=== univ_reg_n_flat ===
### src/rtl/univ_reg_n_if.sv
// Control, data and status bundle for the univ_reg_n universal register.
// The SCLR wire exists only when UNIV_REG_SCLR_EN is defined.
interface univ_reg_n_if #(
   parameter int WIDTH = 8
);
   logic             E;
   logic [2:0]       M;
   logic [WIDTH-1:0] D;
   logic             SIL;
   logic             SIR;
`ifdef UNIV_REG_SCLR_EN
   logic             SCLR;
`endif
   logic [WIDTH-1:0] Q;
   logic             SO;
   logic             TC;
   logic             Z;

`ifdef UNIV_REG_SCLR_EN
   modport master (output E, M, D, SIL, SIR, SCLR, input Q, SO, TC, Z);
   modport slave  (input E, M, D, SIL, SIR, SCLR, output Q, SO, TC, Z);
`else
   modport master (output E, M, D, SIL, SIR, input Q, SO, TC, Z);
   modport slave  (input E, M, D, SIL, SIR, output Q, SO, TC, Z);
`endif
endinterface

### src/rtl/univ_reg_n.sv
// Universal WIDTH-bit register: load, shift, rotate and up/down count with serial out and flags.
// Defining UNIV_REG_SCLR_EN adds a synchronous clear (SCLR) that has priority over E and M.
module univ_reg_n #(
   parameter int               WIDTH   = 8,
   parameter logic [WIDTH-1:0] RST_VAL = '0
) (
   input logic         C,
   input logic         aRn,
   univ_reg_n_if.slave bus
);
   localparam logic [2:0] MODE_HOLD = 3'b000;
   localparam logic [2:0] MODE_LOAD = 3'b001;
   localparam logic [2:0] MODE_SHL  = 3'b010;
   localparam logic [2:0] MODE_SHR  = 3'b011;
   localparam logic [2:0] MODE_ROTL = 3'b100;
   localparam logic [2:0] MODE_ROTR = 3'b101;
   localparam logic [2:0] MODE_UP   = 3'b110;
   localparam logic [2:0] MODE_DOWN = 3'b111;

   localparam logic [WIDTH-1:0] ONE      = {{(WIDTH-1){1'b0}}, 1'b1};
   localparam logic [WIDTH-1:0] ALL_ONES = '1;
   localparam logic [WIDTH-1:0] ZERO     = '0;

   logic [WIDTH-1:0] q;
   logic [WIDTH-1:0] q_next;
   logic             so;
   logic             so_next;
   logic             tc;
   logic             tc_next;
   logic             clear;

`ifdef UNIV_REG_SCLR_EN
   assign clear = bus.SCLR;
`else
   assign clear = 1'b0;
`endif

   // Next-state selection; TC only ever rises on the edge where the counter wraps.
   always_comb begin
      q_next  = q;
      so_next = so;
      tc_next = tc;
      if (clear) begin
         q_next  = RST_VAL;
         so_next = 1'b0;
         tc_next = 1'b0;
      end else if (bus.E) begin
         case (bus.M)
            MODE_HOLD: begin
               q_next = q;
            end
            MODE_LOAD: begin
               q_next  = bus.D;
               tc_next = 1'b0;
            end
            MODE_SHL: begin
               q_next  = {q[WIDTH-2:0], bus.SIL};
               so_next = q[WIDTH-1];
               tc_next = 1'b0;
            end
            MODE_SHR: begin
               q_next  = {bus.SIR, q[WIDTH-1:1]};
               so_next = q[0];
               tc_next = 1'b0;
            end
            MODE_ROTL: begin
               q_next  = {q[WIDTH-2:0], q[WIDTH-1]};
               so_next = q[WIDTH-1];
               tc_next = 1'b0;
            end
            MODE_ROTR: begin
               q_next  = {q[0], q[WIDTH-1:1]};
               so_next = q[0];
               tc_next = 1'b0;
            end
            MODE_UP: begin
               q_next  = q + ONE;
               tc_next = (q == ALL_ONES);
            end
            MODE_DOWN: begin
               q_next  = q - ONE;
               tc_next = (q == ZERO);
            end
            default: begin
               q_next = q;
            end
         endcase
      end
   end

   always_ff @(posedge C or negedge aRn) begin
      if (!aRn) begin
         q  <= RST_VAL;
         so <= 1'b0;
         tc <= 1'b0;
      end else begin
         q  <= q_next;
         so <= so_next;
         tc <= tc_next;
      end
   end

   assign bus.Q  = q;
   assign bus.SO = so;
   assign bus.TC = tc;
   assign bus.Z  = (q == ZERO);
endmodule

### src/flat_wrapper.sv
// flat-port wrapper written by rule: the top's interface ports become plain ports
module univ_reg_n_flat 
#(
   parameter int               WIDTH   = 8,
   parameter logic [WIDTH-1:0] RST_VAL = '0
)
  (C, aRn, bus_E, bus_M, bus_D, bus_SIL, bus_SIR, bus_Q, bus_SO, bus_TC, bus_Z);
  univ_reg_n_if #(.WIDTH(WIDTH)) bus_i ();
  input logic C;
  input logic aRn;
  input wire logic [$bits(bus_i.E)-1:0] bus_E;
  input wire logic [$bits(bus_i.M)-1:0] bus_M;
  input wire logic [$bits(bus_i.D)-1:0] bus_D;
  input wire logic [$bits(bus_i.SIL)-1:0] bus_SIL;
  input wire logic [$bits(bus_i.SIR)-1:0] bus_SIR;
  output wire logic [$bits(bus_i.Q)-1:0] bus_Q;
  output wire logic [$bits(bus_i.SO)-1:0] bus_SO;
  output wire logic [$bits(bus_i.TC)-1:0] bus_TC;
  output wire logic [$bits(bus_i.Z)-1:0] bus_Z;
  assign bus_i.E = bus_E;
  assign bus_i.M = bus_M;
  assign bus_i.D = bus_D;
  assign bus_i.SIL = bus_SIL;
  assign bus_i.SIR = bus_SIR;
  assign bus_Q = bus_i.Q;
  assign bus_SO = bus_i.SO;
  assign bus_TC = bus_i.TC;
  assign bus_Z = bus_i.Z;
  univ_reg_n #(.WIDTH(WIDTH), .RST_VAL(RST_VAL)) u_core (.C(C), .aRn(aRn), .bus(bus_i));
endmodule
### config.mk
export PLATFORM = sky130hd
export DESIGN_NAME = univ_reg_n_flat
export DESIGN_NICKNAME = d
export VERILOG_FILES = /design/src/rtl/univ_reg_n_if.sv /design/src/rtl/univ_reg_n.sv /design/src/flat_wrapper.sv
export SDC_FILE = /design/constraint.sdc
export NUM_CORES = 1
export LEC_CHECK = 0
export ABC_AREA = 1
export CAP_MARGIN = 20
export CORE_AREA = 4 4 66 68
export DETAILED_ROUTE_END_ITERATION = 16
export DIE_AREA = 0 0 70 72
export PLACE_DENSITY_LB_ADDON = 0.1
export SLEW_MARGIN = 15
export SYNTH_ARGS = -nofsm -noshare
export SYNTH_HDL_FRONTEND = slang
export SYNTH_SLANG_ARGS = --single-unit
### constraint.sdc
create_clock -name C -period 1.95 [get_ports C]
set_input_delay 0.39 -clock C [delete_from_list [all_inputs] [get_ports C]]
set_output_delay 0.39 -clock C [all_outputs]
set_load 0.03 [all_outputs]
=== task3_demux_flat ===
--- config.mk ---
export PLATFORM = sky130hd
export DESIGN_NAME = task3_demux_flat
export DESIGN_NICKNAME = d
export VERILOG_FILES = /design/src/rtl/task3_demux_if.sv /design/src/rtl/task3_demux.sv /design/src/flat_wrapper.sv
export SDC_FILE = /design/constraint.sdc
export NUM_CORES = 1
export LEC_CHECK = 0
export CAP_MARGIN = 25
export CORE_MARGIN = 10
export CORE_UTILIZATION = 53
export CTS_CLUSTER_DIAMETER = 150
export DETAILED_ROUTE_END_ITERATION = 7
export GPL_ROUTABILITY_DRIVEN = 0
export PLACE_DENSITY = 0.82
export SYNTH_ARGS = -nofsm -noshare
export SYNTH_HDL_FRONTEND = slang
export SYNTH_SLANG_ARGS = --single-unit
--- constraint.sdc ---
create_clock -name clk -period 4.3 [get_ports clk]
set_input_delay 1.075 -clock clk [delete_from_list [all_inputs] [get_ports clk]]
set_output_delay 1.075 -clock clk [all_outputs]
set_load 0.02 [all_outputs]
--- src/rtl/task3_demux_if.sv ---
// Bus between a word source and the task3_demux steering block.
// Valid/ready: a word moves on a rising edge where in_valid and in_ready are both high; the source holds din/sel until then.
interface task3_demux_if #(
    parameter int WIDTH = 4
);
    logic [WIDTH-1:0] din;
    logic [3:0]       sel;
    logic             in_valid;
    logic             in_ready;
    logic             commit;
    logic [WIDTH-1:0] a;
    logic [WIDTH-1:0] b;
    logic [WIDTH-1:0] d;
    logic [WIDTH-1:0] e;
    logic             out_valid;
    logic [3:0]       wr_mask;
    logic             err;

    modport master (
        output din, sel, in_valid, commit,
        input  in_ready, a, b, d, e, out_valid, wr_mask, err
    );

    modport slave (
        input  din, sel, in_valid, commit,
        output in_ready, a, b, d, e, out_valid, wr_mask, err
    );
endinterface

--- src/rtl/task3_demux.sv ---
// Steers tagged words into four shadow channels (a/b/d/e) and publishes
// all four together on commit, with a one-cycle out_valid pulse.
module task3_demux #(
    parameter int         WIDTH = 4,
    parameter logic [3:0] AUTO  = 4'hF
) (
    input  logic          clk,
    input  logic          rst,
    task3_demux_if.slave  bus,
    output logic [1:0]    state_dbg
);
    typedef enum logic [1:0] {
        IDLE   = 2'd0,
        FILL   = 2'd1,
        COMMIT = 2'd2
    } state_t;

    state_t                 state, state_nxt;
    logic [3:0][WIDTH-1:0]  shadow;
    logic [WIDTH-1:0]       a_q, b_q, d_q, e_q;
    logic                   out_valid_q, err_q;
    logic [3:0]             wr_mask_q;
    logic [1:0]             rr;
    logic                   xfer, is_auto, legal, wr_en;
    logic [1:0]             ch;

    assign xfer    = bus.in_valid & bus.in_ready;
    assign is_auto = (bus.sel == AUTO);
    assign legal   = (bus.sel < 4'd4) | is_auto;
    assign ch      = is_auto ? rr : bus.sel[1:0];
    assign wr_en   = xfer & legal;

    // Only COMMIT stalls the source; the publish happens on the edge leaving it.
    assign bus.in_ready  = (state != COMMIT);
    assign bus.a         = a_q;
    assign bus.b         = b_q;
    assign bus.d         = d_q;
    assign bus.e         = e_q;
    assign bus.out_valid = out_valid_q;
    assign bus.wr_mask   = wr_mask_q;
    assign bus.err       = err_q;
    assign state_dbg     = state;

    always_comb begin
        state_nxt = state;
        case (state)
            IDLE:    if (wr_en) state_nxt = bus.commit ? COMMIT : FILL;
            FILL:    if (bus.commit) state_nxt = COMMIT;
            COMMIT:  state_nxt = IDLE;
            default: state_nxt = IDLE;
        endcase
    end

    always_ff @(posedge clk or posedge rst) begin
        if (rst) begin
            state       <= IDLE;
            shadow      <= '0;
            a_q         <= '0;
            b_q         <= '0;
            d_q         <= '0;
            e_q         <= '0;
            out_valid_q <= 1'b0;
            err_q       <= 1'b0;
            wr_mask_q   <= 4'h0;
            rr          <= 2'd0;
        end else begin
            state       <= state_nxt;
            out_valid_q <= (state == COMMIT);
            err_q       <= xfer & ~legal;
            if (state == COMMIT) begin
                // Shadows are kept, so unwritten channels republish their old value.
                a_q       <= shadow[0];
                b_q       <= shadow[1];
                d_q       <= shadow[2];
                e_q       <= shadow[3];
                wr_mask_q <= 4'h0;
                rr        <= 2'd0;
            end else if (wr_en) begin
                shadow[ch]    <= bus.din;
                wr_mask_q[ch] <= 1'b1;
                if (is_auto) rr <= rr + 2'd1;
            end
        end
    end
endmodule
--- src/flat_wrapper.sv ---
// flat-port wrapper written by rule: the top's interface ports become plain ports
module task3_demux_flat 
#(
    parameter int         WIDTH = 4,
    parameter logic [3:0] AUTO  = 4'hF
)
  (clk, rst, state_dbg, bus_din, bus_sel, bus_in_valid, bus_commit, bus_in_ready, bus_a, bus_b, bus_d, bus_e, bus_out_valid, bus_wr_mask, bus_err);
  task3_demux_if #(.WIDTH(WIDTH)) bus_i ();
  input  logic clk;
  input  logic rst;
  output logic [1:0] state_dbg;
  input wire logic [$bits(bus_i.din)-1:0] bus_din;
  input wire logic [$bits(bus_i.sel)-1:0] bus_sel;
  input wire logic [$bits(bus_i.in_valid)-1:0] bus_in_valid;
  input wire logic [$bits(bus_i.commit)-1:0] bus_commit;
  output wire logic [$bits(bus_i.in_ready)-1:0] bus_in_ready;
  output wire logic [$bits(bus_i.a)-1:0] bus_a;
  output wire logic [$bits(bus_i.b)-1:0] bus_b;
  output wire logic [$bits(bus_i.d)-1:0] bus_d;
  output wire logic [$bits(bus_i.e)-1:0] bus_e;
  output wire logic [$bits(bus_i.out_valid)-1:0] bus_out_valid;
  output wire logic [$bits(bus_i.wr_mask)-1:0] bus_wr_mask;
  output wire logic [$bits(bus_i.err)-1:0] bus_err;
  assign bus_i.din = bus_din;
  assign bus_i.sel = bus_sel;
  assign bus_i.in_valid = bus_in_valid;
  assign bus_i.commit = bus_commit;
  assign bus_in_ready = bus_i.in_ready;
  assign bus_a = bus_i.a;
  assign bus_b = bus_i.b;
  assign bus_d = bus_i.d;
  assign bus_e = bus_i.e;
  assign bus_out_valid = bus_i.out_valid;
  assign bus_wr_mask = bus_i.wr_mask;
  assign bus_err = bus_i.err;
  task3_demux #(.WIDTH(WIDTH), .AUTO(AUTO)) u_core (.clk(clk), .rst(rst), .bus(bus_i), .state_dbg(state_dbg));
endmodule
### Drive-strength map, univ_reg_n_flat

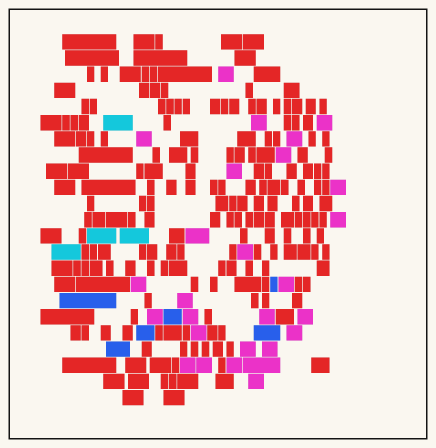
Red is drive 1 or less, cells 198, most used nand2_1. Blue is drive 2, cells 6, most used o21ai_2. Cyan is drive 6 and up, cells 4, most used clkbuf_8. Magenta is drive 3 to 4, cells 27, most used buf_4.
Area Growth Syn to Fin: 47.6%
Worst Slack Setup Final: 0.0515 ns
Finished Cell Area: 0.00163 mm^2
Non-clk bufs: 50

==> notes.md, univ_reg_n_flat <==
Implementation summary

In this run the number of cells on the critical path is 1. By instance count, the leading cell after synthesis is nand2_1. Summing over the stages, the warning tally comes to 26. Summed over all nets, the half-perimeter wirelength after detailed placement is 2920 um. The run finished with clean final reports. The layout inverter count without the clock tree is 29. The maximum level of the CTS H-tree is 1. The final hold violation count is 0.

The buffer and inverter count on the worst path is 1. The critical path launch point type is a flop. For the worst-skew pair, the clock arrives at the later sink with an insertion delay of 0.24 ns.

The post-synthesis share of cell area spent on full adders, half adders and majority gates is 2.27%. The residual overflow from global routing is 0. In the post-route report, total wirelength is listed as between 3000 and 4000 um. The total chip power is ~1200 uW. Sequential cells consume a total of 332 uW. The number of library cell types mapped by synthesis is 28. The cell area that synthesis handed to floorplanning was 0.00110 mm^2. Per the timing report, the achievable frequency comes out to 0.527 GHz.

Looking at the post-CTS report, the setup buffer insertion count equals 0. Listed in order, past its start point the critical path passes clkdlybuf4s50_1. STA classifies the critical path endpoint as an output port. The width of the chip is 70 um.

The number of setup violations in the final report is 0. The synthesized netlist net count is about 200. Summing the areas of all compound-gate instances in the mapped netlist gives 18.6% of the synthesized area. The final report lists a non-filler cell total of 285.
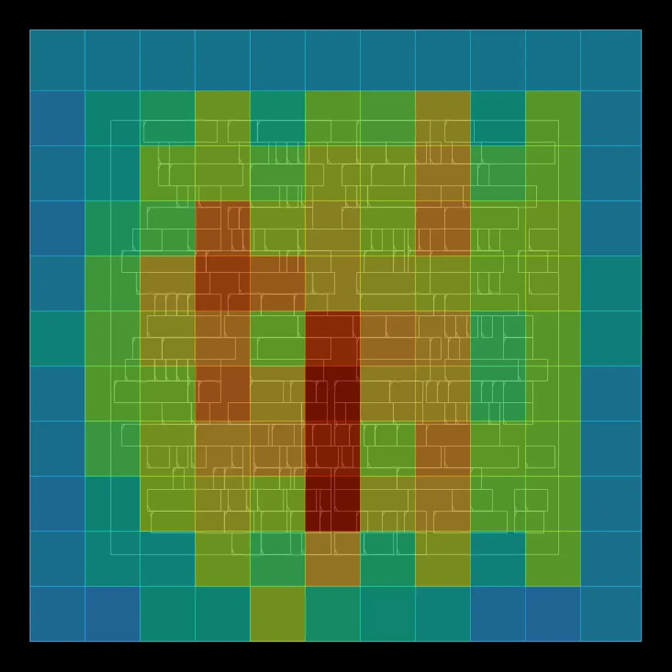
*Routing congestion map, task3_demux_flat*
GR Util met2: 20.7%
mean routed wirelength per cell: 15.2 um
met3 usage: 3.77%
Total GRT Usage: 12.6%

==> notes.md, task3_demux_flat <==
Implementation summary

The number of library cell types mapped by synthesis is 24. The final layout reports a setup TNS of 0 ns. In this run, CTS created clock tree buffers numbering 5. Counting I/O delays and the setup requirement, the final critical path takes 2.83 ns. After detailed placement, the design holds a cell count of 228. The flow ran to the end, and the final reports show no timing, DRC or antenna violations. The layout contains a multi-input combinational cell count of around 100. In this run the worst setup path terminates at bus_in_ready. The violation tally recorded at the end of detailed-routing iteration 0 is 118. Along the worst path, the maximum fanout reaches 21. Detailed routing placed a total of 1780 um of wire on met2. The number of setup violations in the final report is 0.

The worst ir drop on vdd is 0.000259 V. Setup repair after global routing left no endpoint under its margin. Looking at the max-slew report, the worst-margin pin has a slew of ~0.66 ns. The H-tree was split into 2 levels. The number of cells reported by Yosys stat comes to about 150.

==> screenshots <==
Wire density map.
shot_01.png
Scale bar: 20 um. 14 x 14 tiles, from dark purple (low) to yellow (high), scaled to the fullest tile. Values are wire area over tile area, all layers added.
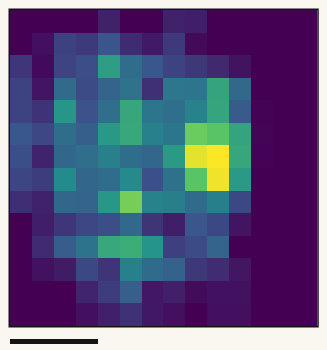
shot_02.png
Scale bar: 20 um. 15 x 15 tiles, from dark purple (low) to yellow (high), scaled to the fullest tile. Values are wire area over tile area, all layers added.
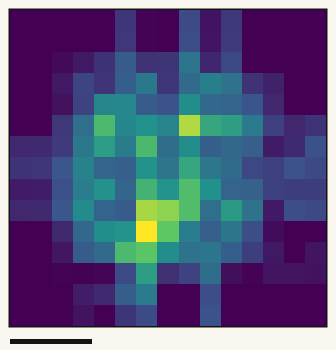
- shot_02.png = task3_demux_flat
- shot_01.png = univ_reg_n_flat
- largest die: shot_02.png


=== gpi_debouncer ===
### Cells colored by class, gpi_debouncer

Scale bar: 50 um.
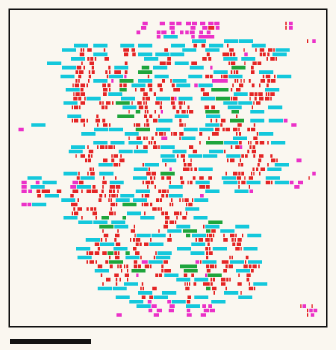

`config.mk`:
```
export PLATFORM = sky130hd
export DESIGN_NAME = gpi_debouncer
export DESIGN_NICKNAME = d
export VERILOG_FILES = /design/src/rtl/gpi_debouncer.sv
export SDC_FILE = /design/constraint.sdc
export NUM_CORES = 1
export LEC_CHECK = 0
export ABC_CLOCK_PERIOD_IN_PS = 10550
export CAP_MARGIN = 30
export CORE_MARGIN = 5
export CORE_UTILIZATION = 25
export CTS_CLUSTER_SIZE = 25
export DETAILED_ROUTE_END_ITERATION = 10
export GPL_ROUTABILITY_DRIVEN = 0
export GPL_TIMING_DRIVEN = 0
export PLACE_DENSITY = 0.44
export SETUP_SLACK_MARGIN = 0.2
export SLEW_MARGIN = 20
export SYNTH_ARGS = -nofsm -noshare
export SYNTH_HDL_FRONTEND = slang
export SYNTH_SLANG_ARGS = --single-unit
```
`constraint.sdc`:
```
create_clock -name iCLK -period 10.55 [get_ports iCLK]
set_clock_uncertainty 0.1 [all_clocks]
set_input_delay 2.11 -clock iCLK [delete_from_list [all_inputs] [get_ports iCLK]]
set_output_delay 2.11 -clock iCLK [all_outputs]
set_load 0.02 [all_outputs]
```
`src/rtl/gpi_debouncer.sv`:
```
// Two-flop synchroniser plus per-bit debounce counter for raw board inputs.
// Optional GPI_STICKY_EN macro adds sticky rise-event latches with per-bit clear.

module gpi_debouncer_lane #(
    parameter int unsigned      CNT_W   = 1,
    parameter logic [CNT_W-1:0] CNT_MAX = '0,
    parameter logic             RST_BIT = 1'b0
) (
    input  logic iCLK,
    input  logic iRST,
    input  logic sync_in,
    output logic stable,
    output logic rise,
    output logic fall,
    output logic accept
);
    logic [CNT_W-1:0] cnt_q, cnt_d;
    logic             stable_q, stable_d;
    logic             rise_q, rise_d;
    logic             fall_q, fall_d;
    logic             accept_d;

    // Any cycle agreeing with the accepted level restarts the run.
    always_comb begin
        cnt_d    = cnt_q;
        stable_d = stable_q;
        rise_d   = 1'b0;
        fall_d   = 1'b0;
        accept_d = 1'b0;
        if (sync_in == stable_q) begin
            cnt_d = '0;
        end else if (cnt_q == CNT_MAX) begin
            cnt_d    = '0;
            stable_d = sync_in;
            rise_d   = sync_in;
            fall_d   = ~sync_in;
            accept_d = 1'b1;
        end else begin
            cnt_d = cnt_q + 1'b1;
        end
    end

    always_ff @(posedge iCLK or posedge iRST) begin
        if (iRST) begin
            cnt_q    <= '0;
            stable_q <= RST_BIT;
            rise_q   <= 1'b0;
            fall_q   <= 1'b0;
        end else begin
            cnt_q    <= cnt_d;
            stable_q <= stable_d;
            rise_q   <= rise_d;
            fall_q   <= fall_d;
        end
    end

    assign stable = stable_q;
    assign rise   = rise_q;
    assign fall   = fall_q;
    assign accept = accept_d;
endmodule

module gpi_debouncer #(
    parameter int unsigned      WIDTH           = 8,
    parameter int unsigned      DEBOUNCE_CYCLES = 250000,
    parameter logic [WIDTH-1:0] RESET_VALUE     = '0
) (
    input  logic             iCLK,
    input  logic             iRST,
    input  logic [WIDTH-1:0] iRAW,
    input  logic [WIDTH-1:0] iCLR,
    output logic [WIDTH-1:0] oSTABLE,
    output logic [WIDTH-1:0] oRISE,
    output logic [WIDTH-1:0] oFALL,
    output logic             oCHANGED,
    output logic [WIDTH-1:0] oSTICKY
);
    localparam int unsigned      CNT_W   = $clog2(DEBOUNCE_CYCLES + 1);
    localparam logic [CNT_W-1:0] CNT_MAX = CNT_W'(DEBOUNCE_CYCLES - 1);

    if (DEBOUNCE_CYCLES < 1 || DEBOUNCE_CYCLES > 32'h00FF_FFFF) begin : g_bad_cfg
        $error("gpi_debouncer: DEBOUNCE_CYCLES must be in 1..2^24-1");
    end

    logic [WIDTH-1:0] s1_q, s1_d;
    logic [WIDTH-1:0] s2_q, s2_d;
    logic             changed_q, changed_d;
    logic [WIDTH-1:0] accept_vec;

    always_comb begin
        s1_d = iRAW;
        s2_d = s1_q;
    end

    always_ff @(posedge iCLK or posedge iRST) begin
        if (iRST) begin
            s1_q <= RESET_VALUE;
            s2_q <= RESET_VALUE;
        end else begin
            s1_q <= s1_d;
            s2_q <= s2_d;
        end
    end

    for (genvar i = 0; i < WIDTH; i++) begin : g_lane
        gpi_debouncer_lane #(
            .CNT_W   (CNT_W),
            .CNT_MAX (CNT_MAX),
            .RST_BIT (RESET_VALUE[i])
        ) u_lane (
            .iCLK    (iCLK),
            .iRST    (iRST),
            .sync_in (s2_q[i]),
            .stable  (oSTABLE[i]),
            .rise    (oRISE[i]),
            .fall    (oFALL[i]),
            .accept  (accept_vec[i])
        );
    end

    // Registered alongside the per-bit pulses so it lines up with them.
    always_comb changed_d = |accept_vec;

    always_ff @(posedge iCLK or posedge iRST) begin
        if (iRST) changed_q <= 1'b0;
        else      changed_q <= changed_d;
    end

    assign oCHANGED = changed_q;

`ifdef GPI_STICKY_EN
    logic [WIDTH-1:0] sticky_q, sticky_d;

    // A rise pulse present in the same cycle as a clear overrides it.
    always_comb sticky_d = (sticky_q & ~iCLR) | oRISE;

    always_ff @(posedge iCLK or posedge iRST) begin
        if (iRST) sticky_q <= '0;
        else      sticky_q <= sticky_d;
    end

    assign oSTICKY = sticky_q;
`else
    logic unused_clr;
    assign unused_clr = ^iCLR;
    assign oSTICKY    = '0;
`endif
endmodule

```
=== neuron_dot_seq_flat ===
--- config.mk ---
export PLATFORM = sky130hd
export DESIGN_NAME = neuron_dot_seq_flat
export DESIGN_NICKNAME = d
export VERILOG_FILES = /design/src/rtl/neuron_dot_if.sv /design/src/rtl/neuron_dot_seq.sv /design/src/flat_wrapper.sv
export SDC_FILE = /design/constraint.sdc
export NUM_CORES = 1
export LEC_CHECK = 0
export CORE_ASPECT_RATIO = 1.4
export CORE_MARGIN = 2
export CORE_UTILIZATION = 55
export CTS_CLUSTER_DIAMETER = 60
export DETAILED_ROUTE_END_ITERATION = 12
export PLACE_DENSITY = 0.79
export SETUP_SLACK_MARGIN = 0.4
export SLEW_MARGIN = 30
export SYNTH_ARGS = -nofsm -noshare
export SYNTH_HDL_FRONTEND = slang
export SYNTH_SLANG_ARGS = --single-unit
--- constraint.sdc ---
create_clock -name clk -period 5.8 [get_ports clk]
set_input_delay 0.87 -clock clk [delete_from_list [all_inputs] [get_ports clk]]
set_output_delay 0.87 -clock clk [all_outputs]
set_load 0.02 [all_outputs]
--- src/rtl/neuron_dot_if.sv ---
// Handshake bundle for neuron_dot_seq: streamed (x,w,bias,last) beats in, saturated y out.
// A transfer happens on a rising edge where valid && ready; the producer holds its data until then.
interface neuron_dot_if #(
    parameter int DATA_W = 8,
    parameter int OUT_W  = 18
);
    logic                     in_valid;
    logic                     in_ready;
    logic signed [DATA_W-1:0] x;
    logic signed [DATA_W-1:0] w;
    logic signed [DATA_W-1:0] bias;
    logic                     in_last;
    logic signed [OUT_W-1:0]  y;
    logic                     y_valid;
    logic                     y_ready;
    logic                     sat;
    logic                     err_len;

    modport master (
        output in_valid, x, w, bias, in_last, y_ready,
        input  in_ready, y, y_valid, sat, err_len
    );

    modport slave (
        input  in_valid, x, w, bias, in_last, y_ready,
        output in_ready, y, y_valid, sat, err_len
    );
endinterface

--- src/rtl/neuron_dot_seq.sv ---
// Streamed dot product of up to N_INPUTS (x,w) beats plus bias, saturated to OUT_W then ReLU.
// Define LEAKY_RELU_EN to output negative saturated values as value >>> 3 instead of 0.
module neuron_dot_seq #(
    parameter int DATA_W   = 8,
    parameter int N_INPUTS = 4,
    parameter int OUT_W    = 18
) (
    input  logic        clk,
    input  logic        rst,
    neuron_dot_if.slave s_if,
    output logic [2:0]  o_dbg_state
);
    localparam int ACC_W  = 2*DATA_W + $clog2(N_INPUTS) + 1;
    localparam int PROD_W = 2*DATA_W;
    localparam int CNT_W  = $clog2(N_INPUTS + 1);
    localparam int EXT_W  = (ACC_W > OUT_W) ? ACC_W : OUT_W;
    localparam logic signed [EXT_W-1:0] SAT_MAX = EXT_W'((64'sd1 <<< (OUT_W-1)) - 64'sd1);
    localparam logic signed [EXT_W-1:0] SAT_MIN = ~SAT_MAX;
    localparam logic signed [OUT_W-1:0] Y_MAX   = SAT_MAX[OUT_W-1:0];
    localparam logic signed [OUT_W-1:0] Y_MIN   = SAT_MIN[OUT_W-1:0];

    typedef enum logic [2:0] {S_IDLE, S_ACCUM, S_ADD, S_ACT, S_OUT} state_t;

    state_t                   r_state, w_next;
    logic signed [ACC_W-1:0]  r_acc, r_sum;
    logic signed [DATA_W-1:0] r_bias;
    logic [CNT_W-1:0]         r_cnt;
    logic signed [OUT_W-1:0]  r_y;
    logic                     r_y_valid, r_sat, r_err_len;

    logic signed [PROD_W-1:0] w_prod;
    logic signed [ACC_W-1:0]  w_prod_ext, w_bias_ext;
    logic [CNT_W-1:0]         w_beat_no;
    logic                     w_len_hit, w_vec_end;
    logic signed [EXT_W-1:0]  w_sum_ext;
    logic                     w_over, w_under;
    logic signed [OUT_W-1:0]  w_clamped, w_act;

    assign w_prod     = s_if.x * s_if.w;
    assign w_prod_ext = {{(ACC_W-PROD_W){w_prod[PROD_W-1]}}, w_prod};
    assign w_bias_ext = {{(ACC_W-DATA_W){r_bias[DATA_W-1]}}, r_bias};

    // Beat number of the beat currently offered; hitting N_INPUTS closes the vector.
    assign w_beat_no = (r_state == S_IDLE) ? CNT_W'(1) : r_cnt + CNT_W'(1);
    assign w_len_hit = (w_beat_no == CNT_W'(N_INPUTS));
    assign w_vec_end = s_if.in_last || w_len_hit;

    assign w_sum_ext = EXT_W'(r_sum);
    assign w_over    = (w_sum_ext > SAT_MAX);
    assign w_under   = (w_sum_ext < SAT_MIN);
    assign w_clamped = w_over ? Y_MAX : (w_under ? Y_MIN : w_sum_ext[OUT_W-1:0]);

`ifdef LEAKY_RELU_EN
    assign w_act = w_clamped[OUT_W-1] ? (w_clamped >>> 3) : w_clamped;
`else
    assign w_act = w_clamped[OUT_W-1] ? '0 : w_clamped;
`endif

    always_ff @(posedge clk) begin
        if (rst) r_state <= S_IDLE;
        else     r_state <= w_next;
    end

    always_comb begin
        w_next        = r_state;
        s_if.in_ready = 1'b0;
        case (r_state)
            S_IDLE: begin
                s_if.in_ready = 1'b1;
                if (s_if.in_valid) w_next = w_vec_end ? S_ADD : S_ACCUM;
            end
            S_ACCUM: begin
                s_if.in_ready = 1'b1;
                if (s_if.in_valid && w_vec_end) w_next = S_ADD;
            end
            S_ADD:   w_next = S_ACT;
            S_ACT:   w_next = S_OUT;
            S_OUT:   if (s_if.y_ready) w_next = S_IDLE;
            default: w_next = S_IDLE;
        endcase
    end

    // in_ready is high exactly in IDLE/ACCUM, so in_valid there means an accepted beat.
    always_ff @(posedge clk) begin
        if (rst) begin
            r_acc     <= '0;
            r_sum     <= '0;
            r_bias    <= '0;
            r_cnt     <= '0;
            r_y       <= '0;
            r_y_valid <= 1'b0;
            r_sat     <= 1'b0;
            r_err_len <= 1'b0;
        end else begin
            case (r_state)
                S_IDLE: if (s_if.in_valid) begin
                    r_acc  <= w_prod_ext;
                    r_bias <= s_if.bias;
                    r_cnt  <= w_beat_no;
                    if (w_len_hit && !s_if.in_last) r_err_len <= 1'b1;
                end
                S_ACCUM: if (s_if.in_valid) begin
                    r_acc <= r_acc + w_prod_ext;
                    r_cnt <= w_beat_no;
                    if (w_len_hit && !s_if.in_last) r_err_len <= 1'b1;
                end
                S_ADD: r_sum <= r_acc + w_bias_ext;
                S_ACT: begin
                    r_y       <= w_act;
                    r_sat     <= w_over || w_under;
                    r_y_valid <= 1'b1;
                end
                S_OUT: if (s_if.y_ready) r_y_valid <= 1'b0;
                default: ;
            endcase
        end
    end

    assign s_if.y       = r_y;
    assign s_if.y_valid = r_y_valid;
    assign s_if.sat     = r_sat;
    assign s_if.err_len = r_err_len;
    assign o_dbg_state  = r_state;
endmodule

--- src/flat_wrapper.sv ---
// flat-port wrapper written by rule: the top's interface ports become plain ports
module neuron_dot_seq_flat 
#(
    parameter int DATA_W   = 8,
    parameter int N_INPUTS = 4,
    parameter int OUT_W    = 18
)
  (clk, rst, o_dbg_state, s_if_in_valid, s_if_x, s_if_w, s_if_bias, s_if_in_last, s_if_y_ready, s_if_in_ready, s_if_y, s_if_y_valid, s_if_sat, s_if_err_len);
  neuron_dot_if #(.DATA_W(DATA_W), .OUT_W(OUT_W)) s_if_i ();
  input  logic clk;
  input  logic rst;
  output logic [2:0] o_dbg_state;
  input wire logic [$bits(s_if_i.in_valid)-1:0] s_if_in_valid;
  input wire logic [$bits(s_if_i.x)-1:0] s_if_x;
  input wire logic [$bits(s_if_i.w)-1:0] s_if_w;
  input wire logic [$bits(s_if_i.bias)-1:0] s_if_bias;
  input wire logic [$bits(s_if_i.in_last)-1:0] s_if_in_last;
  input wire logic [$bits(s_if_i.y_ready)-1:0] s_if_y_ready;
  output wire logic [$bits(s_if_i.in_ready)-1:0] s_if_in_ready;
  output wire logic [$bits(s_if_i.y)-1:0] s_if_y;
  output wire logic [$bits(s_if_i.y_valid)-1:0] s_if_y_valid;
  output wire logic [$bits(s_if_i.sat)-1:0] s_if_sat;
  output wire logic [$bits(s_if_i.err_len)-1:0] s_if_err_len;
  assign s_if_i.in_valid = s_if_in_valid;
  assign s_if_i.x = s_if_x;
  assign s_if_i.w = s_if_w;
  assign s_if_i.bias = s_if_bias;
  assign s_if_i.in_last = s_if_in_last;
  assign s_if_i.y_ready = s_if_y_ready;
  assign s_if_in_ready = s_if_i.in_ready;
  assign s_if_y = s_if_i.y;
  assign s_if_y_valid = s_if_i.y_valid;
  assign s_if_sat = s_if_i.sat;
  assign s_if_err_len = s_if_i.err_len;
  neuron_dot_seq #(.DATA_W(DATA_W), .N_INPUTS(N_INPUTS), .OUT_W(OUT_W)) u_core (.clk(clk), .rst(rst), .s_if(s_if_i), .o_dbg_state(o_dbg_state));
endmodule
=== sdram_init_refresh_ctrl ===
**src/rtl/sdram_ctrl_pkg.sv**
```systemverilog
// Shared SDRAM command encodings, controller states and default timing.
// Purely declarative; no latency or flow control of its own.
// Consumers import it with import sdram_ctrl_pkg::*.
package sdram_ctrl_pkg;

    // {cs, ras, cas, we}, all active low
    typedef enum logic [3:0] {
        INHIBIT      = 4'b1111,
        NOP          = 4'b0111,
        ACTIVE       = 4'b0011,
        READ         = 4'b0101,
        WRITE        = 4'b0100,
        PRECHARGE    = 4'b0010,
        AUTO_REFRESH = 4'b0001,
        LMR          = 4'b0000
    } sdram_cmd_t;

    typedef enum logic [2:0] {
        ST_INIT_WAIT,
        ST_INIT_PRE,
        ST_INIT_REF1,
        ST_INIT_REF2,
        ST_INIT_LMR,
        ST_IDLE,
        ST_REF_PRE,
        ST_REF_AR
    } ctrl_state_t;

    localparam int          DEF_INIT_CYCLES  = 5000;
    localparam int          DEF_T_RP         = 2;
    localparam int          DEF_T_RFC        = 7;
    localparam int          DEF_T_MRD        = 2;
    localparam int          DEF_REF_INTERVAL = 390;
    localparam int          DEF_ADDR_W       = 13;
    localparam logic [12:0] DEF_MODE_REG     = 13'h0032;
    localparam int          A10              = 10;

    function automatic int max_of(input int a, input int b);
        return (a > b) ? a : b;
    endfunction

endpackage

```
**src/rtl/sdram_refresh_timer.sv**
```systemverilog
// Periodic refresh request generator with sticky overrun flag.
// Latency: request asserts the cycle after the counter reaches zero.
// No backpressure: an unserviced request at the next expiry is flagged as overrun.
module sdram_refresh_timer
    import sdram_ctrl_pkg::*;
#(
    parameter int REF_INTERVAL = DEF_REF_INTERVAL
) (
    input  logic clk,
    input  logic reset_n,
    input  logic i_start,
    input  logic i_clear,
    output logic o_pending,
    output logic o_overrun
);

    localparam int              TW     = $clog2(REF_INTERVAL + 1);
    localparam logic [TW-1:0]   L_LOAD = TW'(REF_INTERVAL - 1);

    logic [TW-1:0] r_cnt;
    logic          r_run;
    logic          r_pending;
    logic          r_overrun;
    logic          w_expire;

    assign w_expire = r_run && (r_cnt == '0);

    always_ff @(posedge clk or negedge reset_n) begin
        if (!reset_n) begin
            r_cnt     <= '0;
            r_run     <= 1'b0;
            r_pending <= 1'b0;
            r_overrun <= 1'b0;
        end else begin
            if (i_start) begin
                r_run <= 1'b1;
                r_cnt <= L_LOAD;
            end else if (r_run) begin
                r_cnt <= w_expire ? L_LOAD : (r_cnt - TW'(1));
            end

            // A fresh expiry beats a simultaneous clear: the new request survives.
            if (w_expire) begin
                r_pending <= 1'b1;
            end else if (i_clear) begin
                r_pending <= 1'b0;
            end

            if (w_expire && r_pending && !i_clear) begin
                r_overrun <= 1'b1;
            end
        end
    end

    assign o_pending = r_pending;
    assign o_overrun = r_overrun;

endmodule

```
**src/rtl/sdram_init_refresh_ctrl.sv**
```systemverilog
// SDRAM power-up sequencer and refresh scheduler owning the command pins.
// Latency: every pin value is registered, one cycle after the deciding state.
// Backpressure: refresh waits indefinitely for user_idle while the grant is kept.
module sdram_init_refresh_ctrl
    import sdram_ctrl_pkg::*;
#(
    parameter int                INIT_CYCLES  = DEF_INIT_CYCLES,
    parameter int                T_RP         = DEF_T_RP,
    parameter int                T_RFC        = DEF_T_RFC,
    parameter int                T_MRD        = DEF_T_MRD,
    parameter int                REF_INTERVAL = DEF_REF_INTERVAL,
    parameter int                ADDR_W       = DEF_ADDR_W,
    parameter logic [ADDR_W-1:0] MODE_REG     = ADDR_W'(DEF_MODE_REG)
) (
    input  logic              clk,
    input  logic              reset_n,
    output logic              cs,
    output logic              ras,
    output logic              cas,
    output logic              we,
    output logic [ADDR_W-1:0] addr,
    output logic [1:0]        ba,
    output logic              init_done,
    output logic              user_gnt,
    input  logic              user_idle,
    input  logic [3:0]        user_cmd,
    input  logic [ADDR_W-1:0] user_addr,
    input  logic [1:0]        user_ba,
    output logic              ref_busy,
    output logic              ref_overrun
);

    localparam int CNT_MAX = max_of(max_of(INIT_CYCLES, T_RP), max_of(T_RFC, T_MRD));
    localparam int CNT_W   = $clog2(CNT_MAX + 1);

    // Init steps are spaced command-to-command; refresh keeps a full extra NOP margin.
    localparam logic [CNT_W-1:0] L_INIT_LAST = CNT_W'(INIT_CYCLES - 1);
    localparam logic [CNT_W-1:0] L_RP_INIT   = CNT_W'(T_RP - 1);
    localparam logic [CNT_W-1:0] L_RFC_INIT  = CNT_W'(T_RFC - 1);
    localparam logic [CNT_W-1:0] L_MRD_INIT  = CNT_W'(T_MRD - 1);
    localparam logic [CNT_W-1:0] L_RP_REF    = CNT_W'(T_RP);
    localparam logic [CNT_W-1:0] L_RFC_REF   = CNT_W'(T_RFC);

    ctrl_state_t       r_state;
    logic [CNT_W-1:0]  r_cnt;
    sdram_cmd_t        r_cmd;
    logic [ADDR_W-1:0] r_addr;
    logic [1:0]        r_ba;
    logic              r_init_done;

    ctrl_state_t       w_state_nxt;
    logic [CNT_W-1:0]  w_cnt_nxt;
    sdram_cmd_t        w_cmd_nxt;
    logic [ADDR_W-1:0] w_addr_nxt;
    logic [1:0]        w_ba_nxt;
    logic              w_ref_done;
    logic              w_timer_start;
    logic              w_pending;
    logic              w_overrun;
    logic              w_gnt;

    assign w_gnt         = (r_state == ST_IDLE) && r_init_done;
    assign w_timer_start = (r_state == ST_IDLE) && !r_init_done;

    always_comb begin
        w_state_nxt = r_state;
        w_cnt_nxt   = r_cnt + CNT_W'(1);
        w_cmd_nxt   = NOP;
        w_addr_nxt  = '0;
        w_ba_nxt    = '0;
        w_ref_done  = 1'b0;
        case (r_state)
            ST_INIT_WAIT: begin
                if (r_cnt == L_INIT_LAST) begin
                    w_state_nxt = ST_INIT_PRE;
                    w_cnt_nxt   = '0;
                end
            end
            ST_INIT_PRE: begin
                if (r_cnt == '0) begin
                    w_cmd_nxt       = PRECHARGE;
                    w_addr_nxt[A10] = 1'b1;
                end
                if (r_cnt == L_RP_INIT) begin
                    w_state_nxt = ST_INIT_REF1;
                    w_cnt_nxt   = '0;
                end
            end
            ST_INIT_REF1: begin
                if (r_cnt == '0) w_cmd_nxt = AUTO_REFRESH;
                if (r_cnt == L_RFC_INIT) begin
                    w_state_nxt = ST_INIT_REF2;
                    w_cnt_nxt   = '0;
                end
            end
            ST_INIT_REF2: begin
                if (r_cnt == '0) w_cmd_nxt = AUTO_REFRESH;
                if (r_cnt == L_RFC_INIT) begin
                    w_state_nxt = ST_INIT_LMR;
                    w_cnt_nxt   = '0;
                end
            end
            ST_INIT_LMR: begin
                if (r_cnt == '0) begin
                    w_cmd_nxt  = LMR;
                    w_addr_nxt = MODE_REG;
                end
                if (r_cnt == L_MRD_INIT) begin
                    w_state_nxt = ST_IDLE;
                    w_cnt_nxt   = '0;
                end
            end
            ST_IDLE: begin
                w_cnt_nxt = '0;
                if (w_gnt) begin
                    w_cmd_nxt  = sdram_cmd_t'(user_cmd);
                    w_addr_nxt = user_addr;
                    w_ba_nxt   = user_ba;
                end
                if (r_init_done && w_pending && user_idle) begin
                    w_state_nxt = ST_REF_PRE;
                end
            end
            ST_REF_PRE: begin
                if (r_cnt == '0) begin
                    w_cmd_nxt       = PRECHARGE;
                    w_addr_nxt[A10] = 1'b1;
                end
                if (r_cnt == L_RP_REF) begin
                    w_state_nxt = ST_REF_AR;
                    w_cnt_nxt   = '0;
                end
            end
            ST_REF_AR: begin
                if (r_cnt == '0) w_cmd_nxt = AUTO_REFRESH;
                if (r_cnt == L_RFC_REF) begin
                    w_state_nxt = ST_IDLE;
                    w_cnt_nxt   = '0;
                    w_ref_done  = 1'b1;
                end
            end
            default: begin
                w_state_nxt = ST_INIT_WAIT;
                w_cnt_nxt   = '0;
            end
        endcase
    end

    always_ff @(posedge clk or negedge reset_n) begin
        if (!reset_n) begin
            r_state     <= ST_INIT_WAIT;
            r_cnt       <= '0;
            r_cmd       <= INHIBIT;
            r_addr      <= '0;
            r_ba        <= '0;
            r_init_done <= 1'b0;
        end else begin
            r_state     <= w_state_nxt;
            r_cnt       <= w_cnt_nxt;
            r_cmd       <= w_cmd_nxt;
            r_addr      <= w_addr_nxt;
            r_ba        <= w_ba_nxt;
            r_init_done <= r_init_done || (r_state == ST_IDLE);
        end
    end

    sdram_refresh_timer #(
        .REF_INTERVAL (REF_INTERVAL)
    ) u_timer (
        .clk       (clk),
        .reset_n   (reset_n),
        .i_start   (w_timer_start),
        .i_clear   (w_ref_done),
        .o_pending (w_pending),
        .o_overrun (w_overrun)
    );

    assign cs          = r_cmd[3];
    assign ras         = r_cmd[2];
    assign cas         = r_cmd[1];
    assign we          = r_cmd[0];
    assign addr        = r_addr;
    assign ba          = r_ba;
    assign init_done   = r_init_done;
    assign user_gnt    = w_gnt;
    assign ref_busy    = (r_state == ST_REF_PRE) || (r_state == ST_REF_AR);
    assign ref_overrun = w_overrun;

endmodule

```
**config.mk**
```make
export PLATFORM = sky130hd
export DESIGN_NAME = sdram_init_refresh_ctrl
export DESIGN_NICKNAME = d
export VERILOG_FILES = /design/src/rtl/sdram_ctrl_pkg.sv /design/src/rtl/sdram_refresh_timer.sv /design/src/rtl/sdram_init_refresh_ctrl.sv
export SDC_FILE = /design/constraint.sdc
export NUM_CORES = 1
export LEC_CHECK = 0
export CAP_MARGIN = 10
export CORE_UTILIZATION = 51
export CTS_BUF_LIST = sky130_fd_sc_hd__clkbuf_8 sky130_fd_sc_hd__clkbuf_16
export DETAILED_ROUTE_END_ITERATION = 8
export PLACE_DENSITY = 0.84
export SETUP_SLACK_MARGIN = 0.4
export SYNTH_ARGS = -nofsm -noshare
export SYNTH_HDL_FRONTEND = slang
export SYNTH_SLANG_ARGS = --single-unit
```
**constraint.sdc**
```tcl
create_clock -name clk -period 2.5 [get_ports clk]
set_input_delay 0.75 -clock clk [delete_from_list [all_inputs] [get_ports clk]]
set_output_delay 0.75 -clock clk [all_outputs]
set_load 0.05 [all_outputs]
```
=== spawn_pos_gen ===
===== src/rtl/spawn_pkg.sv =====
// Shared definitions for the spawn position generator.
//   state_t        : FSM state encoding (IDLE, SAMP_X, SAMP_Y, CHECK, DONE)
//   OLED_* bounds  : default coordinate limits of the 96x64 OLED playfield
//   xcoord_t/ycoord_t/tries_t : datapath widths
//   sat_inc()      : saturating increment used for the retry counter
package spawn_pkg;

  localparam int OLED_XMIN = 0;
  localparam int OLED_XMAX = 95;
  localparam int OLED_YMIN = 0;
  localparam int OLED_YMAX = 63;

  typedef logic [6:0] xcoord_t;
  typedef logic [5:0] ycoord_t;
  typedef logic [7:0] tries_t;

  typedef enum logic [2:0] {
    IDLE   = 3'd0,
    SAMP_X = 3'd1,
    SAMP_Y = 3'd2,
    CHECK  = 3'd3,
    DONE   = 3'd4
  } state_t;

  // Holds at all-ones instead of wrapping back to zero.
  function automatic tries_t sat_inc(input tries_t v);
    return (v == 8'hFF) ? v : v + 8'd1;
  endfunction

endpackage


===== src/rtl/in_range.sv =====
// Unsigned range test and clamp for one coordinate.
//   value   : candidate sample
//   lo, hi  : inclusive bounds (lo <= hi)
//   ok      : value lies within [lo, hi]
//   clamped : value limited to [lo, hi]
module in_range #(
  parameter int W = 7
) (
  input  logic [W-1:0] value,
  input  logic [W-1:0] lo,
  input  logic [W-1:0] hi,
  output logic         ok,
  output logic [W-1:0] clamped
);

  assign ok      = (value >= lo) && (value <= hi);
  assign clamped = (value < lo) ? lo : ((value > hi) ? hi : value);

endmodule


===== src/rtl/spawn_pos_gen.sv =====
// Random spawn position generator. On request it samples an x and then a y
// coordinate from a free-running LFSR, rejecting samples outside the
// configured window and re-drawing when the pair repeats the previous output.
// A shared retry budget bounds the latency: once exhausted, out-of-range
// samples are clamped and a repeated position is accepted as is.
//   CLK    : clock, rising edge
//   RST    : asynchronous, active-high reset
//   lfsr_q : current LFSR state (x uses [6:0], y uses [5:0])
//   req    : level request, sampled only while idle
//   busy   : high whenever the generator is not idle
//   valid  : one-cycle pulse when x/y carry a new position
//   x, y   : last accepted position, held between pulses
module spawn_pos_gen
  import spawn_pkg::*;
#(
  parameter int XMIN      = OLED_XMIN,
  parameter int XMAX      = OLED_XMAX,  // XMIN <= XMAX <= 127
  parameter int YMIN      = OLED_YMIN,
  parameter int YMAX      = OLED_YMAX,  // YMIN <= YMAX <= 63
  parameter int MAX_TRIES = 16          // 1..255
) (
  input  logic        CLK,
  input  logic        RST,
  input  logic [11:0] lfsr_q,
  input  logic        req,
  output logic        busy,
  output logic        valid,
  output logic [6:0]  x,
  output logic [5:0]  y
);

  localparam xcoord_t X_LO     = xcoord_t'(XMIN);
  localparam xcoord_t X_HI     = xcoord_t'(XMAX);
  localparam ycoord_t Y_LO     = ycoord_t'(YMIN);
  localparam ycoord_t Y_HI     = ycoord_t'(YMAX);
  localparam tries_t  TRY_LAST = tries_t'(MAX_TRIES - 1);

  state_t  state, state_nx;
  xcoord_t cand_x, cand_x_nx, x_clamped;
  ycoord_t cand_y, cand_y_nx, y_clamped;
  tries_t  tries, tries_nx;
  logic    x_ok, y_ok, last_try, same_pos;

  // Upper LFSR bits are not part of either coordinate.
  logic unused_lfsr;
  assign unused_lfsr = ^lfsr_q[11:7];

  in_range #(.W(7)) u_x_range (
    .value   (lfsr_q[6:0]),
    .lo      (X_LO),
    .hi      (X_HI),
    .ok      (x_ok),
    .clamped (x_clamped)
  );

  in_range #(.W(6)) u_y_range (
    .value   (lfsr_q[5:0]),
    .lo      (Y_LO),
    .hi      (Y_HI),
    .ok      (y_ok),
    .clamped (y_clamped)
  );

  // The final try of the budget forces acceptance instead of another retry.
  assign last_try = (tries >= TRY_LAST);
  assign same_pos = (cand_x == x) && (cand_y == y);

  // NOTE: every signal driven here gets a default first, so no path leaves
  // one unassigned and no latch is inferred.
  always_comb begin
    state_nx  = state;
    cand_x_nx = cand_x;
    cand_y_nx = cand_y;
    tries_nx  = tries;

    unique case (state)
      IDLE: begin
        if (req) begin
          state_nx = SAMP_X;
          tries_nx = '0;
        end
      end
      SAMP_X: begin
        // Clamped equals the raw sample whenever it is in range.
        cand_x_nx = x_clamped;
        if (x_ok || last_try) state_nx = SAMP_Y;
        else                  tries_nx = sat_inc(tries);
      end
      SAMP_Y: begin
        cand_y_nx = y_clamped;
        if (y_ok || last_try) state_nx = CHECK;
        else                  tries_nx = sat_inc(tries);
      end
      CHECK: begin
        if (same_pos && !last_try) begin
          tries_nx = sat_inc(tries);
          state_nx = SAMP_X;
        end else begin
          state_nx = DONE;
        end
      end
      DONE:    state_nx = IDLE;
      default: state_nx = IDLE;
    endcase
  end

  // NOTE: sequential state uses non-blocking assignments so every register
  // samples the pre-edge values, independent of statement order.
  always_ff @(posedge CLK or posedge RST) begin
    if (RST) begin
      state  <= IDLE;
      cand_x <= '0;
      cand_y <= '0;
      tries  <= '0;
      busy   <= 1'b0;
      valid  <= 1'b0;
      x      <= X_LO;
      y      <= Y_LO;
    end else begin
      state  <= state_nx;
      cand_x <= cand_x_nx;
      cand_y <= cand_y_nx;
      tries  <= tries_nx;
      // Outputs are registered from the next state so they line up with it.
      busy   <= (state_nx != IDLE);
      valid  <= (state_nx == DONE);
      if (state_nx == DONE) begin
        x <= cand_x_nx;
        y <= cand_y_nx;
      end
    end
  end

endmodule


===== config.mk =====
export PLATFORM = sky130hd
export DESIGN_NAME = spawn_pos_gen
export DESIGN_NICKNAME = d
export VERILOG_FILES = /design/src/rtl/spawn_pkg.sv /design/src/rtl/in_range.sv /design/src/rtl/spawn_pos_gen.sv
export SDC_FILE = /design/constraint.sdc
export NUM_CORES = 1
export LEC_CHECK = 0
export CORE_ASPECT_RATIO = 1.4
export CORE_UTILIZATION = 59
export CTS_BUF_LIST = sky130_fd_sc_hd__clkbuf_4
export DETAILED_ROUTE_END_ITERATION = 10
export GPL_TIMING_DRIVEN = 0
export PLACE_DENSITY = 0.95
export SLEW_MARGIN = 10
export SYNTH_ARGS = -nofsm -noshare
export SYNTH_HDL_FRONTEND = slang
export SYNTH_SLANG_ARGS = --single-unit

===== constraint.sdc =====
create_clock -name CLK -period 4.9 [get_ports CLK]
set_input_delay 0.98 -clock CLK [delete_from_list [all_inputs] [get_ports CLK]]
set_output_delay 0.98 -clock CLK [all_outputs]
set_load 0.01 [all_outputs]

### Wires at chosen ports, followed through buffers, spawn_pos_gen

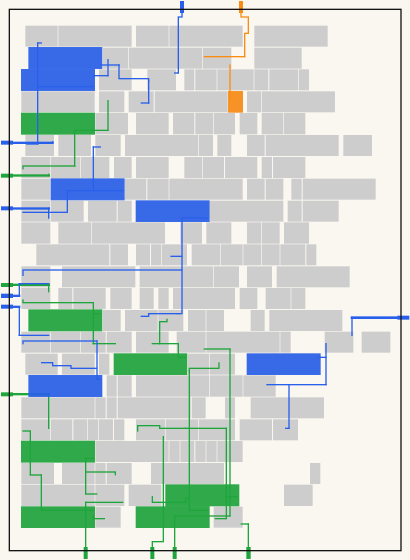
Green is `x`, bits 7, direction output, edge 4 bottom, 3 left, end cells 7, buffers 7, wire 216 um. Orange is `req`, bits 1, direction input, edge top, end cells 1, buffers 1, wire 16.5 um. Blue is `y`, bits 6, direction output, edge 4 left, 1 top, 1 right, end cells 6, buffers 6, wire 183 um.
total I/O pin count: 30
Port-buffer cells: 24

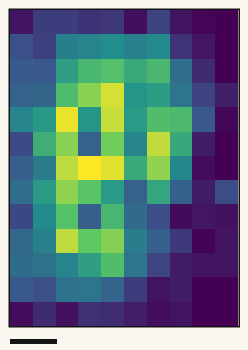
*Wire density map, spawn_pos_gen*
Scale bar: 10 um. 10 x 13 tiles, from dark purple (low) to yellow (high), scaled to the fullest tile. Values are wire area over tile area, all layers added.
The densest ninth of the die: center. The fullest tile reaches 0.50. The emptiest ninth of the die: lower right. 9.2% of the tiles are nearly empty. The mean over all tiles is 0.18. 30% of the tiles are over half the peak.
Total GRT Usage: 24.1%
number of vias in the routed layout: 1,266
mean routed wirelength per cell: 16.9 um
total length of routed wires: 3620 um

==> notes.md, spawn_pos_gen <==
Implementation summary

The number of buffers added by the clock tree synthesis step is 5. The stat command in Yosys gives a chip area of 0.00179 mm^2. The clock group power is 159 uW. The residual overflow from global routing is 0.

The global-route met1 utilization is around a quarter. The hold buffer count at CTS is 0. The number of violations reported at the end of detailed-routing iteration 0 is 48. The DRC violation count after routing is 0. In the final layout, the registers with the most flip-flops are tries: 8 flops, cand_x: 7 flops, x: 7 flops.

The worst reg2reg path depth is 8. The library cell with the largest summed area after synthesis is dfrtp_1. Looking at the group totals, the largest power group turns out to be combinational cells. The compound-cell area share of the yosys netlist is ~7.3%.

The critical path launch point type is an input pin. In the hold report, the worst path ends at y[0]$_DFFE_PP0N_. The fraction of synthesized cell area in xor and xnor cells is 6.36%. The post-synthesis instance total is 145. The clock buffer count is 5. The relative area change from synthesis to final layout is 18.9%. The average instance in the mapped netlist occupies approximately 12 um^2. met2 is the most crowded layer. The worst hold slack after final layout is 0.561 ns. The tightest min-delay check is of the reg -> reg type.

The worst-case headroom to the max-slew limit is 47.8%. For reference, the placement row count at floorplan is 23. Per the layout area report, the combinational fraction of cell area is between 30% and 40%.

The flow ran to the end, and the final reports show no timing, DRC or antenna violations.
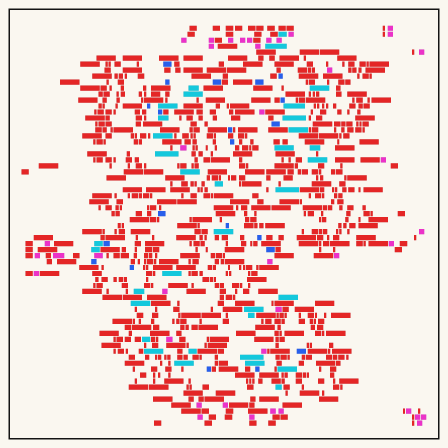
*Drive-strength map, gpi_debouncer*
Cyan is drive 6 and up, cells 35, most used clkbuf_16. Red is drive 1 or less, cells 795, most used dfrtp_1. Magenta is drive 3 to 4, cells 40, most used buf_4. Blue is drive 2, cells 21, most used nand2_2.
Worst Slack Setup Final: 6.75 ns
Non-clk bufs: 83
Area Growth Syn to Fin: 19.4%
Finished Cell Area: 0.0102 mm^2

About 'Cells colored by class' of gpi_debouncer:
Cyan is flip-flops, cells 185, share of their area 48%. Magenta is other buffers and delay cells, cells 83, share of their area 7.6%. Red is all other logic, cells 591, share of their area 37%. Green is clock drivers and dummy loads, cells 32, share of their area 6.9%.
sequential portion of the cell area: 45.5%
placement row count: 67
core utilization of the finished layout: 30.3%
core area: 0.0336 mm^2

==> notes.md, gpi_debouncer <==
Implementation summary

The total inserted antenna cells is 0. The final hold violation count is 0. The number of cells on the worst hold path is listed as 0.

Per the run summary, max-cap violations total 0. The area fraction of the dominant cell type after synthesis is 54.3%. The flow ran to the end, and the final reports show no timing, DRC or antenna violations. Traced cell by cell, the critical path runs through buf_4 -> clkdlybuf4s50_1. The critical setup path kind is reg -> out.

The number of I/O pins is 51. The area fraction of clock buffers and clock inverters is 6.52%. The largest incremental delay on the critical path is 0.59 ns. After Yosys synthesis, full adders, half adders and majority gates account for 1.17% of the synthesized area. After global routing the overflow that remains totals 0. The endpoint of the worst hold path is s2_q[0]$_DFF_PP0_. The summed instance area of the synthesized netlist is 0.00852 mm^2. Per the synthesis report, the simple-gate share of the synthesized area is 24.8%. The worst reg2reg path depth is 8. The total number of yosys warnings is 0.

The clock transition at the register clock pins on the worst setup and hold paths after CTS is 0.07 ns. Counting flops per register, the top entry is g_lane.u_lane.cnt_q. By instance count after routing, the leading logic cell type is dfrtp_1. The nature of the critical path endpoint is an output port. Entering global routing, the biggest net connects 68 pins.

The start point of the critical path is g_lane[1].u_lane.stable$_DFFE_PP0P_.
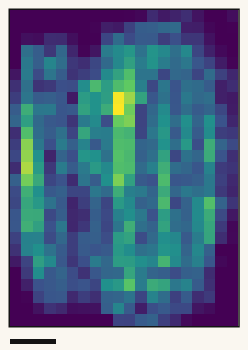
*Wire density map, neuron_dot_seq_flat*
Scale bar: 20 um. 20 x 27 tiles, from dark purple (low) to yellow (high), scaled to the fullest tile. Values are wire area over tile area, all layers added.
12% of the tiles are nearly empty. The densest ninth of the die: center. The fullest tile reaches 0.62. The mean over all tiles is 0.19. 16% of the tiles are over half the peak.
number of vias in the routed layout: 6,313
Total GRT Usage: 24.3%

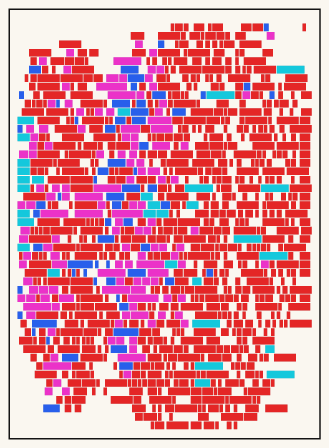
*Drive-strength map, neuron_dot_seq_flat*
Blue is drive 2, cells 61, most used inv_2. Red is drive 1 or less, cells 786, most used nand2_1. Magenta is drive 3 to 4, cells 133, most used buf_4. Cyan is drive 6 and up, cells 30, most used buf_6.
Area Growth Syn to Fin: 29.8%
Worst Slack Setup Final: -0.0782 ns
Non-clk bufs: 148
Finished Cell Area: 0.00909 mm^2

==> notes.md, neuron_dot_seq_flat <==
Implementation summary

The run finished, with violations left. The checks that failed: negative setup slack. Registers represent a cell area share of 15.9%. Post-synthesis, Yosys gives the total cell area as 0.00700 mm^2. The last timing report of the flow puts the setup violation total at 2. For this run, the number of Yosys warnings is 0. For the worst-skew pair, the clock arrives at the later sink with an insertion delay of around 0.33 ns. Setup repair after global routing could not meet its margin everywhere. Clock tree synthesis selected as its root buffer the cell clkbuf_16.

The CTS tree is yes. After Yosys synthesis, and, or, nand and nor cells account for between 20% and 30% of the synthesized area. Per the detailed placement report, the placed cell area equals about 0.0083 mm^2. The die outline height is 137 um.

The final hold violation count is 0. The top cell type by instance count after synthesis is nand2_1. Entering global routing, the biggest net connects about 74 pins. The initial antenna violation count is 0.

The routed length on met3 is 288 um. The worst setup slack after layout is -0.0782 ns.
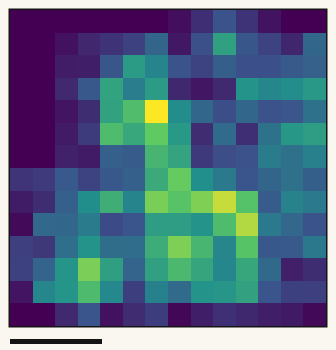
*Wire density map, sdram_init_refresh_ctrl*
Scale bar: 20 um. 14 x 14 tiles, from dark purple (low) to yellow (high), scaled to the fullest tile. Values are wire area over tile area, all layers added.
The densest ninth of the die: center. The fullest tile reaches 0.50. 24% of the tiles are over half the peak. The emptiest ninth of the die: upper left. The mean over all tiles is 0.16. 12% of the tiles are nearly empty.
number of vias in the routed layout: 1,740
Total GRT Usage: 21.3%
mean routed wirelength per cell: 13.9 um
total length of routed wires: 4510 um

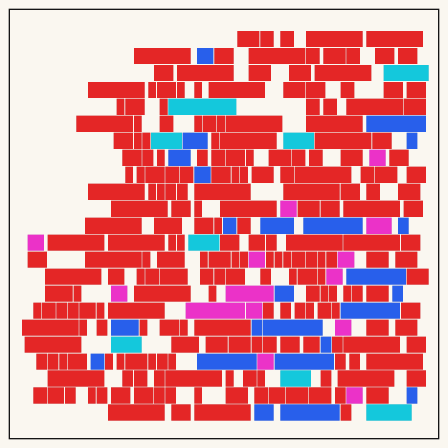
*Drive-strength map, sdram_init_refresh_ctrl*
Red is drive 1 or less, cells 229, most used dfrtp_1. Magenta is drive 3 to 4, cells 14, most used buf_4. Cyan is drive 6 and up, cells 8, most used clkbuf_8. Blue is drive 2, cells 24.
Area Growth Syn to Fin: 28.7%
Non-clk bufs: 54
Worst Slack Setup Final: 0.448 ns

==> notes.md, sdram_init_refresh_ctrl <==
Implementation summary

The iteration count of the initial detailed-routing pass is 4. Per the OpenROAD power report, leakage power amounts to about 0.0013 uW. The worst-case headroom to the max-slew limit is 63.2%. The sequential share of cell area is 41.6%.

The maximum fanout along the worst path is 1. The initial antenna violation count is 0. The sequential cell fraction of total power is 53.4%. The register cell area after layout is 0.00121 mm^2. The flow ran to the end, and the final reports show no timing, DRC or antenna violations. The number of nets at the end of the flow is ~300.

The worst reg2reg path depth is 6. The post-cts repair resize count is 28. 153 cells are multi-input combinational gates. After synthesis the netlist holds a flip-flop and latch count of 48. The critical path endpoint has a required time of 1.75 ns. The uppermost layer routed is met4. The maximum level of the CTS H-tree is 2. The number of library cell types mapped by synthesis is 45. The average cell area after synthesis is 10.3 um^2. According to the tapcell log, the count of inserted taps is 50.

The critical path ends at cas. Looking at the power breakdown, the clock network takes 37.1% of the total. Summed over its instances, the top area cell type makes up 48.7% of the synthesized netlist area. The total chip power is 1490 uW.

==> notes/layouts.md <==
Pictures saved along the way, in no particular order.

Cells colored by class.
panel A
Scale bar: 20 um.
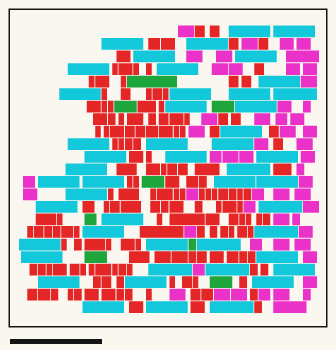
panel B
Scale bar: 10 um.
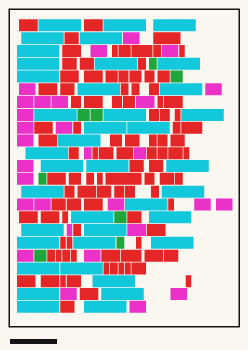
panel C
Scale bar: 20 um.
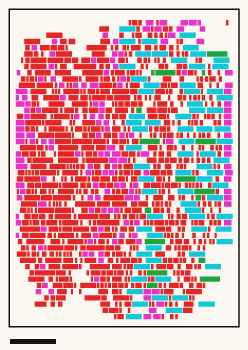
Of these, fewest cells: panel B
| picture | from |
|---|---|
| panel A | sdram_init_refresh_ctrl |
| panel B | spawn_pos_gen |
| panel C | neuron_dot_seq_flat |

Key to panel C:
Magenta is other buffers and delay cells, cells 148, share of their area 14%. Cyan is flip-flops, cells 72, share of their area 16%. Green is clock drivers and dummy loads, cells 16, share of their area 3.2%. Red is all other logic, cells 774, share of their area 66%.


=== booth_mul_scheduler ===
### Cells colored by class, booth_mul_scheduler

Scale bar: 20 um.
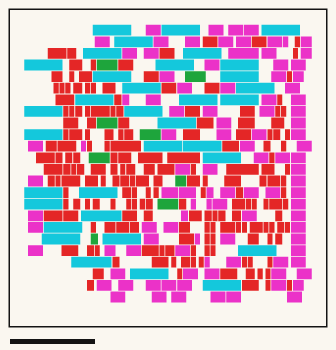

## src/rtl/booth_mul_scheduler.sv

```systemverilog
// Round-robin front end that time-shares one Booth multiplier among NREQ requesters.
// One operation in flight: accept -> start pulse -> wait for done (watchdog) -> response.
module booth_mul_scheduler #(
  parameter int unsigned W       = 5,
  parameter int unsigned NREQ    = 4,
  parameter int unsigned TIMEOUT = 31
) (
  input  logic                      clk,
  input  logic                      rst_n,
  input  logic [NREQ-1:0]           req_valid,
  input  logic [NREQ*W-1:0]         req_a,
  input  logic [NREQ*W-1:0]         req_b,
  output logic [NREQ-1:0]           req_ready,
  output logic                      rsp_valid,
  input  logic                      rsp_ready,
  output logic [$clog2(NREQ)-1:0]   rsp_id,
  output logic [2*W-1:0]            rsp_product,
  output logic                      rsp_err,
  output logic                      mul_start,
  output logic [W-1:0]              mul_a,
  output logic [W-1:0]              mul_q,
  output logic [3:0]                mul_cycle,
  input  logic                      mul_done,
  input  logic [2*W-1:0]            mul_product
);

  localparam int unsigned ID_W = $clog2(NREQ);
  localparam int unsigned PW   = 2 * W;
  localparam int unsigned WD_W = $clog2(TIMEOUT + 1);

  typedef enum logic [1:0] {
    S_IDLE  = 2'd0,
    S_START = 2'd1,
    S_WAIT  = 2'd2,
    S_RESP  = 2'd3
  } state_t;

  state_t          state;
  logic [ID_W-1:0] last_grant;
  logic [ID_W-1:0] gidx;
  logic            grant_vld;
  logic [W-1:0]    a_sel;
  logic [W-1:0]    b_sel;
  logic            zero_op;
  logic [WD_W-1:0] wd_cnt;

  // First valid requester after the last one served, wrapping modulo NREQ.
  always_comb begin
    grant_vld = 1'b0;
    gidx      = '0;
    for (int unsigned k = 0; k < NREQ; k++) begin
      if (!grant_vld && req_valid[ID_W'((32'(last_grant) + 32'd1 + k) % NREQ)]) begin
        grant_vld = 1'b1;
        gidx      = ID_W'((32'(last_grant) + 32'd1 + k) % NREQ);
      end
    end
  end

  assign a_sel     = req_a[32'(gidx) * W +: W];
  assign b_sel     = req_b[32'(gidx) * W +: W];
  assign zero_op   = (a_sel == '0) || (b_sel == '0);
  assign req_ready = (rst_n && (state == S_IDLE) && grant_vld) ? (NREQ'(1) << gidx) : '0;
  assign mul_cycle = 4'(W);

  always_ff @(posedge clk or negedge rst_n) begin
    if (!rst_n) begin
      state       <= S_IDLE;
      last_grant  <= ID_W'(NREQ - 1);
      rsp_valid   <= 1'b0;
      rsp_id      <= '0;
      rsp_product <= '0;
      rsp_err     <= 1'b0;
      mul_start   <= 1'b0;
      mul_a       <= '0;
      mul_q       <= '0;
      wd_cnt      <= '0;
    end else begin
      case (state)
        S_IDLE: begin
          if (grant_vld) begin
            last_grant <= gidx;
            rsp_id     <= gidx;
            if (zero_op) begin
              // A zero operand makes the product trivially zero; skip the multiplier.
              rsp_product <= '0;
              rsp_err     <= 1'b0;
              rsp_valid   <= 1'b1;
              state       <= S_RESP;
            end else begin
              mul_a     <= a_sel;
              mul_q     <= b_sel;
              mul_start <= 1'b1;
              state     <= S_START;
            end
          end
        end
        S_START: begin
          mul_start <= 1'b0;
          wd_cnt    <= '0;
          state     <= S_WAIT;
        end
        S_WAIT: begin
          // wd_cnt == 0 marks the first WAIT cycle, where a stale done is ignored.
          if ((wd_cnt != '0) && mul_done) begin
            rsp_product <= mul_product;
            rsp_err     <= 1'b0;
            rsp_valid   <= 1'b1;
            state       <= S_RESP;
          end else if (wd_cnt == WD_W'(TIMEOUT)) begin
            rsp_product <= PW'(0);
            rsp_err     <= 1'b1;
            rsp_valid   <= 1'b1;
            state       <= S_RESP;
          end else begin
            wd_cnt <= wd_cnt + WD_W'(1);
          end
        end
        S_RESP: begin
          if (rsp_ready) begin
            rsp_valid <= 1'b0;
            state     <= S_IDLE;
          end
        end
        default: state <= S_IDLE;
      endcase
    end
  end

endmodule
```

## config.mk

```make
export PLATFORM = sky130hd
export DESIGN_NAME = booth_mul_scheduler
export DESIGN_NICKNAME = d
export VERILOG_FILES = /design/src/rtl/booth_mul_scheduler.sv
export SDC_FILE = /design/constraint.sdc
export NUM_CORES = 1
export LEC_CHECK = 0
export ABC_AREA = 0
export CAP_MARGIN = 10
export CORE_MARGIN = 3
export CORE_UTILIZATION = 46
export CTS_CLUSTER_SIZE = 20
export DETAILED_ROUTE_END_ITERATION = 10
export GPL_TIMING_DRIVEN = 0
export PLACE_DENSITY_LB_ADDON = 0.2
export RECOVER_POWER = 25
export SLEW_MARGIN = 20
export SYNTH_ARGS = -nofsm -noshare
export SYNTH_HDL_FRONTEND = slang
export SYNTH_SLANG_ARGS = --single-unit
```

## constraint.sdc

```tcl
create_clock -name clk -period 5.35 [get_ports clk]
set_clock_uncertainty 0.1 [all_clocks]
set_input_delay 1.07 -clock clk [delete_from_list [all_inputs] [get_ports clk]]
set_output_delay 1.07 -clock clk [all_outputs]
set_load 0.005 [all_outputs]
```

=== uart_tx_serializer ===
**config.mk**
```make
export PLATFORM = sky130hd
export DESIGN_NAME = uart_tx_serializer
export DESIGN_NICKNAME = d
export VERILOG_FILES = /design/src/rtl/uart_tx_serializer.sv
export SDC_FILE = /design/constraint.sdc
export NUM_CORES = 1
export LEC_CHECK = 0
export CAP_MARGIN = 20
export CELL_PAD_IN_SITES_DETAIL_PLACEMENT = 0
export CELL_PAD_IN_SITES_GLOBAL_PLACEMENT = 1
export CORE_MARGIN = 3
export CORE_UTILIZATION = 39
export DETAILED_ROUTE_END_ITERATION = 8
export GPL_TIMING_DRIVEN = 0
export HOLD_SLACK_MARGIN = 0.08
export PLACE_DENSITY_LB_ADDON = 0.1
export SYNTH_ARGS = -nofsm -noshare
export SYNTH_HDL_FRONTEND = slang
export SYNTH_SLANG_ARGS = --single-unit
```
**constraint.sdc**
```tcl
create_clock -name clk -period 2.1 [get_ports clk]
set_input_delay 0.21 -clock clk [delete_from_list [all_inputs] [get_ports clk]]
set_output_delay 0.21 -clock clk [all_outputs]
set_load 0.02 [all_outputs]
```
**src/rtl/uart_tx_serializer.sv**
```systemverilog
// UART transmit stage: pops one byte at a time from the upstream FIFO and
// shifts it out as start, data (LSB first), optional parity and stop bit(s).
module uart_tx_serializer #(
    parameter int CLKS_PER_BIT = 434,
    parameter int DATA_BITS    = 8,
    parameter int PARITY       = 0,
    parameter int STOP_BITS    = 1
) (
    input  logic       clk,
    input  logic       rst,
    input  logic       tx_en,
    input  logic       fifo_empty,
    input  logic [7:0] fifo_data,
    output logic       fifo_rd_en,
    output logic       tx,
    output logic       busy,
    output logic       tx_done
);

    localparam int                 CNT_W      = $clog2(CLKS_PER_BIT);
    localparam logic [CNT_W-1:0]   CNT_LAST   = CNT_W'(CLKS_PER_BIT - 1);
    localparam logic [CNT_W-1:0]   CNT_ONE    = CNT_W'(1);
    localparam logic [2:0]         DATA_LAST  = 3'(DATA_BITS - 1);
    localparam logic [2:0]         STOP_LAST  = 3'(STOP_BITS - 1);
    localparam bit                 HAS_PARITY = (PARITY == 1) || (PARITY == 2);

    typedef enum logic [2:0] {IDLE, START, DATA, PAR_BIT, STOP} state_t;

    state_t               state;
    state_t               state_next;
    logic [CNT_W-1:0]     baud_cnt;
    logic [2:0]           bit_idx;
    logic [DATA_BITS-1:0] shift_reg;
    logic                 parity_bit;
    logic                 bit_tick;
    logic                 frame_start;
    logic [DATA_BITS-1:0] load_bits;

    assign bit_tick    = (baud_cnt == CNT_LAST);
    assign frame_start = tx_en && !fifo_empty;
    assign load_bits   = fifo_data[DATA_BITS-1:0];

    always_ff @(posedge clk) begin
        if (rst) begin
            state <= IDLE;
        end else begin
            state <= state_next;
        end
    end

    // Every non-idle state lasts whole bit times; bit_idx counts bits within DATA and STOP.
    always_comb begin
        state_next = state;
        case (state)
            IDLE:    if (frame_start) state_next = START;
            START:   if (bit_tick) state_next = DATA;
            DATA: begin
                if (bit_tick && (bit_idx == DATA_LAST)) begin
                    state_next = HAS_PARITY ? PAR_BIT : STOP;
                end
            end
            PAR_BIT: if (bit_tick) state_next = STOP;
            STOP: begin
                if (bit_tick && (bit_idx == STOP_LAST)) begin
                    state_next = IDLE;
                end
            end
            default: state_next = IDLE;
        endcase
    end

    always_comb begin
        tx   = 1'b1;
        busy = 1'b1;
        case (state)
            IDLE:    busy = 1'b0;
            START:   tx   = 1'b0;
            DATA:    tx   = shift_reg[0];
            PAR_BIT: tx   = parity_bit;
            default: tx   = 1'b1;
        endcase
    end

    // The FIFO head is only looked at in IDLE, so the pop issued here has a
    // whole frame to take effect before the next sample.
    always_ff @(posedge clk) begin
        if (rst) begin
            baud_cnt   <= '0;
            bit_idx    <= '0;
            shift_reg  <= '0;
            parity_bit <= 1'b0;
            fifo_rd_en <= 1'b0;
            tx_done    <= 1'b0;
        end else begin
            fifo_rd_en <= (state == IDLE) && frame_start;
            tx_done    <= (state == STOP) && (state_next == IDLE);
            if (state == IDLE) begin
                baud_cnt <= '0;
                bit_idx  <= '0;
                if (frame_start) begin
                    shift_reg  <= load_bits;
                    parity_bit <= (PARITY == 1) ? ~^load_bits : ^load_bits;
                end
            end else if (bit_tick) begin
                baud_cnt <= '0;
                bit_idx  <= (state_next != state) ? 3'd0 : bit_idx + 3'd1;
                if (state == DATA) begin
                    shift_reg <= shift_reg >> 1;
                end
            end else begin
                baud_cnt <= baud_cnt + CNT_ONE;
            end
        end
    end

endmodule

```
=== uart_tx_engine ===
`src/rtl/uart_pkg.sv`:
```
// Shared UART types: transmit FSM encoding, parity modes, word-length codes.
// Pure declarations; no timing or handshake behaviour lives here.
package uart_pkg;

    typedef enum logic [2:0] {
        UART_TX_IDLE   = 3'd0,
        UART_TX_START  = 3'd1,
        UART_TX_DATA   = 3'd2,
        UART_TX_PARITY = 3'd3,
        UART_TX_STOP1  = 3'd4,
        UART_TX_STOP2  = 3'd5
    } uart_tx_state_e;

    typedef enum logic [1:0] {
        UART_PAR_NONE = 2'b00,
        UART_PAR_EVEN = 2'b01,
        UART_PAR_ODD  = 2'b10
    } uart_parity_e;

    localparam logic [1:0] UART_WL_5 = 2'b00;
    localparam logic [1:0] UART_WL_6 = 2'b01;
    localparam logic [1:0] UART_WL_7 = 2'b10;
    localparam logic [1:0] UART_WL_8 = 2'b11;

    localparam int UART_MIN_DATA_BITS = 5;

    // Word length in bits, clamped to what the instance can actually carry.
    function automatic logic [3:0] uart_word_len(input logic [1:0] code,
                                                 input logic [3:0] max_bits);
        logic [3:0] len;
        len = 4'(UART_MIN_DATA_BITS) + {2'b00, code};
        return (len > max_bits) ? max_bits : len;
    endfunction

endpackage

```
`src/rtl/uart_baud_gen.sv`:
```
// Bit-period timer: counts 0..div per bit, flags the last cycle of each bit.
// Latency: bclk registered, pulses on the first cycle of every bit; no backpressure.
module uart_baud_gen #(
    parameter int DIV_WIDTH = 16
) (
    input  logic                 pclk,
    input  logic                 areset,
    input  logic                 load_i,
    input  logic [DIV_WIDTH-1:0] div_i,
    input  logic                 active_i,
    input  logic                 frame_end_i,
    output logic                 tick_o,
    output logic                 bclk_o
);

    logic [DIV_WIDTH-1:0] cnt_q, cnt_d;
    logic [DIV_WIDTH-1:0] div_q, div_d;
    logic                 bclk_q, bclk_d;

    assign tick_o = active_i && (cnt_q == div_q);
    assign bclk_o = bclk_q;

    always_comb begin
        cnt_d = cnt_q;
        div_d = div_q;
        if (load_i) begin
            div_d = div_i;
            cnt_d = '0;
        end else if (tick_o) begin
            cnt_d = '0;
        end else if (active_i) begin
            cnt_d = cnt_q + 1'b1;
        end
        // A new bit starts after acceptance or after any wrap that is not the frame's last.
        bclk_d = load_i | (tick_o & ~frame_end_i);
    end

    always_ff @(posedge pclk or negedge areset) begin
        if (!areset) begin
            cnt_q  <= '0;
            div_q  <= '0;
            bclk_q <= 1'b0;
        end else begin
            cnt_q  <= cnt_d;
            div_q  <= div_d;
            bclk_q <= bclk_d;
        end
    end

endmodule

```
`src/rtl/uart_tx_engine.sv`:
```
// UART transmitter: start, 5..8 data bits LSB first, optional parity (UART_TX_PARITY_EN), 1/2 stops.
// Latency: tx falls one pclk after acceptance; tx_ready low for the whole frame, so tx_valid simply waits.
module uart_tx_engine
    import uart_pkg::*;
#(
    parameter int DATA_WIDTH = 8,
    parameter int DIV_WIDTH  = 16
) (
    input  logic                  pclk,
    input  logic                  areset,
    input  logic [DIV_WIDTH-1:0]  baud_div,
    input  logic [1:0]            data_bits,
    input  logic                  stop2,
`ifdef UART_TX_PARITY_EN
    input  logic [1:0]            parity_mode,
`endif
    input  logic                  tx_valid,
    input  logic [DATA_WIDTH-1:0] tx_data,
    output logic                  tx_ready,
    output logic                  tx,
    output logic                  bclk,
    output logic                  busy
);

    localparam int BW = (DATA_WIDTH > 1) ? $clog2(DATA_WIDTH) : 1;

    localparam logic [2:0] S_IDLE   = UART_TX_IDLE;
    localparam logic [2:0] S_START  = UART_TX_START;
    localparam logic [2:0] S_DATA   = UART_TX_DATA;
    localparam logic [2:0] S_PARITY = UART_TX_PARITY;
    localparam logic [2:0] S_STOP1  = UART_TX_STOP1;
    localparam logic [2:0] S_STOP2  = UART_TX_STOP2;

    logic [2:0]            state_q, state_d;
    logic [DATA_WIDTH-1:0] data_q, data_d;
    logic [BW-1:0]         bit_q, bit_d;
    logic [BW-1:0]         last_q, last_d;
    logic                  stop2_q, stop2_d;
    logic                  tx_q, tx_d;
    logic                  ready_q, ready_d;
    logic                  busy_q, busy_d;
    logic                  accept;
    logic                  tick;
    logic                  frame_end;
    logic [3:0]            len_w;

`ifdef UART_TX_PARITY_EN
    logic                  par_en_q, par_en_d;
    logic                  par_bit_q, par_bit_d;
    logic [DATA_WIDTH-1:0] par_mask;
`endif

    assign accept = (state_q == S_IDLE) && tx_valid;
    assign len_w  = uart_word_len(data_bits, 4'(DATA_WIDTH));

`ifdef UART_TX_PARITY_EN
    always_comb begin
        par_mask = '0;
        for (int i = 0; i < DATA_WIDTH; i++) begin
            par_mask[i] = (4'(i) < len_w);
        end
    end
`endif

    always_comb begin
        state_d   = state_q;
        data_d    = data_q;
        bit_d     = bit_q;
        last_d    = last_q;
        stop2_d   = stop2_q;
        tx_d      = tx_q;
        ready_d   = ready_q;
        busy_d    = busy_q;
        frame_end = 1'b0;
`ifdef UART_TX_PARITY_EN
        par_en_d  = par_en_q;
        par_bit_d = par_bit_q;
`endif
        case (state_q)
            S_IDLE: begin
                if (accept) begin
                    state_d = S_START;
                    data_d  = tx_data;
                    last_d  = BW'(len_w - 4'd1);
                    stop2_d = stop2;
                    tx_d    = 1'b0;
                    ready_d = 1'b0;
                    busy_d  = 1'b1;
`ifdef UART_TX_PARITY_EN
                    par_en_d  = (parity_mode == UART_PAR_EVEN) || (parity_mode == UART_PAR_ODD);
                    par_bit_d = (^(tx_data & par_mask)) ^ (parity_mode == UART_PAR_ODD);
`endif
                end
            end
            S_START: begin
                if (tick) begin
                    state_d = S_DATA;
                    bit_d   = '0;
                    tx_d    = data_q[0];
                end
            end
            S_DATA: begin
                if (tick) begin
                    if (bit_q == last_q) begin
`ifdef UART_TX_PARITY_EN
                        if (par_en_q) begin
                            state_d = S_PARITY;
                            tx_d    = par_bit_q;
                        end else begin
                            state_d = S_STOP1;
                            tx_d    = 1'b1;
                        end
`else
                        state_d = S_STOP1;
                        tx_d    = 1'b1;
`endif
                    end else begin
                        bit_d  = bit_q + 1'b1;
                        data_d = data_q >> 1;
                        tx_d   = data_q[1];
                    end
                end
            end
`ifdef UART_TX_PARITY_EN
            S_PARITY: begin
                if (tick) begin
                    state_d = S_STOP1;
                    tx_d    = 1'b1;
                end
            end
`endif
            S_STOP1: begin
                if (tick) begin
                    tx_d = 1'b1;
                    if (stop2_q) begin
                        state_d = S_STOP2;
                    end else begin
                        state_d   = S_IDLE;
                        ready_d   = 1'b1;
                        busy_d    = 1'b0;
                        frame_end = 1'b1;
                    end
                end
            end
            S_STOP2: begin
                if (tick) begin
                    state_d   = S_IDLE;
                    tx_d      = 1'b1;
                    ready_d   = 1'b1;
                    busy_d    = 1'b0;
                    frame_end = 1'b1;
                end
            end
            default: begin
                state_d = S_IDLE;
                tx_d    = 1'b1;
                ready_d = 1'b1;
                busy_d  = 1'b0;
            end
        endcase
    end

    always_ff @(posedge pclk or negedge areset) begin
        if (!areset) begin
            state_q   <= S_IDLE;
            data_q    <= '0;
            bit_q     <= '0;
            last_q    <= '0;
            stop2_q   <= 1'b0;
            tx_q      <= 1'b1;
            ready_q   <= 1'b1;
            busy_q    <= 1'b0;
`ifdef UART_TX_PARITY_EN
            par_en_q  <= 1'b0;
            par_bit_q <= 1'b0;
`endif
        end else begin
            state_q   <= state_d;
            data_q    <= data_d;
            bit_q     <= bit_d;
            last_q    <= last_d;
            stop2_q   <= stop2_d;
            tx_q      <= tx_d;
            ready_q   <= ready_d;
            busy_q    <= busy_d;
`ifdef UART_TX_PARITY_EN
            par_en_q  <= par_en_d;
            par_bit_q <= par_bit_d;
`endif
        end
    end

    uart_baud_gen #(
        .DIV_WIDTH (DIV_WIDTH)
    ) u_baud_gen (
        .pclk        (pclk),
        .areset      (areset),
        .load_i      (accept),
        .div_i       (baud_div),
        .active_i    (busy_q),
        .frame_end_i (frame_end),
        .tick_o      (tick),
        .bclk_o      (bclk)
    );

    assign tx       = tx_q;
    assign tx_ready = ready_q;
    assign busy     = busy_q;

endmodule

```
`config.mk`:
```
export PLATFORM = sky130hd
export DESIGN_NAME = uart_tx_engine
export DESIGN_NICKNAME = d
export VERILOG_FILES = /design/src/rtl/uart_pkg.sv /design/src/rtl/uart_baud_gen.sv /design/src/rtl/uart_tx_engine.sv
export SDC_FILE = /design/constraint.sdc
export NUM_CORES = 1
export LEC_CHECK = 0
export CORE_ASPECT_RATIO = 0.9
export CORE_MARGIN = 2
export CORE_UTILIZATION = 40
export CTS_BUF_LIST = sky130_fd_sc_hd__clkbuf_2 sky130_fd_sc_hd__clkbuf_4 sky130_fd_sc_hd__clkbuf_8
export CTS_CLUSTER_SIZE = 14
export DETAILED_ROUTE_END_ITERATION = 10
export PLACE_DENSITY = 0.65
export SLEW_MARGIN = 20
export SYNTH_ARGS = -nofsm -noshare
export SYNTH_HDL_FRONTEND = slang
export SYNTH_SLANG_ARGS = --single-unit
```
`constraint.sdc`:
```
create_clock -name pclk -period 3 [get_ports pclk]
set_clock_uncertainty 0.1 [all_clocks]
set_input_delay 0.6 -clock pclk [delete_from_list [all_inputs] [get_ports pclk]]
set_output_delay 0.6 -clock pclk [all_outputs]
set_load 0.05 [all_outputs]
```
=== cache_array_ctrl ===
## src/rtl/cache_array_ctrl.sv

```systemverilog
// Control FSM for a 2-way set-associative, write-back, write-allocate cache.
// Drives the tag/valid/dirty/LRU array loads, data-array enables and the line-level memory port.
module cache_array_ctrl #(
    parameter int s_offset = 5,
    parameter int s_index  = 3,
    parameter int s_tag    = 32 - s_offset - s_index
) (
    input  logic               clk,
    input  logic               rst,
    input  logic               mem_read,
    input  logic               mem_write,
    input  logic [31:0]        mem_addr,
    output logic               mem_resp,
    output logic               pmem_read,
    output logic               pmem_write,
    output logic [31:0]        pmem_address,
    input  logic               pmem_resp,
    output logic [s_index-1:0] arr_index,
    input  logic [s_tag-1:0]   tag_out0,
    input  logic [s_tag-1:0]   tag_out1,
    input  logic               valid_out0,
    input  logic               valid_out1,
    input  logic               dirty_out0,
    input  logic               dirty_out1,
    input  logic               lru_out,
    output logic [1:0]         tag_valid_load,
    output logic [1:0]         dirty_load,
    output logic               dirty_in,
    output logic               lru_load,
    output logic               lru_in,
    output logic [1:0]         data_we,
    output logic               data_from_mem
);

    typedef enum logic [1:0] {
        IDLE      = 2'd0,
        WRITEBACK = 2'd1,
        FETCH     = 2'd2
    } state_t;

    state_t r_state;
    state_t w_state_nxt;
    logic   r_victim;

    logic [s_tag-1:0] w_tag;
    logic [s_tag-1:0] w_victim_tag;
    logic             w_hit0;
    logic             w_hit1;
    logic             w_hit;
    logic             w_hit_way;
    logic             w_req;
    logic             w_wr;
    logic             w_lru_evict_dirty;
    logic             w_unused_offset;

    assign arr_index = mem_addr[s_offset +: s_index];
    assign w_tag     = mem_addr[31 -: s_tag];
    assign w_unused_offset = &{1'b0, mem_addr[s_offset-1:0]};

    assign w_hit0    = valid_out0 & (tag_out0 == w_tag);
    assign w_hit1    = valid_out1 & (tag_out1 == w_tag);
    assign w_hit     = w_hit0 | w_hit1;
    // A double hit is illegal; resolving it to way 0 keeps the enables one-hot.
    assign w_hit_way = w_hit1 & ~w_hit0;

    assign w_req = mem_read | mem_write;
    assign w_wr  = mem_write;

    assign w_victim_tag      = r_victim ? tag_out1 : tag_out0;
    assign w_lru_evict_dirty = lru_out ? (valid_out1 & dirty_out1) : (valid_out0 & dirty_out0);

    always_ff @(posedge clk) begin
        if (rst) begin
            r_state  <= IDLE;
            r_victim <= 1'b0;
        end else begin
            r_state <= w_state_nxt;
            if (r_state == IDLE && w_req && !w_hit) begin
                r_victim <= lru_out;
            end
        end
    end

    always_comb begin
        w_state_nxt    = r_state;
        mem_resp       = 1'b0;
        pmem_read      = 1'b0;
        pmem_write     = 1'b0;
        pmem_address   = 32'd0;
        tag_valid_load = 2'b00;
        dirty_load     = 2'b00;
        dirty_in       = 1'b0;
        lru_load       = 1'b0;
        lru_in         = 1'b0;
        data_we        = 2'b00;
        data_from_mem  = 1'b0;

        // Reset masks every strobe so an interrupted refill or writeback leaves the arrays untouched.
        if (rst) begin
            w_state_nxt = IDLE;
        end else begin
            case (r_state)
                IDLE: begin
                    if (w_req) begin
                        if (w_hit) begin
                            mem_resp = 1'b1;
                            lru_load = 1'b1;
                            lru_in   = ~w_hit_way;
                            if (w_wr) begin
                                data_we[w_hit_way]    = 1'b1;
                                dirty_load[w_hit_way] = 1'b1;
                                dirty_in              = 1'b1;
                            end
                        end else begin
                            w_state_nxt = w_lru_evict_dirty ? WRITEBACK : FETCH;
                        end
                    end
                end
                WRITEBACK: begin
                    pmem_write   = 1'b1;
                    pmem_address = {w_victim_tag, arr_index, {s_offset{1'b0}}};
                    if (pmem_resp) begin
                        dirty_load[r_victim] = 1'b1;
                        w_state_nxt          = FETCH;
                    end
                end
                FETCH: begin
                    pmem_read    = 1'b1;
                    pmem_address = {w_tag, arr_index, {s_offset{1'b0}}};
                    // The refilled line lands here; the following IDLE cycle hits and merges any write.
                    if (pmem_resp) begin
                        data_we[r_victim]        = 1'b1;
                        data_from_mem            = 1'b1;
                        tag_valid_load[r_victim] = 1'b1;
                        dirty_load[r_victim]     = 1'b1;
                        w_state_nxt              = IDLE;
                    end
                end
                default: begin
                    w_state_nxt = IDLE;
                end
            endcase
        end
    end

endmodule

```

## config.mk

```make
export PLATFORM = sky130hd
export DESIGN_NAME = cache_array_ctrl
export DESIGN_NICKNAME = d
export VERILOG_FILES = /design/src/rtl/cache_array_ctrl.sv
export SDC_FILE = /design/constraint.sdc
export NUM_CORES = 1
export LEC_CHECK = 0
export CORE_MARGIN = 1.5
export CORE_UTILIZATION = 31
export DETAILED_ROUTE_END_ITERATION = 8
export GPL_TIMING_DRIVEN = 0
export PLACE_DENSITY = 0.9
export SYNTH_ARGS = -nofsm -noshare
export SYNTH_HDL_FRONTEND = slang
export SYNTH_SLANG_ARGS = --single-unit
export TNS_END_PERCENT = 10
```

## constraint.sdc

```tcl
create_clock -name clk -period 3.5 [get_ports clk]
set_input_delay 0.875 -clock clk [delete_from_list [all_inputs] [get_ports clk]]
set_output_delay 0.875 -clock clk [all_outputs]
set_load 0.1 [all_outputs]
```

=== ram_capture ===
`config.mk`:
```
export PLATFORM = sky130hd
export DESIGN_NAME = ram_capture
export DESIGN_NICKNAME = d
export VERILOG_FILES = /design/src/rtl/ram_capture.sv
export SDC_FILE = /design/constraint.sdc
export NUM_CORES = 2
export LEC_CHECK = 0
export CAP_MARGIN = 20
export CORE_MARGIN = 2
export CORE_UTILIZATION = 45
export DETAILED_ROUTE_END_ITERATION = 8
export SYNTH_ARGS = -nofsm -noshare
export SYNTH_HDL_FRONTEND = slang
export SYNTH_SLANG_ARGS = --single-unit
```
`constraint.sdc`:
```
create_clock -name CLK -period 3.98 [get_ports CLK]
set_input_delay 0.398 -clock CLK [delete_from_list [all_inputs] [get_ports CLK]]
set_output_delay 0.398 -clock CLK [all_outputs]
set_load 0.01 [all_outputs]
```
`src/rtl/ram_capture.sv`:
```
// rtl/ram_capture.sv - captures valid-strobed samples into an inferred RAM, then serves registered random-access reads.
// Optional trigger qualification (ARMED state, trig_mask/trig_value ports) is built when RAM_CAPTURE_TRIGGER_EN is defined.
module ram_capture #(
   parameter int DATA_W = 8,
   parameter int ADDR_W = 9
) (
   input  logic              CLK,
   input  logic              RST,
   input  logic              arm,
   input  logic              stop,
   input  logic              din_valid,
   input  logic [DATA_W-1:0] din,
`ifdef RAM_CAPTURE_TRIGGER_EN
   input  logic [DATA_W-1:0] trig_mask,
   input  logic [DATA_W-1:0] trig_value,
`endif
   output logic              busy,
   output logic              done,
   output logic              overflow,
   output logic [ADDR_W:0]   count,
   input  logic              rd_en,
   input  logic [ADDR_W-1:0] rd_addr,
   output logic [DATA_W-1:0] rd_data,
   output logic              rd_valid
);

   localparam int DEPTH = 1 << ADDR_W;
   localparam logic [ADDR_W:0] CNT_LAST = (ADDR_W+1)'(DEPTH - 1);
   localparam logic [ADDR_W:0] CNT_FULL = (ADDR_W+1)'(DEPTH);

`ifdef RAM_CAPTURE_TRIGGER_EN
   typedef enum logic [1:0] {
      IDLE    = 2'd0,
      ARMED   = 2'd1,
      CAPTURE = 2'd2,
      DONE    = 2'd3
   } state_t;
`else
   typedef enum logic [1:0] {
      IDLE    = 2'd0,
      CAPTURE = 2'd2,
      DONE    = 2'd3
   } state_t;
`endif

   state_t state, state_nxt;

   logic [DATA_W-1:0] mem [DEPTH];
   logic [ADDR_W-1:0] wr_addr;
   logic              wr_en;
   logic              clr;
   logic              rd_ok;

`ifdef RAM_CAPTURE_TRIGGER_EN
   logic trig_hit;
   assign trig_hit = ((din ^ trig_value) & trig_mask) == '0;
   assign busy     = (state == ARMED) || (state == CAPTURE);
`else
   assign busy     = (state == CAPTURE);
`endif
   assign done     = (state == DONE);

   always_ff @(posedge CLK or posedge RST) begin
      if (RST) state <= IDLE;
      else     state <= state_nxt;
   end

   always_comb begin
      state_nxt = state;
      wr_en     = 1'b0;
      clr       = 1'b0;
      case (state)
         IDLE, DONE: begin
            if (arm) begin
               clr = 1'b1;
`ifdef RAM_CAPTURE_TRIGGER_EN
               state_nxt = ARMED;
`else
               state_nxt = CAPTURE;
`endif
            end
         end
`ifdef RAM_CAPTURE_TRIGGER_EN
         ARMED: begin
            // wr_addr was cleared by arm, so the trigger sample lands at address 0
            if (stop) begin
               state_nxt = DONE;
            end else if (din_valid && trig_hit) begin
               wr_en     = 1'b1;
               state_nxt = CAPTURE;
            end
         end
`endif
         CAPTURE: begin
            if (din_valid && count != CNT_FULL) wr_en = 1'b1;
            if (stop || (din_valid && count == CNT_LAST)) state_nxt = DONE;
         end
         default: state_nxt = IDLE;
      endcase
   end

   always_ff @(posedge CLK or posedge RST) begin
      if (RST) begin
         wr_addr  <= '0;
         count    <= '0;
         overflow <= 1'b0;
      end else if (clr) begin
         wr_addr  <= '0;
         count    <= '0;
         overflow <= 1'b0;
      end else begin
         if (wr_en) begin
            wr_addr <= wr_addr + 1'b1;
            count   <= count + 1'b1;
         end
         if (state == DONE && din_valid && count == CNT_FULL) overflow <= 1'b1;
      end
   end

   // RAM array has no reset so it maps onto block RAM and survives RST
   always_ff @(posedge CLK) begin
      if (wr_en) mem[wr_addr] <= din;
   end

   assign rd_ok = rd_en && (state == IDLE || state == DONE);

   always_ff @(posedge CLK or posedge RST) begin
      if (RST) begin
         rd_data  <= '0;
         rd_valid <= 1'b0;
      end else begin
         rd_valid <= rd_ok;
         if (rd_ok) rd_data <= mem[rd_addr];
      end
   end

endmodule

```
### Cells colored by class, uart_tx_serializer

Scale bar: 20 um.
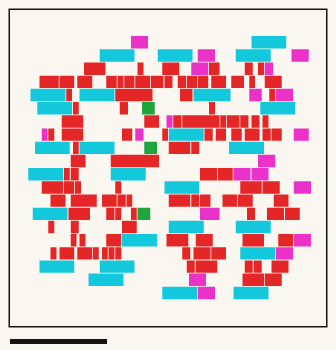
Green is cells driving clock nets, cells 3, share of their area 1.5%. Magenta is other buffers and delay cells, cells 20, share of their area 11%. Red is all other logic, cells 108, share of their area 53%. Cyan is flip-flops, cells 26, share of their area 34%.
placement row count: 20
Finished Cell Area: 0.00159 mm^2
sequential portion of the cell area: 32.9%

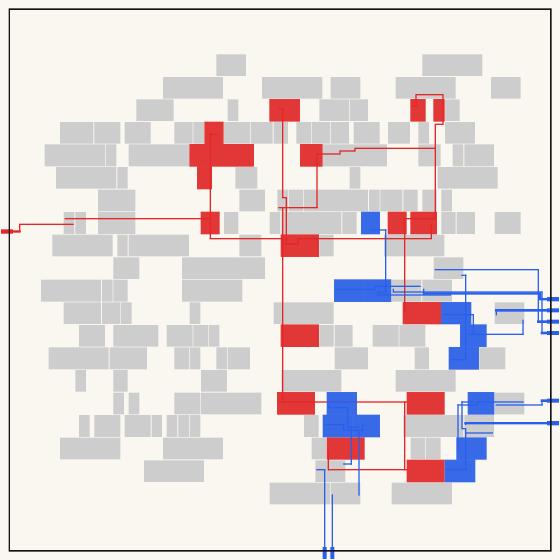
*Wires at chosen ports, followed through buffers, uart_tx_serializer*
Red is `rst`, bits 1, direction input, edge left, end cells 17, buffers 2, wire 207 um. Blue is `fifo_data`, bits 8, direction input, edge 6 right, 2 bottom, end cells 12, buffers 8, wire 212 um.
Port-buffer cells: 14
total I/O pin count: 16

==> notes.md, uart_tx_serializer <==
Implementation summary

The highest supply drop recorded on VDD is 0.000347 V. The number of placed instances with taps included is 198. The share of final-layout standard cells stronger than drive strength 1 is 14.6%. The most instantiated logic cell after routing is dfxtp_1. The sequential power reported by the tool is 518 uW.

The clock group power is roughly 210 uW. The post-detailed-routing wire length is 2570 um. The register with the most flip-flops in the layout has 9 of them.

Yosys attributes the largest share of cell area to dfxtp_1 38%, xnor2_1 8.3%, a211oi_2 6.4%, mux2i_1 5.1%, ha_1 4.6%. The first TritonRoute pass finished after 4 iterations. The run finished with clean final reports.

STA classifies the critical path endpoint as an output port. The tree is rooted in a clkbuf_4. Across the run, the number of max-cap violations was 0. The initial antenna violation count was 0.
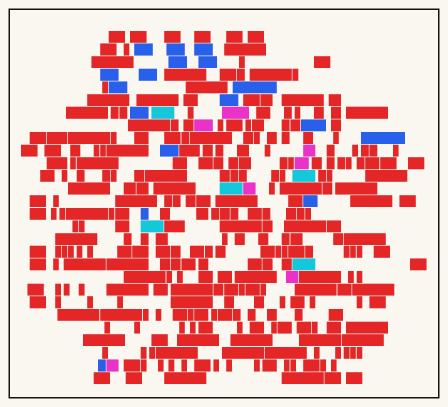
*Drive-strength map, uart_tx_engine*
Cyan is drive 6 and up, cells 5, most used clkbuf_8. Red is drive 1 or less, cells 298, most used nand2_1. Magenta is drive 3 to 4, cells 7, most used buf_4. Blue is drive 2, cells 17, most used mux2_2.
Area Growth Syn to Fin: 18.0%
Non-clk bufs: 36
Finished Cell Area: 0.00330 mm^2

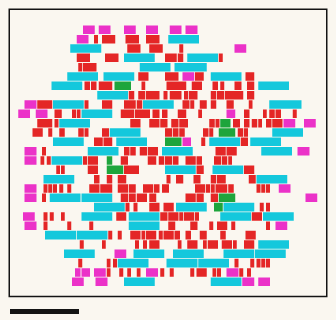
*Cells colored by class, uart_tx_engine*
Scale bar: 20 um.
Red is all other logic, cells 229, share of their area 44%. Green is clock drivers and dummy loads, cells 8, share of their area 2.8%. Magenta is other buffers and delay cells, cells 36, share of their area 11%. Cyan is flip-flops, cells 54, share of their area 42%.
placement row count: 28
sequential portion of the cell area: 41.0%
core area: 0.00666 mm^2
core utilization of the finished layout: 49.6%

==> notes.md, uart_tx_engine <==
Implementation summary

The net count of the finished layout is 360. For met1 alone, demand over resource in global routing was 23.6%. The cell sequence reported for the critical path is clkdlybuf4s50_1. The post-route clock period utilization is 86.5%. The first-pass GRT wire length is 9830 um. Synthesis handed over a netlist of 295 instances. The arrival time at the worst endpoint is approximately 1.9 ns.

The highest metal layer carrying signal wires in the routed design is met4. The worst-case headroom to the max-slew limit is between 50% and 60%. The top cell types in the final layout, fill and taps aside, are 61 x nand2_1, 52 x dfrtp_1, 32 x clkdlybuf4s50_1, 24 x xor2_1, 21 x nor2_1.

In the final layout, multi-input gates take up 41.6% of the cell area. The max-cap violation count is 0. Nets still carrying antenna violations after routing amount to 0. STA puts the critical path data required time at 2.30 ns. The run finished with clean final reports. The final layout report lists a filler cell count of approximately 660. The most instantiated logic cell after routing is nand2_1. In this run the VDD rail shows a maximum IR drop of 0.000211 V. The layout inverter count without the clock tree is 6.

The power density normalized to cell area is 613 mW/mm^2. The clock buffer count is 5.
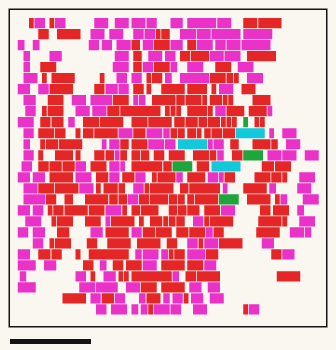
*Cells colored by class, cache_array_ctrl*
Scale bar: 20 um.
Magenta is other buffers and delay cells, cells 163, share of their area 40%. Green is clock drivers and dummy loads, cells 4, share of their area 1.3%. Cyan is flip-flops, cells 3, share of their area 1.7%. Red is all other logic, cells 217, share of their area 57%.
core area: 0.00547 mm^2
core utilization of the finished layout: 65.3%
placement row count: 27

==> notes.md, cache_array_ctrl <==
Implementation summary

The worst ir drop on vdd is slightly above 0.0002 V. The data arrival time reported for the critical path is between 2 and 3 ns. The number of global-route vias before repair came to 2,591. The final design instance area without fill is between 0.003 and 0.004 mm^2. The number of setup violations in the final report is 9. The critical path ends at dirty_load[0]. As logged by OpenROAD, the buffers inserted on ports number 127. Counting flops per register, the top entry is r_state. After Yosys synthesis, full adders, half adders and majority gates account for 2.87% of the synthesized area.

The most instantiated logic cell after routing is buf_4. STA classifies the critical path endpoint as an output port. The checks that failed: negative setup slack. Once routing completed, OpenROAD measured the worst setup slack at -0.363 ns. The run finished, with violations left.

Per the post-route antenna check, the number of violating nets is 0. The fraction of synthesized cell area in xor and xnor cells is 24.1%. The aggregate negative setup slack is -1.80 ns. The fraction of area in multi-input gates is a little over half.
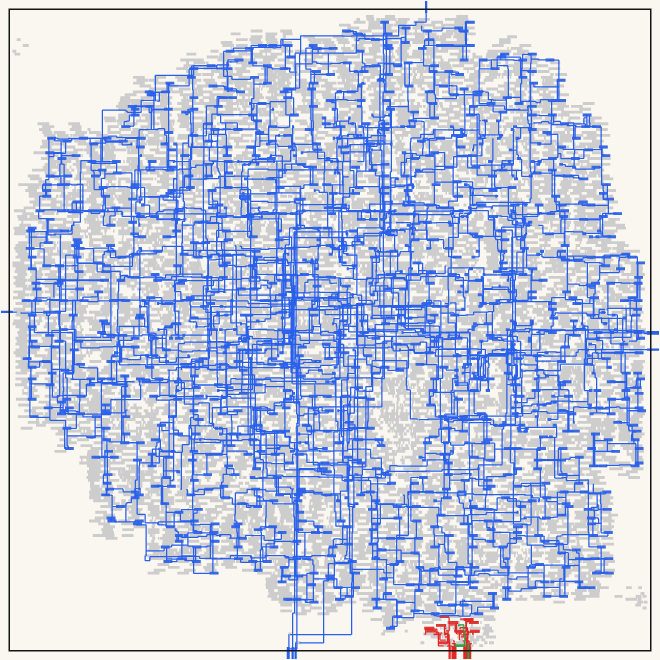
*Wires at chosen ports, followed through buffers, ram_capture*
Blue is `rd_addr`, bits 9, direction input, edge 4 bottom, 3 right, 1 top, 1 left, end cells 1,462, buffers 206, wire 53.9 mm. Red is `count`, bits 10, direction output, edge bottom, end cells 10, buffers 10, wire 397 um. Green is `overflow`, bits 1, direction output, edge bottom, end cells 1, buffers 1, wire 32.4 um.
Port-buffer cells: 44
total I/O pin count: 45

==> notes.md, ram_capture <==
Implementation summary

The classification of the worst-slack hold path is in -> reg. The main kind of combinational logic by area is multiplexers. Yosys reports that the leading cell type by area covers about three quarters of the netlist area. The number of nets at the end of the flow is 8,755. Per the timing report, the most critical flop-to-flop path finishes at mem[108][6]$_DFFE_PP_. Per the synth log, the flip-flop and latch total comes to roughly 4,100. In the layout the tool counted multi-input logic cells amounting to 2,994. The max-slew violation count is 1.

Once detailed placement completed, the half-perimeter wirelength came to around 320,000 um. Setup repair after global routing left no endpoint under its margin. The nature of the critical path endpoint is a flop.

The total core area is 0.353 mm^2. The relative area change from synthesis to final layout is 17.0%. The register cell area after layout is 0.124 mm^2.

The worst ir drop on vdd is about 0.00036 V. At the floorplan stage, the core utilization is reported as 45.3%. The initial antenna violation count is 36. After global routing the overflow that remains totals 0.

The final reports fail on max-slew violations. Internal power comes to 71,900 uW. For reference, the critical path is captured by mem[108][6]$_DFFE_PP_. The post-cts repair resize count is 0. The run finished, with violations left.
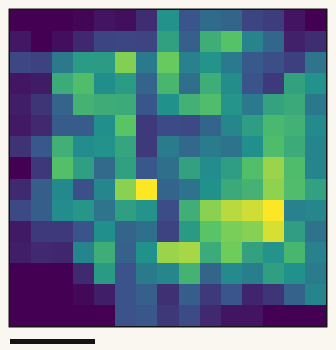
*Wire density map, booth_mul_scheduler*
Scale bar: 20 um. 15 x 15 tiles, from dark purple (low) to yellow (high), scaled to the fullest tile. Values are wire area over tile area, all layers added.
The emptiest ninth of the die: lower left. The mean over all tiles is 0.17. The fullest tile reaches 0.46. 33% of the tiles are over half the peak.
number of vias in the routed layout: 2,070
mean routed wirelength per cell: 15.5 um

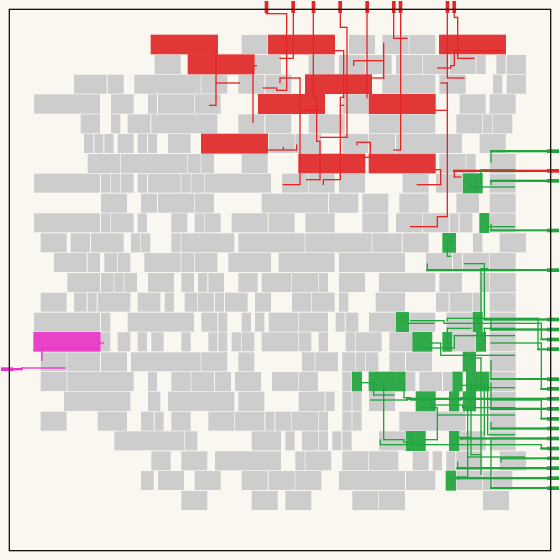
*Wires at chosen ports, followed through buffers, booth_mul_scheduler*
Magenta is `rsp_valid`, bits 1, direction output, edge left, end cells 1, buffers 1, wire 17.8 um. Green is `req_a`, bits 20, direction input, edge right, end cells 24, buffers 20, wire 483 um. Red is `rsp_product`, bits 10, direction output, edge 9 top, 1 right, end cells 10, buffers 10, wire 278 um.
Port-buffer cells: 86
total I/O pin count: 91

About 'Cells colored by class' of booth_mul_scheduler:
Cyan is flip-flops, cells 34, share of their area 27%. Green is clock drivers and dummy loads, cells 8, share of their area 3.1%. Magenta is other buffers and delay cells, cells 102, share of their area 31%. Red is all other logic, cells 185, share of their area 38%.
Finished Cell Area: 0.00318 mm^2
core area: 0.00441 mm^2
placement row count: 24

==> notes.md, booth_mul_scheduler <==
Implementation summary

Per STA, the worst path is made up of clkdlybuf4s50_1 -> nand2b_1 -> o22a_1 -> o21ai_1 -> clkbuf_1 -> clkbuf_1 -> nor3b_1 -> clkdlybuf4s50_1. The maximum level of the CTS H-tree is 2. Summed over all instances, the cell type with the most area after synthesis is dfrtp_1. The count of cells along the worst hold path is 1.

The final hold violation count is 0. The most used flip-flop cell after synthesis is dfrtp_1. The run finished with clean final reports. The root buffer selected by CTS is clkbuf_8.

The sequential share of cell area is between 20 and 30%. The clock network power share is 13.4%. Per the post-run analysis, buffers plus inverters along the critical path come to 4. The number of vias per cell after detailed routing is 5.43. Setup repair after global routing left no endpoint under its margin. The post-detailed-routing wire length is 5920 um. Per STA, the worst path accumulates the most delay in the family buffers and inverters.

==> gallery <==
Routing congestion map.
(a)
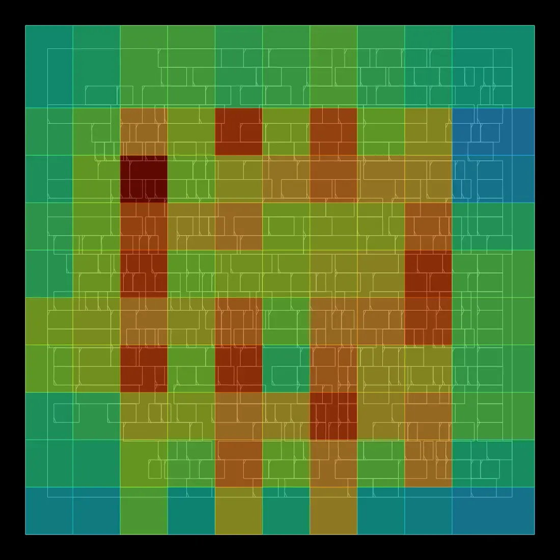
(b)
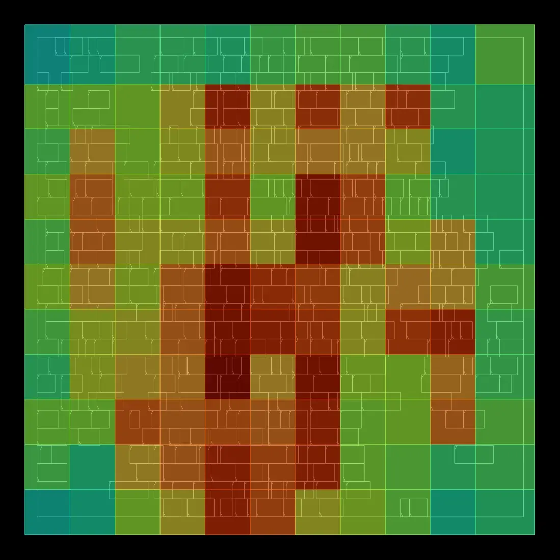
(c)
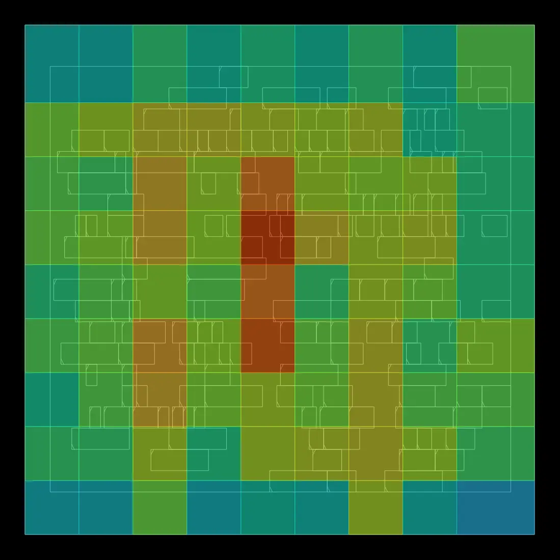
(d)
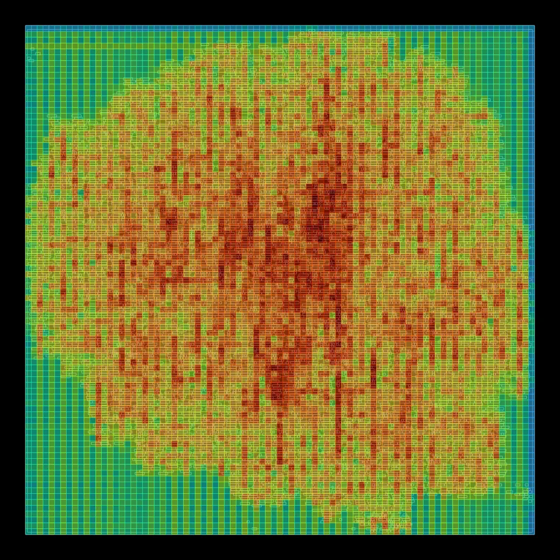
(e)
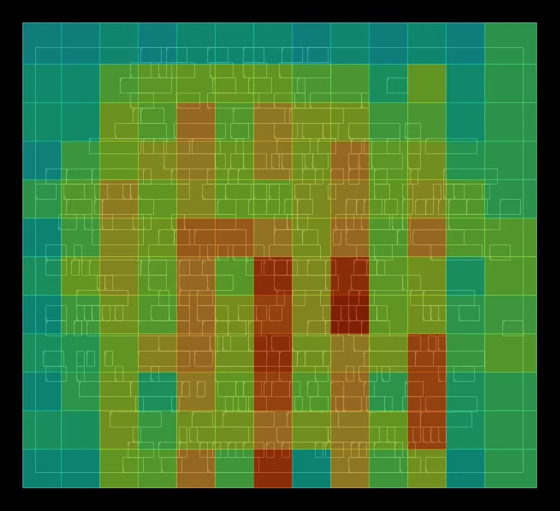
| picture | from |
|---|---|
| (d) | ram_capture |
| (a) | booth_mul_scheduler |
| (b) | cache_array_ctrl |
| (e) | uart_tx_engine |
| (c) | uart_tx_serializer |
- lowest track usage: (c)
- most wire per cell: (d)


=== game_timer ===
### Drive-strength map, game_timer

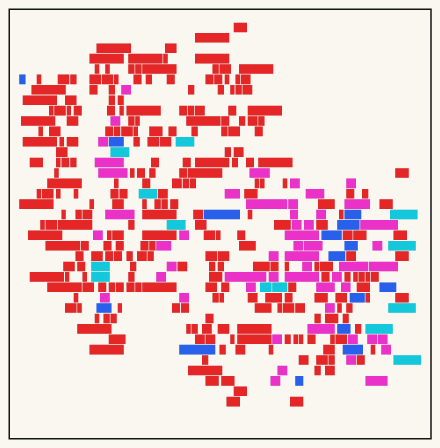

[src/rtl/game_timer.sv]
// game_timer: round countdown with a 1 Hz tick, binary and BCD seconds-left, and a held expiry flag.
// Define GAME_TIMER_WARN_EN to add the registered time_warn output.
module game_timer #(
  parameter int CLK_HZ       = 100000000,
  parameter int GAME_SECONDS = 30,
  parameter int WARN_SECONDS = 5
) (
  input  logic       clk,
  input  logic       reset_n,
  input  logic       game_active,
  input  logic       sys_reset,
  output logic       game_time_up,
  output logic       tick_1hz,
  output logic [6:0] time_left,
  output logic [7:0] time_left_bcd
`ifdef GAME_TIMER_WARN_EN
  ,
  output logic       time_warn
`endif
);

  localparam int            PW      = (CLK_HZ > 2) ? $clog2(CLK_HZ) : 1;
  localparam logic [PW-1:0] PRE_MAX = PW'(CLK_HZ - 1);
  localparam logic [6:0]    TL_INIT = 7'(GAME_SECONDS);

  if (CLK_HZ < 2) begin : g_bad_clk_hz
    $error("game_timer: CLK_HZ must be >= 2");
  end
  if (GAME_SECONDS < 1 || GAME_SECONDS > 99) begin : g_bad_game_seconds
    $error("game_timer: GAME_SECONDS must be in 1..99");
  end
  if (WARN_SECONDS < 1 || WARN_SECONDS > GAME_SECONDS) begin : g_bad_warn_seconds
    $error("game_timer: WARN_SECONDS must be in 1..GAME_SECONDS");
  end

  logic [PW-1:0] prescaler;
  logic [PW-1:0] prescaler_nxt;
  logic [6:0]    time_left_nxt;
  logic          time_up_nxt;
  logic          tick_nxt;
  logic          advance;
  logic          wrap;

  // Counting freezes once expired, which is what keeps time_left from wrapping below zero.
  assign advance = game_active && !game_time_up;
  assign wrap    = (prescaler == PRE_MAX);

  always_comb begin
    prescaler_nxt = prescaler;
    time_left_nxt = time_left;
    time_up_nxt   = game_time_up;
    tick_nxt      = 1'b0;
    if (sys_reset) begin
      prescaler_nxt = '0;
      time_left_nxt = TL_INIT;
      time_up_nxt   = 1'b0;
    end else if (advance) begin
      if (wrap) begin
        prescaler_nxt = '0;
        if (time_left != 7'd0) begin
          time_left_nxt = time_left - 7'd1;
          tick_nxt      = 1'b1;
        end
        if (time_left <= 7'd1) begin
          time_up_nxt = 1'b1;
        end
      end else begin
        prescaler_nxt = prescaler + PW'(1);
      end
    end
  end

  always_ff @(posedge clk or negedge reset_n) begin
    if (!reset_n) begin
      prescaler    <= '0;
      time_left    <= TL_INIT;
      game_time_up <= 1'b0;
      tick_1hz     <= 1'b0;
    end else begin
      prescaler    <= prescaler_nxt;
      time_left    <= time_left_nxt;
      game_time_up <= time_up_nxt;
      tick_1hz     <= tick_nxt;
    end
  end

`ifdef GAME_TIMER_WARN_EN
  localparam logic [6:0] WARN_MAX = 7'(WARN_SECONDS);

  // Built from the next-state values so the flag changes on the same edge as time_left.
  always_ff @(posedge clk or negedge reset_n) begin
    if (!reset_n) begin
      time_warn <= 1'b0;
    end else begin
      time_warn <= !time_up_nxt && (time_left_nxt != 7'd0) && (time_left_nxt <= WARN_MAX);
    end
  end
`endif

  logic [3:0] bcd_tens;
  logic [3:0] bcd_ones;

  // Binary-to-BCD by comparison against multiples of ten; time_left never exceeds 99.
  always_comb begin
    bcd_tens = 4'd0;
    bcd_ones = time_left[3:0];
    for (int i = 1; i <= 9; i++) begin
      if (time_left >= 7'(10 * i)) begin
        bcd_tens = 4'(i);
        bcd_ones = 4'(time_left - 7'(10 * i));
      end
    end
  end

  assign time_left_bcd = {bcd_tens, bcd_ones};

endmodule

[config.mk]
export PLATFORM = sky130hd
export DESIGN_NAME = game_timer
export DESIGN_NICKNAME = d
export VERILOG_FILES = /design/src/rtl/game_timer.sv
export SDC_FILE = /design/constraint.sdc
export NUM_CORES = 1
export LEC_CHECK = 0
export CORE_AREA = 2 2 108 110
export CTS_BUF_LIST = sky130_fd_sc_hd__clkbuf_2 sky130_fd_sc_hd__clkbuf_4 sky130_fd_sc_hd__clkbuf_8
export DETAILED_ROUTE_END_ITERATION = 8
export DIE_AREA = 0 0 110 112
export PLACE_DENSITY = 0.44
export SLEW_MARGIN = 5
export SYNTH_ARGS = -nofsm -noshare
export SYNTH_HDL_FRONTEND = slang
export SYNTH_SLANG_ARGS = --single-unit
[constraint.sdc]
create_clock -name clk -period 3.3 [get_ports clk]
set_clock_uncertainty 0.2 [all_clocks]
set_input_delay 0.825 -clock clk [delete_from_list [all_inputs] [get_ports clk]]
set_output_delay 0.825 -clock clk [all_outputs]
set_load 0.05 [all_outputs]
=== ifetch_ctrl ===
===== src/rtl/ifetch_ctrl.sv =====
// Instruction fetch controller: owns the PC, fills a 2-entry prefetch queue, serves decode.
// Define IFETCH_MISALIGN_CHK_EN to trap odd redirect targets in a sticky ERR state.
module ifetch_ctrl #(
   parameter int unsigned     PC_W     = 16,
   parameter int unsigned     INSTR_W  = 16,
   parameter logic [PC_W-1:0] RESET_PC = 16'h0000,
   parameter logic [PC_W-1:0] LAST_PC  = 16'h001C
) (
   input  logic               clk,
   input  logic               rst_n,
   output logic [PC_W-1:0]    imem_pc,
   input  logic [INSTR_W-1:0] imem_instr,
   output logic               out_valid,
   input  logic               out_ready,
   output logic [INSTR_W-1:0] out_instr,
   output logic [PC_W-1:0]    out_pc,
   input  logic               redirect_valid,
   input  logic [PC_W-1:0]    redirect_pc,
   output logic               fetch_done,
   output logic               fetch_err
);

`ifdef IFETCH_MISALIGN_CHK_EN
   typedef enum logic [1:0] {S_RUN, S_DONE, S_ERR} state_e;
`else
   typedef enum logic [1:0] {S_RUN, S_DONE} state_e;
`endif

   state_e              state_q, state_d;
   logic [PC_W-1:0]     pc_q, pc_d, pc_inc, redir_tgt;
   logic [1:0]          cnt_q, cnt_d, cnt_mid;
   logic [INSTR_W-1:0]  h_instr_q, h_instr_d, t_instr_q, t_instr_d;
   logic [PC_W-1:0]     h_pc_q, h_pc_d, t_pc_q, t_pc_d;
   logic                pop, fetch, redir_hit, redir_bad;

   always_ff @(posedge clk or negedge rst_n) begin
      if (!rst_n) begin
         state_q   <= S_RUN;
         pc_q      <= RESET_PC;
         cnt_q     <= '0;
         h_instr_q <= '0;
         h_pc_q    <= '0;
         t_instr_q <= '0;
         t_pc_q    <= '0;
      end else begin
         state_q   <= state_d;
         pc_q      <= pc_d;
         cnt_q     <= cnt_d;
         h_instr_q <= h_instr_d;
         h_pc_q    <= h_pc_d;
         t_instr_q <= t_instr_d;
         t_pc_q    <= t_pc_d;
      end
   end

   always_comb begin
      pop    = (cnt_q != 2'd0) && out_ready;
      pc_inc = pc_q + PC_W'(2);
`ifdef IFETCH_MISALIGN_CHK_EN
      redir_hit = redirect_valid && (state_q != S_ERR);
      redir_bad = redir_hit && redirect_pc[0];
      redir_tgt = redirect_pc;
`else
      redir_hit = redirect_valid;
      redir_bad = 1'b0;
      redir_tgt = redirect_pc & ~PC_W'(1);
`endif
      fetch = (state_q == S_RUN) && !redirect_valid && ((cnt_q != 2'd2) || pop);

      state_d   = state_q;
      pc_d      = pc_q;
      cnt_d     = cnt_q;
      h_instr_d = h_instr_q;
      h_pc_d    = h_pc_q;
      t_instr_d = t_instr_q;
      t_pc_d    = t_pc_q;
      cnt_mid   = cnt_q - {1'b0, pop};

      if (redir_hit) begin
         cnt_d = '0;
`ifdef IFETCH_MISALIGN_CHK_EN
         if (redir_bad) begin
            state_d = S_ERR;
         end else
`endif
         begin
            pc_d    = redir_tgt;
            state_d = (redir_tgt > LAST_PC) ? S_DONE : S_RUN;
         end
      end else begin
         if (pop) begin
            h_instr_d = t_instr_q;
            h_pc_d    = t_pc_q;
         end
         // New word lands at whichever slot is first free after the pop
         if (fetch) begin
            if (cnt_mid == 2'd0) begin
               h_instr_d = imem_instr;
               h_pc_d    = pc_q;
            end else begin
               t_instr_d = imem_instr;
               t_pc_d    = pc_q;
            end
            cnt_d = cnt_mid + 2'd1;
            pc_d  = pc_inc;
            if (pc_inc > LAST_PC) state_d = S_DONE;
         end else begin
            cnt_d = cnt_mid;
         end
      end
   end

   always_comb begin
      imem_pc    = pc_q;
      out_valid  = (cnt_q != 2'd0);
      out_instr  = h_instr_q;
      out_pc     = h_pc_q;
      fetch_done = (state_q == S_DONE);
`ifdef IFETCH_MISALIGN_CHK_EN
      fetch_err  = (state_q == S_ERR);
`else
      fetch_err  = 1'b0;
`endif
   end

endmodule


===== config.mk =====
export PLATFORM = sky130hd
export DESIGN_NAME = ifetch_ctrl
export DESIGN_NICKNAME = d
export VERILOG_FILES = /design/src/rtl/ifetch_ctrl.sv
export SDC_FILE = /design/constraint.sdc
export NUM_CORES = 1
export LEC_CHECK = 0
export CAP_MARGIN = 40
export CORE_ASPECT_RATIO = 0.6
export CORE_UTILIZATION = 35
export DETAILED_ROUTE_END_ITERATION = 10
export PLACE_DENSITY = 0.62
export SYNTH_ARGS = -nofsm -noshare
export SYNTH_HDL_FRONTEND = slang
export SYNTH_SLANG_ARGS = --single-unit

===== constraint.sdc =====
create_clock -name clk -period 2.9 [get_ports clk]
set_clock_uncertainty 0.2 [all_clocks]
set_input_delay 0.58 -clock clk [delete_from_list [all_inputs] [get_ports clk]]
set_output_delay 0.58 -clock clk [all_outputs]
set_load 0.05 [all_outputs]


==> notes/layouts.md <==
Pictures saved along the way, in no particular order.

Wires at chosen ports, followed through buffers.
picture 1
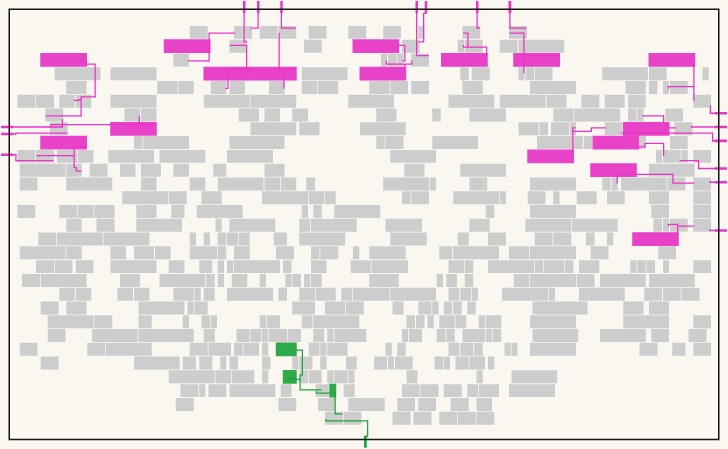
picture 2
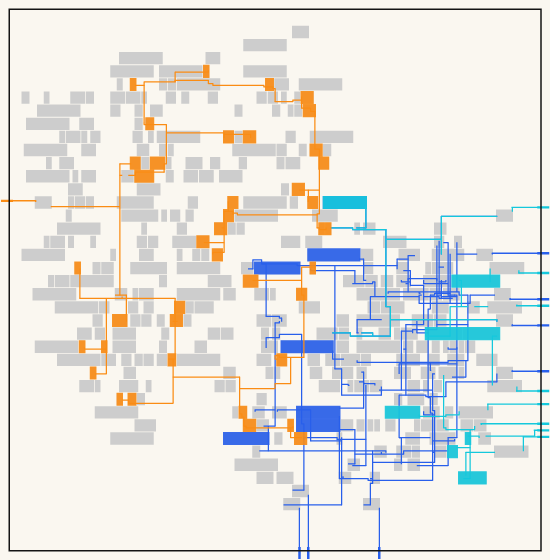
The one with the most cells is picture 1.
picture 1 -> ifetch_ctrl
picture 2 -> game_timer

### Routing congestion map, game_timer

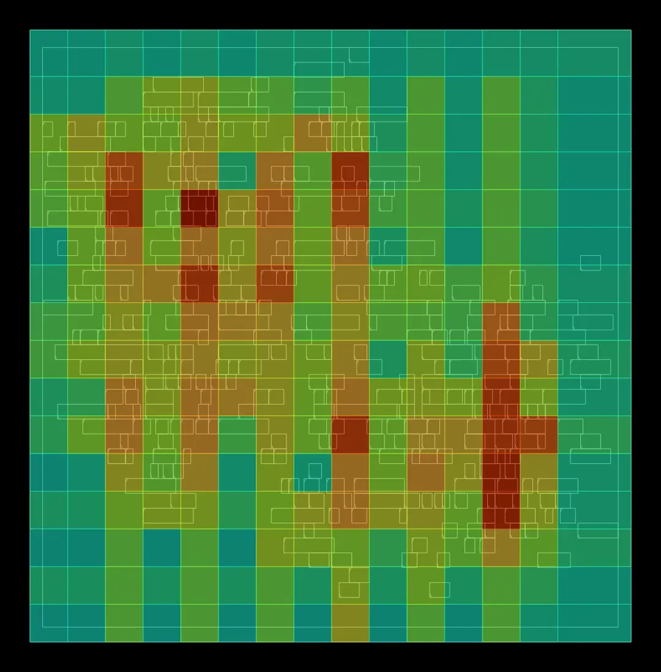
mean routed wirelength per cell: 15.6 um
GR Util met2: 21.6%
met3 usage: 1.64%
met1 routing resource usage after global routing: 18.2%
busiest layer in global routing: met2

Notes on 'Drive-strength map' of game_timer above:
Blue is drive 2, cells 15. Red is drive 1 or less, cells 270, most used dfrtp_1. Magenta is drive 3 to 4, cells 53, most used buf_4. Cyan is drive 6 and up, cells 13, most used clkbuf_8.
Worst Slack Setup Final: -0.182 ns
Non-clk bufs: 49
Area Growth Syn to Fin: 31.3%
Finished Cell Area: 0.00355 mm^2

==> notes.md, game_timer <==
Implementation summary

The final core area utilization is 31.8%. The sequential power is 445 uW. The final reports fail on negative setup slack. The tool warning count for the run is 36. The synthesized flop and latch total is 36.

The register with the most flip-flops in the layout has 27 of them. The net switching share of the total power is 23.1%. Entering global routing, the biggest net connects 37 pins.

The fraction of the yosys area taken by sequential cells is about a third. Counting cells, the worst reg-to-reg path comes to 6. The number of setup violations in the final report is 4. The total via count in the routed design is roughly 2,500. For the worst-skew pair, the clock arrives at the later sink with an insertion delay of 0.29 ns. The first global-routing pass estimated 13,200 um of wire. The number of violations reported at the end of detailed-routing iteration 0 is ~170. Per report_power, the Combinational row totals 44.2 uW. The run finished, with violations left. The clock transition at the register clock pins on the worst setup and hold paths after CTS is 0.08 ns.

Across the run, the number of max-cap violations was 0. The design received a total of 143 well taps at floorplan. The global-route total usage across every layer is 13.2%. In this run the worst hold path is classified as reg -> reg. Walking the worst path, the cells encountered are inv_4 -> ha_4 -> nor2b_4 -> o31a_1 -> nand2b_4 -> a32o_2 -> nor4_4 -> buf_12. The synthesized netlist net count is 329. In the post-route analysis, the smallest setup slack over all paths is -0.182 ns.
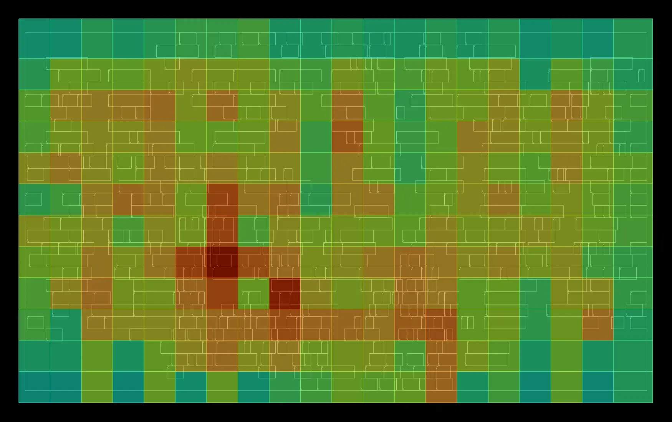
*Routing congestion map, ifetch_ctrl*
busiest layer in global routing: met1
met3 usage: 5.42%
core utilization of the finished layout: 49.9%

==> notes.md, ifetch_ctrl <==
Implementation summary

The run finished with clean final reports. The fraction of area in multi-input gates is 32.8%. The fraction of final cell area spent on non-clock buffers in this run is 19.6%. Global routing used 18.8% of the available tracks across all layers.

The dominant delay contributor by cell family on the critical path is simple AND/OR/NAND/NOR gates. At the worst endpoint, the arrival time is 2.73 ns. The area fraction of the dominant cell type after synthesis is 50.9%. The cell total in the yosys stat output is 358. The initial antenna violation count came to 0. Synthesis instantiated 50 different standard cells from the library. The maximum clock path buffer count is 2. The sequential power is 1560 uW. From left edge to right edge, the die measures 140 um. The flip-flop and latch count is just over 80. The count of input and output buffers is 83. The number of global-route vias before repair is 3,183. The plain and repair buffers instantiated in the layout total slightly above 100. The post-cts repair resize count is 0. Setup repair after global routing left no endpoint under its margin. Walking the critical path from launch to capture passes 10 cell instances.

Row generation in the floorplan step produced 29 rows.

=== button_conditioner ===
`src/rtl/button_conditioner.sv`:
```
// rtl/button_conditioner.sv - synchronise, debounce and auto-repeat a bank of pushbuttons
module button_conditioner #(
    parameter int CHANNELS        = 5,
    parameter int CNT_W           = 26,
    parameter int DEBOUNCE_CYCLES = 1_000_000,
    parameter int REPEAT_DELAY    = 50_000_000,
    parameter int REPEAT_PERIOD   = 16_777_216
) (
    input  logic                i_clk_sys,
    input  logic                i_rst_n,
    input  logic [CHANNELS-1:0] i_button_in,
    input  logic [CHANNELS-1:0] i_repeat_en,
    output logic [CHANNELS-1:0] o_level,
    output logic [CHANNELS-1:0] o_press,
    output logic [CHANNELS-1:0] o_release,
    output logic [CHANNELS-1:0] o_key_strobe
);

    localparam logic [1:0] ST_IDLE   = 2'd0;
    localparam logic [1:0] ST_DELAY  = 2'd1;
    localparam logic [1:0] ST_REPEAT = 2'd2;

    localparam logic [CNT_W-1:0] DB_LAST     = CNT_W'(DEBOUNCE_CYCLES - 1);
    localparam logic [CNT_W-1:0] DELAY_LAST  = CNT_W'(REPEAT_DELAY - 1);
    localparam logic [CNT_W-1:0] PERIOD_LAST = CNT_W'(REPEAT_PERIOD - 1);
    localparam logic [CNT_W-1:0] CNT_ONE     = CNT_W'(1);

    for (genvar g = 0; g < CHANNELS; g++) begin : g_ch
        logic             r_sync1;
        logic             r_sync2;
        logic [CNT_W-1:0] r_db_cnt;
        logic [CNT_W-1:0] r_rpt_cnt;
        logic [1:0]       r_state;
        logic             r_level;
        logic             r_press;
        logic             r_release;
        logic             r_strobe;

        logic             w_differ;
        logic             w_accept;
        logic             w_rise;
        logic             w_fall;
        logic [1:0]       w_state_next;
        logic [CNT_W-1:0] w_rpt_next;
        logic             w_rpt_pulse;

        assign w_differ = (r_sync2 != r_level);
        assign w_accept = w_differ && (r_db_cnt == DB_LAST);
        assign w_rise   = w_accept && r_sync2;
        assign w_fall   = w_accept && !r_sync2;

        // A release or a dropped enable on the deadline cycle suppresses the repeat.
        always_comb begin
            w_state_next = r_state;
            w_rpt_next   = r_rpt_cnt;
            w_rpt_pulse  = 1'b0;
            case (r_state)
                ST_IDLE: begin
                    if (w_rise) begin
                        w_state_next = ST_DELAY;
                        w_rpt_next   = '0;
                    end
                end
                ST_DELAY, ST_REPEAT: begin
                    if (w_fall || !i_repeat_en[g]) begin
                        w_state_next = ST_IDLE;
                        w_rpt_next   = '0;
                    end else if (r_rpt_cnt == ((r_state == ST_DELAY) ? DELAY_LAST : PERIOD_LAST)) begin
                        w_state_next = ST_REPEAT;
                        w_rpt_next   = '0;
                        w_rpt_pulse  = 1'b1;
                    end else begin
                        w_rpt_next   = r_rpt_cnt + CNT_ONE;
                    end
                end
                default: begin
                    w_state_next = ST_IDLE;
                    w_rpt_next   = '0;
                end
            endcase
        end

        always_ff @(posedge i_clk_sys or negedge i_rst_n) begin
            if (!i_rst_n) begin
                r_sync1   <= 1'b0;
                r_sync2   <= 1'b0;
                r_db_cnt  <= '0;
                r_rpt_cnt <= '0;
                r_state   <= ST_IDLE;
                r_level   <= 1'b0;
                r_press   <= 1'b0;
                r_release <= 1'b0;
                r_strobe  <= 1'b0;
            end else begin
                r_sync1 <= i_button_in[g];
                r_sync2 <= r_sync1;
                if (!w_differ || w_accept) begin
                    r_db_cnt <= '0;
                end else begin
                    r_db_cnt <= r_db_cnt + CNT_ONE;
                end
                if (w_accept) begin
                    r_level <= r_sync2;
                end
                r_press   <= w_rise;
                r_release <= w_fall;
                r_strobe  <= w_rise | w_rpt_pulse;
                r_state   <= w_state_next;
                r_rpt_cnt <= w_rpt_next;
            end
        end

        assign o_level[g]      = r_level;
        assign o_press[g]      = r_press;
        assign o_release[g]    = r_release;
        assign o_key_strobe[g] = r_strobe;
    end

endmodule

```
`config.mk`:
```
export PLATFORM = sky130hd
export DESIGN_NAME = button_conditioner
export DESIGN_NICKNAME = d
export VERILOG_FILES = /design/src/rtl/button_conditioner.sv
export SDC_FILE = /design/constraint.sdc
export NUM_CORES = 1
export LEC_CHECK = 0
export CORE_MARGIN = 4
export CORE_UTILIZATION = 35
export CTS_CLUSTER_DIAMETER = 150
export DETAILED_ROUTE_END_ITERATION = 7
export GPL_TIMING_DRIVEN = 0
export HOLD_SLACK_MARGIN = 0.08
export PLACE_DENSITY = 0.55
export SYNTH_ARGS = -nofsm -noshare
export SYNTH_HDL_FRONTEND = slang
export SYNTH_SLANG_ARGS = --single-unit
```
`constraint.sdc`:
```
create_clock -name i_clk_sys -period 3.55 [get_ports i_clk_sys]
set_clock_uncertainty 0.05 [all_clocks]
set_input_delay 0.71 -clock i_clk_sys [delete_from_list [all_inputs] [get_ports i_clk_sys]]
set_output_delay 0.71 -clock i_clk_sys [all_outputs]
set_load 0.02 [all_outputs]
```
=== dmem_arbiter ===
`config.mk`:
```
export PLATFORM = sky130hd
export DESIGN_NAME = dmem_arbiter
export DESIGN_NICKNAME = d
export VERILOG_FILES = /design/src/rtl/dmem_arbiter.sv
export SDC_FILE = /design/constraint.sdc
export NUM_CORES = 1
export LEC_CHECK = 0
export CAP_MARGIN = 20
export CORE_AREA = 3 3 164 166
export DETAILED_ROUTE_END_ITERATION = 6
export DIE_AREA = 0 0 167 169
export PLACE_DENSITY = 0.52
export SLEW_MARGIN = 20
export SYNTH_ARGS = -nofsm -noshare
export SYNTH_HDL_FRONTEND = slang
export SYNTH_SLANG_ARGS = --single-unit
```
`constraint.sdc`:
```
create_clock -name clk -period 4.2 [get_ports clk]
set_clock_uncertainty 0.1 [all_clocks]
set_input_delay 0.63 -clock clk [delete_from_list [all_inputs] [get_ports clk]]
set_output_delay 0.63 -clock clk [all_outputs]
set_load 0.005 [all_outputs]
```
`src/rtl/dmem_arbiter.sv`:
```
// Round-robin arbiter sharing a single data-memory port among N_p cores.
// One transaction is in flight at a time: grant in IDLE, issue, then wait for the response.
module dmem_arbiter #(
    parameter int N_p       = 4,
    parameter int TIMEOUT_p = 255
) (
    input  logic                   clk,
    input  logic                   reset,
    input  logic [N_p-1:0]         req_valid_i,
    input  logic [N_p-1:0]         req_wen_i,
    input  logic [N_p-1:0]         req_byte_i,
    input  logic [32*N_p-1:0]      req_addr_i,
    input  logic [32*N_p-1:0]      req_wdata_i,
    output logic [N_p-1:0]         req_yumi_o,
    output logic [N_p-1:0]         rsp_valid_o,
    output logic [31:0]            rsp_data_o,
    input  logic [N_p-1:0]         req_yumi_i,
    output logic                   mem_valid_o,
    output logic                   mem_wen_o,
    output logic                   mem_byte_o,
    output logic [31:0]            mem_addr_o,
    output logic [31:0]            mem_wdata_o,
    output logic                   mem_yumi_o,
    input  logic                   mem_yumi_i,
    input  logic                   mem_valid_i,
    input  logic [31:0]            mem_rdata_i,
    output logic [$clog2(N_p)-1:0] grant_id_o,
    output logic                   busy_o,
    output logic                   error_o
);
    localparam int IW = $clog2(N_p);

    typedef enum logic [1:0] {IDLE, ISSUE, RESP} state_t;

    state_t        state_reg;
    logic [IW-1:0] rr_ptr_reg;
    logic [IW-1:0] owner_reg;
    logic [31:0]   addr_reg;
    logic [31:0]   wdata_reg;
    logic          wen_reg;
    logic          byte_reg;
    logic [7:0]    tmo_cnt_reg;
    logic          error_reg;

    logic [IW-1:0] pick;
    logic          pick_found;
    logic [IW:0]   cand;
    logic [N_p-1:0] owner_onehot;
    logic          accept;
    logic          window;
    logic          done;
    logic [IW-1:0] rr_ptr_next;

    genvar gi;
    generate
        for (gi = 0; gi < N_p; gi++) begin : g_onehot
            assign owner_onehot[gi] = (owner_reg == IW'(gi));
        end
    endgenerate

    // First requester at or after rr_ptr, wrapping modulo N_p.
    always_comb begin
        pick       = rr_ptr_reg;
        pick_found = 1'b0;
        cand       = '0;
        for (int i = 0; i < N_p; i++) begin
            cand = {1'b0, rr_ptr_reg} + (IW+1)'(i);
            if (cand >= (IW+1)'(N_p)) begin
                cand = cand - (IW+1)'(N_p);
            end
            if (!pick_found && req_valid_i[cand[IW-1:0]]) begin
                pick       = cand[IW-1:0];
                pick_found = 1'b1;
            end
        end
    end

    // The response may arrive in the very cycle the memory accepts the request.
    assign accept = (state_reg == ISSUE) && mem_yumi_i;
    assign window = (state_reg == RESP) || accept;
    assign done   = window && mem_valid_i && |(req_yumi_i & owner_onehot);

    assign rr_ptr_next = (owner_reg == IW'(N_p - 1)) ? '0 : owner_reg + IW'(1);

    assign req_yumi_o  = accept ? owner_onehot : '0;
    assign rsp_valid_o = (window && mem_valid_i) ? owner_onehot : '0;
    assign rsp_data_o  = window ? mem_rdata_i : '0;
    assign mem_yumi_o  = done;
    assign mem_valid_o = (state_reg == ISSUE);
    assign mem_wen_o   = wen_reg;
    assign mem_byte_o  = byte_reg;
    assign mem_addr_o  = addr_reg;
    assign mem_wdata_o = wdata_reg;
    assign grant_id_o  = owner_reg;
    assign busy_o      = (state_reg != IDLE);
    assign error_o     = error_reg;

    always_ff @(posedge clk) begin
        if (!reset) begin
            state_reg   <= IDLE;
            rr_ptr_reg  <= '0;
            owner_reg   <= '0;
            addr_reg    <= '0;
            wdata_reg   <= '0;
            wen_reg     <= 1'b0;
            byte_reg    <= 1'b0;
            tmo_cnt_reg <= '0;
            error_reg   <= 1'b0;
        end else begin
            case (state_reg)
                IDLE: begin
                    if (pick_found) begin
                        owner_reg <= pick;
                        addr_reg  <= req_addr_i[32*pick +: 32];
                        wdata_reg <= req_wdata_i[32*pick +: 32];
                        wen_reg   <= req_wen_i[pick];
                        byte_reg  <= req_byte_i[pick];
                        state_reg <= ISSUE;
                    end
                end
                ISSUE: begin
                    if (done) begin
                        state_reg  <= IDLE;
                        rr_ptr_reg <= rr_ptr_next;
                    end else if (accept) begin
                        state_reg   <= RESP;
                        tmo_cnt_reg <= '0;
                    end
                end
                RESP: begin
                    if (done) begin
                        state_reg  <= IDLE;
                        rr_ptr_reg <= rr_ptr_next;
                    end else if (!mem_valid_i && tmo_cnt_reg != 8'(TIMEOUT_p)) begin
                        // Counter saturates at the limit; error stays set, FSM keeps waiting.
                        tmo_cnt_reg <= tmo_cnt_reg + 8'd1;
                        if (tmo_cnt_reg + 8'd1 == 8'(TIMEOUT_p)) begin
                            error_reg <= 1'b1;
                        end
                    end
                end
                default: state_reg <= IDLE;
            endcase
        end
    end
endmodule

```
### Cells colored by class, button_conditioner

Scale bar: 50 um.
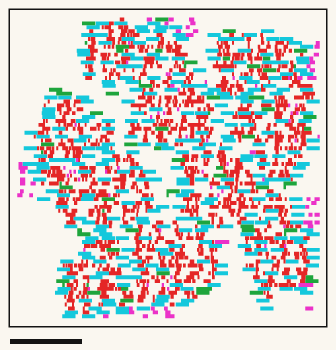
Cyan is flip-flops, cells 300, share of their area 43%. Magenta is other buffers and delay cells, cells 104, share of their area 4.2%. Red is all other logic, cells 1,325, share of their area 45%. Green is clock drivers and dummy loads, cells 67, share of their area 7.3%.
sequential portion of the cell area: 41.4%
placement row count: 77
Finished Cell Area: 0.0181 mm^2

==> notes.md, button_conditioner <==
Implementation summary

The largest cell class by area is logic gates. After clock tree synthesis, the flow added hold-fix buffers numbering 0. Entering global routing, the biggest net connects between 100 and 150 pins.

Clock tree synthesis found a total of 300 sinks. The nature of the critical path endpoint is a flop. Per the placement report, the placed cell count is 2,321. The number of antenna diodes in the final layout is 0.

In this run the tools logged warnings totalling 43. The heaviest power group is the clock network. Per the OpenROAD power report, leakage power amounts to 0.00761 uW. Among all flip-flop cells after synthesis, the most frequent one is dfrtp_1.

The slowest stage of the critical path belongs to the cell clkbuf_1. The run finished with clean final reports. The compound-cell area share of the yosys netlist is 12.6%. In this run the cell area of the synthesized design comes to between 0.015 and 0.02 mm^2.

The count of input and output buffers is 31. The flow inserted 592 tap cells. The main kind of combinational logic by area is simple AND/OR/NAND/NOR gates. The total chip power is 7800 uW. In this run the count of I/O pins placed on the die edge is 32. The worst reg2reg path depth is 8.

Per the TritonCTS log, the buffer count is 39.
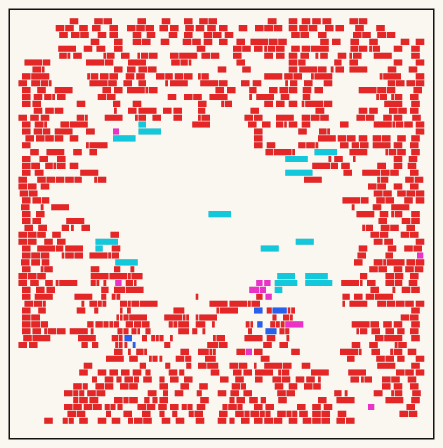
*Drive-strength map, dmem_arbiter*
Magenta is drive 3 to 4, cells 11, most used buf_4. Cyan is drive 6 and up, cells 17, most used clkbuf_16. Red is drive 1 or less, cells 909, most used clkdlybuf4s50_1. Blue is drive 2, cells 6.
Area Growth Syn to Fin: 92.6%
Worst Slack Setup Final: 0.792 ns
Finished Cell Area: 0.00982 mm^2

==> notes.md, dmem_arbiter <==
Implementation summary

The flow ran to the end, and the final reports show no timing, DRC or antenna violations. The main kind of combinational logic by area is multiplexers. Yosys attributes the largest share of cell area to dfxtp_1 32%, mux2i_1 27%, o221ai_1 11%, nand2_1 6.0%, and2_1 4.2%.

The buffer and inverter count on the worst path is 2. The most common logic cells in the final layout are 419 x clkdlybuf4s50_1, 136 x mux2i_1, 81 x nand2_1, 81 x dfxtp_1, 66 x o221ai_1. The DRC violation count after routing is 0.

The endpoint of the worst setup timing path is rsp_valid_o[1]. The fraction of area in multi-input gates is between 30% and 40%. After detailed routing, the wire length on met1 is 9540 um. The width of the chip is roughly 170 um. In the final timing run, aggregate negative setup slack is 0 ns. The number of global-route vias before repair was 5,572. The number of enable-type register cells in the synthesized netlist is 0. STA classifies the critical path endpoint as an output port.

The fraction of synthesized area in multiplexers is 26.7%. In the final design database the tool counted 1,255 nets. The synthesis report names the predominant flop master as dfxtp_1. The total chip power is 2930 uW. In the Yosys report the total cell count is 541. The clock network power share is 30.5%. The largest incremental delay on the critical path is 0.63 ns.

For this run, the number of standard cells in the final layout without fillers is 1,278.

=== shifter_seq ===
$ cat config.mk
export PLATFORM = sky130hd
export DESIGN_NAME = shifter_seq
export DESIGN_NICKNAME = d
export VERILOG_FILES = /design/src/rtl/shifter_pkg.sv /design/src/rtl/shift_step.sv /design/src/rtl/shifter_seq.sv
export SDC_FILE = /design/constraint.sdc
export NUM_CORES = 1
export LEC_CHECK = 0
export ABC_AREA = 1
export CAP_MARGIN = 20
export CORE_ASPECT_RATIO = 0.5
export CORE_MARGIN = 10
export CORE_UTILIZATION = 40
export CTS_CLUSTER_DIAMETER = 120
export DETAILED_ROUTE_END_ITERATION = 7
export GPL_TIMING_DRIVEN = 0
export PLACE_DENSITY = 0.63
export SYNTH_ARGS = -nofsm -noshare
export SYNTH_HDL_FRONTEND = slang
export SYNTH_HIERARCHICAL = 1
export SYNTH_SLANG_ARGS = --single-unit
$ cat constraint.sdc
create_clock -name clk -period 1.55 [get_ports clk]
set_input_delay 0.155 -clock clk [delete_from_list [all_inputs] [get_ports clk]]
set_output_delay 0.155 -clock clk [all_outputs]
set_load 0.005 [all_outputs]
$ cat src/rtl/shifter_pkg.sv
// Shared types for the iterative multi-mode shifter.
//   shift_mode_t  : operation select, encoding matches the external 2-bit mode port
//   shift_state_t : controller states of shifter_seq
package shifter_pkg;

    typedef enum logic [1:0] {
        SH_LSL = 2'b00,
        SH_LSR = 2'b01,
        SH_ASR = 2'b10,
        SH_ROR = 2'b11
    } shift_mode_t;

    typedef enum logic [1:0] {
        S_IDLE  = 2'b00,
        S_SHIFT = 2'b01,
        S_DONE  = 2'b10
    } shift_state_t;

endpackage

$ cat src/rtl/shift_step.sv
// Combinational single-bit shift step.
// Ports:
//   i_data [M-1:0] : word to shift
//   i_mode         : LSL / LSR / ASR / ROR
//   o_data [M-1:0] : word after one bit position
//   o_bit          : bit ejected by this step
module shift_step
    import shifter_pkg::*;
#(
    parameter int unsigned M = 4
) (
    input  logic [M-1:0] i_data,
    input  shift_mode_t  i_mode,
    output logic [M-1:0] o_data,
    output logic         o_bit
);

    always_comb begin
        o_data = i_data;
        o_bit  = 1'b0;
        unique case (i_mode)
            SH_LSL: begin
                o_data = {i_data[M-2:0], 1'b0};
                o_bit  = i_data[M-1];
            end
            SH_LSR: begin
                o_data = {1'b0, i_data[M-1:1]};
                o_bit  = i_data[0];
            end
            SH_ASR: begin
                o_data = {i_data[M-1], i_data[M-1:1]};
                o_bit  = i_data[0];
            end
            SH_ROR: begin
                o_data = {i_data[0], i_data[M-1:1]};
                o_bit  = i_data[0];
            end
            default: begin
                o_data = i_data;
                o_bit  = 1'b0;
            end
        endcase
    end

endmodule

$ cat src/rtl/shifter_seq.sv
// Iterative multi-mode shifter: one bit position per clock, start/done handshake,
// registered result with C/N/V/Z flags.
// Ports:
//   clk, rst      : clock, synchronous active-high reset
//   start         : request, sampled only in IDLE
//   A, B [M-1:0]  : shiftee, unsigned shift amount
//   mode [1:0]    : 00 LSL, 01 LSR, 10 ASR, 11 ROR
//   R [M-1:0]     : result (held until the next operation completes)
//   C, N, V, Z    : carry-out, sign, amount-out-of-range, zero
//   busy          : high in SHIFT and DONE
//   done          : one-cycle pulse when R and flags are valid
module shifter_seq
    import shifter_pkg::*;
#(
    parameter int unsigned M = 4
) (
    input  logic         clk,
    input  logic         rst,
    input  logic         start,
    input  logic [M-1:0] A,
    input  logic [M-1:0] B,
    input  logic [1:0]   mode,
    output logic [M-1:0] R,
    output logic         C,
    output logic         N,
    output logic         V,
    output logic         Z,
    output logic         busy,
    output logic         done
);

    localparam int unsigned CW   = $clog2(M + 1);
    localparam logic [M:0]  MExt = (M + 1)'(M);

    shift_state_t  r_state, w_state_next;
    shift_mode_t   r_mode, w_mode_in;
    logic [M-1:0]  r_work, w_step_data;
    logic          w_step_bit;
    logic [CW-1:0] r_k, w_k_load;
    logic          r_v, r_c_clr;
    logic          w_b_ge_m, w_b_gt_m, w_v_load, w_c_clr_load;

    assign w_mode_in = shift_mode_t'(mode);

    shift_step #(
        .M (M)
    ) u_step (
        .i_data (r_work),
        .i_mode (r_mode),
        .o_data (w_step_data),
        .o_bit  (w_step_bit)
    );

    // Step count and flag setup derived from the request operands.
    always_comb begin
        w_b_ge_m     = {1'b0, B} >= MExt;
        w_b_gt_m     = {1'b0, B} > MExt;
        w_k_load     = '0;
        w_v_load     = 1'b0;
        w_c_clr_load = 1'b0;
        if (w_mode_in == SH_ROR) begin
            w_k_load = CW'(B % M);
        end else begin
            w_k_load = w_b_ge_m ? CW'(M) : CW'(B);
            w_v_load = w_b_ge_m;
            // Past M steps a logical shift only ejects zeros; ASR keeps ejecting the sign.
            w_c_clr_load = w_b_gt_m && (w_mode_in != SH_ASR);
        end
    end

    always_comb begin
        w_state_next = r_state;
        busy         = (r_state != S_IDLE);
        done         = (r_state == S_DONE);
        unique case (r_state)
            S_IDLE: begin
                if (start) begin
                    w_state_next = (w_k_load == '0) ? S_DONE : S_SHIFT;
                end
            end
            S_SHIFT: begin
                if (r_k == CW'(1)) begin
                    w_state_next = S_DONE;
                end
            end
            S_DONE:  w_state_next = S_IDLE;
            default: w_state_next = S_IDLE;
        endcase
    end

    always_ff @(posedge clk) begin
        if (rst) begin
            r_state <= S_IDLE;
        end else begin
            r_state <= w_state_next;
        end
    end

    always_ff @(posedge clk) begin
        if (rst) begin
            r_work  <= '0;
            r_mode  <= SH_LSL;
            r_k     <= '0;
            r_v     <= 1'b0;
            r_c_clr <= 1'b0;
            R       <= '0;
            C       <= 1'b0;
            N       <= 1'b0;
            V       <= 1'b0;
            Z       <= 1'b0;
        end else begin
            unique case (r_state)
                S_IDLE: begin
                    if (start) begin
                        r_work  <= A;
                        r_mode  <= w_mode_in;
                        r_k     <= w_k_load;
                        r_v     <= w_v_load;
                        r_c_clr <= w_c_clr_load;
                        // Zero-step operations publish straight away.
                        if (w_k_load == '0) begin
                            R <= A;
                            C <= 1'b0;
                            N <= A[M-1];
                            V <= w_v_load;
                            Z <= (A == '0);
                        end
                    end
                end
                S_SHIFT: begin
                    r_work <= w_step_data;
                    r_k    <= r_k - CW'(1);
                    if (r_k == CW'(1)) begin
                        R <= w_step_data;
                        C <= r_c_clr ? 1'b0 : w_step_bit;
                        N <= w_step_data[M-1];
                        V <= r_v;
                        Z <= (w_step_data == '0);
                    end
                end
                default: begin
                end
            endcase
        end
    end

endmodule

=== instr_fetch_unit ===
**src/rtl/riscv_pkg.sv**
```systemverilog
// -----------------------------------------------------------------------------
// riscv_pkg
//
// Purpose:
//   Shared types and constants for the multicycle RISC-V core front end.
//   Holds the base-ISA major opcode encoding (opcode_e), the state type of
//   the instruction fetch FSM (fetch_state_e), the canonical NOP word the
//   instruction register resets to, and a helper that classifies an opcode
//   as one the core can execute.
//
// Contents:
//   opcode_e         7-bit major opcode, IR[6:0]
//   fetch_state_e    IDLE / REQ / WAIT for instr_fetch_unit
//   NOP_INSTR        addi x0, x0, 0 (32'h0000_0013)
//   is_legal_opcode  1 when the opcode is one of the nine implemented
//                    major opcodes and its low two bits are 2'b11
// -----------------------------------------------------------------------------
package riscv_pkg;

  // Major opcodes of the RV32I subset implemented by the core.
  typedef enum logic [6:0] {
    OP_L     = 7'b0000011,
    OP_I     = 7'b0010011,
    OP_AUIPC = 7'b0010111,
    OP_S     = 7'b0100011,
    OP_R     = 7'b0110011,
    OP_LUI   = 7'b0110111,
    OP_B     = 7'b1100011,
    OP_JALR  = 7'b1100111,
    OP_JAL   = 7'b1101111
  } opcode_e;

  // Fetch FSM: IDLE waits for a request, REQ holds the bus request until it
  // is granted, WAIT waits for the read data to come back.
  typedef enum logic [1:0] {
    IDLE = 2'd0,
    REQ  = 2'd1,
    WAIT = 2'd2
  } fetch_state_e;

  // addi x0, x0, 0 -- the IR holds this after reset so decode sees a
  // harmless instruction before the first real fetch completes.
  localparam logic [31:0] NOP_INSTR = 32'h0000_0013;

  // Anything whose low two bits are not 2'b11 is a compressed or reserved
  // encoding, which this core does not execute, so it is rejected before the
  // opcode itself is looked at.
  function automatic logic is_legal_opcode(opcode_e op);
    logic [6:0] raw;
    logic       legal;
    raw   = op;
    legal = 1'b0;
    if (raw[1:0] == 2'b11) begin
      case (op)
        OP_L, OP_S, OP_R, OP_B, OP_I,
        OP_JALR, OP_JAL, OP_AUIPC, OP_LUI: legal = 1'b1;
        default:                           legal = 1'b0;
      endcase
    end
    return legal;
  endfunction

endpackage

```
**src/rtl/instr_fetch_unit.sv**
```systemverilog
// -----------------------------------------------------------------------------
// instr_fetch_unit
//
// Purpose:
//   Multicycle fetch front end. On a request from the main control FSM it
//   reads one 32-bit instruction from instruction memory over a
//   req/gnt/rvalid handshake, writes it into the instruction register (IR)
//   and records the PC it came from (OldPC). IR[6:0] is presented as an
//   opcode_e for the decoder and immediate extender. While a fetch is in
//   flight the IR and OldPC keep the previous instruction, so decode stays
//   stable until fetch_done_o.
//
// Parameters:
//   ADDR_W       instruction address width (default 32)
//   TIMEOUT_CYC  cycles spent in REQ or WAIT before giving up with a bus
//                error (default 16); 0 disables the timeout
//
// Ports:
//   clk_i            clock
//   rst_i            synchronous active-high reset
//   fetch_req_i      start a fetch at pc_i (ignored while busy_o)
//   pc_i             current PC
//   imem_req_o       memory read request, held until imem_gnt_i
//   imem_addr_o      byte address of the word being read ([1:0] = 0)
//   imem_gnt_i       memory accepted the request
//   imem_rvalid_i    read data valid (never in the same cycle as gnt)
//   imem_rdata_i     read data
//   instr_o          IR contents
//   opcode_o         IR[6:0] as opcode_e
//   old_pc_o         PC of the instruction in IR
//   instr_valid_o    IR holds a fetched instruction (cleared only by reset)
//   fetch_done_o     one-cycle pulse: IR was just updated
//   busy_o           fetch in progress (state != IDLE)
//   misalign_o       one-cycle pulse: request had pc_i[1:0] != 0
//   bus_err_o        one-cycle pulse: handshake timed out
//   illegal_instr_o  IR holds an unsupported opcode (optional, see below)
//
// Build options:
//   ILLEGAL_OPCODE_CHECK_EN  when defined, every IR load also registers
//                            whether the loaded opcode is unsupported and
//                            drives it on illegal_instr_o until the next
//                            load. When undefined, illegal_instr_o is 0.
// -----------------------------------------------------------------------------
module instr_fetch_unit
  import riscv_pkg::*;
#(
  parameter int ADDR_W      = 32,
  parameter int TIMEOUT_CYC = 16
) (
  input  logic              clk_i,
  input  logic              rst_i,
  input  logic              fetch_req_i,
  input  logic [ADDR_W-1:0] pc_i,
  output logic              imem_req_o,
  output logic [ADDR_W-1:0] imem_addr_o,
  input  logic              imem_gnt_i,
  input  logic              imem_rvalid_i,
  input  logic [31:0]       imem_rdata_i,
  output logic [31:0]       instr_o,
  output opcode_e           opcode_o,
  output logic [ADDR_W-1:0] old_pc_o,
  output logic              instr_valid_o,
  output logic              fetch_done_o,
  output logic              busy_o,
  output logic              misalign_o,
  output logic              bus_err_o,
  output logic              illegal_instr_o
);

  // The counter must be able to hold TIMEOUT_CYC - 1; keep at least one bit
  // so the design still elaborates with the timeout disabled.
  localparam int CNT_W = (TIMEOUT_CYC > 0) ? $clog2(TIMEOUT_CYC + 1) : 1;
  localparam logic [CNT_W-1:0] CNT_LAST =
    CNT_W'((TIMEOUT_CYC > 0) ? (TIMEOUT_CYC - 1) : 0);
  localparam logic [CNT_W-1:0] CNT_ONE = CNT_W'(1);

  fetch_state_e      state_q, state_d;
  logic [ADDR_W-1:0] addr_q, addr_d;
  logic [CNT_W-1:0]  cnt_q, cnt_d;
  logic [31:0]       ir_q, ir_d;
  logic [ADDR_W-1:0] old_pc_q, old_pc_d;
  logic              valid_q, valid_d;
  logic              done_q, done_d;
  logic              misalign_q, misalign_d;
  logic              bus_err_q, bus_err_d;

  logic              ir_load;
  logic              timeout_hit;

  // The IR is written exactly when the read data arrives in WAIT; rvalid in
  // any other state is a stale or spurious beat and is dropped.
  assign ir_load = (state_q == WAIT) && imem_rvalid_i;

  // True in the last allowed cycle of REQ/WAIT. Progress (gnt or rvalid) in
  // that same cycle still wins over the timeout.
  assign timeout_hit = (TIMEOUT_CYC != 0) && (cnt_q == CNT_LAST);

  // Next-state logic: FSM transitions, address latch, watchdog counter,
  // IR/OldPC update and the single-cycle status pulses.
  always_comb begin
    state_d    = state_q;
    addr_d     = addr_q;
    cnt_d      = cnt_q;
    ir_d       = ir_q;
    old_pc_d   = old_pc_q;
    valid_d    = valid_q;
    done_d     = 1'b0;
    misalign_d = 1'b0;
    bus_err_d  = 1'b0;

    case (state_q)
      IDLE: begin
        cnt_d = '0;
        if (fetch_req_i) begin
          // A misaligned PC never reaches the memory; it only raises the
          // pulse and leaves the IR untouched.
          if (pc_i[1:0] == 2'b00) begin
            addr_d  = pc_i;
            state_d = REQ;
          end else begin
            misalign_d = 1'b1;
          end
        end
      end

      REQ: begin
        if (imem_gnt_i) begin
          state_d = WAIT;
          cnt_d   = '0;
        end else if (timeout_hit) begin
          state_d   = IDLE;
          cnt_d     = '0;
          bus_err_d = 1'b1;
        end else if (TIMEOUT_CYC != 0) begin
          cnt_d = cnt_q + CNT_ONE;
        end
      end

      WAIT: begin
        if (ir_load) begin
          ir_d     = imem_rdata_i;
          old_pc_d = addr_q;
          valid_d  = 1'b1;
          done_d   = 1'b1;
          state_d  = IDLE;
          cnt_d    = '0;
        end else if (timeout_hit) begin
          state_d   = IDLE;
          cnt_d     = '0;
          bus_err_d = 1'b1;
        end else if (TIMEOUT_CYC != 0) begin
          cnt_d = cnt_q + CNT_ONE;
        end
      end

      default: begin
        state_d = IDLE;
        cnt_d   = '0;
      end
    endcase
  end

  // State and datapath registers. Reset drops any fetch in flight, so a late
  // rvalid after reset lands in IDLE and is ignored.
  always_ff @(posedge clk_i) begin
    if (rst_i) begin
      state_q    <= IDLE;
      addr_q     <= '0;
      cnt_q      <= '0;
      ir_q       <= NOP_INSTR;
      old_pc_q   <= '0;
      valid_q    <= 1'b0;
      done_q     <= 1'b0;
      misalign_q <= 1'b0;
      bus_err_q  <= 1'b0;
    end else begin
      state_q    <= state_d;
      addr_q     <= addr_d;
      cnt_q      <= cnt_d;
      ir_q       <= ir_d;
      old_pc_q   <= old_pc_d;
      valid_q    <= valid_d;
      done_q     <= done_d;
      misalign_q <= misalign_d;
      bus_err_q  <= bus_err_d;
    end
  end

`ifdef ILLEGAL_OPCODE_CHECK_EN
  logic illegal_q, illegal_d;

  // The legality flag tracks the IR: it is re-evaluated on every load and
  // held in between. The IR is loaded regardless of the verdict.
  assign illegal_d = ir_load ? !is_legal_opcode(opcode_e'(imem_rdata_i[6:0]))
                             : illegal_q;

  always_ff @(posedge clk_i) begin
    if (rst_i) begin
      illegal_q <= 1'b0;
    end else begin
      illegal_q <= illegal_d;
    end
  end

  assign illegal_instr_o = illegal_q;
`else
  assign illegal_instr_o = 1'b0;
`endif

  assign imem_req_o    = (state_q == REQ);
  assign imem_addr_o   = addr_q;
  assign busy_o        = (state_q != IDLE);
  assign instr_o       = ir_q;
  assign opcode_o      = opcode_e'(ir_q[6:0]);
  assign old_pc_o      = old_pc_q;
  assign instr_valid_o = valid_q;
  assign fetch_done_o  = done_q;
  assign misalign_o    = misalign_q;
  assign bus_err_o     = bus_err_q;

endmodule

```
**config.mk**
```make
export PLATFORM = sky130hd
export DESIGN_NAME = instr_fetch_unit
export DESIGN_NICKNAME = d
export VERILOG_FILES = /design/src/rtl/riscv_pkg.sv /design/src/rtl/instr_fetch_unit.sv
export SDC_FILE = /design/constraint.sdc
export NUM_CORES = 1
export LEC_CHECK = 0
export ABC_CLOCK_PERIOD_IN_PS = 4250
export CAP_MARGIN = 30
export CORE_MARGIN = 2
export CORE_UTILIZATION = 44
export DETAILED_ROUTE_END_ITERATION = 10
export GPL_TIMING_DRIVEN = 0
export PLACE_DENSITY = 0.85
export SETUP_SLACK_MARGIN = 0.3
export SYNTH_ARGS = -nofsm -noshare
export SYNTH_HDL_FRONTEND = slang
export SYNTH_SLANG_ARGS = --single-unit
```
**constraint.sdc**
```tcl
create_clock -name clk_i -period 4.25 [get_ports clk_i]
set_input_delay 0.425 -clock clk_i [delete_from_list [all_inputs] [get_ports clk_i]]
set_output_delay 0.425 -clock clk_i [all_outputs]
set_load 0.05 [all_outputs]
```
### Wires at chosen ports, followed through buffers, shifter_seq

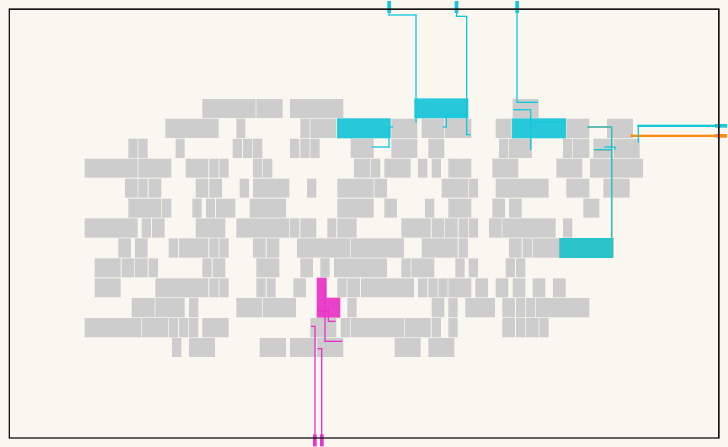
Magenta is `mode`, bits 2, direction input, edge bottom, end cells 3, buffers 2, wire 41.9 um. Orange is `N`, bits 1, direction output, edge right, end cells 1, buffers 1, wire 32.6 um. Cyan is `R`, bits 4, direction output, edge 3 top, 1 right, end cells 4, buffers 5, wire 111 um.
Port-buffer cells: 22
total I/O pin count: 23

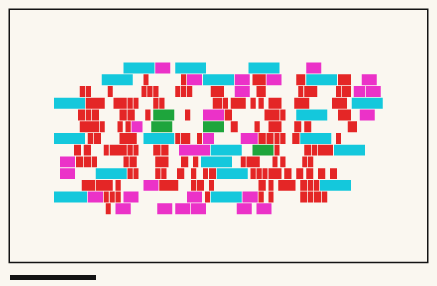
*Cells colored by class, shifter_seq*
Scale bar: 20 um.
Cyan is flip-flops, cells 20, share of their area 28%. Red is all other logic, cells 134, share of their area 49%. Green is clock drivers and dummy loads, cells 4, share of their area 3.8%. Magenta is other buffers and delay cells, cells 28, share of their area 20%.
sequential portion of the cell area: 26.8%
core area: 0.00270 mm^2
Finished Cell Area: 0.00150 mm^2

==> notes.md, shifter_seq <==
Implementation summary

The flow ran to the end, and the final reports show no timing, DRC or antenna violations. Per the repair_timing log after CTS, setup buffers inserted total 0. The worst register-to-register path ends at C$_SDFFE_PP0P_. The area share of and/or/nand/nor cells after synthesis is a little under a third. The cell total in the yosys stat output is around 160. The total half-perimeter wirelength after legalization and detailed placement is 2190 um.

The fraction of area in multi-input gates is between 40% and 50%. In the global route stage, met2 resource usage came out at 16.3%. For hold timing, the worst endpoint is r_c_clr$_SDFFE_PP0P_.

For reference, the final report shows the hold violation count at 0. The worst-case reg-to-reg setup slack stands at roughly 0.22 ns. The routed length per placed instance is 12.2 um. The flow reports power dissipated in the clock network as 406 uW. The worst-case headroom to the max-slew limit is a little under 80%.

Global route summary, busiest routing layer listed as met2. The floorplan has 13 rows. The register cell area after layout is between 400 and 500 um^2. The tool warning count is 27. The most used flip-flop cell after synthesis is dfxtp_1.

The flow reports that combinational logic draws 33.3% of the design power.
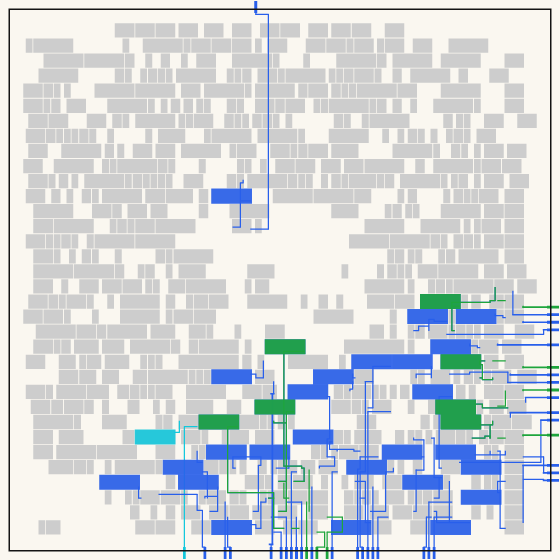
*Wires at chosen ports, followed through buffers, instr_fetch_unit*
Cyan is `bus_err_o`, bits 1, direction output, edge bottom, end cells 1, buffers 1, wire 27.2 um. Blue is `instr_o`, bits 32, direction output, edge 19 bottom, 12 right, 1 top, end cells 32, buffers 32, wire 810 um. Green is `opcode_o`, bits 7, direction output, edge 4 right, 3 bottom, end cells 7, buffers 14, wire 194 um.
total I/O pin count: 179
Port-buffer cells: 177

==> notes.md, instr_fetch_unit <==
Implementation summary

The flow ran to the end, and the final reports show no timing, DRC or antenna violations. In this run the cell area of the synthesized design comes to 0.00385 mm^2. Per the breakdown, switching nets consume 24.3% of all power. For reference, simple AND, OR, NAND and NOR cells occupy 23.0% of the area reported after synthesis. The power in combinational cells is 204 uW. The count of non-CTS buffers in the layout is 217.

The pin closest to its max-slew limit shows a slew of about 0.55 ns. The nature of the critical path endpoint is an output port. The sequential share of cell area is 35.8%.

The synthesized flop and latch total is roughly 110. The buffer and inverter count on the worst path is 3. The number of nets at the end of the flow is ~740. The number of setup violations in the final report is 0.

The endpoint of the worst register-to-register path is old_pc_o[15]$_SDFFE_PP0P_. Across all layers, the routed design uses 3,882 vias. The beginning of the worst hold path is cnt_q[4]$_SDFF_PP0_. Power spread over the standard cell area amounts to 323 mW/mm^2. The repair_antennas step left the layout with diodes totalling 0. Per the STA report, the cell with the highest stage delay on the worst path is clkdlybuf4s50_1. The library cell used most frequently in the layout, excluding fill and tap cells, is nand2_1.

In this run the most used layer during global routing was met2. Entering global routing, the biggest net connects 19 pins. Summing all multi-input logic gate instances after layout gives 0.00150 mm^2. Combinational logic is responsible for 10.6% of the overall power. The global-route met1 utilization is 27.0%.

==> screenshots <==
Routing congestion map.
image #1
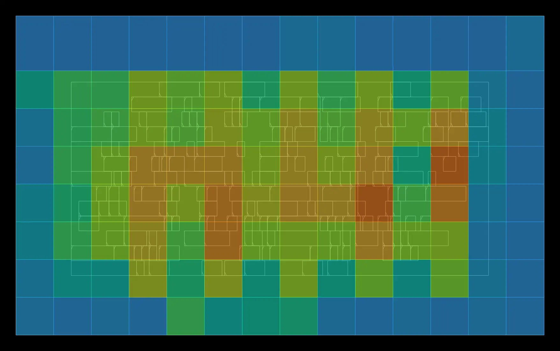
image #2
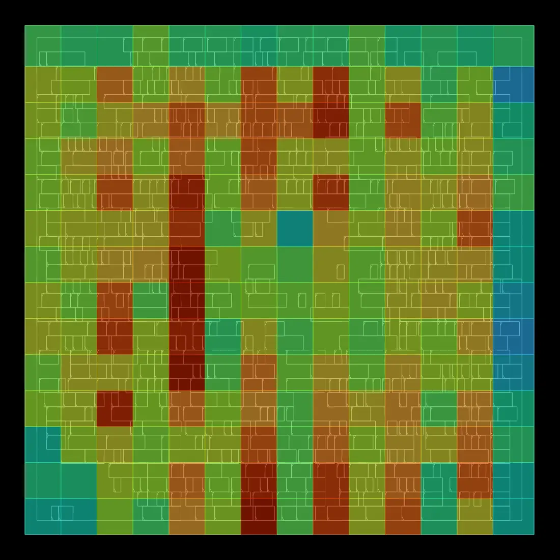
- highest utilization: image #2
Image #1 comes from shifter_seq.
Image #2 comes from instr_fetch_unit.


=== calc_port_responder ===
### Routing congestion map, calc_port_responder

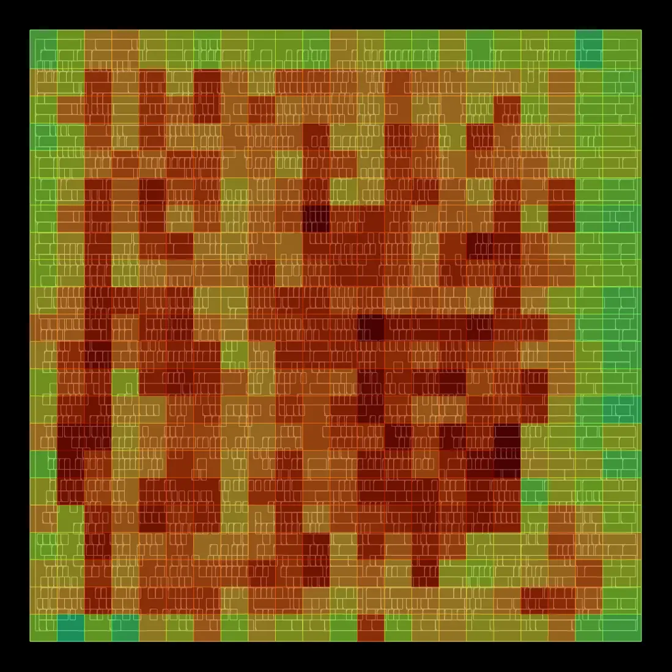

**src/rtl/calc_pkg.sv**
```systemverilog
// Shared types for the calculator port responder: command/response
// encodings, FSM states and the result-pipeline stage record.
package calc_pkg;

  localparam int DATA_W = 32;

  typedef enum logic [3:0] {
    NOP = 4'd0,
    ADD = 4'd1,
    SUB = 4'd2,
    SHL = 4'd5,
    SHR = 4'd6
  } cmd_e;

  typedef enum logic [1:0] {
    NONE = 2'b00,
    OK   = 2'b01,
    OVF  = 2'b10,
    INV  = 2'b11
  } resp_e;

  typedef enum logic {
    IDLE    = 1'b0,
    GET_OP2 = 1'b1
  } state_e;

  typedef struct packed {
    logic              valid;
    resp_e             resp;
    logic [DATA_W-1:0] data;
  } stage_t;

endpackage

```
**src/rtl/calc_alu.sv**
```systemverilog
// Combinational arithmetic core: add/sub with range check, logical shifts,
// and an invalid-command response for anything else.
module calc_alu
  import calc_pkg::*;
(
  input  logic [3:0]        cmd,
  input  logic [DATA_W-1:0] op1,
  input  logic [DATA_W-1:0] op2,
  output resp_e             resp,
  output logic [DATA_W-1:0] data
);

  logic [DATA_W:0] sum;

  always_comb begin
    resp = INV;
    data = '0;
    sum  = {1'b0, op1} + {1'b0, op2};
    case (cmd)
      ADD: begin
        if (sum[DATA_W]) begin
          resp = OVF;
        end else begin
          resp = OK;
          data = sum[DATA_W-1:0];
        end
      end
      SUB: begin
        if (op1 < op2) begin
          resp = OVF;
        end else begin
          resp = OK;
          data = op1 - op2;
        end
      end
      SHL: begin
        resp = OK;
        data = op1 << op2[4:0];
      end
      SHR: begin
        resp = OK;
        data = op1 >> op2[4:0];
      end
      default: begin
        resp = INV;
        data = '0;
      end
    endcase
  end

endmodule

```
**src/rtl/calc_port_responder.sv**
```systemverilog
// Two-cycle request port (cmd+op1, then op2) feeding a fixed-latency result
// pipeline, with a saturating count of issued responses.
//
// state   | meaning
// IDLE    | waiting for a nonzero command with operand 1
// GET_OP2 | operand 1 held; next edge samples operand 2 and issues
module calc_port_responder
  import calc_pkg::*;
#(
  parameter int EXEC_LAT = 3,
  parameter int CNT_W    = 16
) (
  input  logic              c_clk,
  input  logic              reset,
  input  logic [3:0]        req_cmd_in,
  input  logic [31:0]       req_data_in,
  output logic [1:0]        out_resp,
  output logic [31:0]       out_data,
  output logic              busy,
  output logic              proto_err,
  output logic [CNT_W-1:0]  op_count
);

  state_e            state;
  logic [3:0]        cmd_q;
  logic [DATA_W-1:0] op1_q;
  logic [DATA_W-1:0] op2_q;
  logic              issue_q;
  resp_e             alu_resp;
  logic [DATA_W-1:0] alu_data;
  stage_t            pipe [EXEC_LAT];

  calc_alu u_alu (
    .cmd  (cmd_q),
    .op1  (op1_q),
    .op2  (op2_q),
    .resp (alu_resp),
    .data (alu_data)
  );

  always_ff @(posedge c_clk or negedge reset) begin
    if (!reset) begin
      state     <= IDLE;
      cmd_q     <= '0;
      op1_q     <= '0;
      op2_q     <= '0;
      issue_q   <= 1'b0;
      proto_err <= 1'b0;
    end else begin
      issue_q <= 1'b0;
      case (state)
        IDLE: begin
          if (req_cmd_in != 4'd0) begin
            cmd_q <= req_cmd_in;
            op1_q <= req_data_in;
            state <= GET_OP2;
          end
        end
        GET_OP2: begin
          // A command arriving here is a protocol slip; its data is still operand 2.
          op2_q   <= req_data_in;
          issue_q <= 1'b1;
          if (req_cmd_in != 4'd0) proto_err <= 1'b1;
          state   <= IDLE;
        end
        default: state <= IDLE;
      endcase
    end
  end

  // Operand registers add one cycle, so EXEC_LAT stages land the result on edge E+EXEC_LAT.
  always_ff @(posedge c_clk or negedge reset) begin
    if (!reset) begin
      for (int i = 0; i < EXEC_LAT; i++) pipe[i] <= '0;
    end else begin
      pipe[0] <= '{valid: issue_q,
                   resp:  issue_q ? alu_resp : NONE,
                   data:  issue_q ? alu_data : '0};
      for (int i = 1; i < EXEC_LAT; i++) pipe[i] <= pipe[i-1];
    end
  end

  always_ff @(posedge c_clk or negedge reset) begin
    if (!reset) begin
      op_count <= '0;
    end else if (pipe[EXEC_LAT-1].valid && (op_count != {CNT_W{1'b1}})) begin
      op_count <= op_count + {{(CNT_W-1){1'b0}}, 1'b1};
    end
  end

  assign out_resp = pipe[EXEC_LAT-1].resp;
  assign out_data = pipe[EXEC_LAT-1].data;
  assign busy     = (state == GET_OP2);

endmodule
```
**config.mk**
```make
export PLATFORM = sky130hd
export DESIGN_NAME = calc_port_responder
export DESIGN_NICKNAME = d
export VERILOG_FILES = /design/src/rtl/calc_pkg.sv /design/src/rtl/calc_alu.sv /design/src/rtl/calc_port_responder.sv
export SDC_FILE = /design/constraint.sdc
export NUM_CORES = 1
export LEC_CHECK = 0
export ABC_AREA = 1
export CAP_MARGIN = 5
export CORE_UTILIZATION = 66
export CTS_CLUSTER_DIAMETER = 120
export DETAILED_ROUTE_END_ITERATION = 8
export PLACE_DENSITY = 0.91
export SYNTH_ARGS = -nofsm -noshare
export SYNTH_HDL_FRONTEND = slang
export SYNTH_SLANG_ARGS = --single-unit
```
**constraint.sdc**
```tcl
create_clock -name c_clk -period 4.2 [get_ports c_clk]
set_input_delay 1.26 -clock c_clk [delete_from_list [all_inputs] [get_ports c_clk]]
set_output_delay 1.26 -clock c_clk [all_outputs]
set_load 0.02 [all_outputs]
```
=== ps2_key_fifo_flat ===
### src/rtl/ps2_key_fifo_if.sv
// Key-event bus between the PS/2 byte receiver, the key FIFO and its MMIO consumer.
// The master modport is the producer/consumer side; the slave modport is the FIFO block.
interface ps2_key_fifo_if #(
    parameter int DEPTH = 8
) ();
    localparam int CW = $clog2(DEPTH) + 1;

    logic          scan_valid;
    logic [7:0]    scan_code;
    logic          rd_en;
    logic          clr_ovf;
    logic          rd_valid;
    logic [9:0]    rd_data;
    logic [CW-1:0] count;
    logic          overflow;

    modport master (
        output scan_valid, scan_code, rd_en, clr_ovf,
        input  rd_valid, rd_data, count, overflow
    );

    modport slave (
        input  scan_valid, scan_code, rd_en, clr_ovf,
        output rd_valid, rd_data, count, overflow
    );
endinterface

### src/rtl/ps2_key_fifo.sv
// Set-2 scan-code prefix decoder with optional typematic-repeat filter feeding a
// first-word-fall-through key-event FIFO ({keydown, ext, code}).
//
// state     | meaning
// ----------+------------------------------------------
// S_IDLE    | no prefix pending
// S_EXT     | E0 seen, next code is an extended make
// S_BRK     | F0 seen, next code is a break
// S_EXT_BRK | E0 F0 seen, next code is an extended break
module ps2_key_fifo #(
    parameter int DEPTH         = 8,
    parameter int FILTER_REPEAT = 1
) (
    input  logic          clk,
    input  logic          reset,
    ps2_key_fifo_if.slave bus
);
    localparam int AW = $clog2(DEPTH);
    localparam int CW = AW + 1;
    localparam logic [CW-1:0] FULL = CW'(DEPTH);

    typedef enum logic [1:0] {
        S_IDLE,
        S_EXT,
        S_BRK,
        S_EXT_BRK
    } state_t;

    state_t        state_q;
    logic          held_vld_q;
    logic [8:0]    held_q;
    logic [9:0]    mem_q [DEPTH];
    logic [AW-1:0] wr_ptr_q;
    logic [AW-1:0] rd_ptr_q;
    logic [CW-1:0] count_q;
    logic [CW-1:0] count_d;
    logic          ovf_q;

    logic          is_e0;
    logic          is_f0;
    logic          emit;
    logic          ev_ext;
    logic          ev_brk;
    logic [8:0]    ev_key;
    logic [9:0]    ev_data;
    logic          held_hit;
    logic          filt_drop;
    logic          push;
    logic          pop;
    logic          full;
    logic          wr_ok;
    logic          drop;

    always_comb begin
        is_e0     = (bus.scan_code == 8'hE0);
        is_f0     = (bus.scan_code == 8'hF0);
        emit      = bus.scan_valid && !is_e0 && !is_f0;
        ev_ext    = (state_q == S_EXT) || (state_q == S_EXT_BRK);
        ev_brk    = (state_q == S_BRK) || (state_q == S_EXT_BRK);
        ev_key    = {ev_ext, bus.scan_code};
        ev_data   = {!ev_brk, ev_key};
        held_hit  = held_vld_q && (held_q == ev_key);
        filt_drop = (FILTER_REPEAT != 0) && !ev_brk && held_hit;
        push      = emit && !filt_drop;
        pop       = bus.rd_en && (count_q != '0);
        full      = (count_q == FULL);
        // A full FIFO still accepts a push when the head leaves in the same cycle.
        wr_ok     = push && (!full || pop);
        drop      = push && full && !pop;
        count_d   = count_q + {{(CW-1){1'b0}}, wr_ok} - {{(CW-1){1'b0}}, pop};
    end

    always_ff @(posedge clk or negedge reset) begin
        if (!reset) begin
            state_q <= S_IDLE;
        end else if (bus.scan_valid) begin
            case (state_q)
                S_IDLE:    state_q <= is_e0 ? S_EXT : (is_f0 ? S_BRK : S_IDLE);
                S_EXT:     state_q <= is_e0 ? S_EXT : (is_f0 ? S_EXT_BRK : S_IDLE);
                S_BRK:     state_q <= is_e0 ? S_EXT : (is_f0 ? S_BRK : S_IDLE);
                S_EXT_BRK: state_q <= is_e0 ? S_EXT : (is_f0 ? S_EXT_BRK : S_IDLE);
                default:   state_q <= S_IDLE;
            endcase
        end
    end

    // Held key tracks the last accepted make, even if the FIFO itself dropped it.
    always_ff @(posedge clk or negedge reset) begin
        if (!reset) begin
            held_vld_q <= 1'b0;
            held_q     <= '0;
        end else if ((FILTER_REPEAT != 0) && emit) begin
            if (!ev_brk && !held_hit) begin
                held_vld_q <= 1'b1;
                held_q     <= ev_key;
            end else if (ev_brk && held_hit) begin
                held_vld_q <= 1'b0;
            end
        end
    end

    always_ff @(posedge clk) begin
        if (wr_ok) begin
            mem_q[wr_ptr_q] <= ev_data;
        end
    end

    always_ff @(posedge clk or negedge reset) begin
        if (!reset) begin
            wr_ptr_q <= '0;
            rd_ptr_q <= '0;
            count_q  <= '0;
            ovf_q    <= 1'b0;
        end else begin
            if (wr_ok) begin
                wr_ptr_q <= wr_ptr_q + 1'b1;
            end
            if (pop) begin
                rd_ptr_q <= rd_ptr_q + 1'b1;
            end
            count_q <= count_d;
            if (drop) begin
                ovf_q <= 1'b1;
            end else if (bus.clr_ovf) begin
                ovf_q <= 1'b0;
            end
        end
    end

    // Head is gated so the uninitialised storage never shows after reset.
    assign bus.rd_valid = (count_q != '0);
    assign bus.rd_data  = (count_q != '0) ? mem_q[rd_ptr_q] : '0;
    assign bus.count    = count_q;
    assign bus.overflow = ovf_q;

endmodule

### src/flat_wrapper.sv
// flat-port wrapper written by rule: the top's interface ports become plain ports
module ps2_key_fifo_flat 
#(
    parameter int DEPTH         = 8,
    parameter int FILTER_REPEAT = 1
)
  (clk, reset, bus_scan_valid, bus_scan_code, bus_rd_en, bus_clr_ovf, bus_rd_valid, bus_rd_data, bus_count, bus_overflow);
  ps2_key_fifo_if #(.DEPTH(DEPTH)) bus_i ();
  input  logic clk;
  input  logic reset;
  input wire logic [$bits(bus_i.scan_valid)-1:0] bus_scan_valid;
  input wire logic [$bits(bus_i.scan_code)-1:0] bus_scan_code;
  input wire logic [$bits(bus_i.rd_en)-1:0] bus_rd_en;
  input wire logic [$bits(bus_i.clr_ovf)-1:0] bus_clr_ovf;
  output wire logic [$bits(bus_i.rd_valid)-1:0] bus_rd_valid;
  output wire logic [$bits(bus_i.rd_data)-1:0] bus_rd_data;
  output wire logic [$bits(bus_i.count)-1:0] bus_count;
  output wire logic [$bits(bus_i.overflow)-1:0] bus_overflow;
  assign bus_i.scan_valid = bus_scan_valid;
  assign bus_i.scan_code = bus_scan_code;
  assign bus_i.rd_en = bus_rd_en;
  assign bus_i.clr_ovf = bus_clr_ovf;
  assign bus_rd_valid = bus_i.rd_valid;
  assign bus_rd_data = bus_i.rd_data;
  assign bus_count = bus_i.count;
  assign bus_overflow = bus_i.overflow;
  ps2_key_fifo #(.DEPTH(DEPTH), .FILTER_REPEAT(FILTER_REPEAT)) u_core (.clk(clk), .reset(reset), .bus(bus_i));
endmodule
### config.mk
export PLATFORM = sky130hd
export DESIGN_NAME = ps2_key_fifo_flat
export DESIGN_NICKNAME = d
export VERILOG_FILES = /design/src/rtl/ps2_key_fifo_if.sv /design/src/rtl/ps2_key_fifo.sv /design/src/flat_wrapper.sv
export SDC_FILE = /design/constraint.sdc
export NUM_CORES = 1
export LEC_CHECK = 0
export CAP_MARGIN = 20
export CORE_MARGIN = 2
export CORE_UTILIZATION = 45
export CTS_BUF_LIST = sky130_fd_sc_hd__clkbuf_4
export DETAILED_ROUTE_END_ITERATION = 8
export HOLD_SLACK_MARGIN = 0.03
export PLACE_DENSITY_LB_ADDON = 0.3
export SLEW_MARGIN = 40
export SYNTH_ARGS = -nofsm -noshare
export SYNTH_HDL_FRONTEND = slang
export SYNTH_SLANG_ARGS = --single-unit
### constraint.sdc
create_clock -name clk -period 5.5 [get_ports clk]
set_clock_uncertainty 0.15 [all_clocks]
set_input_delay 1.1 -clock clk [delete_from_list [all_inputs] [get_ports clk]]
set_output_delay 1.1 -clock clk [all_outputs]
set_load 0.1 [all_outputs]
### Drive-strength map, calc_port_responder

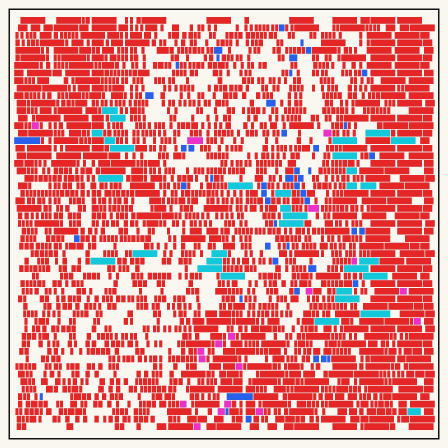
Red is drive 1 or less, cells 2,375, most used nand2_1. Blue is drive 2, cells 48, most used nor2_2. Magenta is drive 3 to 4, cells 18, most used buf_4. Cyan is drive 6 and up, cells 32, most used clkbuf_16.
Non-clk bufs: 103
Area Growth Syn to Fin: 8.18%
Finished Cell Area: 0.0166 mm^2

Notes on 'Routing congestion map' of calc_port_responder above:
core utilization of the finished layout: 73.1%
Total GRT Usage: 44.5%

==> notes.md, calc_port_responder <==
Implementation summary

The flow ran to the end, and the final reports show no timing, DRC or antenna violations. The clock insertion delay at the later pin of the skew report is 0.46 ns. For this run, the top clock speed supported by timing is 0.302 GHz.

The pin slew with the least headroom to its limit is 1.27 ns. After layout, the setup clock skew is reported as roughly 0.020 ns. After synthesis the cells add up to 0.0154 mm^2. The flip-flop and latch count is 192. The DRC violation count after routing is 0. Signal nets in the final route climb as high as met5. Yosys reports a chip area of 0.0154 mm^2. The final layout contains routed wiring with a total length of 51,900 um. Looking at the gate-level netlist, the highest instance count belongs to nand2_1. The clock buffer count is 17.

Yosys reports that the leading cell type by area covers 31.2% of the netlist area. The global-route met1 utilization is 59.1%. The final layout report lists a non-clock inverter count of 322. The residual overflow from global routing is 0. The maximum level of the CTS H-tree is 4. In this run, synthesis produced a sequential element count of around 190. Yosys mapped a number of flops with a built-in enable equal to 0. Per the CTS log, the buffer count on the longest clock path is 2. The compound-cell area share of the yosys netlist is 6.93%. The number of placement rows is 55.

The number of different library cells used by synthesis comes to 40. Traced cell by cell, the critical path runs through ha_1 -> o21ai_0 -> a21oi_1 -> nand2_1 -> a21oi_2 -> nand2_2 -> nor2_4 -> inv_4 -> nor2_1 -> nor2_1 -> nor2_1. The most critical min-delay path falls under reg -> reg.

The layout contains a multi-input combinational cell count of about 1,800. Hold analysis lists the worst path endpoint as out_data[2]$_DFF_PN0_.
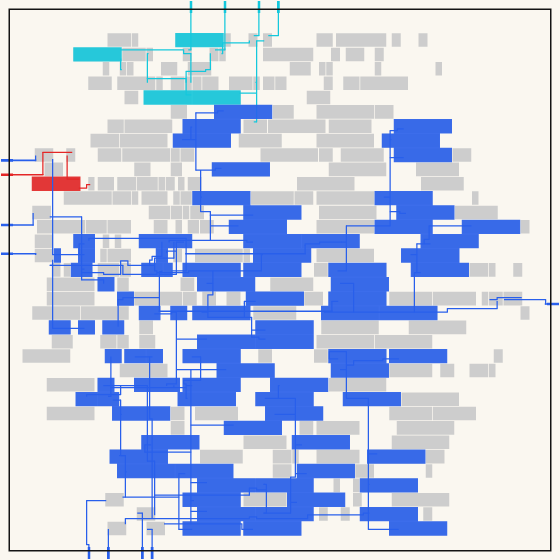
*Wires at chosen ports, followed through buffers, ps2_key_fifo_flat*
Cyan is `bus_count`, bits 4, direction output, edge top, end cells 4, buffers 4, wire 106 um. Blue is `bus_scan_code`, bits 8, direction input, edge 4 bottom, 3 left, 1 right, end cells 86, buffers 9, wire 1,020 um. Red is `bus_overflow`, bits 1, direction output, edge left, end cells 1, buffers 1, wire 24.9 um.
Port-buffer cells: 28
total I/O pin count: 29

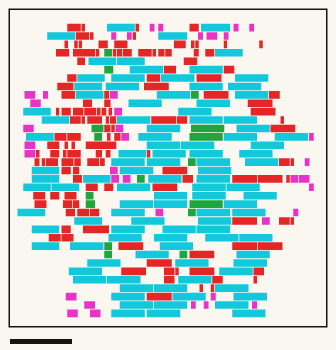
*Cells colored by class, ps2_key_fifo_flat*
Scale bar: 20 um.
Red is all other logic, cells 131, share of their area 28%. Green is clock drivers and dummy loads, cells 16, share of their area 4.1%. Magenta is other buffers and delay cells, cells 38, share of their area 5.6%. Cyan is flip-flops, cells 103, share of their area 62%.
sequential portion of the cell area: 60.2%
core area: 0.00928 mm^2
core utilization of the finished layout: 53.3%
Finished Cell Area: 0.00495 mm^2
placement row count: 35

==> notes.md, ps2_key_fifo_flat <==
Implementation summary

The flow ran to the end, and the final reports show no timing, DRC or antenna violations. Counting endpoints that fail hold in the final report gives 0. The critical path goes through clkdlybuf4s50_1 -> xnor2_1 -> nand4_1 -> or3_1 -> inv_1 -> ha_1 -> or4_4 -> nor2_1 -> buf_4. The residual overflow from global routing is 0. The classification of the worst-slack hold path is reg -> reg.

For the worst reg-to-reg path, the endpoint reported by OpenROAD is u_core.mem_q[2][1]$_DFFE_PP_. CTS reports a maximum clock tree buffer depth of 2. The endpoint of the worst hold path is u_core.held_vld_q$_DFFE_PN0P_. The clock insertion delay at the later pin of the skew report is about 0.44 ns. The report gives the cell count of the worst hold path as 1. The count of non-CTS buffers in the layout is 38. Per the layout area report, the combinational gate area comes to 0.00128 mm^2. The biggest area contributor in the post-synthesis netlist is edfxtp_1. The largest register by flop count is u_core.mem_q. The met2 track utilization from global routing is a little under a quarter. From the final report, the count of setup violators was given as 0. The iteration count recorded for the first detailed-route pass is 4.

Yosys shows that the main logic family after synthesis is multiplexers. The clock transition at the register clock pins on the worst setup and hold paths after CTS is 0.14 ns. Once routing completed, OpenROAD measured the worst setup slack at 1.65 ns.

## Gallery

Wire density map.
Plate I
Scale bar: 20 um. 20 x 20 tiles, from dark purple (low) to yellow (high), scaled to the fullest tile. Values are wire area over tile area, all layers added.
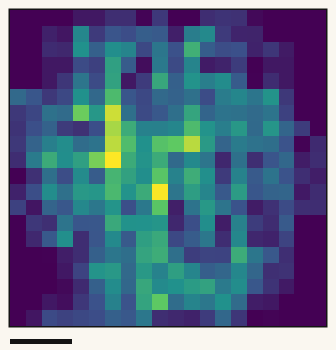
Plate II
Scale bar: 50 um. 31 x 31 tiles, from dark purple (low) to yellow (high), scaled to the fullest tile. Values are wire area over tile area, all layers added.
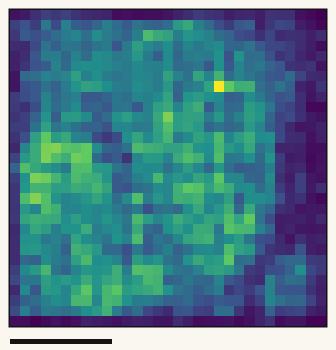
Of these, largest die: Plate II
calc_port_responder is Plate II.
ps2_key_fifo_flat is Plate I.

Key to Plate I:
The densest ninth of the die: center. 16% of the tiles are over half the peak. The emptiest ninth of the die: upper right. The mean over all tiles is 0.11. The fullest tile reaches 0.39.


=== clk_div_multi_flat ===
### Wire density map, clk_div_multi_flat

Scale bar: 50 um. 30 x 30 tiles, from dark purple (low) to yellow (high), scaled to the fullest tile. Values are wire area over tile area, all layers added.
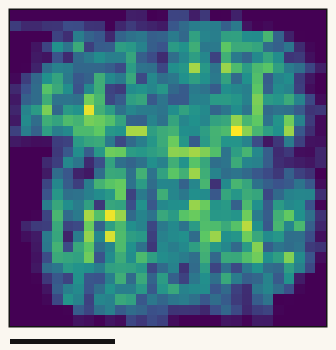

[config.mk]
export PLATFORM = sky130hd
export DESIGN_NAME = clk_div_multi_flat
export DESIGN_NICKNAME = d
export VERILOG_FILES = /design/src/rtl/clk_div_pkg.sv /design/src/rtl/clk_div_multi_if.sv /design/src/rtl/clk_div_chan.sv /design/src/rtl/clk_div_multi.sv /design/src/flat_wrapper.sv
export SDC_FILE = /design/constraint.sdc
export NUM_CORES = 1
export LEC_CHECK = 0
export CAP_MARGIN = 20
export CORE_UTILIZATION = 50
export DETAILED_ROUTE_END_ITERATION = 8
export HOLD_SLACK_MARGIN = 0.1
export PLACE_DENSITY = 0.68
export SETUP_SLACK_MARGIN = 0.4
export SLEW_MARGIN = 20
export SYNTH_ARGS = -nofsm -noshare
export SYNTH_HDL_FRONTEND = slang
export SYNTH_SLANG_ARGS = --single-unit
export TNS_END_PERCENT = 5
[constraint.sdc]
create_clock -name CLK_in -period 4.6 [get_ports CLK_in]
set_input_delay 1.38 -clock CLK_in [delete_from_list [all_inputs] [get_ports CLK_in]]
set_output_delay 1.38 -clock CLK_in [all_outputs]
set_load 0.05 [all_outputs]
[src/rtl/clk_div_pkg.sv]
// Shared constants and helpers for the multi-channel clock divider.
package clk_div_pkg;

  localparam int unsigned CW_DEF = 21;
  localparam int unsigned DEF_TC = 99999;

  // Tick period in CLK_in cycles for a given terminal count.
  function automatic int unsigned period_of(input int unsigned tc);
    return tc + 1;
  endfunction

endpackage

[src/rtl/clk_div_multi_if.sv]
// Control and status bundle for clk_div_multi; clock and reset stay outside.
interface clk_div_multi_if
  import clk_div_pkg::*;
#(
  parameter int unsigned NCH = 4,
  parameter int unsigned CW  = CW_DEF
);

  logic [NCH-1:0] en;
  logic [NCH-1:0] ld;
  logic [CW-1:0]  div_in;
  logic           sync;
  logic [NCH-1:0] tick;
  logic [NCH-1:0] clk_out;
  logic [NCH-1:0] pend;

  modport master (
    output en, ld, div_in, sync,
    input  tick, clk_out, pend
  );

  modport slave (
    input  en, ld, div_in, sync,
    output tick, clk_out, pend
  );

endinterface

[src/rtl/clk_div_chan.sv]
// One divider channel: counter, active/shadow terminal count, tick and divided clock.
module clk_div_chan
  import clk_div_pkg::*;
#(
  parameter int unsigned CW     = CW_DEF,
  parameter int unsigned DEF_TC = clk_div_pkg::DEF_TC
) (
  input  logic          CLK_in,
  input  logic          rst,
  input  logic          en,
  input  logic          ld,
  input  logic [CW-1:0] div_in,
  input  logic          sync,
  output logic          tick,
  output logic          clk_out,
  output logic          pend
);

  logic [CW-1:0] cnt;
  logic [CW-1:0] tc;
  logic [CW-1:0] shadow;
  logic          wrap;

  assign wrap = en && (cnt == tc);

  // New divisors only reach tc at a wrap or sync, where cnt is 0,
  // so the running period is never cut short.
  always_ff @(posedge CLK_in) begin
    if (rst) begin
      cnt     <= '0;
      tc      <= CW'(DEF_TC);
      shadow  <= CW'(DEF_TC);
      pend    <= 1'b0;
      tick    <= 1'b0;
      clk_out <= 1'b0;
    end else if (sync) begin
      cnt     <= '0;
      clk_out <= 1'b0;
      tick    <= 1'b0;
      pend    <= 1'b0;
      if (ld) begin
        tc     <= div_in;
        shadow <= div_in;
      end else if (pend) begin
        tc <= shadow;
      end
    end else begin
      tick <= wrap;
      if (wrap) begin
        cnt     <= '0;
        clk_out <= ~clk_out;
        pend    <= 1'b0;
        if (ld) begin
          tc     <= div_in;
          shadow <= div_in;
        end else if (pend) begin
          tc <= shadow;
        end
      end else begin
        if (en) begin
          cnt <= cnt + CW'(1);
        end
        if (ld) begin
          shadow <= div_in;
          pend   <= 1'b1;
        end
      end
    end
  end

endmodule

[src/rtl/clk_div_multi.sv]
// NCH independent programmable dividers sharing div_in, sync, clock and reset.
module clk_div_multi
  import clk_div_pkg::*;
#(
  parameter int unsigned NCH    = 4,
  parameter int unsigned CW     = CW_DEF,
  parameter int unsigned DEF_TC = clk_div_pkg::DEF_TC
) (
  input  logic            CLK_in,
  input  logic            rst,
  clk_div_multi_if.slave  bus
);

  logic [NCH-1:0] tick_v;
  logic [NCH-1:0] clk_out_v;
  logic [NCH-1:0] pend_v;

  for (genvar i = 0; i < NCH; i++) begin : g_chan
    clk_div_chan #(
      .CW     (CW),
      .DEF_TC (DEF_TC)
    ) u_chan (
      .CLK_in  (CLK_in),
      .rst     (rst),
      .en      (bus.en[i]),
      .ld      (bus.ld[i]),
      .div_in  (bus.div_in),
      .sync    (bus.sync),
      .tick    (tick_v[i]),
      .clk_out (clk_out_v[i]),
      .pend    (pend_v[i])
    );
  end

  assign bus.tick    = tick_v;
  assign bus.clk_out = clk_out_v;
  assign bus.pend    = pend_v;

endmodule

[src/flat_wrapper.sv]
// flat-port wrapper written by rule: the top's interface ports become plain ports
module clk_div_multi_flat import clk_div_pkg::*;
#(
  parameter int unsigned NCH    = 4,
  parameter int unsigned CW     = CW_DEF,
  parameter int unsigned DEF_TC = clk_div_pkg::DEF_TC
)
  (CLK_in, rst, bus_en, bus_ld, bus_div_in, bus_sync, bus_tick, bus_clk_out, bus_pend);
  clk_div_multi_if #(.NCH(NCH), .CW(CW)) bus_i ();
  input  logic CLK_in;
  input  logic rst;
  input wire logic [$bits(bus_i.en)-1:0] bus_en;
  input wire logic [$bits(bus_i.ld)-1:0] bus_ld;
  input wire logic [$bits(bus_i.div_in)-1:0] bus_div_in;
  input wire logic [$bits(bus_i.sync)-1:0] bus_sync;
  output wire logic [$bits(bus_i.tick)-1:0] bus_tick;
  output wire logic [$bits(bus_i.clk_out)-1:0] bus_clk_out;
  output wire logic [$bits(bus_i.pend)-1:0] bus_pend;
  assign bus_i.en = bus_en;
  assign bus_i.ld = bus_ld;
  assign bus_i.div_in = bus_div_in;
  assign bus_i.sync = bus_sync;
  assign bus_tick = bus_i.tick;
  assign bus_clk_out = bus_i.clk_out;
  assign bus_pend = bus_i.pend;
  clk_div_multi #(.NCH(NCH), .CW(CW), .DEF_TC(DEF_TC)) u_core (.CLK_in(CLK_in), .rst(rst), .bus(bus_i));
endmodule
=== rom_streamer ===
<file path="src/rtl/rom_streamer.sv">
// Streams a burst of words from a synchronous ROM (1-cycle read latency) through
// a 3-entry output FIFO with valid/ready handshake.
module rom_streamer #(
    parameter int DATA_WIDTH = 8,
    parameter int ADDR_WIDTH = 4
) (
    input  logic                  clk,
    input  logic                  rst_n,
    input  logic                  start,
    input  logic [ADDR_WIDTH-1:0] start_addr,
    input  logic [ADDR_WIDTH:0]   len,
    output logic [ADDR_WIDTH-1:0] rom_addr,
    input  logic [DATA_WIDTH-1:0] rom_data,
    output logic                  m_valid,
    input  logic                  m_ready,
    output logic [DATA_WIDTH-1:0] m_data,
    output logic                  busy,
    output logic                  done
);

    typedef enum logic [1:0] {
        S_IDLE,
        S_RUN,
        S_DRAIN,
        S_DONE
    } state_t;

    state_t                r_state;
    logic [ADDR_WIDTH-1:0] r_addr;
    logic [ADDR_WIDTH:0]   r_remain;
    logic                  r_inflight;
    logic                  r_busy;
    logic                  r_done;

    logic [DATA_WIDTH-1:0] r_fifo [0:2];
    logic [1:0]            r_wr_ptr;
    logic [1:0]            r_rd_ptr;
    logic [1:0]            r_count;

    logic                  w_issue;
    logic                  w_push;
    logic                  w_pop;

    // Issue only when every outstanding word is guaranteed a FIFO slot.
    assign w_issue = (r_state == S_RUN) && ((3'(r_count) + 3'(r_inflight)) <= 3'd2);
    assign w_push  = r_inflight;
    assign w_pop   = (r_count != 2'd0) && m_ready;

    assign rom_addr = r_addr;
    assign m_valid  = (r_count != 2'd0);
    assign m_data   = r_fifo[r_rd_ptr];
    assign busy     = r_busy;
    assign done     = r_done;

    always_ff @(posedge clk or negedge rst_n) begin
        if (!rst_n) begin
            r_state    <= S_IDLE;
            r_addr     <= '0;
            r_remain   <= '0;
            r_inflight <= 1'b0;
            r_busy     <= 1'b0;
            r_done     <= 1'b0;
        end else begin
            r_inflight <= w_issue;
            case (r_state)
                S_IDLE: begin
                    if (start && (len != '0)) begin
                        r_state  <= S_RUN;
                        r_addr   <= start_addr;
                        r_remain <= len;
                        r_busy   <= 1'b1;
                    end
                end
                S_RUN: begin
                    if (w_issue) begin
                        r_addr   <= r_addr + ADDR_WIDTH'(1);
                        r_remain <= r_remain - (ADDR_WIDTH + 1)'(1);
                        if (r_remain == (ADDR_WIDTH + 1)'(1)) begin
                            r_state <= S_DRAIN;
                        end
                    end
                end
                S_DRAIN: begin
                    if ((r_count == 2'd0) && !r_inflight) begin
                        r_state <= S_DONE;
                        r_busy  <= 1'b0;
                        r_done  <= 1'b1;
                    end
                end
                S_DONE: begin
                    r_state <= S_IDLE;
                    r_done  <= 1'b0;
                end
                default: begin
                    r_state <= S_IDLE;
                    r_busy  <= 1'b0;
                    r_done  <= 1'b0;
                end
            endcase
        end
    end

    always_ff @(posedge clk or negedge rst_n) begin
        if (!rst_n) begin
            for (int unsigned i = 0; i < 3; i++) begin
                r_fifo[i] <= '0;
            end
            r_wr_ptr <= 2'd0;
            r_rd_ptr <= 2'd0;
            r_count  <= 2'd0;
        end else begin
            if (w_push) begin
                r_fifo[r_wr_ptr] <= rom_data;
                r_wr_ptr         <= (r_wr_ptr == 2'd2) ? 2'd0 : r_wr_ptr + 2'd1;
            end
            if (w_pop) begin
                r_rd_ptr <= (r_rd_ptr == 2'd2) ? 2'd0 : r_rd_ptr + 2'd1;
            end
            case ({w_push, w_pop})
                2'b10:   r_count <= r_count + 2'd1;
                2'b01:   r_count <= r_count - 2'd1;
                default: r_count <= r_count;
            endcase
        end
    end

endmodule

</file>
<file path="config.mk">
export PLATFORM = sky130hd
export DESIGN_NAME = rom_streamer
export DESIGN_NICKNAME = d
export VERILOG_FILES = /design/src/rtl/rom_streamer.sv
export SDC_FILE = /design/constraint.sdc
export NUM_CORES = 1
export LEC_CHECK = 0
export ABC_CLOCK_PERIOD_IN_PS = 2230
export CELL_PAD_IN_SITES_DETAIL_PLACEMENT = 1
export CELL_PAD_IN_SITES_GLOBAL_PLACEMENT = 2
export CORE_ASPECT_RATIO = 0.8
export CORE_MARGIN = 10
export CORE_UTILIZATION = 35
export CTS_CLUSTER_DIAMETER = 120
export DETAILED_ROUTE_END_ITERATION = 8
export GPL_TIMING_DRIVEN = 0
export PLACE_DENSITY_LB_ADDON = 0.1
export SLEW_MARGIN = 40
export SYNTH_ARGS = -nofsm -noshare
export SYNTH_HDL_FRONTEND = slang
export SYNTH_SLANG_ARGS = --single-unit
export TNS_END_PERCENT = 30
</file>
<file path="constraint.sdc">
create_clock -name clk -period 2.23 [get_ports clk]
set_input_delay 0.3345 -clock clk [delete_from_list [all_inputs] [get_ports clk]]
set_output_delay 0.3345 -clock clk [all_outputs]
set_load 0.05 [all_outputs]
</file>
=== osc_reset_sequencer ===
### config.mk
export PLATFORM = sky130hd
export DESIGN_NAME = osc_reset_sequencer
export DESIGN_NICKNAME = d
export VERILOG_FILES = /design/src/rtl/osc_reset_sequencer_pkg.sv /design/src/rtl/osc_reset_sequencer_sync_2ff.sv /design/src/rtl/osc_reset_sequencer.sv
export SDC_FILE = /design/constraint.sdc
export NUM_CORES = 1
export LEC_CHECK = 0
export ABC_AREA = 1
export CAP_MARGIN = 25
export CORE_ASPECT_RATIO = 1.4
export CORE_UTILIZATION = 46
export DETAILED_ROUTE_END_ITERATION = 8
export PLACE_DENSITY = 0.78
export SYNTH_ARGS = -nofsm -noshare
export SYNTH_HDL_FRONTEND = slang
export SYNTH_SLANG_ARGS = --single-unit
### constraint.sdc
create_clock -name CLK -period 1.74 [get_ports CLK]
set_input_delay 0.348 -clock CLK [delete_from_list [all_inputs] [get_ports CLK]]
set_output_delay 0.348 -clock CLK [all_outputs]
set_load 0.05 [all_outputs]
### src/rtl/osc_reset_sequencer_pkg.sv
// Shared types and constants for the oscillator reset sequencer.
// State encodings are visible on the STATE debug output.
package osc_reset_sequencer_pkg;

   typedef enum logic [2:0] {
      ST_WAIT_OSC  = 3'd0,
      ST_WAIT_LOCK = 3'd1,
      ST_RELEASE   = 3'd2,
      ST_RUN       = 3'd3,
      ST_FAULT     = 3'd4,
      ST_HOLD      = 3'd5
   } state_e;

   localparam int LLC_W      = 8;
   localparam int SYNC_DEPTH = 2;
   localparam int STAGE_W    = 3;

   function automatic logic [LLC_W-1:0] sat_inc(
      input logic [LLC_W-1:0] v
   );
      return (&v) ? v : v + 1'b1;
   endfunction

endpackage

### src/rtl/osc_reset_sequencer_sync_2ff.sv
// Multi-flop synchronizer for a single asynchronous level.
// Clears to 0 on the asynchronous active-high reset.
module sync_2ff
   import osc_reset_sequencer_pkg::*;
(
   input  logic i_clk,
   input  logic i_rst,
   input  logic i_d,
   output logic o_q
);

   logic [SYNC_DEPTH-1:0] r_sync;

   always_ff @(posedge i_clk or posedge i_rst) begin
      if (i_rst) begin
         r_sync <= '0;
      end else begin
         r_sync <= {r_sync[SYNC_DEPTH-2:0], i_d};
      end
   end

   assign o_q = r_sync[SYNC_DEPTH-1];

endmodule

### src/rtl/osc_reset_sequencer.sv
// Staged fabric reset sequencer with oscillator settle, lock filter
// and lock supervision; re-runs the release on lock loss or SW request.
module osc_reset_sequencer
   import osc_reset_sequencer_pkg::*;
#(
   parameter int STARTUP_CYCLES = 50000,
   parameter int N_STAGES       = 3,
   parameter int STAGE_GAP      = 256,
   parameter int LOCK_FILTER    = 16,
   parameter int CNT_W          = 16
) (
   input  logic                CLK,
   input  logic                RESET,
   input  logic                PLL_LOCK,
   input  logic                SW_RESET_REQ,
   output logic [N_STAGES-1:0] FABRIC_RESET_N,
   output logic                READY,
   output logic [LLC_W-1:0]    LOCK_LOST_CNT,
   output logic [2:0]          STATE
);

   localparam logic [CNT_W-1:0] OSC_LAST =
      CNT_W'(STARTUP_CYCLES - 1);
   localparam logic [CNT_W-1:0] FILT_LAST =
      CNT_W'(LOCK_FILTER - 1);
   localparam logic [CNT_W-1:0] GAP_LAST =
      CNT_W'(STAGE_GAP - 1);
   localparam logic [STAGE_W-1:0] LAST_STAGE =
      STAGE_W'(N_STAGES - 1);
   localparam logic [N_STAGES-1:0] FIRST_BIT =
      N_STAGES'(1);

   logic w_lock_s;

   state_e                r_state;
   logic [CNT_W-1:0]      r_cnt;
   logic [STAGE_W-1:0]    r_stage;
   logic [N_STAGES-1:0]   r_frn;
   logic                  r_ready;
   logic [LLC_W-1:0]      r_llc;

   state_e                w_state;
   logic [CNT_W-1:0]      w_cnt;
   logic [STAGE_W-1:0]    w_stage;
   logic [N_STAGES-1:0]   w_frn;
   logic                  w_ready;
   logic [LLC_W-1:0]      w_llc;

   sync_2ff u_lock_sync (
      .i_clk (CLK),
      .i_rst (RESET),
      .i_d   (PLL_LOCK),
      .o_q   (w_lock_s)
   );

   always_ff @(posedge CLK or posedge RESET) begin
      if (RESET) begin
         r_state <= ST_WAIT_OSC;
         r_cnt   <= '0;
         r_stage <= '0;
         r_frn   <= '0;
         r_ready <= 1'b0;
         r_llc   <= '0;
      end else begin
         r_state <= w_state;
         r_cnt   <= w_cnt;
         r_stage <= w_stage;
         r_frn   <= w_frn;
         r_ready <= w_ready;
         r_llc   <= w_llc;
      end
   end

   always_comb begin
      w_state = r_state;
      w_cnt   = r_cnt;
      w_stage = r_stage;
      w_frn   = r_frn;
      w_ready = r_ready;
      w_llc   = r_llc;
      unique case (r_state)
         ST_WAIT_OSC: begin
            if (r_cnt == OSC_LAST) begin
               w_state = ST_WAIT_LOCK;
               w_cnt   = '0;
            end else begin
               w_cnt = r_cnt + 1'b1;
            end
         end
         ST_WAIT_LOCK: begin
            if (!w_lock_s) begin
               w_cnt = '0;
            end else if (r_cnt == FILT_LAST) begin
               w_state = ST_RELEASE;
               w_cnt   = '0;
               w_stage = '0;
               w_frn   = FIRST_BIT;
            end else begin
               w_cnt = r_cnt + 1'b1;
            end
         end
         // Lock loss outranks a simultaneous software request.
         ST_RELEASE, ST_RUN: begin
            if (!w_lock_s) begin
               w_state = ST_FAULT;
               w_frn   = '0;
               w_ready = 1'b0;
               w_llc   = sat_inc(r_llc);
            end else if (SW_RESET_REQ) begin
               w_state = ST_HOLD;
               w_cnt   = '0;
               w_frn   = '0;
               w_ready = 1'b0;
            end else if (r_state == ST_RELEASE) begin
               if (r_cnt == GAP_LAST) begin
                  w_cnt = '0;
                  if (r_stage == LAST_STAGE) begin
                     w_state = ST_RUN;
                     w_ready = 1'b1;
                  end else begin
                     w_stage = r_stage + 1'b1;
                     w_frn   = (r_frn << 1) | FIRST_BIT;
                  end
               end else begin
                  w_cnt = r_cnt + 1'b1;
               end
            end
         end
         ST_FAULT: begin
            w_state = ST_WAIT_LOCK;
            w_cnt   = '0;
         end
         ST_HOLD: begin
            if (r_cnt == GAP_LAST) begin
               w_state = ST_WAIT_LOCK;
               w_cnt   = '0;
            end else begin
               w_cnt = r_cnt + 1'b1;
            end
         end
         default: begin
            // Illegal encoding: recover like a fault, without counting.
            w_state = ST_FAULT;
            w_cnt   = '0;
            w_frn   = '0;
            w_ready = 1'b0;
         end
      endcase
   end

   assign FABRIC_RESET_N = r_frn;
   assign READY          = r_ready;
   assign LOCK_LOST_CNT  = r_llc;
   assign STATE          = r_state;

endmodule
=== pipeline_ctrl ===
### src/rtl/pipe_pkg.sv
// Shared types and constants for the pipeline controller: FSM states and
// EX-stage operand forwarding selects.
package pipe_pkg;

  typedef enum logic [1:0] {
    RUN      = 2'd0,
    MEM_WAIT = 2'd1,
    ERR      = 2'd2
  } state_e;

  localparam logic [1:0] FWD_RF  = 2'd0;
  localparam logic [1:0] FWD_WB  = 2'd1;
  localparam logic [1:0] FWD_MEM = 2'd2;

  // Newest producer wins; x0 is hard-wired zero and never forwarded.
  function automatic logic [1:0] fwd_sel(input logic [4:0] src,
                                         input logic [4:0] mem_rd,
                                         input logic       mem_we,
                                         input logic [4:0] wb_rd,
                                         input logic       wb_we);
    logic [1:0] sel;
    sel = FWD_RF;
    if (mem_we && (mem_rd != 5'd0) && (mem_rd == src)) begin
      sel = FWD_MEM;
    end else if (wb_we && (wb_rd != 5'd0) && (wb_rd == src)) begin
      sel = FWD_WB;
    end
    return sel;
  endfunction

endpackage

### src/rtl/hazard_detect.sv
// Combinational register comparators: EX forwarding selects and the ID-stage
// data-hazard stall request. Behaviour depends on PIPE_FORWARDING_EN.
module hazard_detect
  import pipe_pkg::*;
(
  input  logic [4:0] id_rs1,
  input  logic [4:0] id_rs2,
  input  logic       id_use_rs1,
  input  logic       id_use_rs2,
  input  logic [4:0] ex_rs1,
  input  logic [4:0] ex_rs2,
  input  logic [4:0] ex_rd,
  input  logic       ex_reg_write,
  input  logic       ex_mem_read,
  input  logic [4:0] mem_rd,
  input  logic       mem_reg_write,
  input  logic [4:0] wb_rd,
  input  logic       wb_reg_write,
  output logic [1:0] fwd_a,
  output logic [1:0] fwd_b,
  output logic       hazard_stall
);

  logic ex_hit;
  logic mem_hit;

  always_comb begin
    ex_hit  = (ex_rd != 5'd0) &&
              ((id_use_rs1 && (id_rs1 == ex_rd)) || (id_use_rs2 && (id_rs2 == ex_rd)));
    mem_hit = (mem_rd != 5'd0) &&
              ((id_use_rs1 && (id_rs1 == mem_rd)) || (id_use_rs2 && (id_rs2 == mem_rd)));
  end

`ifdef PIPE_FORWARDING_EN
  logic unused_fwd;
  assign unused_fwd = ex_reg_write ^ mem_hit;

  always_comb begin
    fwd_a = fwd_sel(ex_rs1, mem_rd, mem_reg_write, wb_rd, wb_reg_write);
    fwd_b = fwd_sel(ex_rs2, mem_rd, mem_reg_write, wb_rd, wb_reg_write);
    // Only a load result is too late to forward into the dependent EX.
    hazard_stall = ex_mem_read && ex_hit;
  end
`else
  logic unused_nofwd;
  assign unused_nofwd = ^{ex_rs1, ex_rs2, wb_rd, wb_reg_write, ex_mem_read};

  always_comb begin
    fwd_a = FWD_RF;
    fwd_b = FWD_RF;
    // WB producers are covered by write-before-read in the register file.
    hazard_stall = (ex_reg_write && ex_hit) || (mem_reg_write && mem_hit);
  end
`endif

endmodule

### src/rtl/pipeline_ctrl.sv
// Stall/flush/forwarding controller for the 5-stage pipeline with data-memory
// wait sequencing and timeout. Optional feature macro: PIPE_FORWARDING_EN.
module pipeline_ctrl
  import pipe_pkg::*;
#(
  parameter int unsigned MEM_TIMEOUT = 15,
  parameter int unsigned CNT_W       = 16
) (
  input  logic             clk,
  input  logic             reset,
  input  logic [4:0]       id_rs1,
  input  logic [4:0]       id_rs2,
  input  logic             id_use_rs1,
  input  logic             id_use_rs2,
  input  logic [4:0]       ex_rs1,
  input  logic [4:0]       ex_rs2,
  input  logic [4:0]       ex_rd,
  input  logic             ex_reg_write,
  input  logic             ex_mem_read,
  input  logic [4:0]       mem_rd,
  input  logic             mem_reg_write,
  input  logic [4:0]       wb_rd,
  input  logic             wb_reg_write,
  input  logic             ex_branch_taken,
  input  logic             mem_access,
  input  logic             dmem_ready,
  output logic             dmem_req,
  output logic             pc_en,
  output logic             if_id_en,
  output logic             id_ex_en,
  output logic             ex_mem_en,
  output logic             mem_wb_en,
  output logic             if_id_flush,
  output logic             id_ex_flush,
  output logic             mem_wb_flush,
  output logic [1:0]       fwd_a,
  output logic [1:0]       fwd_b,
  output logic             mem_err,
  output logic [CNT_W-1:0] stall_cycles
);

  localparam logic [7:0] WaitLast = 8'(MEM_TIMEOUT - 1);

  state_e           state_q;
  logic [7:0]       wait_q;
  logic [CNT_W-1:0] stall_q;
  logic             hazard_stall;
  logic             mem_stall;

  hazard_detect u_hazard_detect (
    .id_rs1        (id_rs1),
    .id_rs2        (id_rs2),
    .id_use_rs1    (id_use_rs1),
    .id_use_rs2    (id_use_rs2),
    .ex_rs1        (ex_rs1),
    .ex_rs2        (ex_rs2),
    .ex_rd         (ex_rd),
    .ex_reg_write  (ex_reg_write),
    .ex_mem_read   (ex_mem_read),
    .mem_rd        (mem_rd),
    .mem_reg_write (mem_reg_write),
    .wb_rd         (wb_rd),
    .wb_reg_write  (wb_reg_write),
    .fwd_a         (fwd_a),
    .fwd_b         (fwd_b),
    .hazard_stall  (hazard_stall)
  );

  assign mem_stall    = (state_q != ERR) && mem_access && !dmem_ready;
  assign stall_cycles = stall_q;

  // Priority: reset > error > memory stall > branch flush > data hazard.
  always_comb begin
    pc_en        = 1'b1;
    if_id_en     = 1'b1;
    id_ex_en     = 1'b1;
    ex_mem_en    = 1'b1;
    mem_wb_en    = 1'b1;
    if_id_flush  = 1'b0;
    id_ex_flush  = 1'b0;
    mem_wb_flush = 1'b0;
    dmem_req     = mem_access;
    mem_err      = 1'b0;
    if (!reset) begin
      pc_en        = 1'b0;
      if_id_en     = 1'b0;
      id_ex_en     = 1'b0;
      ex_mem_en    = 1'b0;
      mem_wb_en    = 1'b0;
      if_id_flush  = 1'b1;
      id_ex_flush  = 1'b1;
      mem_wb_flush = 1'b1;
      dmem_req     = 1'b0;
    end else if (state_q == ERR) begin
      pc_en     = 1'b0;
      if_id_en  = 1'b0;
      id_ex_en  = 1'b0;
      ex_mem_en = 1'b0;
      mem_wb_en = 1'b0;
      dmem_req  = 1'b0;
      mem_err   = 1'b1;
    end else if (mem_stall) begin
      pc_en        = 1'b0;
      if_id_en     = 1'b0;
      id_ex_en     = 1'b0;
      ex_mem_en    = 1'b0;
      mem_wb_flush = 1'b1;
    end else if (ex_branch_taken) begin
      if_id_flush = 1'b1;
      id_ex_flush = 1'b1;
    end else if (hazard_stall) begin
      pc_en       = 1'b0;
      if_id_en    = 1'b0;
      id_ex_flush = 1'b1;
    end
  end

  always_ff @(posedge clk) begin
    if (!reset) begin
      state_q <= RUN;
      wait_q  <= '0;
      stall_q <= '0;
    end else begin
      if (!pc_en && (state_q != ERR) && (stall_q != '1)) begin
        stall_q <= stall_q + 1'b1;
      end
      unique case (state_q)
        RUN: begin
          if (mem_stall) begin
            state_q <= MEM_WAIT;
            wait_q  <= '0;
          end
        end
        MEM_WAIT: begin
          if (!mem_stall) begin
            state_q <= RUN;
          end else if (wait_q == WaitLast) begin
            state_q <= ERR;
          end else begin
            wait_q <= wait_q + 1'b1;
          end
        end
        ERR:     state_q <= ERR;
        default: state_q <= RUN;
      endcase
    end
  end

endmodule

### config.mk
export PLATFORM = sky130hd
export DESIGN_NAME = pipeline_ctrl
export DESIGN_NICKNAME = d
export VERILOG_FILES = /design/src/rtl/pipe_pkg.sv /design/src/rtl/hazard_detect.sv /design/src/rtl/pipeline_ctrl.sv
export SDC_FILE = /design/constraint.sdc
export NUM_CORES = 1
export LEC_CHECK = 0
export CAP_MARGIN = 10
export CORE_ASPECT_RATIO = 0.7
export CORE_MARGIN = 4
export CORE_UTILIZATION = 42
export CTS_CLUSTER_DIAMETER = 60
export DETAILED_ROUTE_END_ITERATION = 10
export HOLD_SLACK_MARGIN = 0.12
export PLACE_DENSITY = 0.8
export SYNTH_ARGS = -nofsm -noshare
export SYNTH_HDL_FRONTEND = slang
export SYNTH_SLANG_ARGS = --single-unit
export TNS_END_PERCENT = 50
### constraint.sdc
create_clock -name clk -period 2.6 [get_ports clk]
set_clock_uncertainty 0.2 [all_clocks]
set_input_delay 0.52 -clock clk [delete_from_list [all_inputs] [get_ports clk]]
set_output_delay 0.52 -clock clk [all_outputs]
set_load 0.05 [all_outputs]
### Wires at chosen ports, followed through buffers, rom_streamer

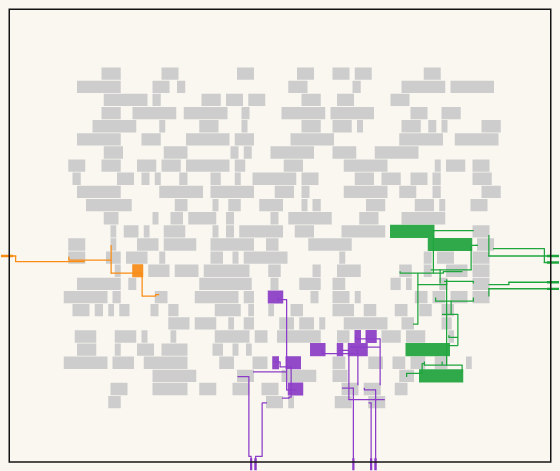
Orange is `m_valid`, bits 1, direction output, edge left, end cells 1, buffers 1, wire 46.3 um. Purple is `len`, bits 5, direction input, edge bottom, end cells 9, buffers 5, wire 180 um. Green is `rom_addr`, bits 4, direction output, edge right, end cells 4, buffers 4, wire 189 um.
Port-buffer cells: 35
total I/O pin count: 36

==> notes.md, rom_streamer <==
Implementation summary

In this run the worst hold path is classified as in -> async. The worst setup path is captured at a flop. The master of the slowest instance on the critical path is dfrtp_2. The instance count on the critical path is 7.

The clock buffer count is 5. The post-route netlist has 24.5% of its cells at a drive strength greater than 1. The fraction of area in multi-input gates is about two fifths. The total chip power is 5130 uW. In the synthesized netlist, the number of instances is 210. The run finished with clean final reports.

The width of the chip is 112 um. The synthesized chip area reported by yosys is ~0.0024 mm^2. The critical path endpoint has a required time of 2.42 ns. Endpoints failing hold in the final report were tallied at 0. The internal cell power is 2800 uW.

The critical setup path kind is reg -> reg. The number of global-route vias before repair was approximately 1,900. The number of placement rows is 26. The number of placed instances with taps included is 330.

The final design instance area without fill is 0.00302 mm^2. STA shows the worst reg2reg path with a cell count of 7. The total overflow left after global routing is 0. The most common logic cell in the final layout is dfrtp_1. The endpoint of the worst register-to-register path is r_state[1]$_DFFE_PN0P_.
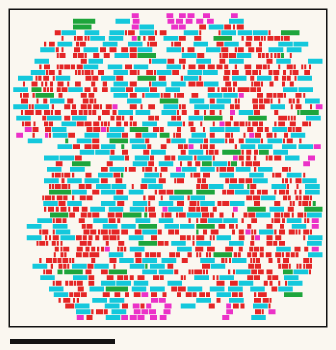
*Cells colored by class, clk_div_multi_flat*
Scale bar: 50 um.
Magenta is other buffers and delay cells, cells 60, share of their area 4.5%. Red is all other logic, cells 809, share of their area 45%. Cyan is flip-flops, cells 264, share of their area 43%. Green is clock drivers and dummy loads, cells 48, share of their area 7.4%.
sequential portion of the cell area: 42.1%
placement row count: 54
core utilization of the finished layout: 57.7%
Finished Cell Area: 0.0126 mm^2
core area: 0.0218 mm^2

## Picture notes: 'Wire density map' of clk_div_multi_flat
28% of the tiles are over half the peak. 14% of the tiles are nearly empty. The fullest tile reaches 0.48.
Total GRT Usage: 22.3%
total length of routed wires: 24,700 um
mean routed wirelength per cell: 16.9 um
number of vias in the routed layout: 8,002

==> notes.md, clk_div_multi_flat <==
Implementation summary

The number of nets at the end of the flow is 1,198. The area fraction of clock buffers and clock inverters is 7.16%. The flow ran to the end, and the final reports show no timing, DRC or antenna violations. The library cell with the largest summed area after synthesis is dfxtp_1. The buffer and inverter count on the worst path is 1. The synthesis report lists the Yosys warning total as 0. The global-route met1 utilization is 31.9%. The start point of the critical path is u_core.g_chan[0].u_chan.pend$_SDFFE_PP0P_. After synthesis, the netlist uses between 50 and 60 different library cells. For this run, global-route usage on met2 was measured as 34.9%. The analysis attributes to cell leakage a power of 0.00462 uW.

The register cell area after layout is 0.00529 mm^2. The number of buffers inserted to repair setup after CTS is 0. The worst setup slack after layout is 1.46 ns.

Per the layout report, the design carries 17 non-clock inverters. The number of enable-type register cells in the synthesized netlist is 0. The uppermost layer routed is met4. The power density normalized to cell area is 404 mW/mm^2. The worst setup slack after placement is 0.959 ns. The floorplan core density is 51.0%. For this run, the register share of the synthesized area comes to approximately 48%. Clock tree synthesis found a total of 264 sinks. Before any placement, the netlist area is recorded as roughly 0.011 mm^2. The net switching power of the design is 1170 uW. The master of the slowest instance on the critical path is clkdlybuf4s50_1.

The number of global-route vias before repair came to between 7,000 and 8,000. The registers reported with the highest flop counts are u_core.g_chan.u_chan.cnt: 84 flops, u_core.g_chan.u_chan.shadow: 84 flops, u_core.g_chan.u_chan.tc: 84 flops. The most utilized layer in the global route result is met2. The synthesis run identifies the leading combinational cell family as simple AND/OR/NAND/NOR gates.

The power report lists the combinational group at between 300 and 400 uW.
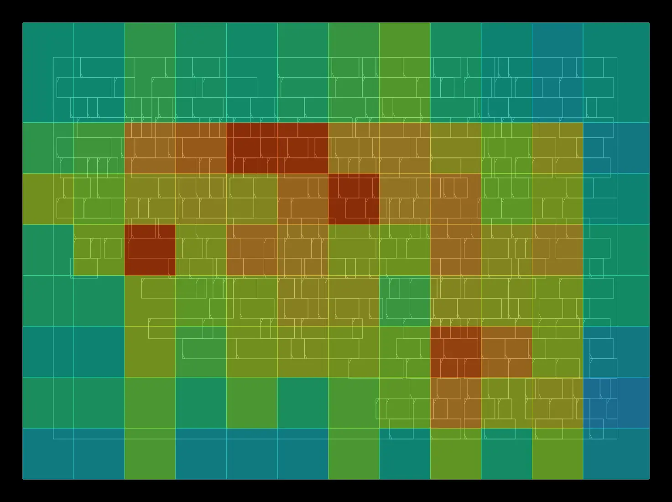
*Routing congestion map, pipeline_ctrl*
busiest layer in global routing: met2
GR Util met2: 29.5%
mean routed wirelength per cell: 15.0 um
Total GRT Usage: 18.2%
met3 usage: 3.95%

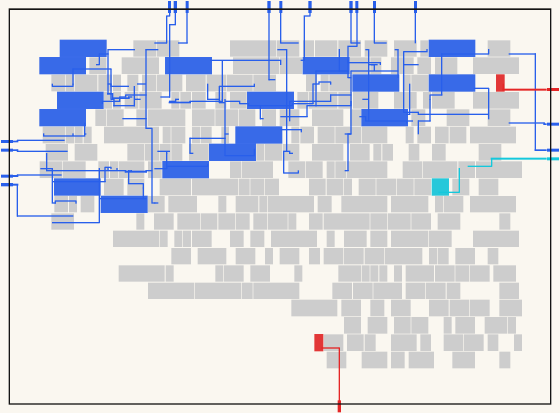
*Wires at chosen ports, followed through buffers, pipeline_ctrl*
Cyan is `id_ex_flush`, bits 1, direction output, edge right, end cells 1, buffers 1, wire 20.3 um. Red is `fwd_a`, bits 2, direction output, edge 1 right, 1 bottom, end cells 2, buffers 0, wire 18.6 um. Blue is `stall_cycles`, bits 16, direction output, edge 10 top, 4 left, 2 right, end cells 16, buffers 16, wire 625 um.
Port-buffer cells: 54
total I/O pin count: 76

==> notes.md, pipeline_ctrl <==
Implementation summary

Headroom to the max-slew limit came out at 61.1%. Endpoints with negative setup slack in the final report add up to 2. The worst setup slack after placement is -0.440 ns.

The design draws 949 uW. The layout inverter count without the clock tree is 4. The cell-mix breakdown from Yosys lists the compound-gate area share as between 10% and 20%. The area fraction of the dominant cell type after synthesis is 30.0%. The critical setup path kind is in -> out. The main kind of combinational logic by area is simple AND/OR/NAND/NOR gates.

The count of non-CTS buffers in the layout is between 70 and 80. For this run, the number of Yosys warnings is 0. The flow reported a cell area power density of between 300 and 400 mW/mm^2. The largest single stage delay on the critical path is 0.52 ns. The clock network power share is 27.4%. The total met2 wirelength after detailed routing is 2150 um. The area fraction of clock buffers and clock inverters is 2.11%. Counting tap cells, the placed design contains a total of 322 instances. Measured on the finished design, the core utilization comes to 66.0%. After detailed routing, no signal wire sits above met4. The nature of the critical path endpoint is an output port. The checks that failed: negative setup slack.

The worst reg2reg path depth is 7. The run finished, with violations left. For reference, the top cells by area after synthesis are dfxtp_1 30%, xnor2_1 11%, nand2_1 4.8%, nand4_1 3.6%, mux2i_1 3.5%. The worst path required time is approximately 1.9 ns. The start point of the critical path is ex_rd[0].

Final hold analysis gives a worst-case slack of between 0.2 and 0.3 ns. The static leakage is 0.000997 uW. In the post-route analysis, the smallest setup slack over all paths is -0.0422 ns.
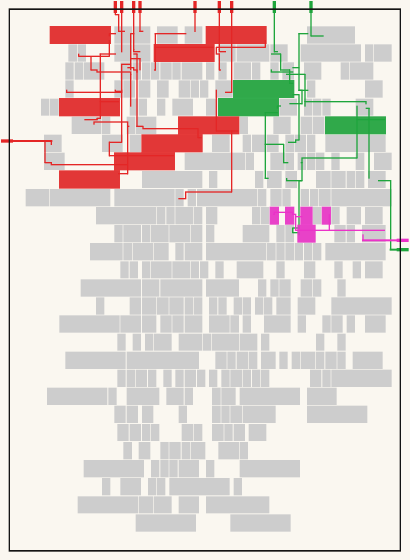
*Wires at chosen ports, followed through buffers, osc_reset_sequencer*
Red is `LOCK_LOST_CNT`, bits 8, direction output, edge 7 top, 1 left, end cells 8, buffers 8, wire 249 um. Magenta is `SW_RESET_REQ`, bits 1, direction input, edge right, end cells 5, buffers 1, wire 29.2 um. Green is `STATE`, bits 3, direction output, edge 2 top, 1 right, end cells 3, buffers 5, wire 147 um.
total I/O pin count: 19
Port-buffer cells: 18

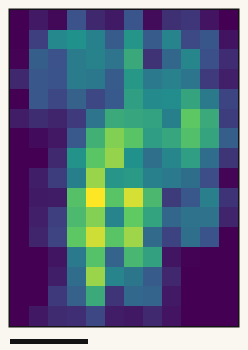
*Wire density map, osc_reset_sequencer*
Scale bar: 20 um. 12 x 16 tiles, from dark purple (low) to yellow (high), scaled to the fullest tile. Values are wire area over tile area, all layers added.
The mean over all tiles is 0.14. The densest ninth of the die: center. The fullest tile reaches 0.46.
mean routed wirelength per cell: 11.2 um
Total GRT Usage: 20.2%
number of vias in the routed layout: 1,844

==> notes.md, osc_reset_sequencer <==
Implementation summary

The fraction of final cell area spent on clock buffers and inverters in this run is around 4.4%. The power density normalized to cell area is 1380 mW/mm^2. Cells fill 59.9% of the core in the end.

According to the timing report, the critical path is launched from r_cnt[0]$_DFFE_PP0P_. The max-slew violation count is 0. After routing the design area is 0.00256 mm^2. Entering global routing, the biggest net connects 37 pins. The top cell type by instance count after synthesis is nand2_1. The static leakage is 0.00124 uW. The worst reg2reg path depth is 11.

The initial antenna violation count is 0. The number of setup violations in the final report is 0. At the end of the flow, the number of nets in the layout was between 300 and 400. The flow ran to the end, and the final reports show no timing, DRC or antenna violations. The floorplan core density is between 40% and 50%.

The fraction of synthesized area in multiplexers is 0%. At the later pin of the worst-skew pair, clock insertion delay measures about 0.30 ns. STA classifies the critical path endpoint as a flop. The script logs the ratio of routed vias to standard cells as 4.88. The iteration count recorded for the first detailed-route pass is 4.

The fraction of synthesis flops using an asynchronous set or reset pin is 100%. The detailed router reports a met3 wire length of 103 um. The area fraction of the dominant cell type after synthesis is 43.6%.

The highest layer touched by signal routing is met4. Leaving out the clock tree, the finished layout contains a buffer count of 34. The DRC violation count after routing is 0. The post-cts repair resize count is 0. The fraction of the yosys area taken by sequential cells is 43.6%. The compound-cell area share of the yosys netlist is 5.82%. The classification of the worst-slack hold path is reg -> reg.

==> layout pictures side by side <==
Drive-strength map.
image #1
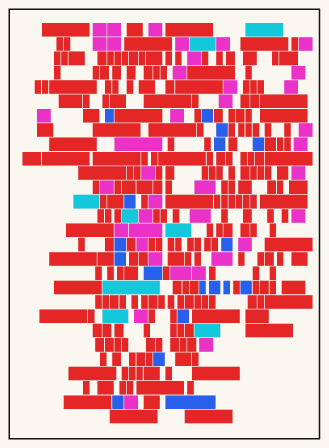
image #2
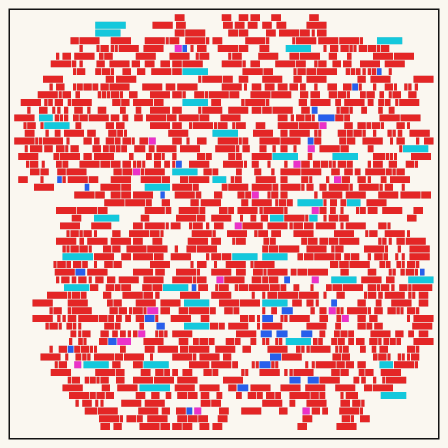
image #3
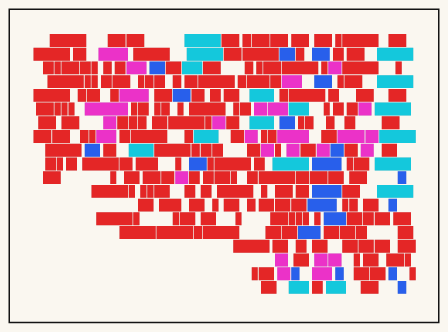
image #4
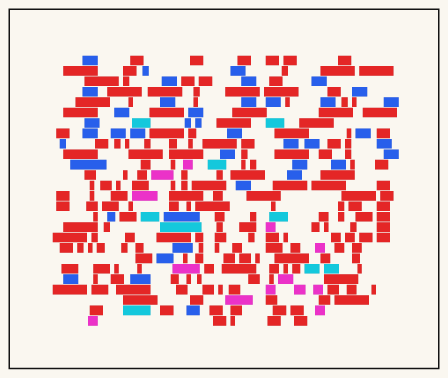
| from | picture |
|---|---|
| clk_div_multi_flat | image #2 |
| osc_reset_sequencer | image #1 |
| pipeline_ctrl | image #3 |
| rom_streamer | image #4 |
The one with the most cells is image #2.

Key to image #2:
Magenta is drive 3 to 4, cells 20, most used buf_4. Cyan is drive 6 and up, cells 36, most used clkbuf_16. Red is drive 1 or less, cells 1,095, most used dfxtp_1. Blue is drive 2, cells 30, most used o221a_2.



==> gallery <==
Drive-strength map.
panel A
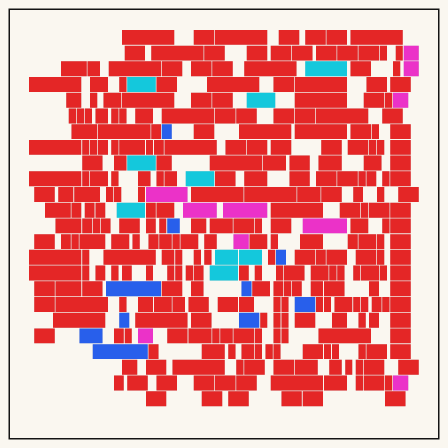
panel B
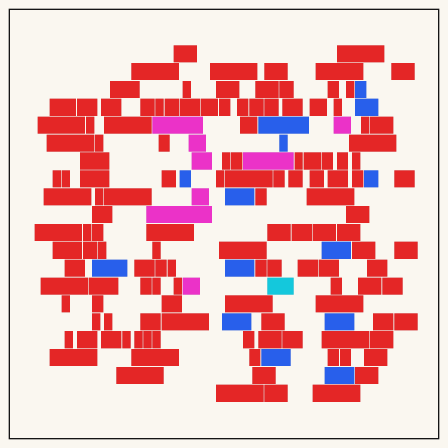
panel C
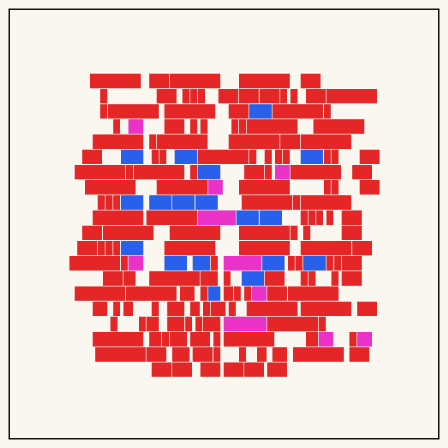
panel D
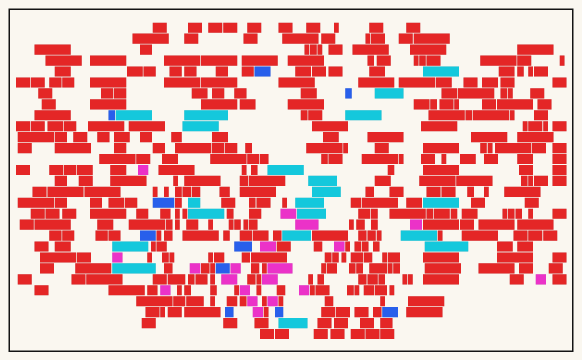
panel E
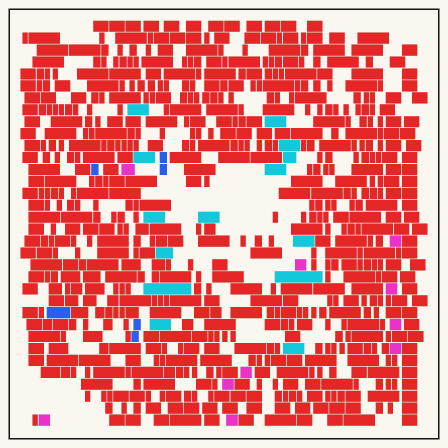
panel F
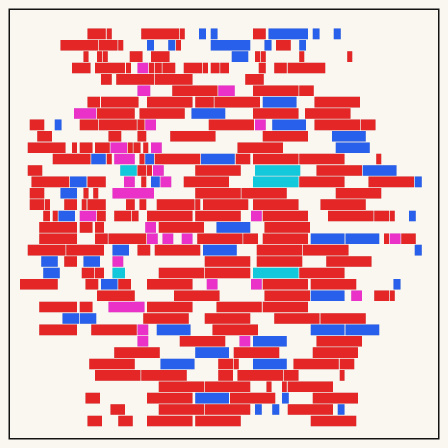
- uart_tx_serializer = panel B
- ifetch_ctrl = panel D
- instr_fetch_unit = panel E
- ps2_key_fifo_flat = panel F
- booth_mul_scheduler = panel A
- task3_demux_flat = panel C
The one with the most cells is panel E.


## Gallery

Wire density map.
Plate I
Scale bar: 20 um. 20 x 20 tiles, from dark purple (low) to yellow (high), scaled to the fullest tile. Values are wire area over tile area, all layers added.
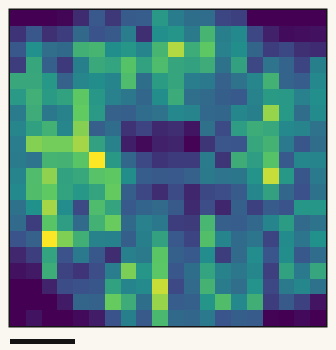
Plate II
Scale bar: 20 um. 22 x 22 tiles, from dark purple (low) to yellow (high), scaled to the fullest tile. Values are wire area over tile area, all layers added.
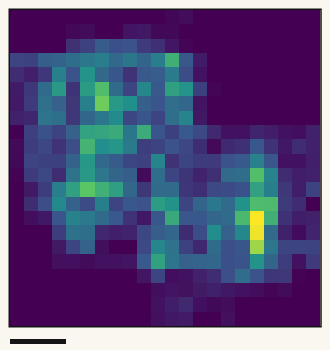
Plate III
Scale bar: 20 um. 16 x 16 tiles, from dark purple (low) to yellow (high), scaled to the fullest tile. Values are wire area over tile area, all layers added.
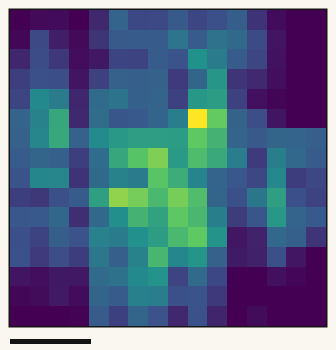
Plate IV
Scale bar: 20 um. 19 x 12 tiles, from dark purple (low) to yellow (high), scaled to the fullest tile. Values are wire area over tile area, all layers added.
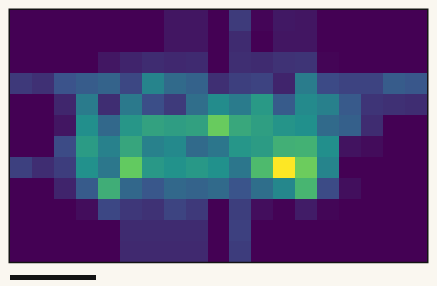
Plate V
Scale bar: 50 um. 39 x 39 tiles, from dark purple (low) to yellow (high), scaled to the fullest tile. Values are wire area over tile area, all layers added.
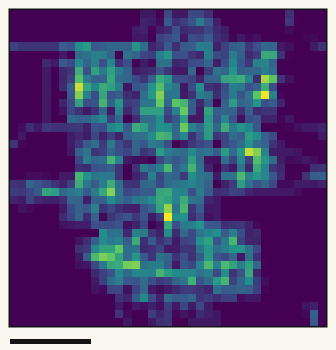
Plate VI
Scale bar: 50 um. 22 x 22 tiles, from dark purple (low) to yellow (high), scaled to the fullest tile. Values are wire area over tile area, all layers added.
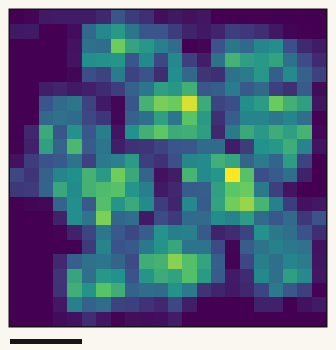
- Plate I = instr_fetch_unit
- Plate III = cache_array_ctrl
- Plate VI = button_conditioner
- Plate V = gpi_debouncer
- Plate II = game_timer
- Plate IV = shifter_seq

Key to Plate IV:
The emptiest ninth of the die: lower right. 11% of the tiles are over half the peak. The mean over all tiles is 0.074.

Power and IR drop assume default switching activity.
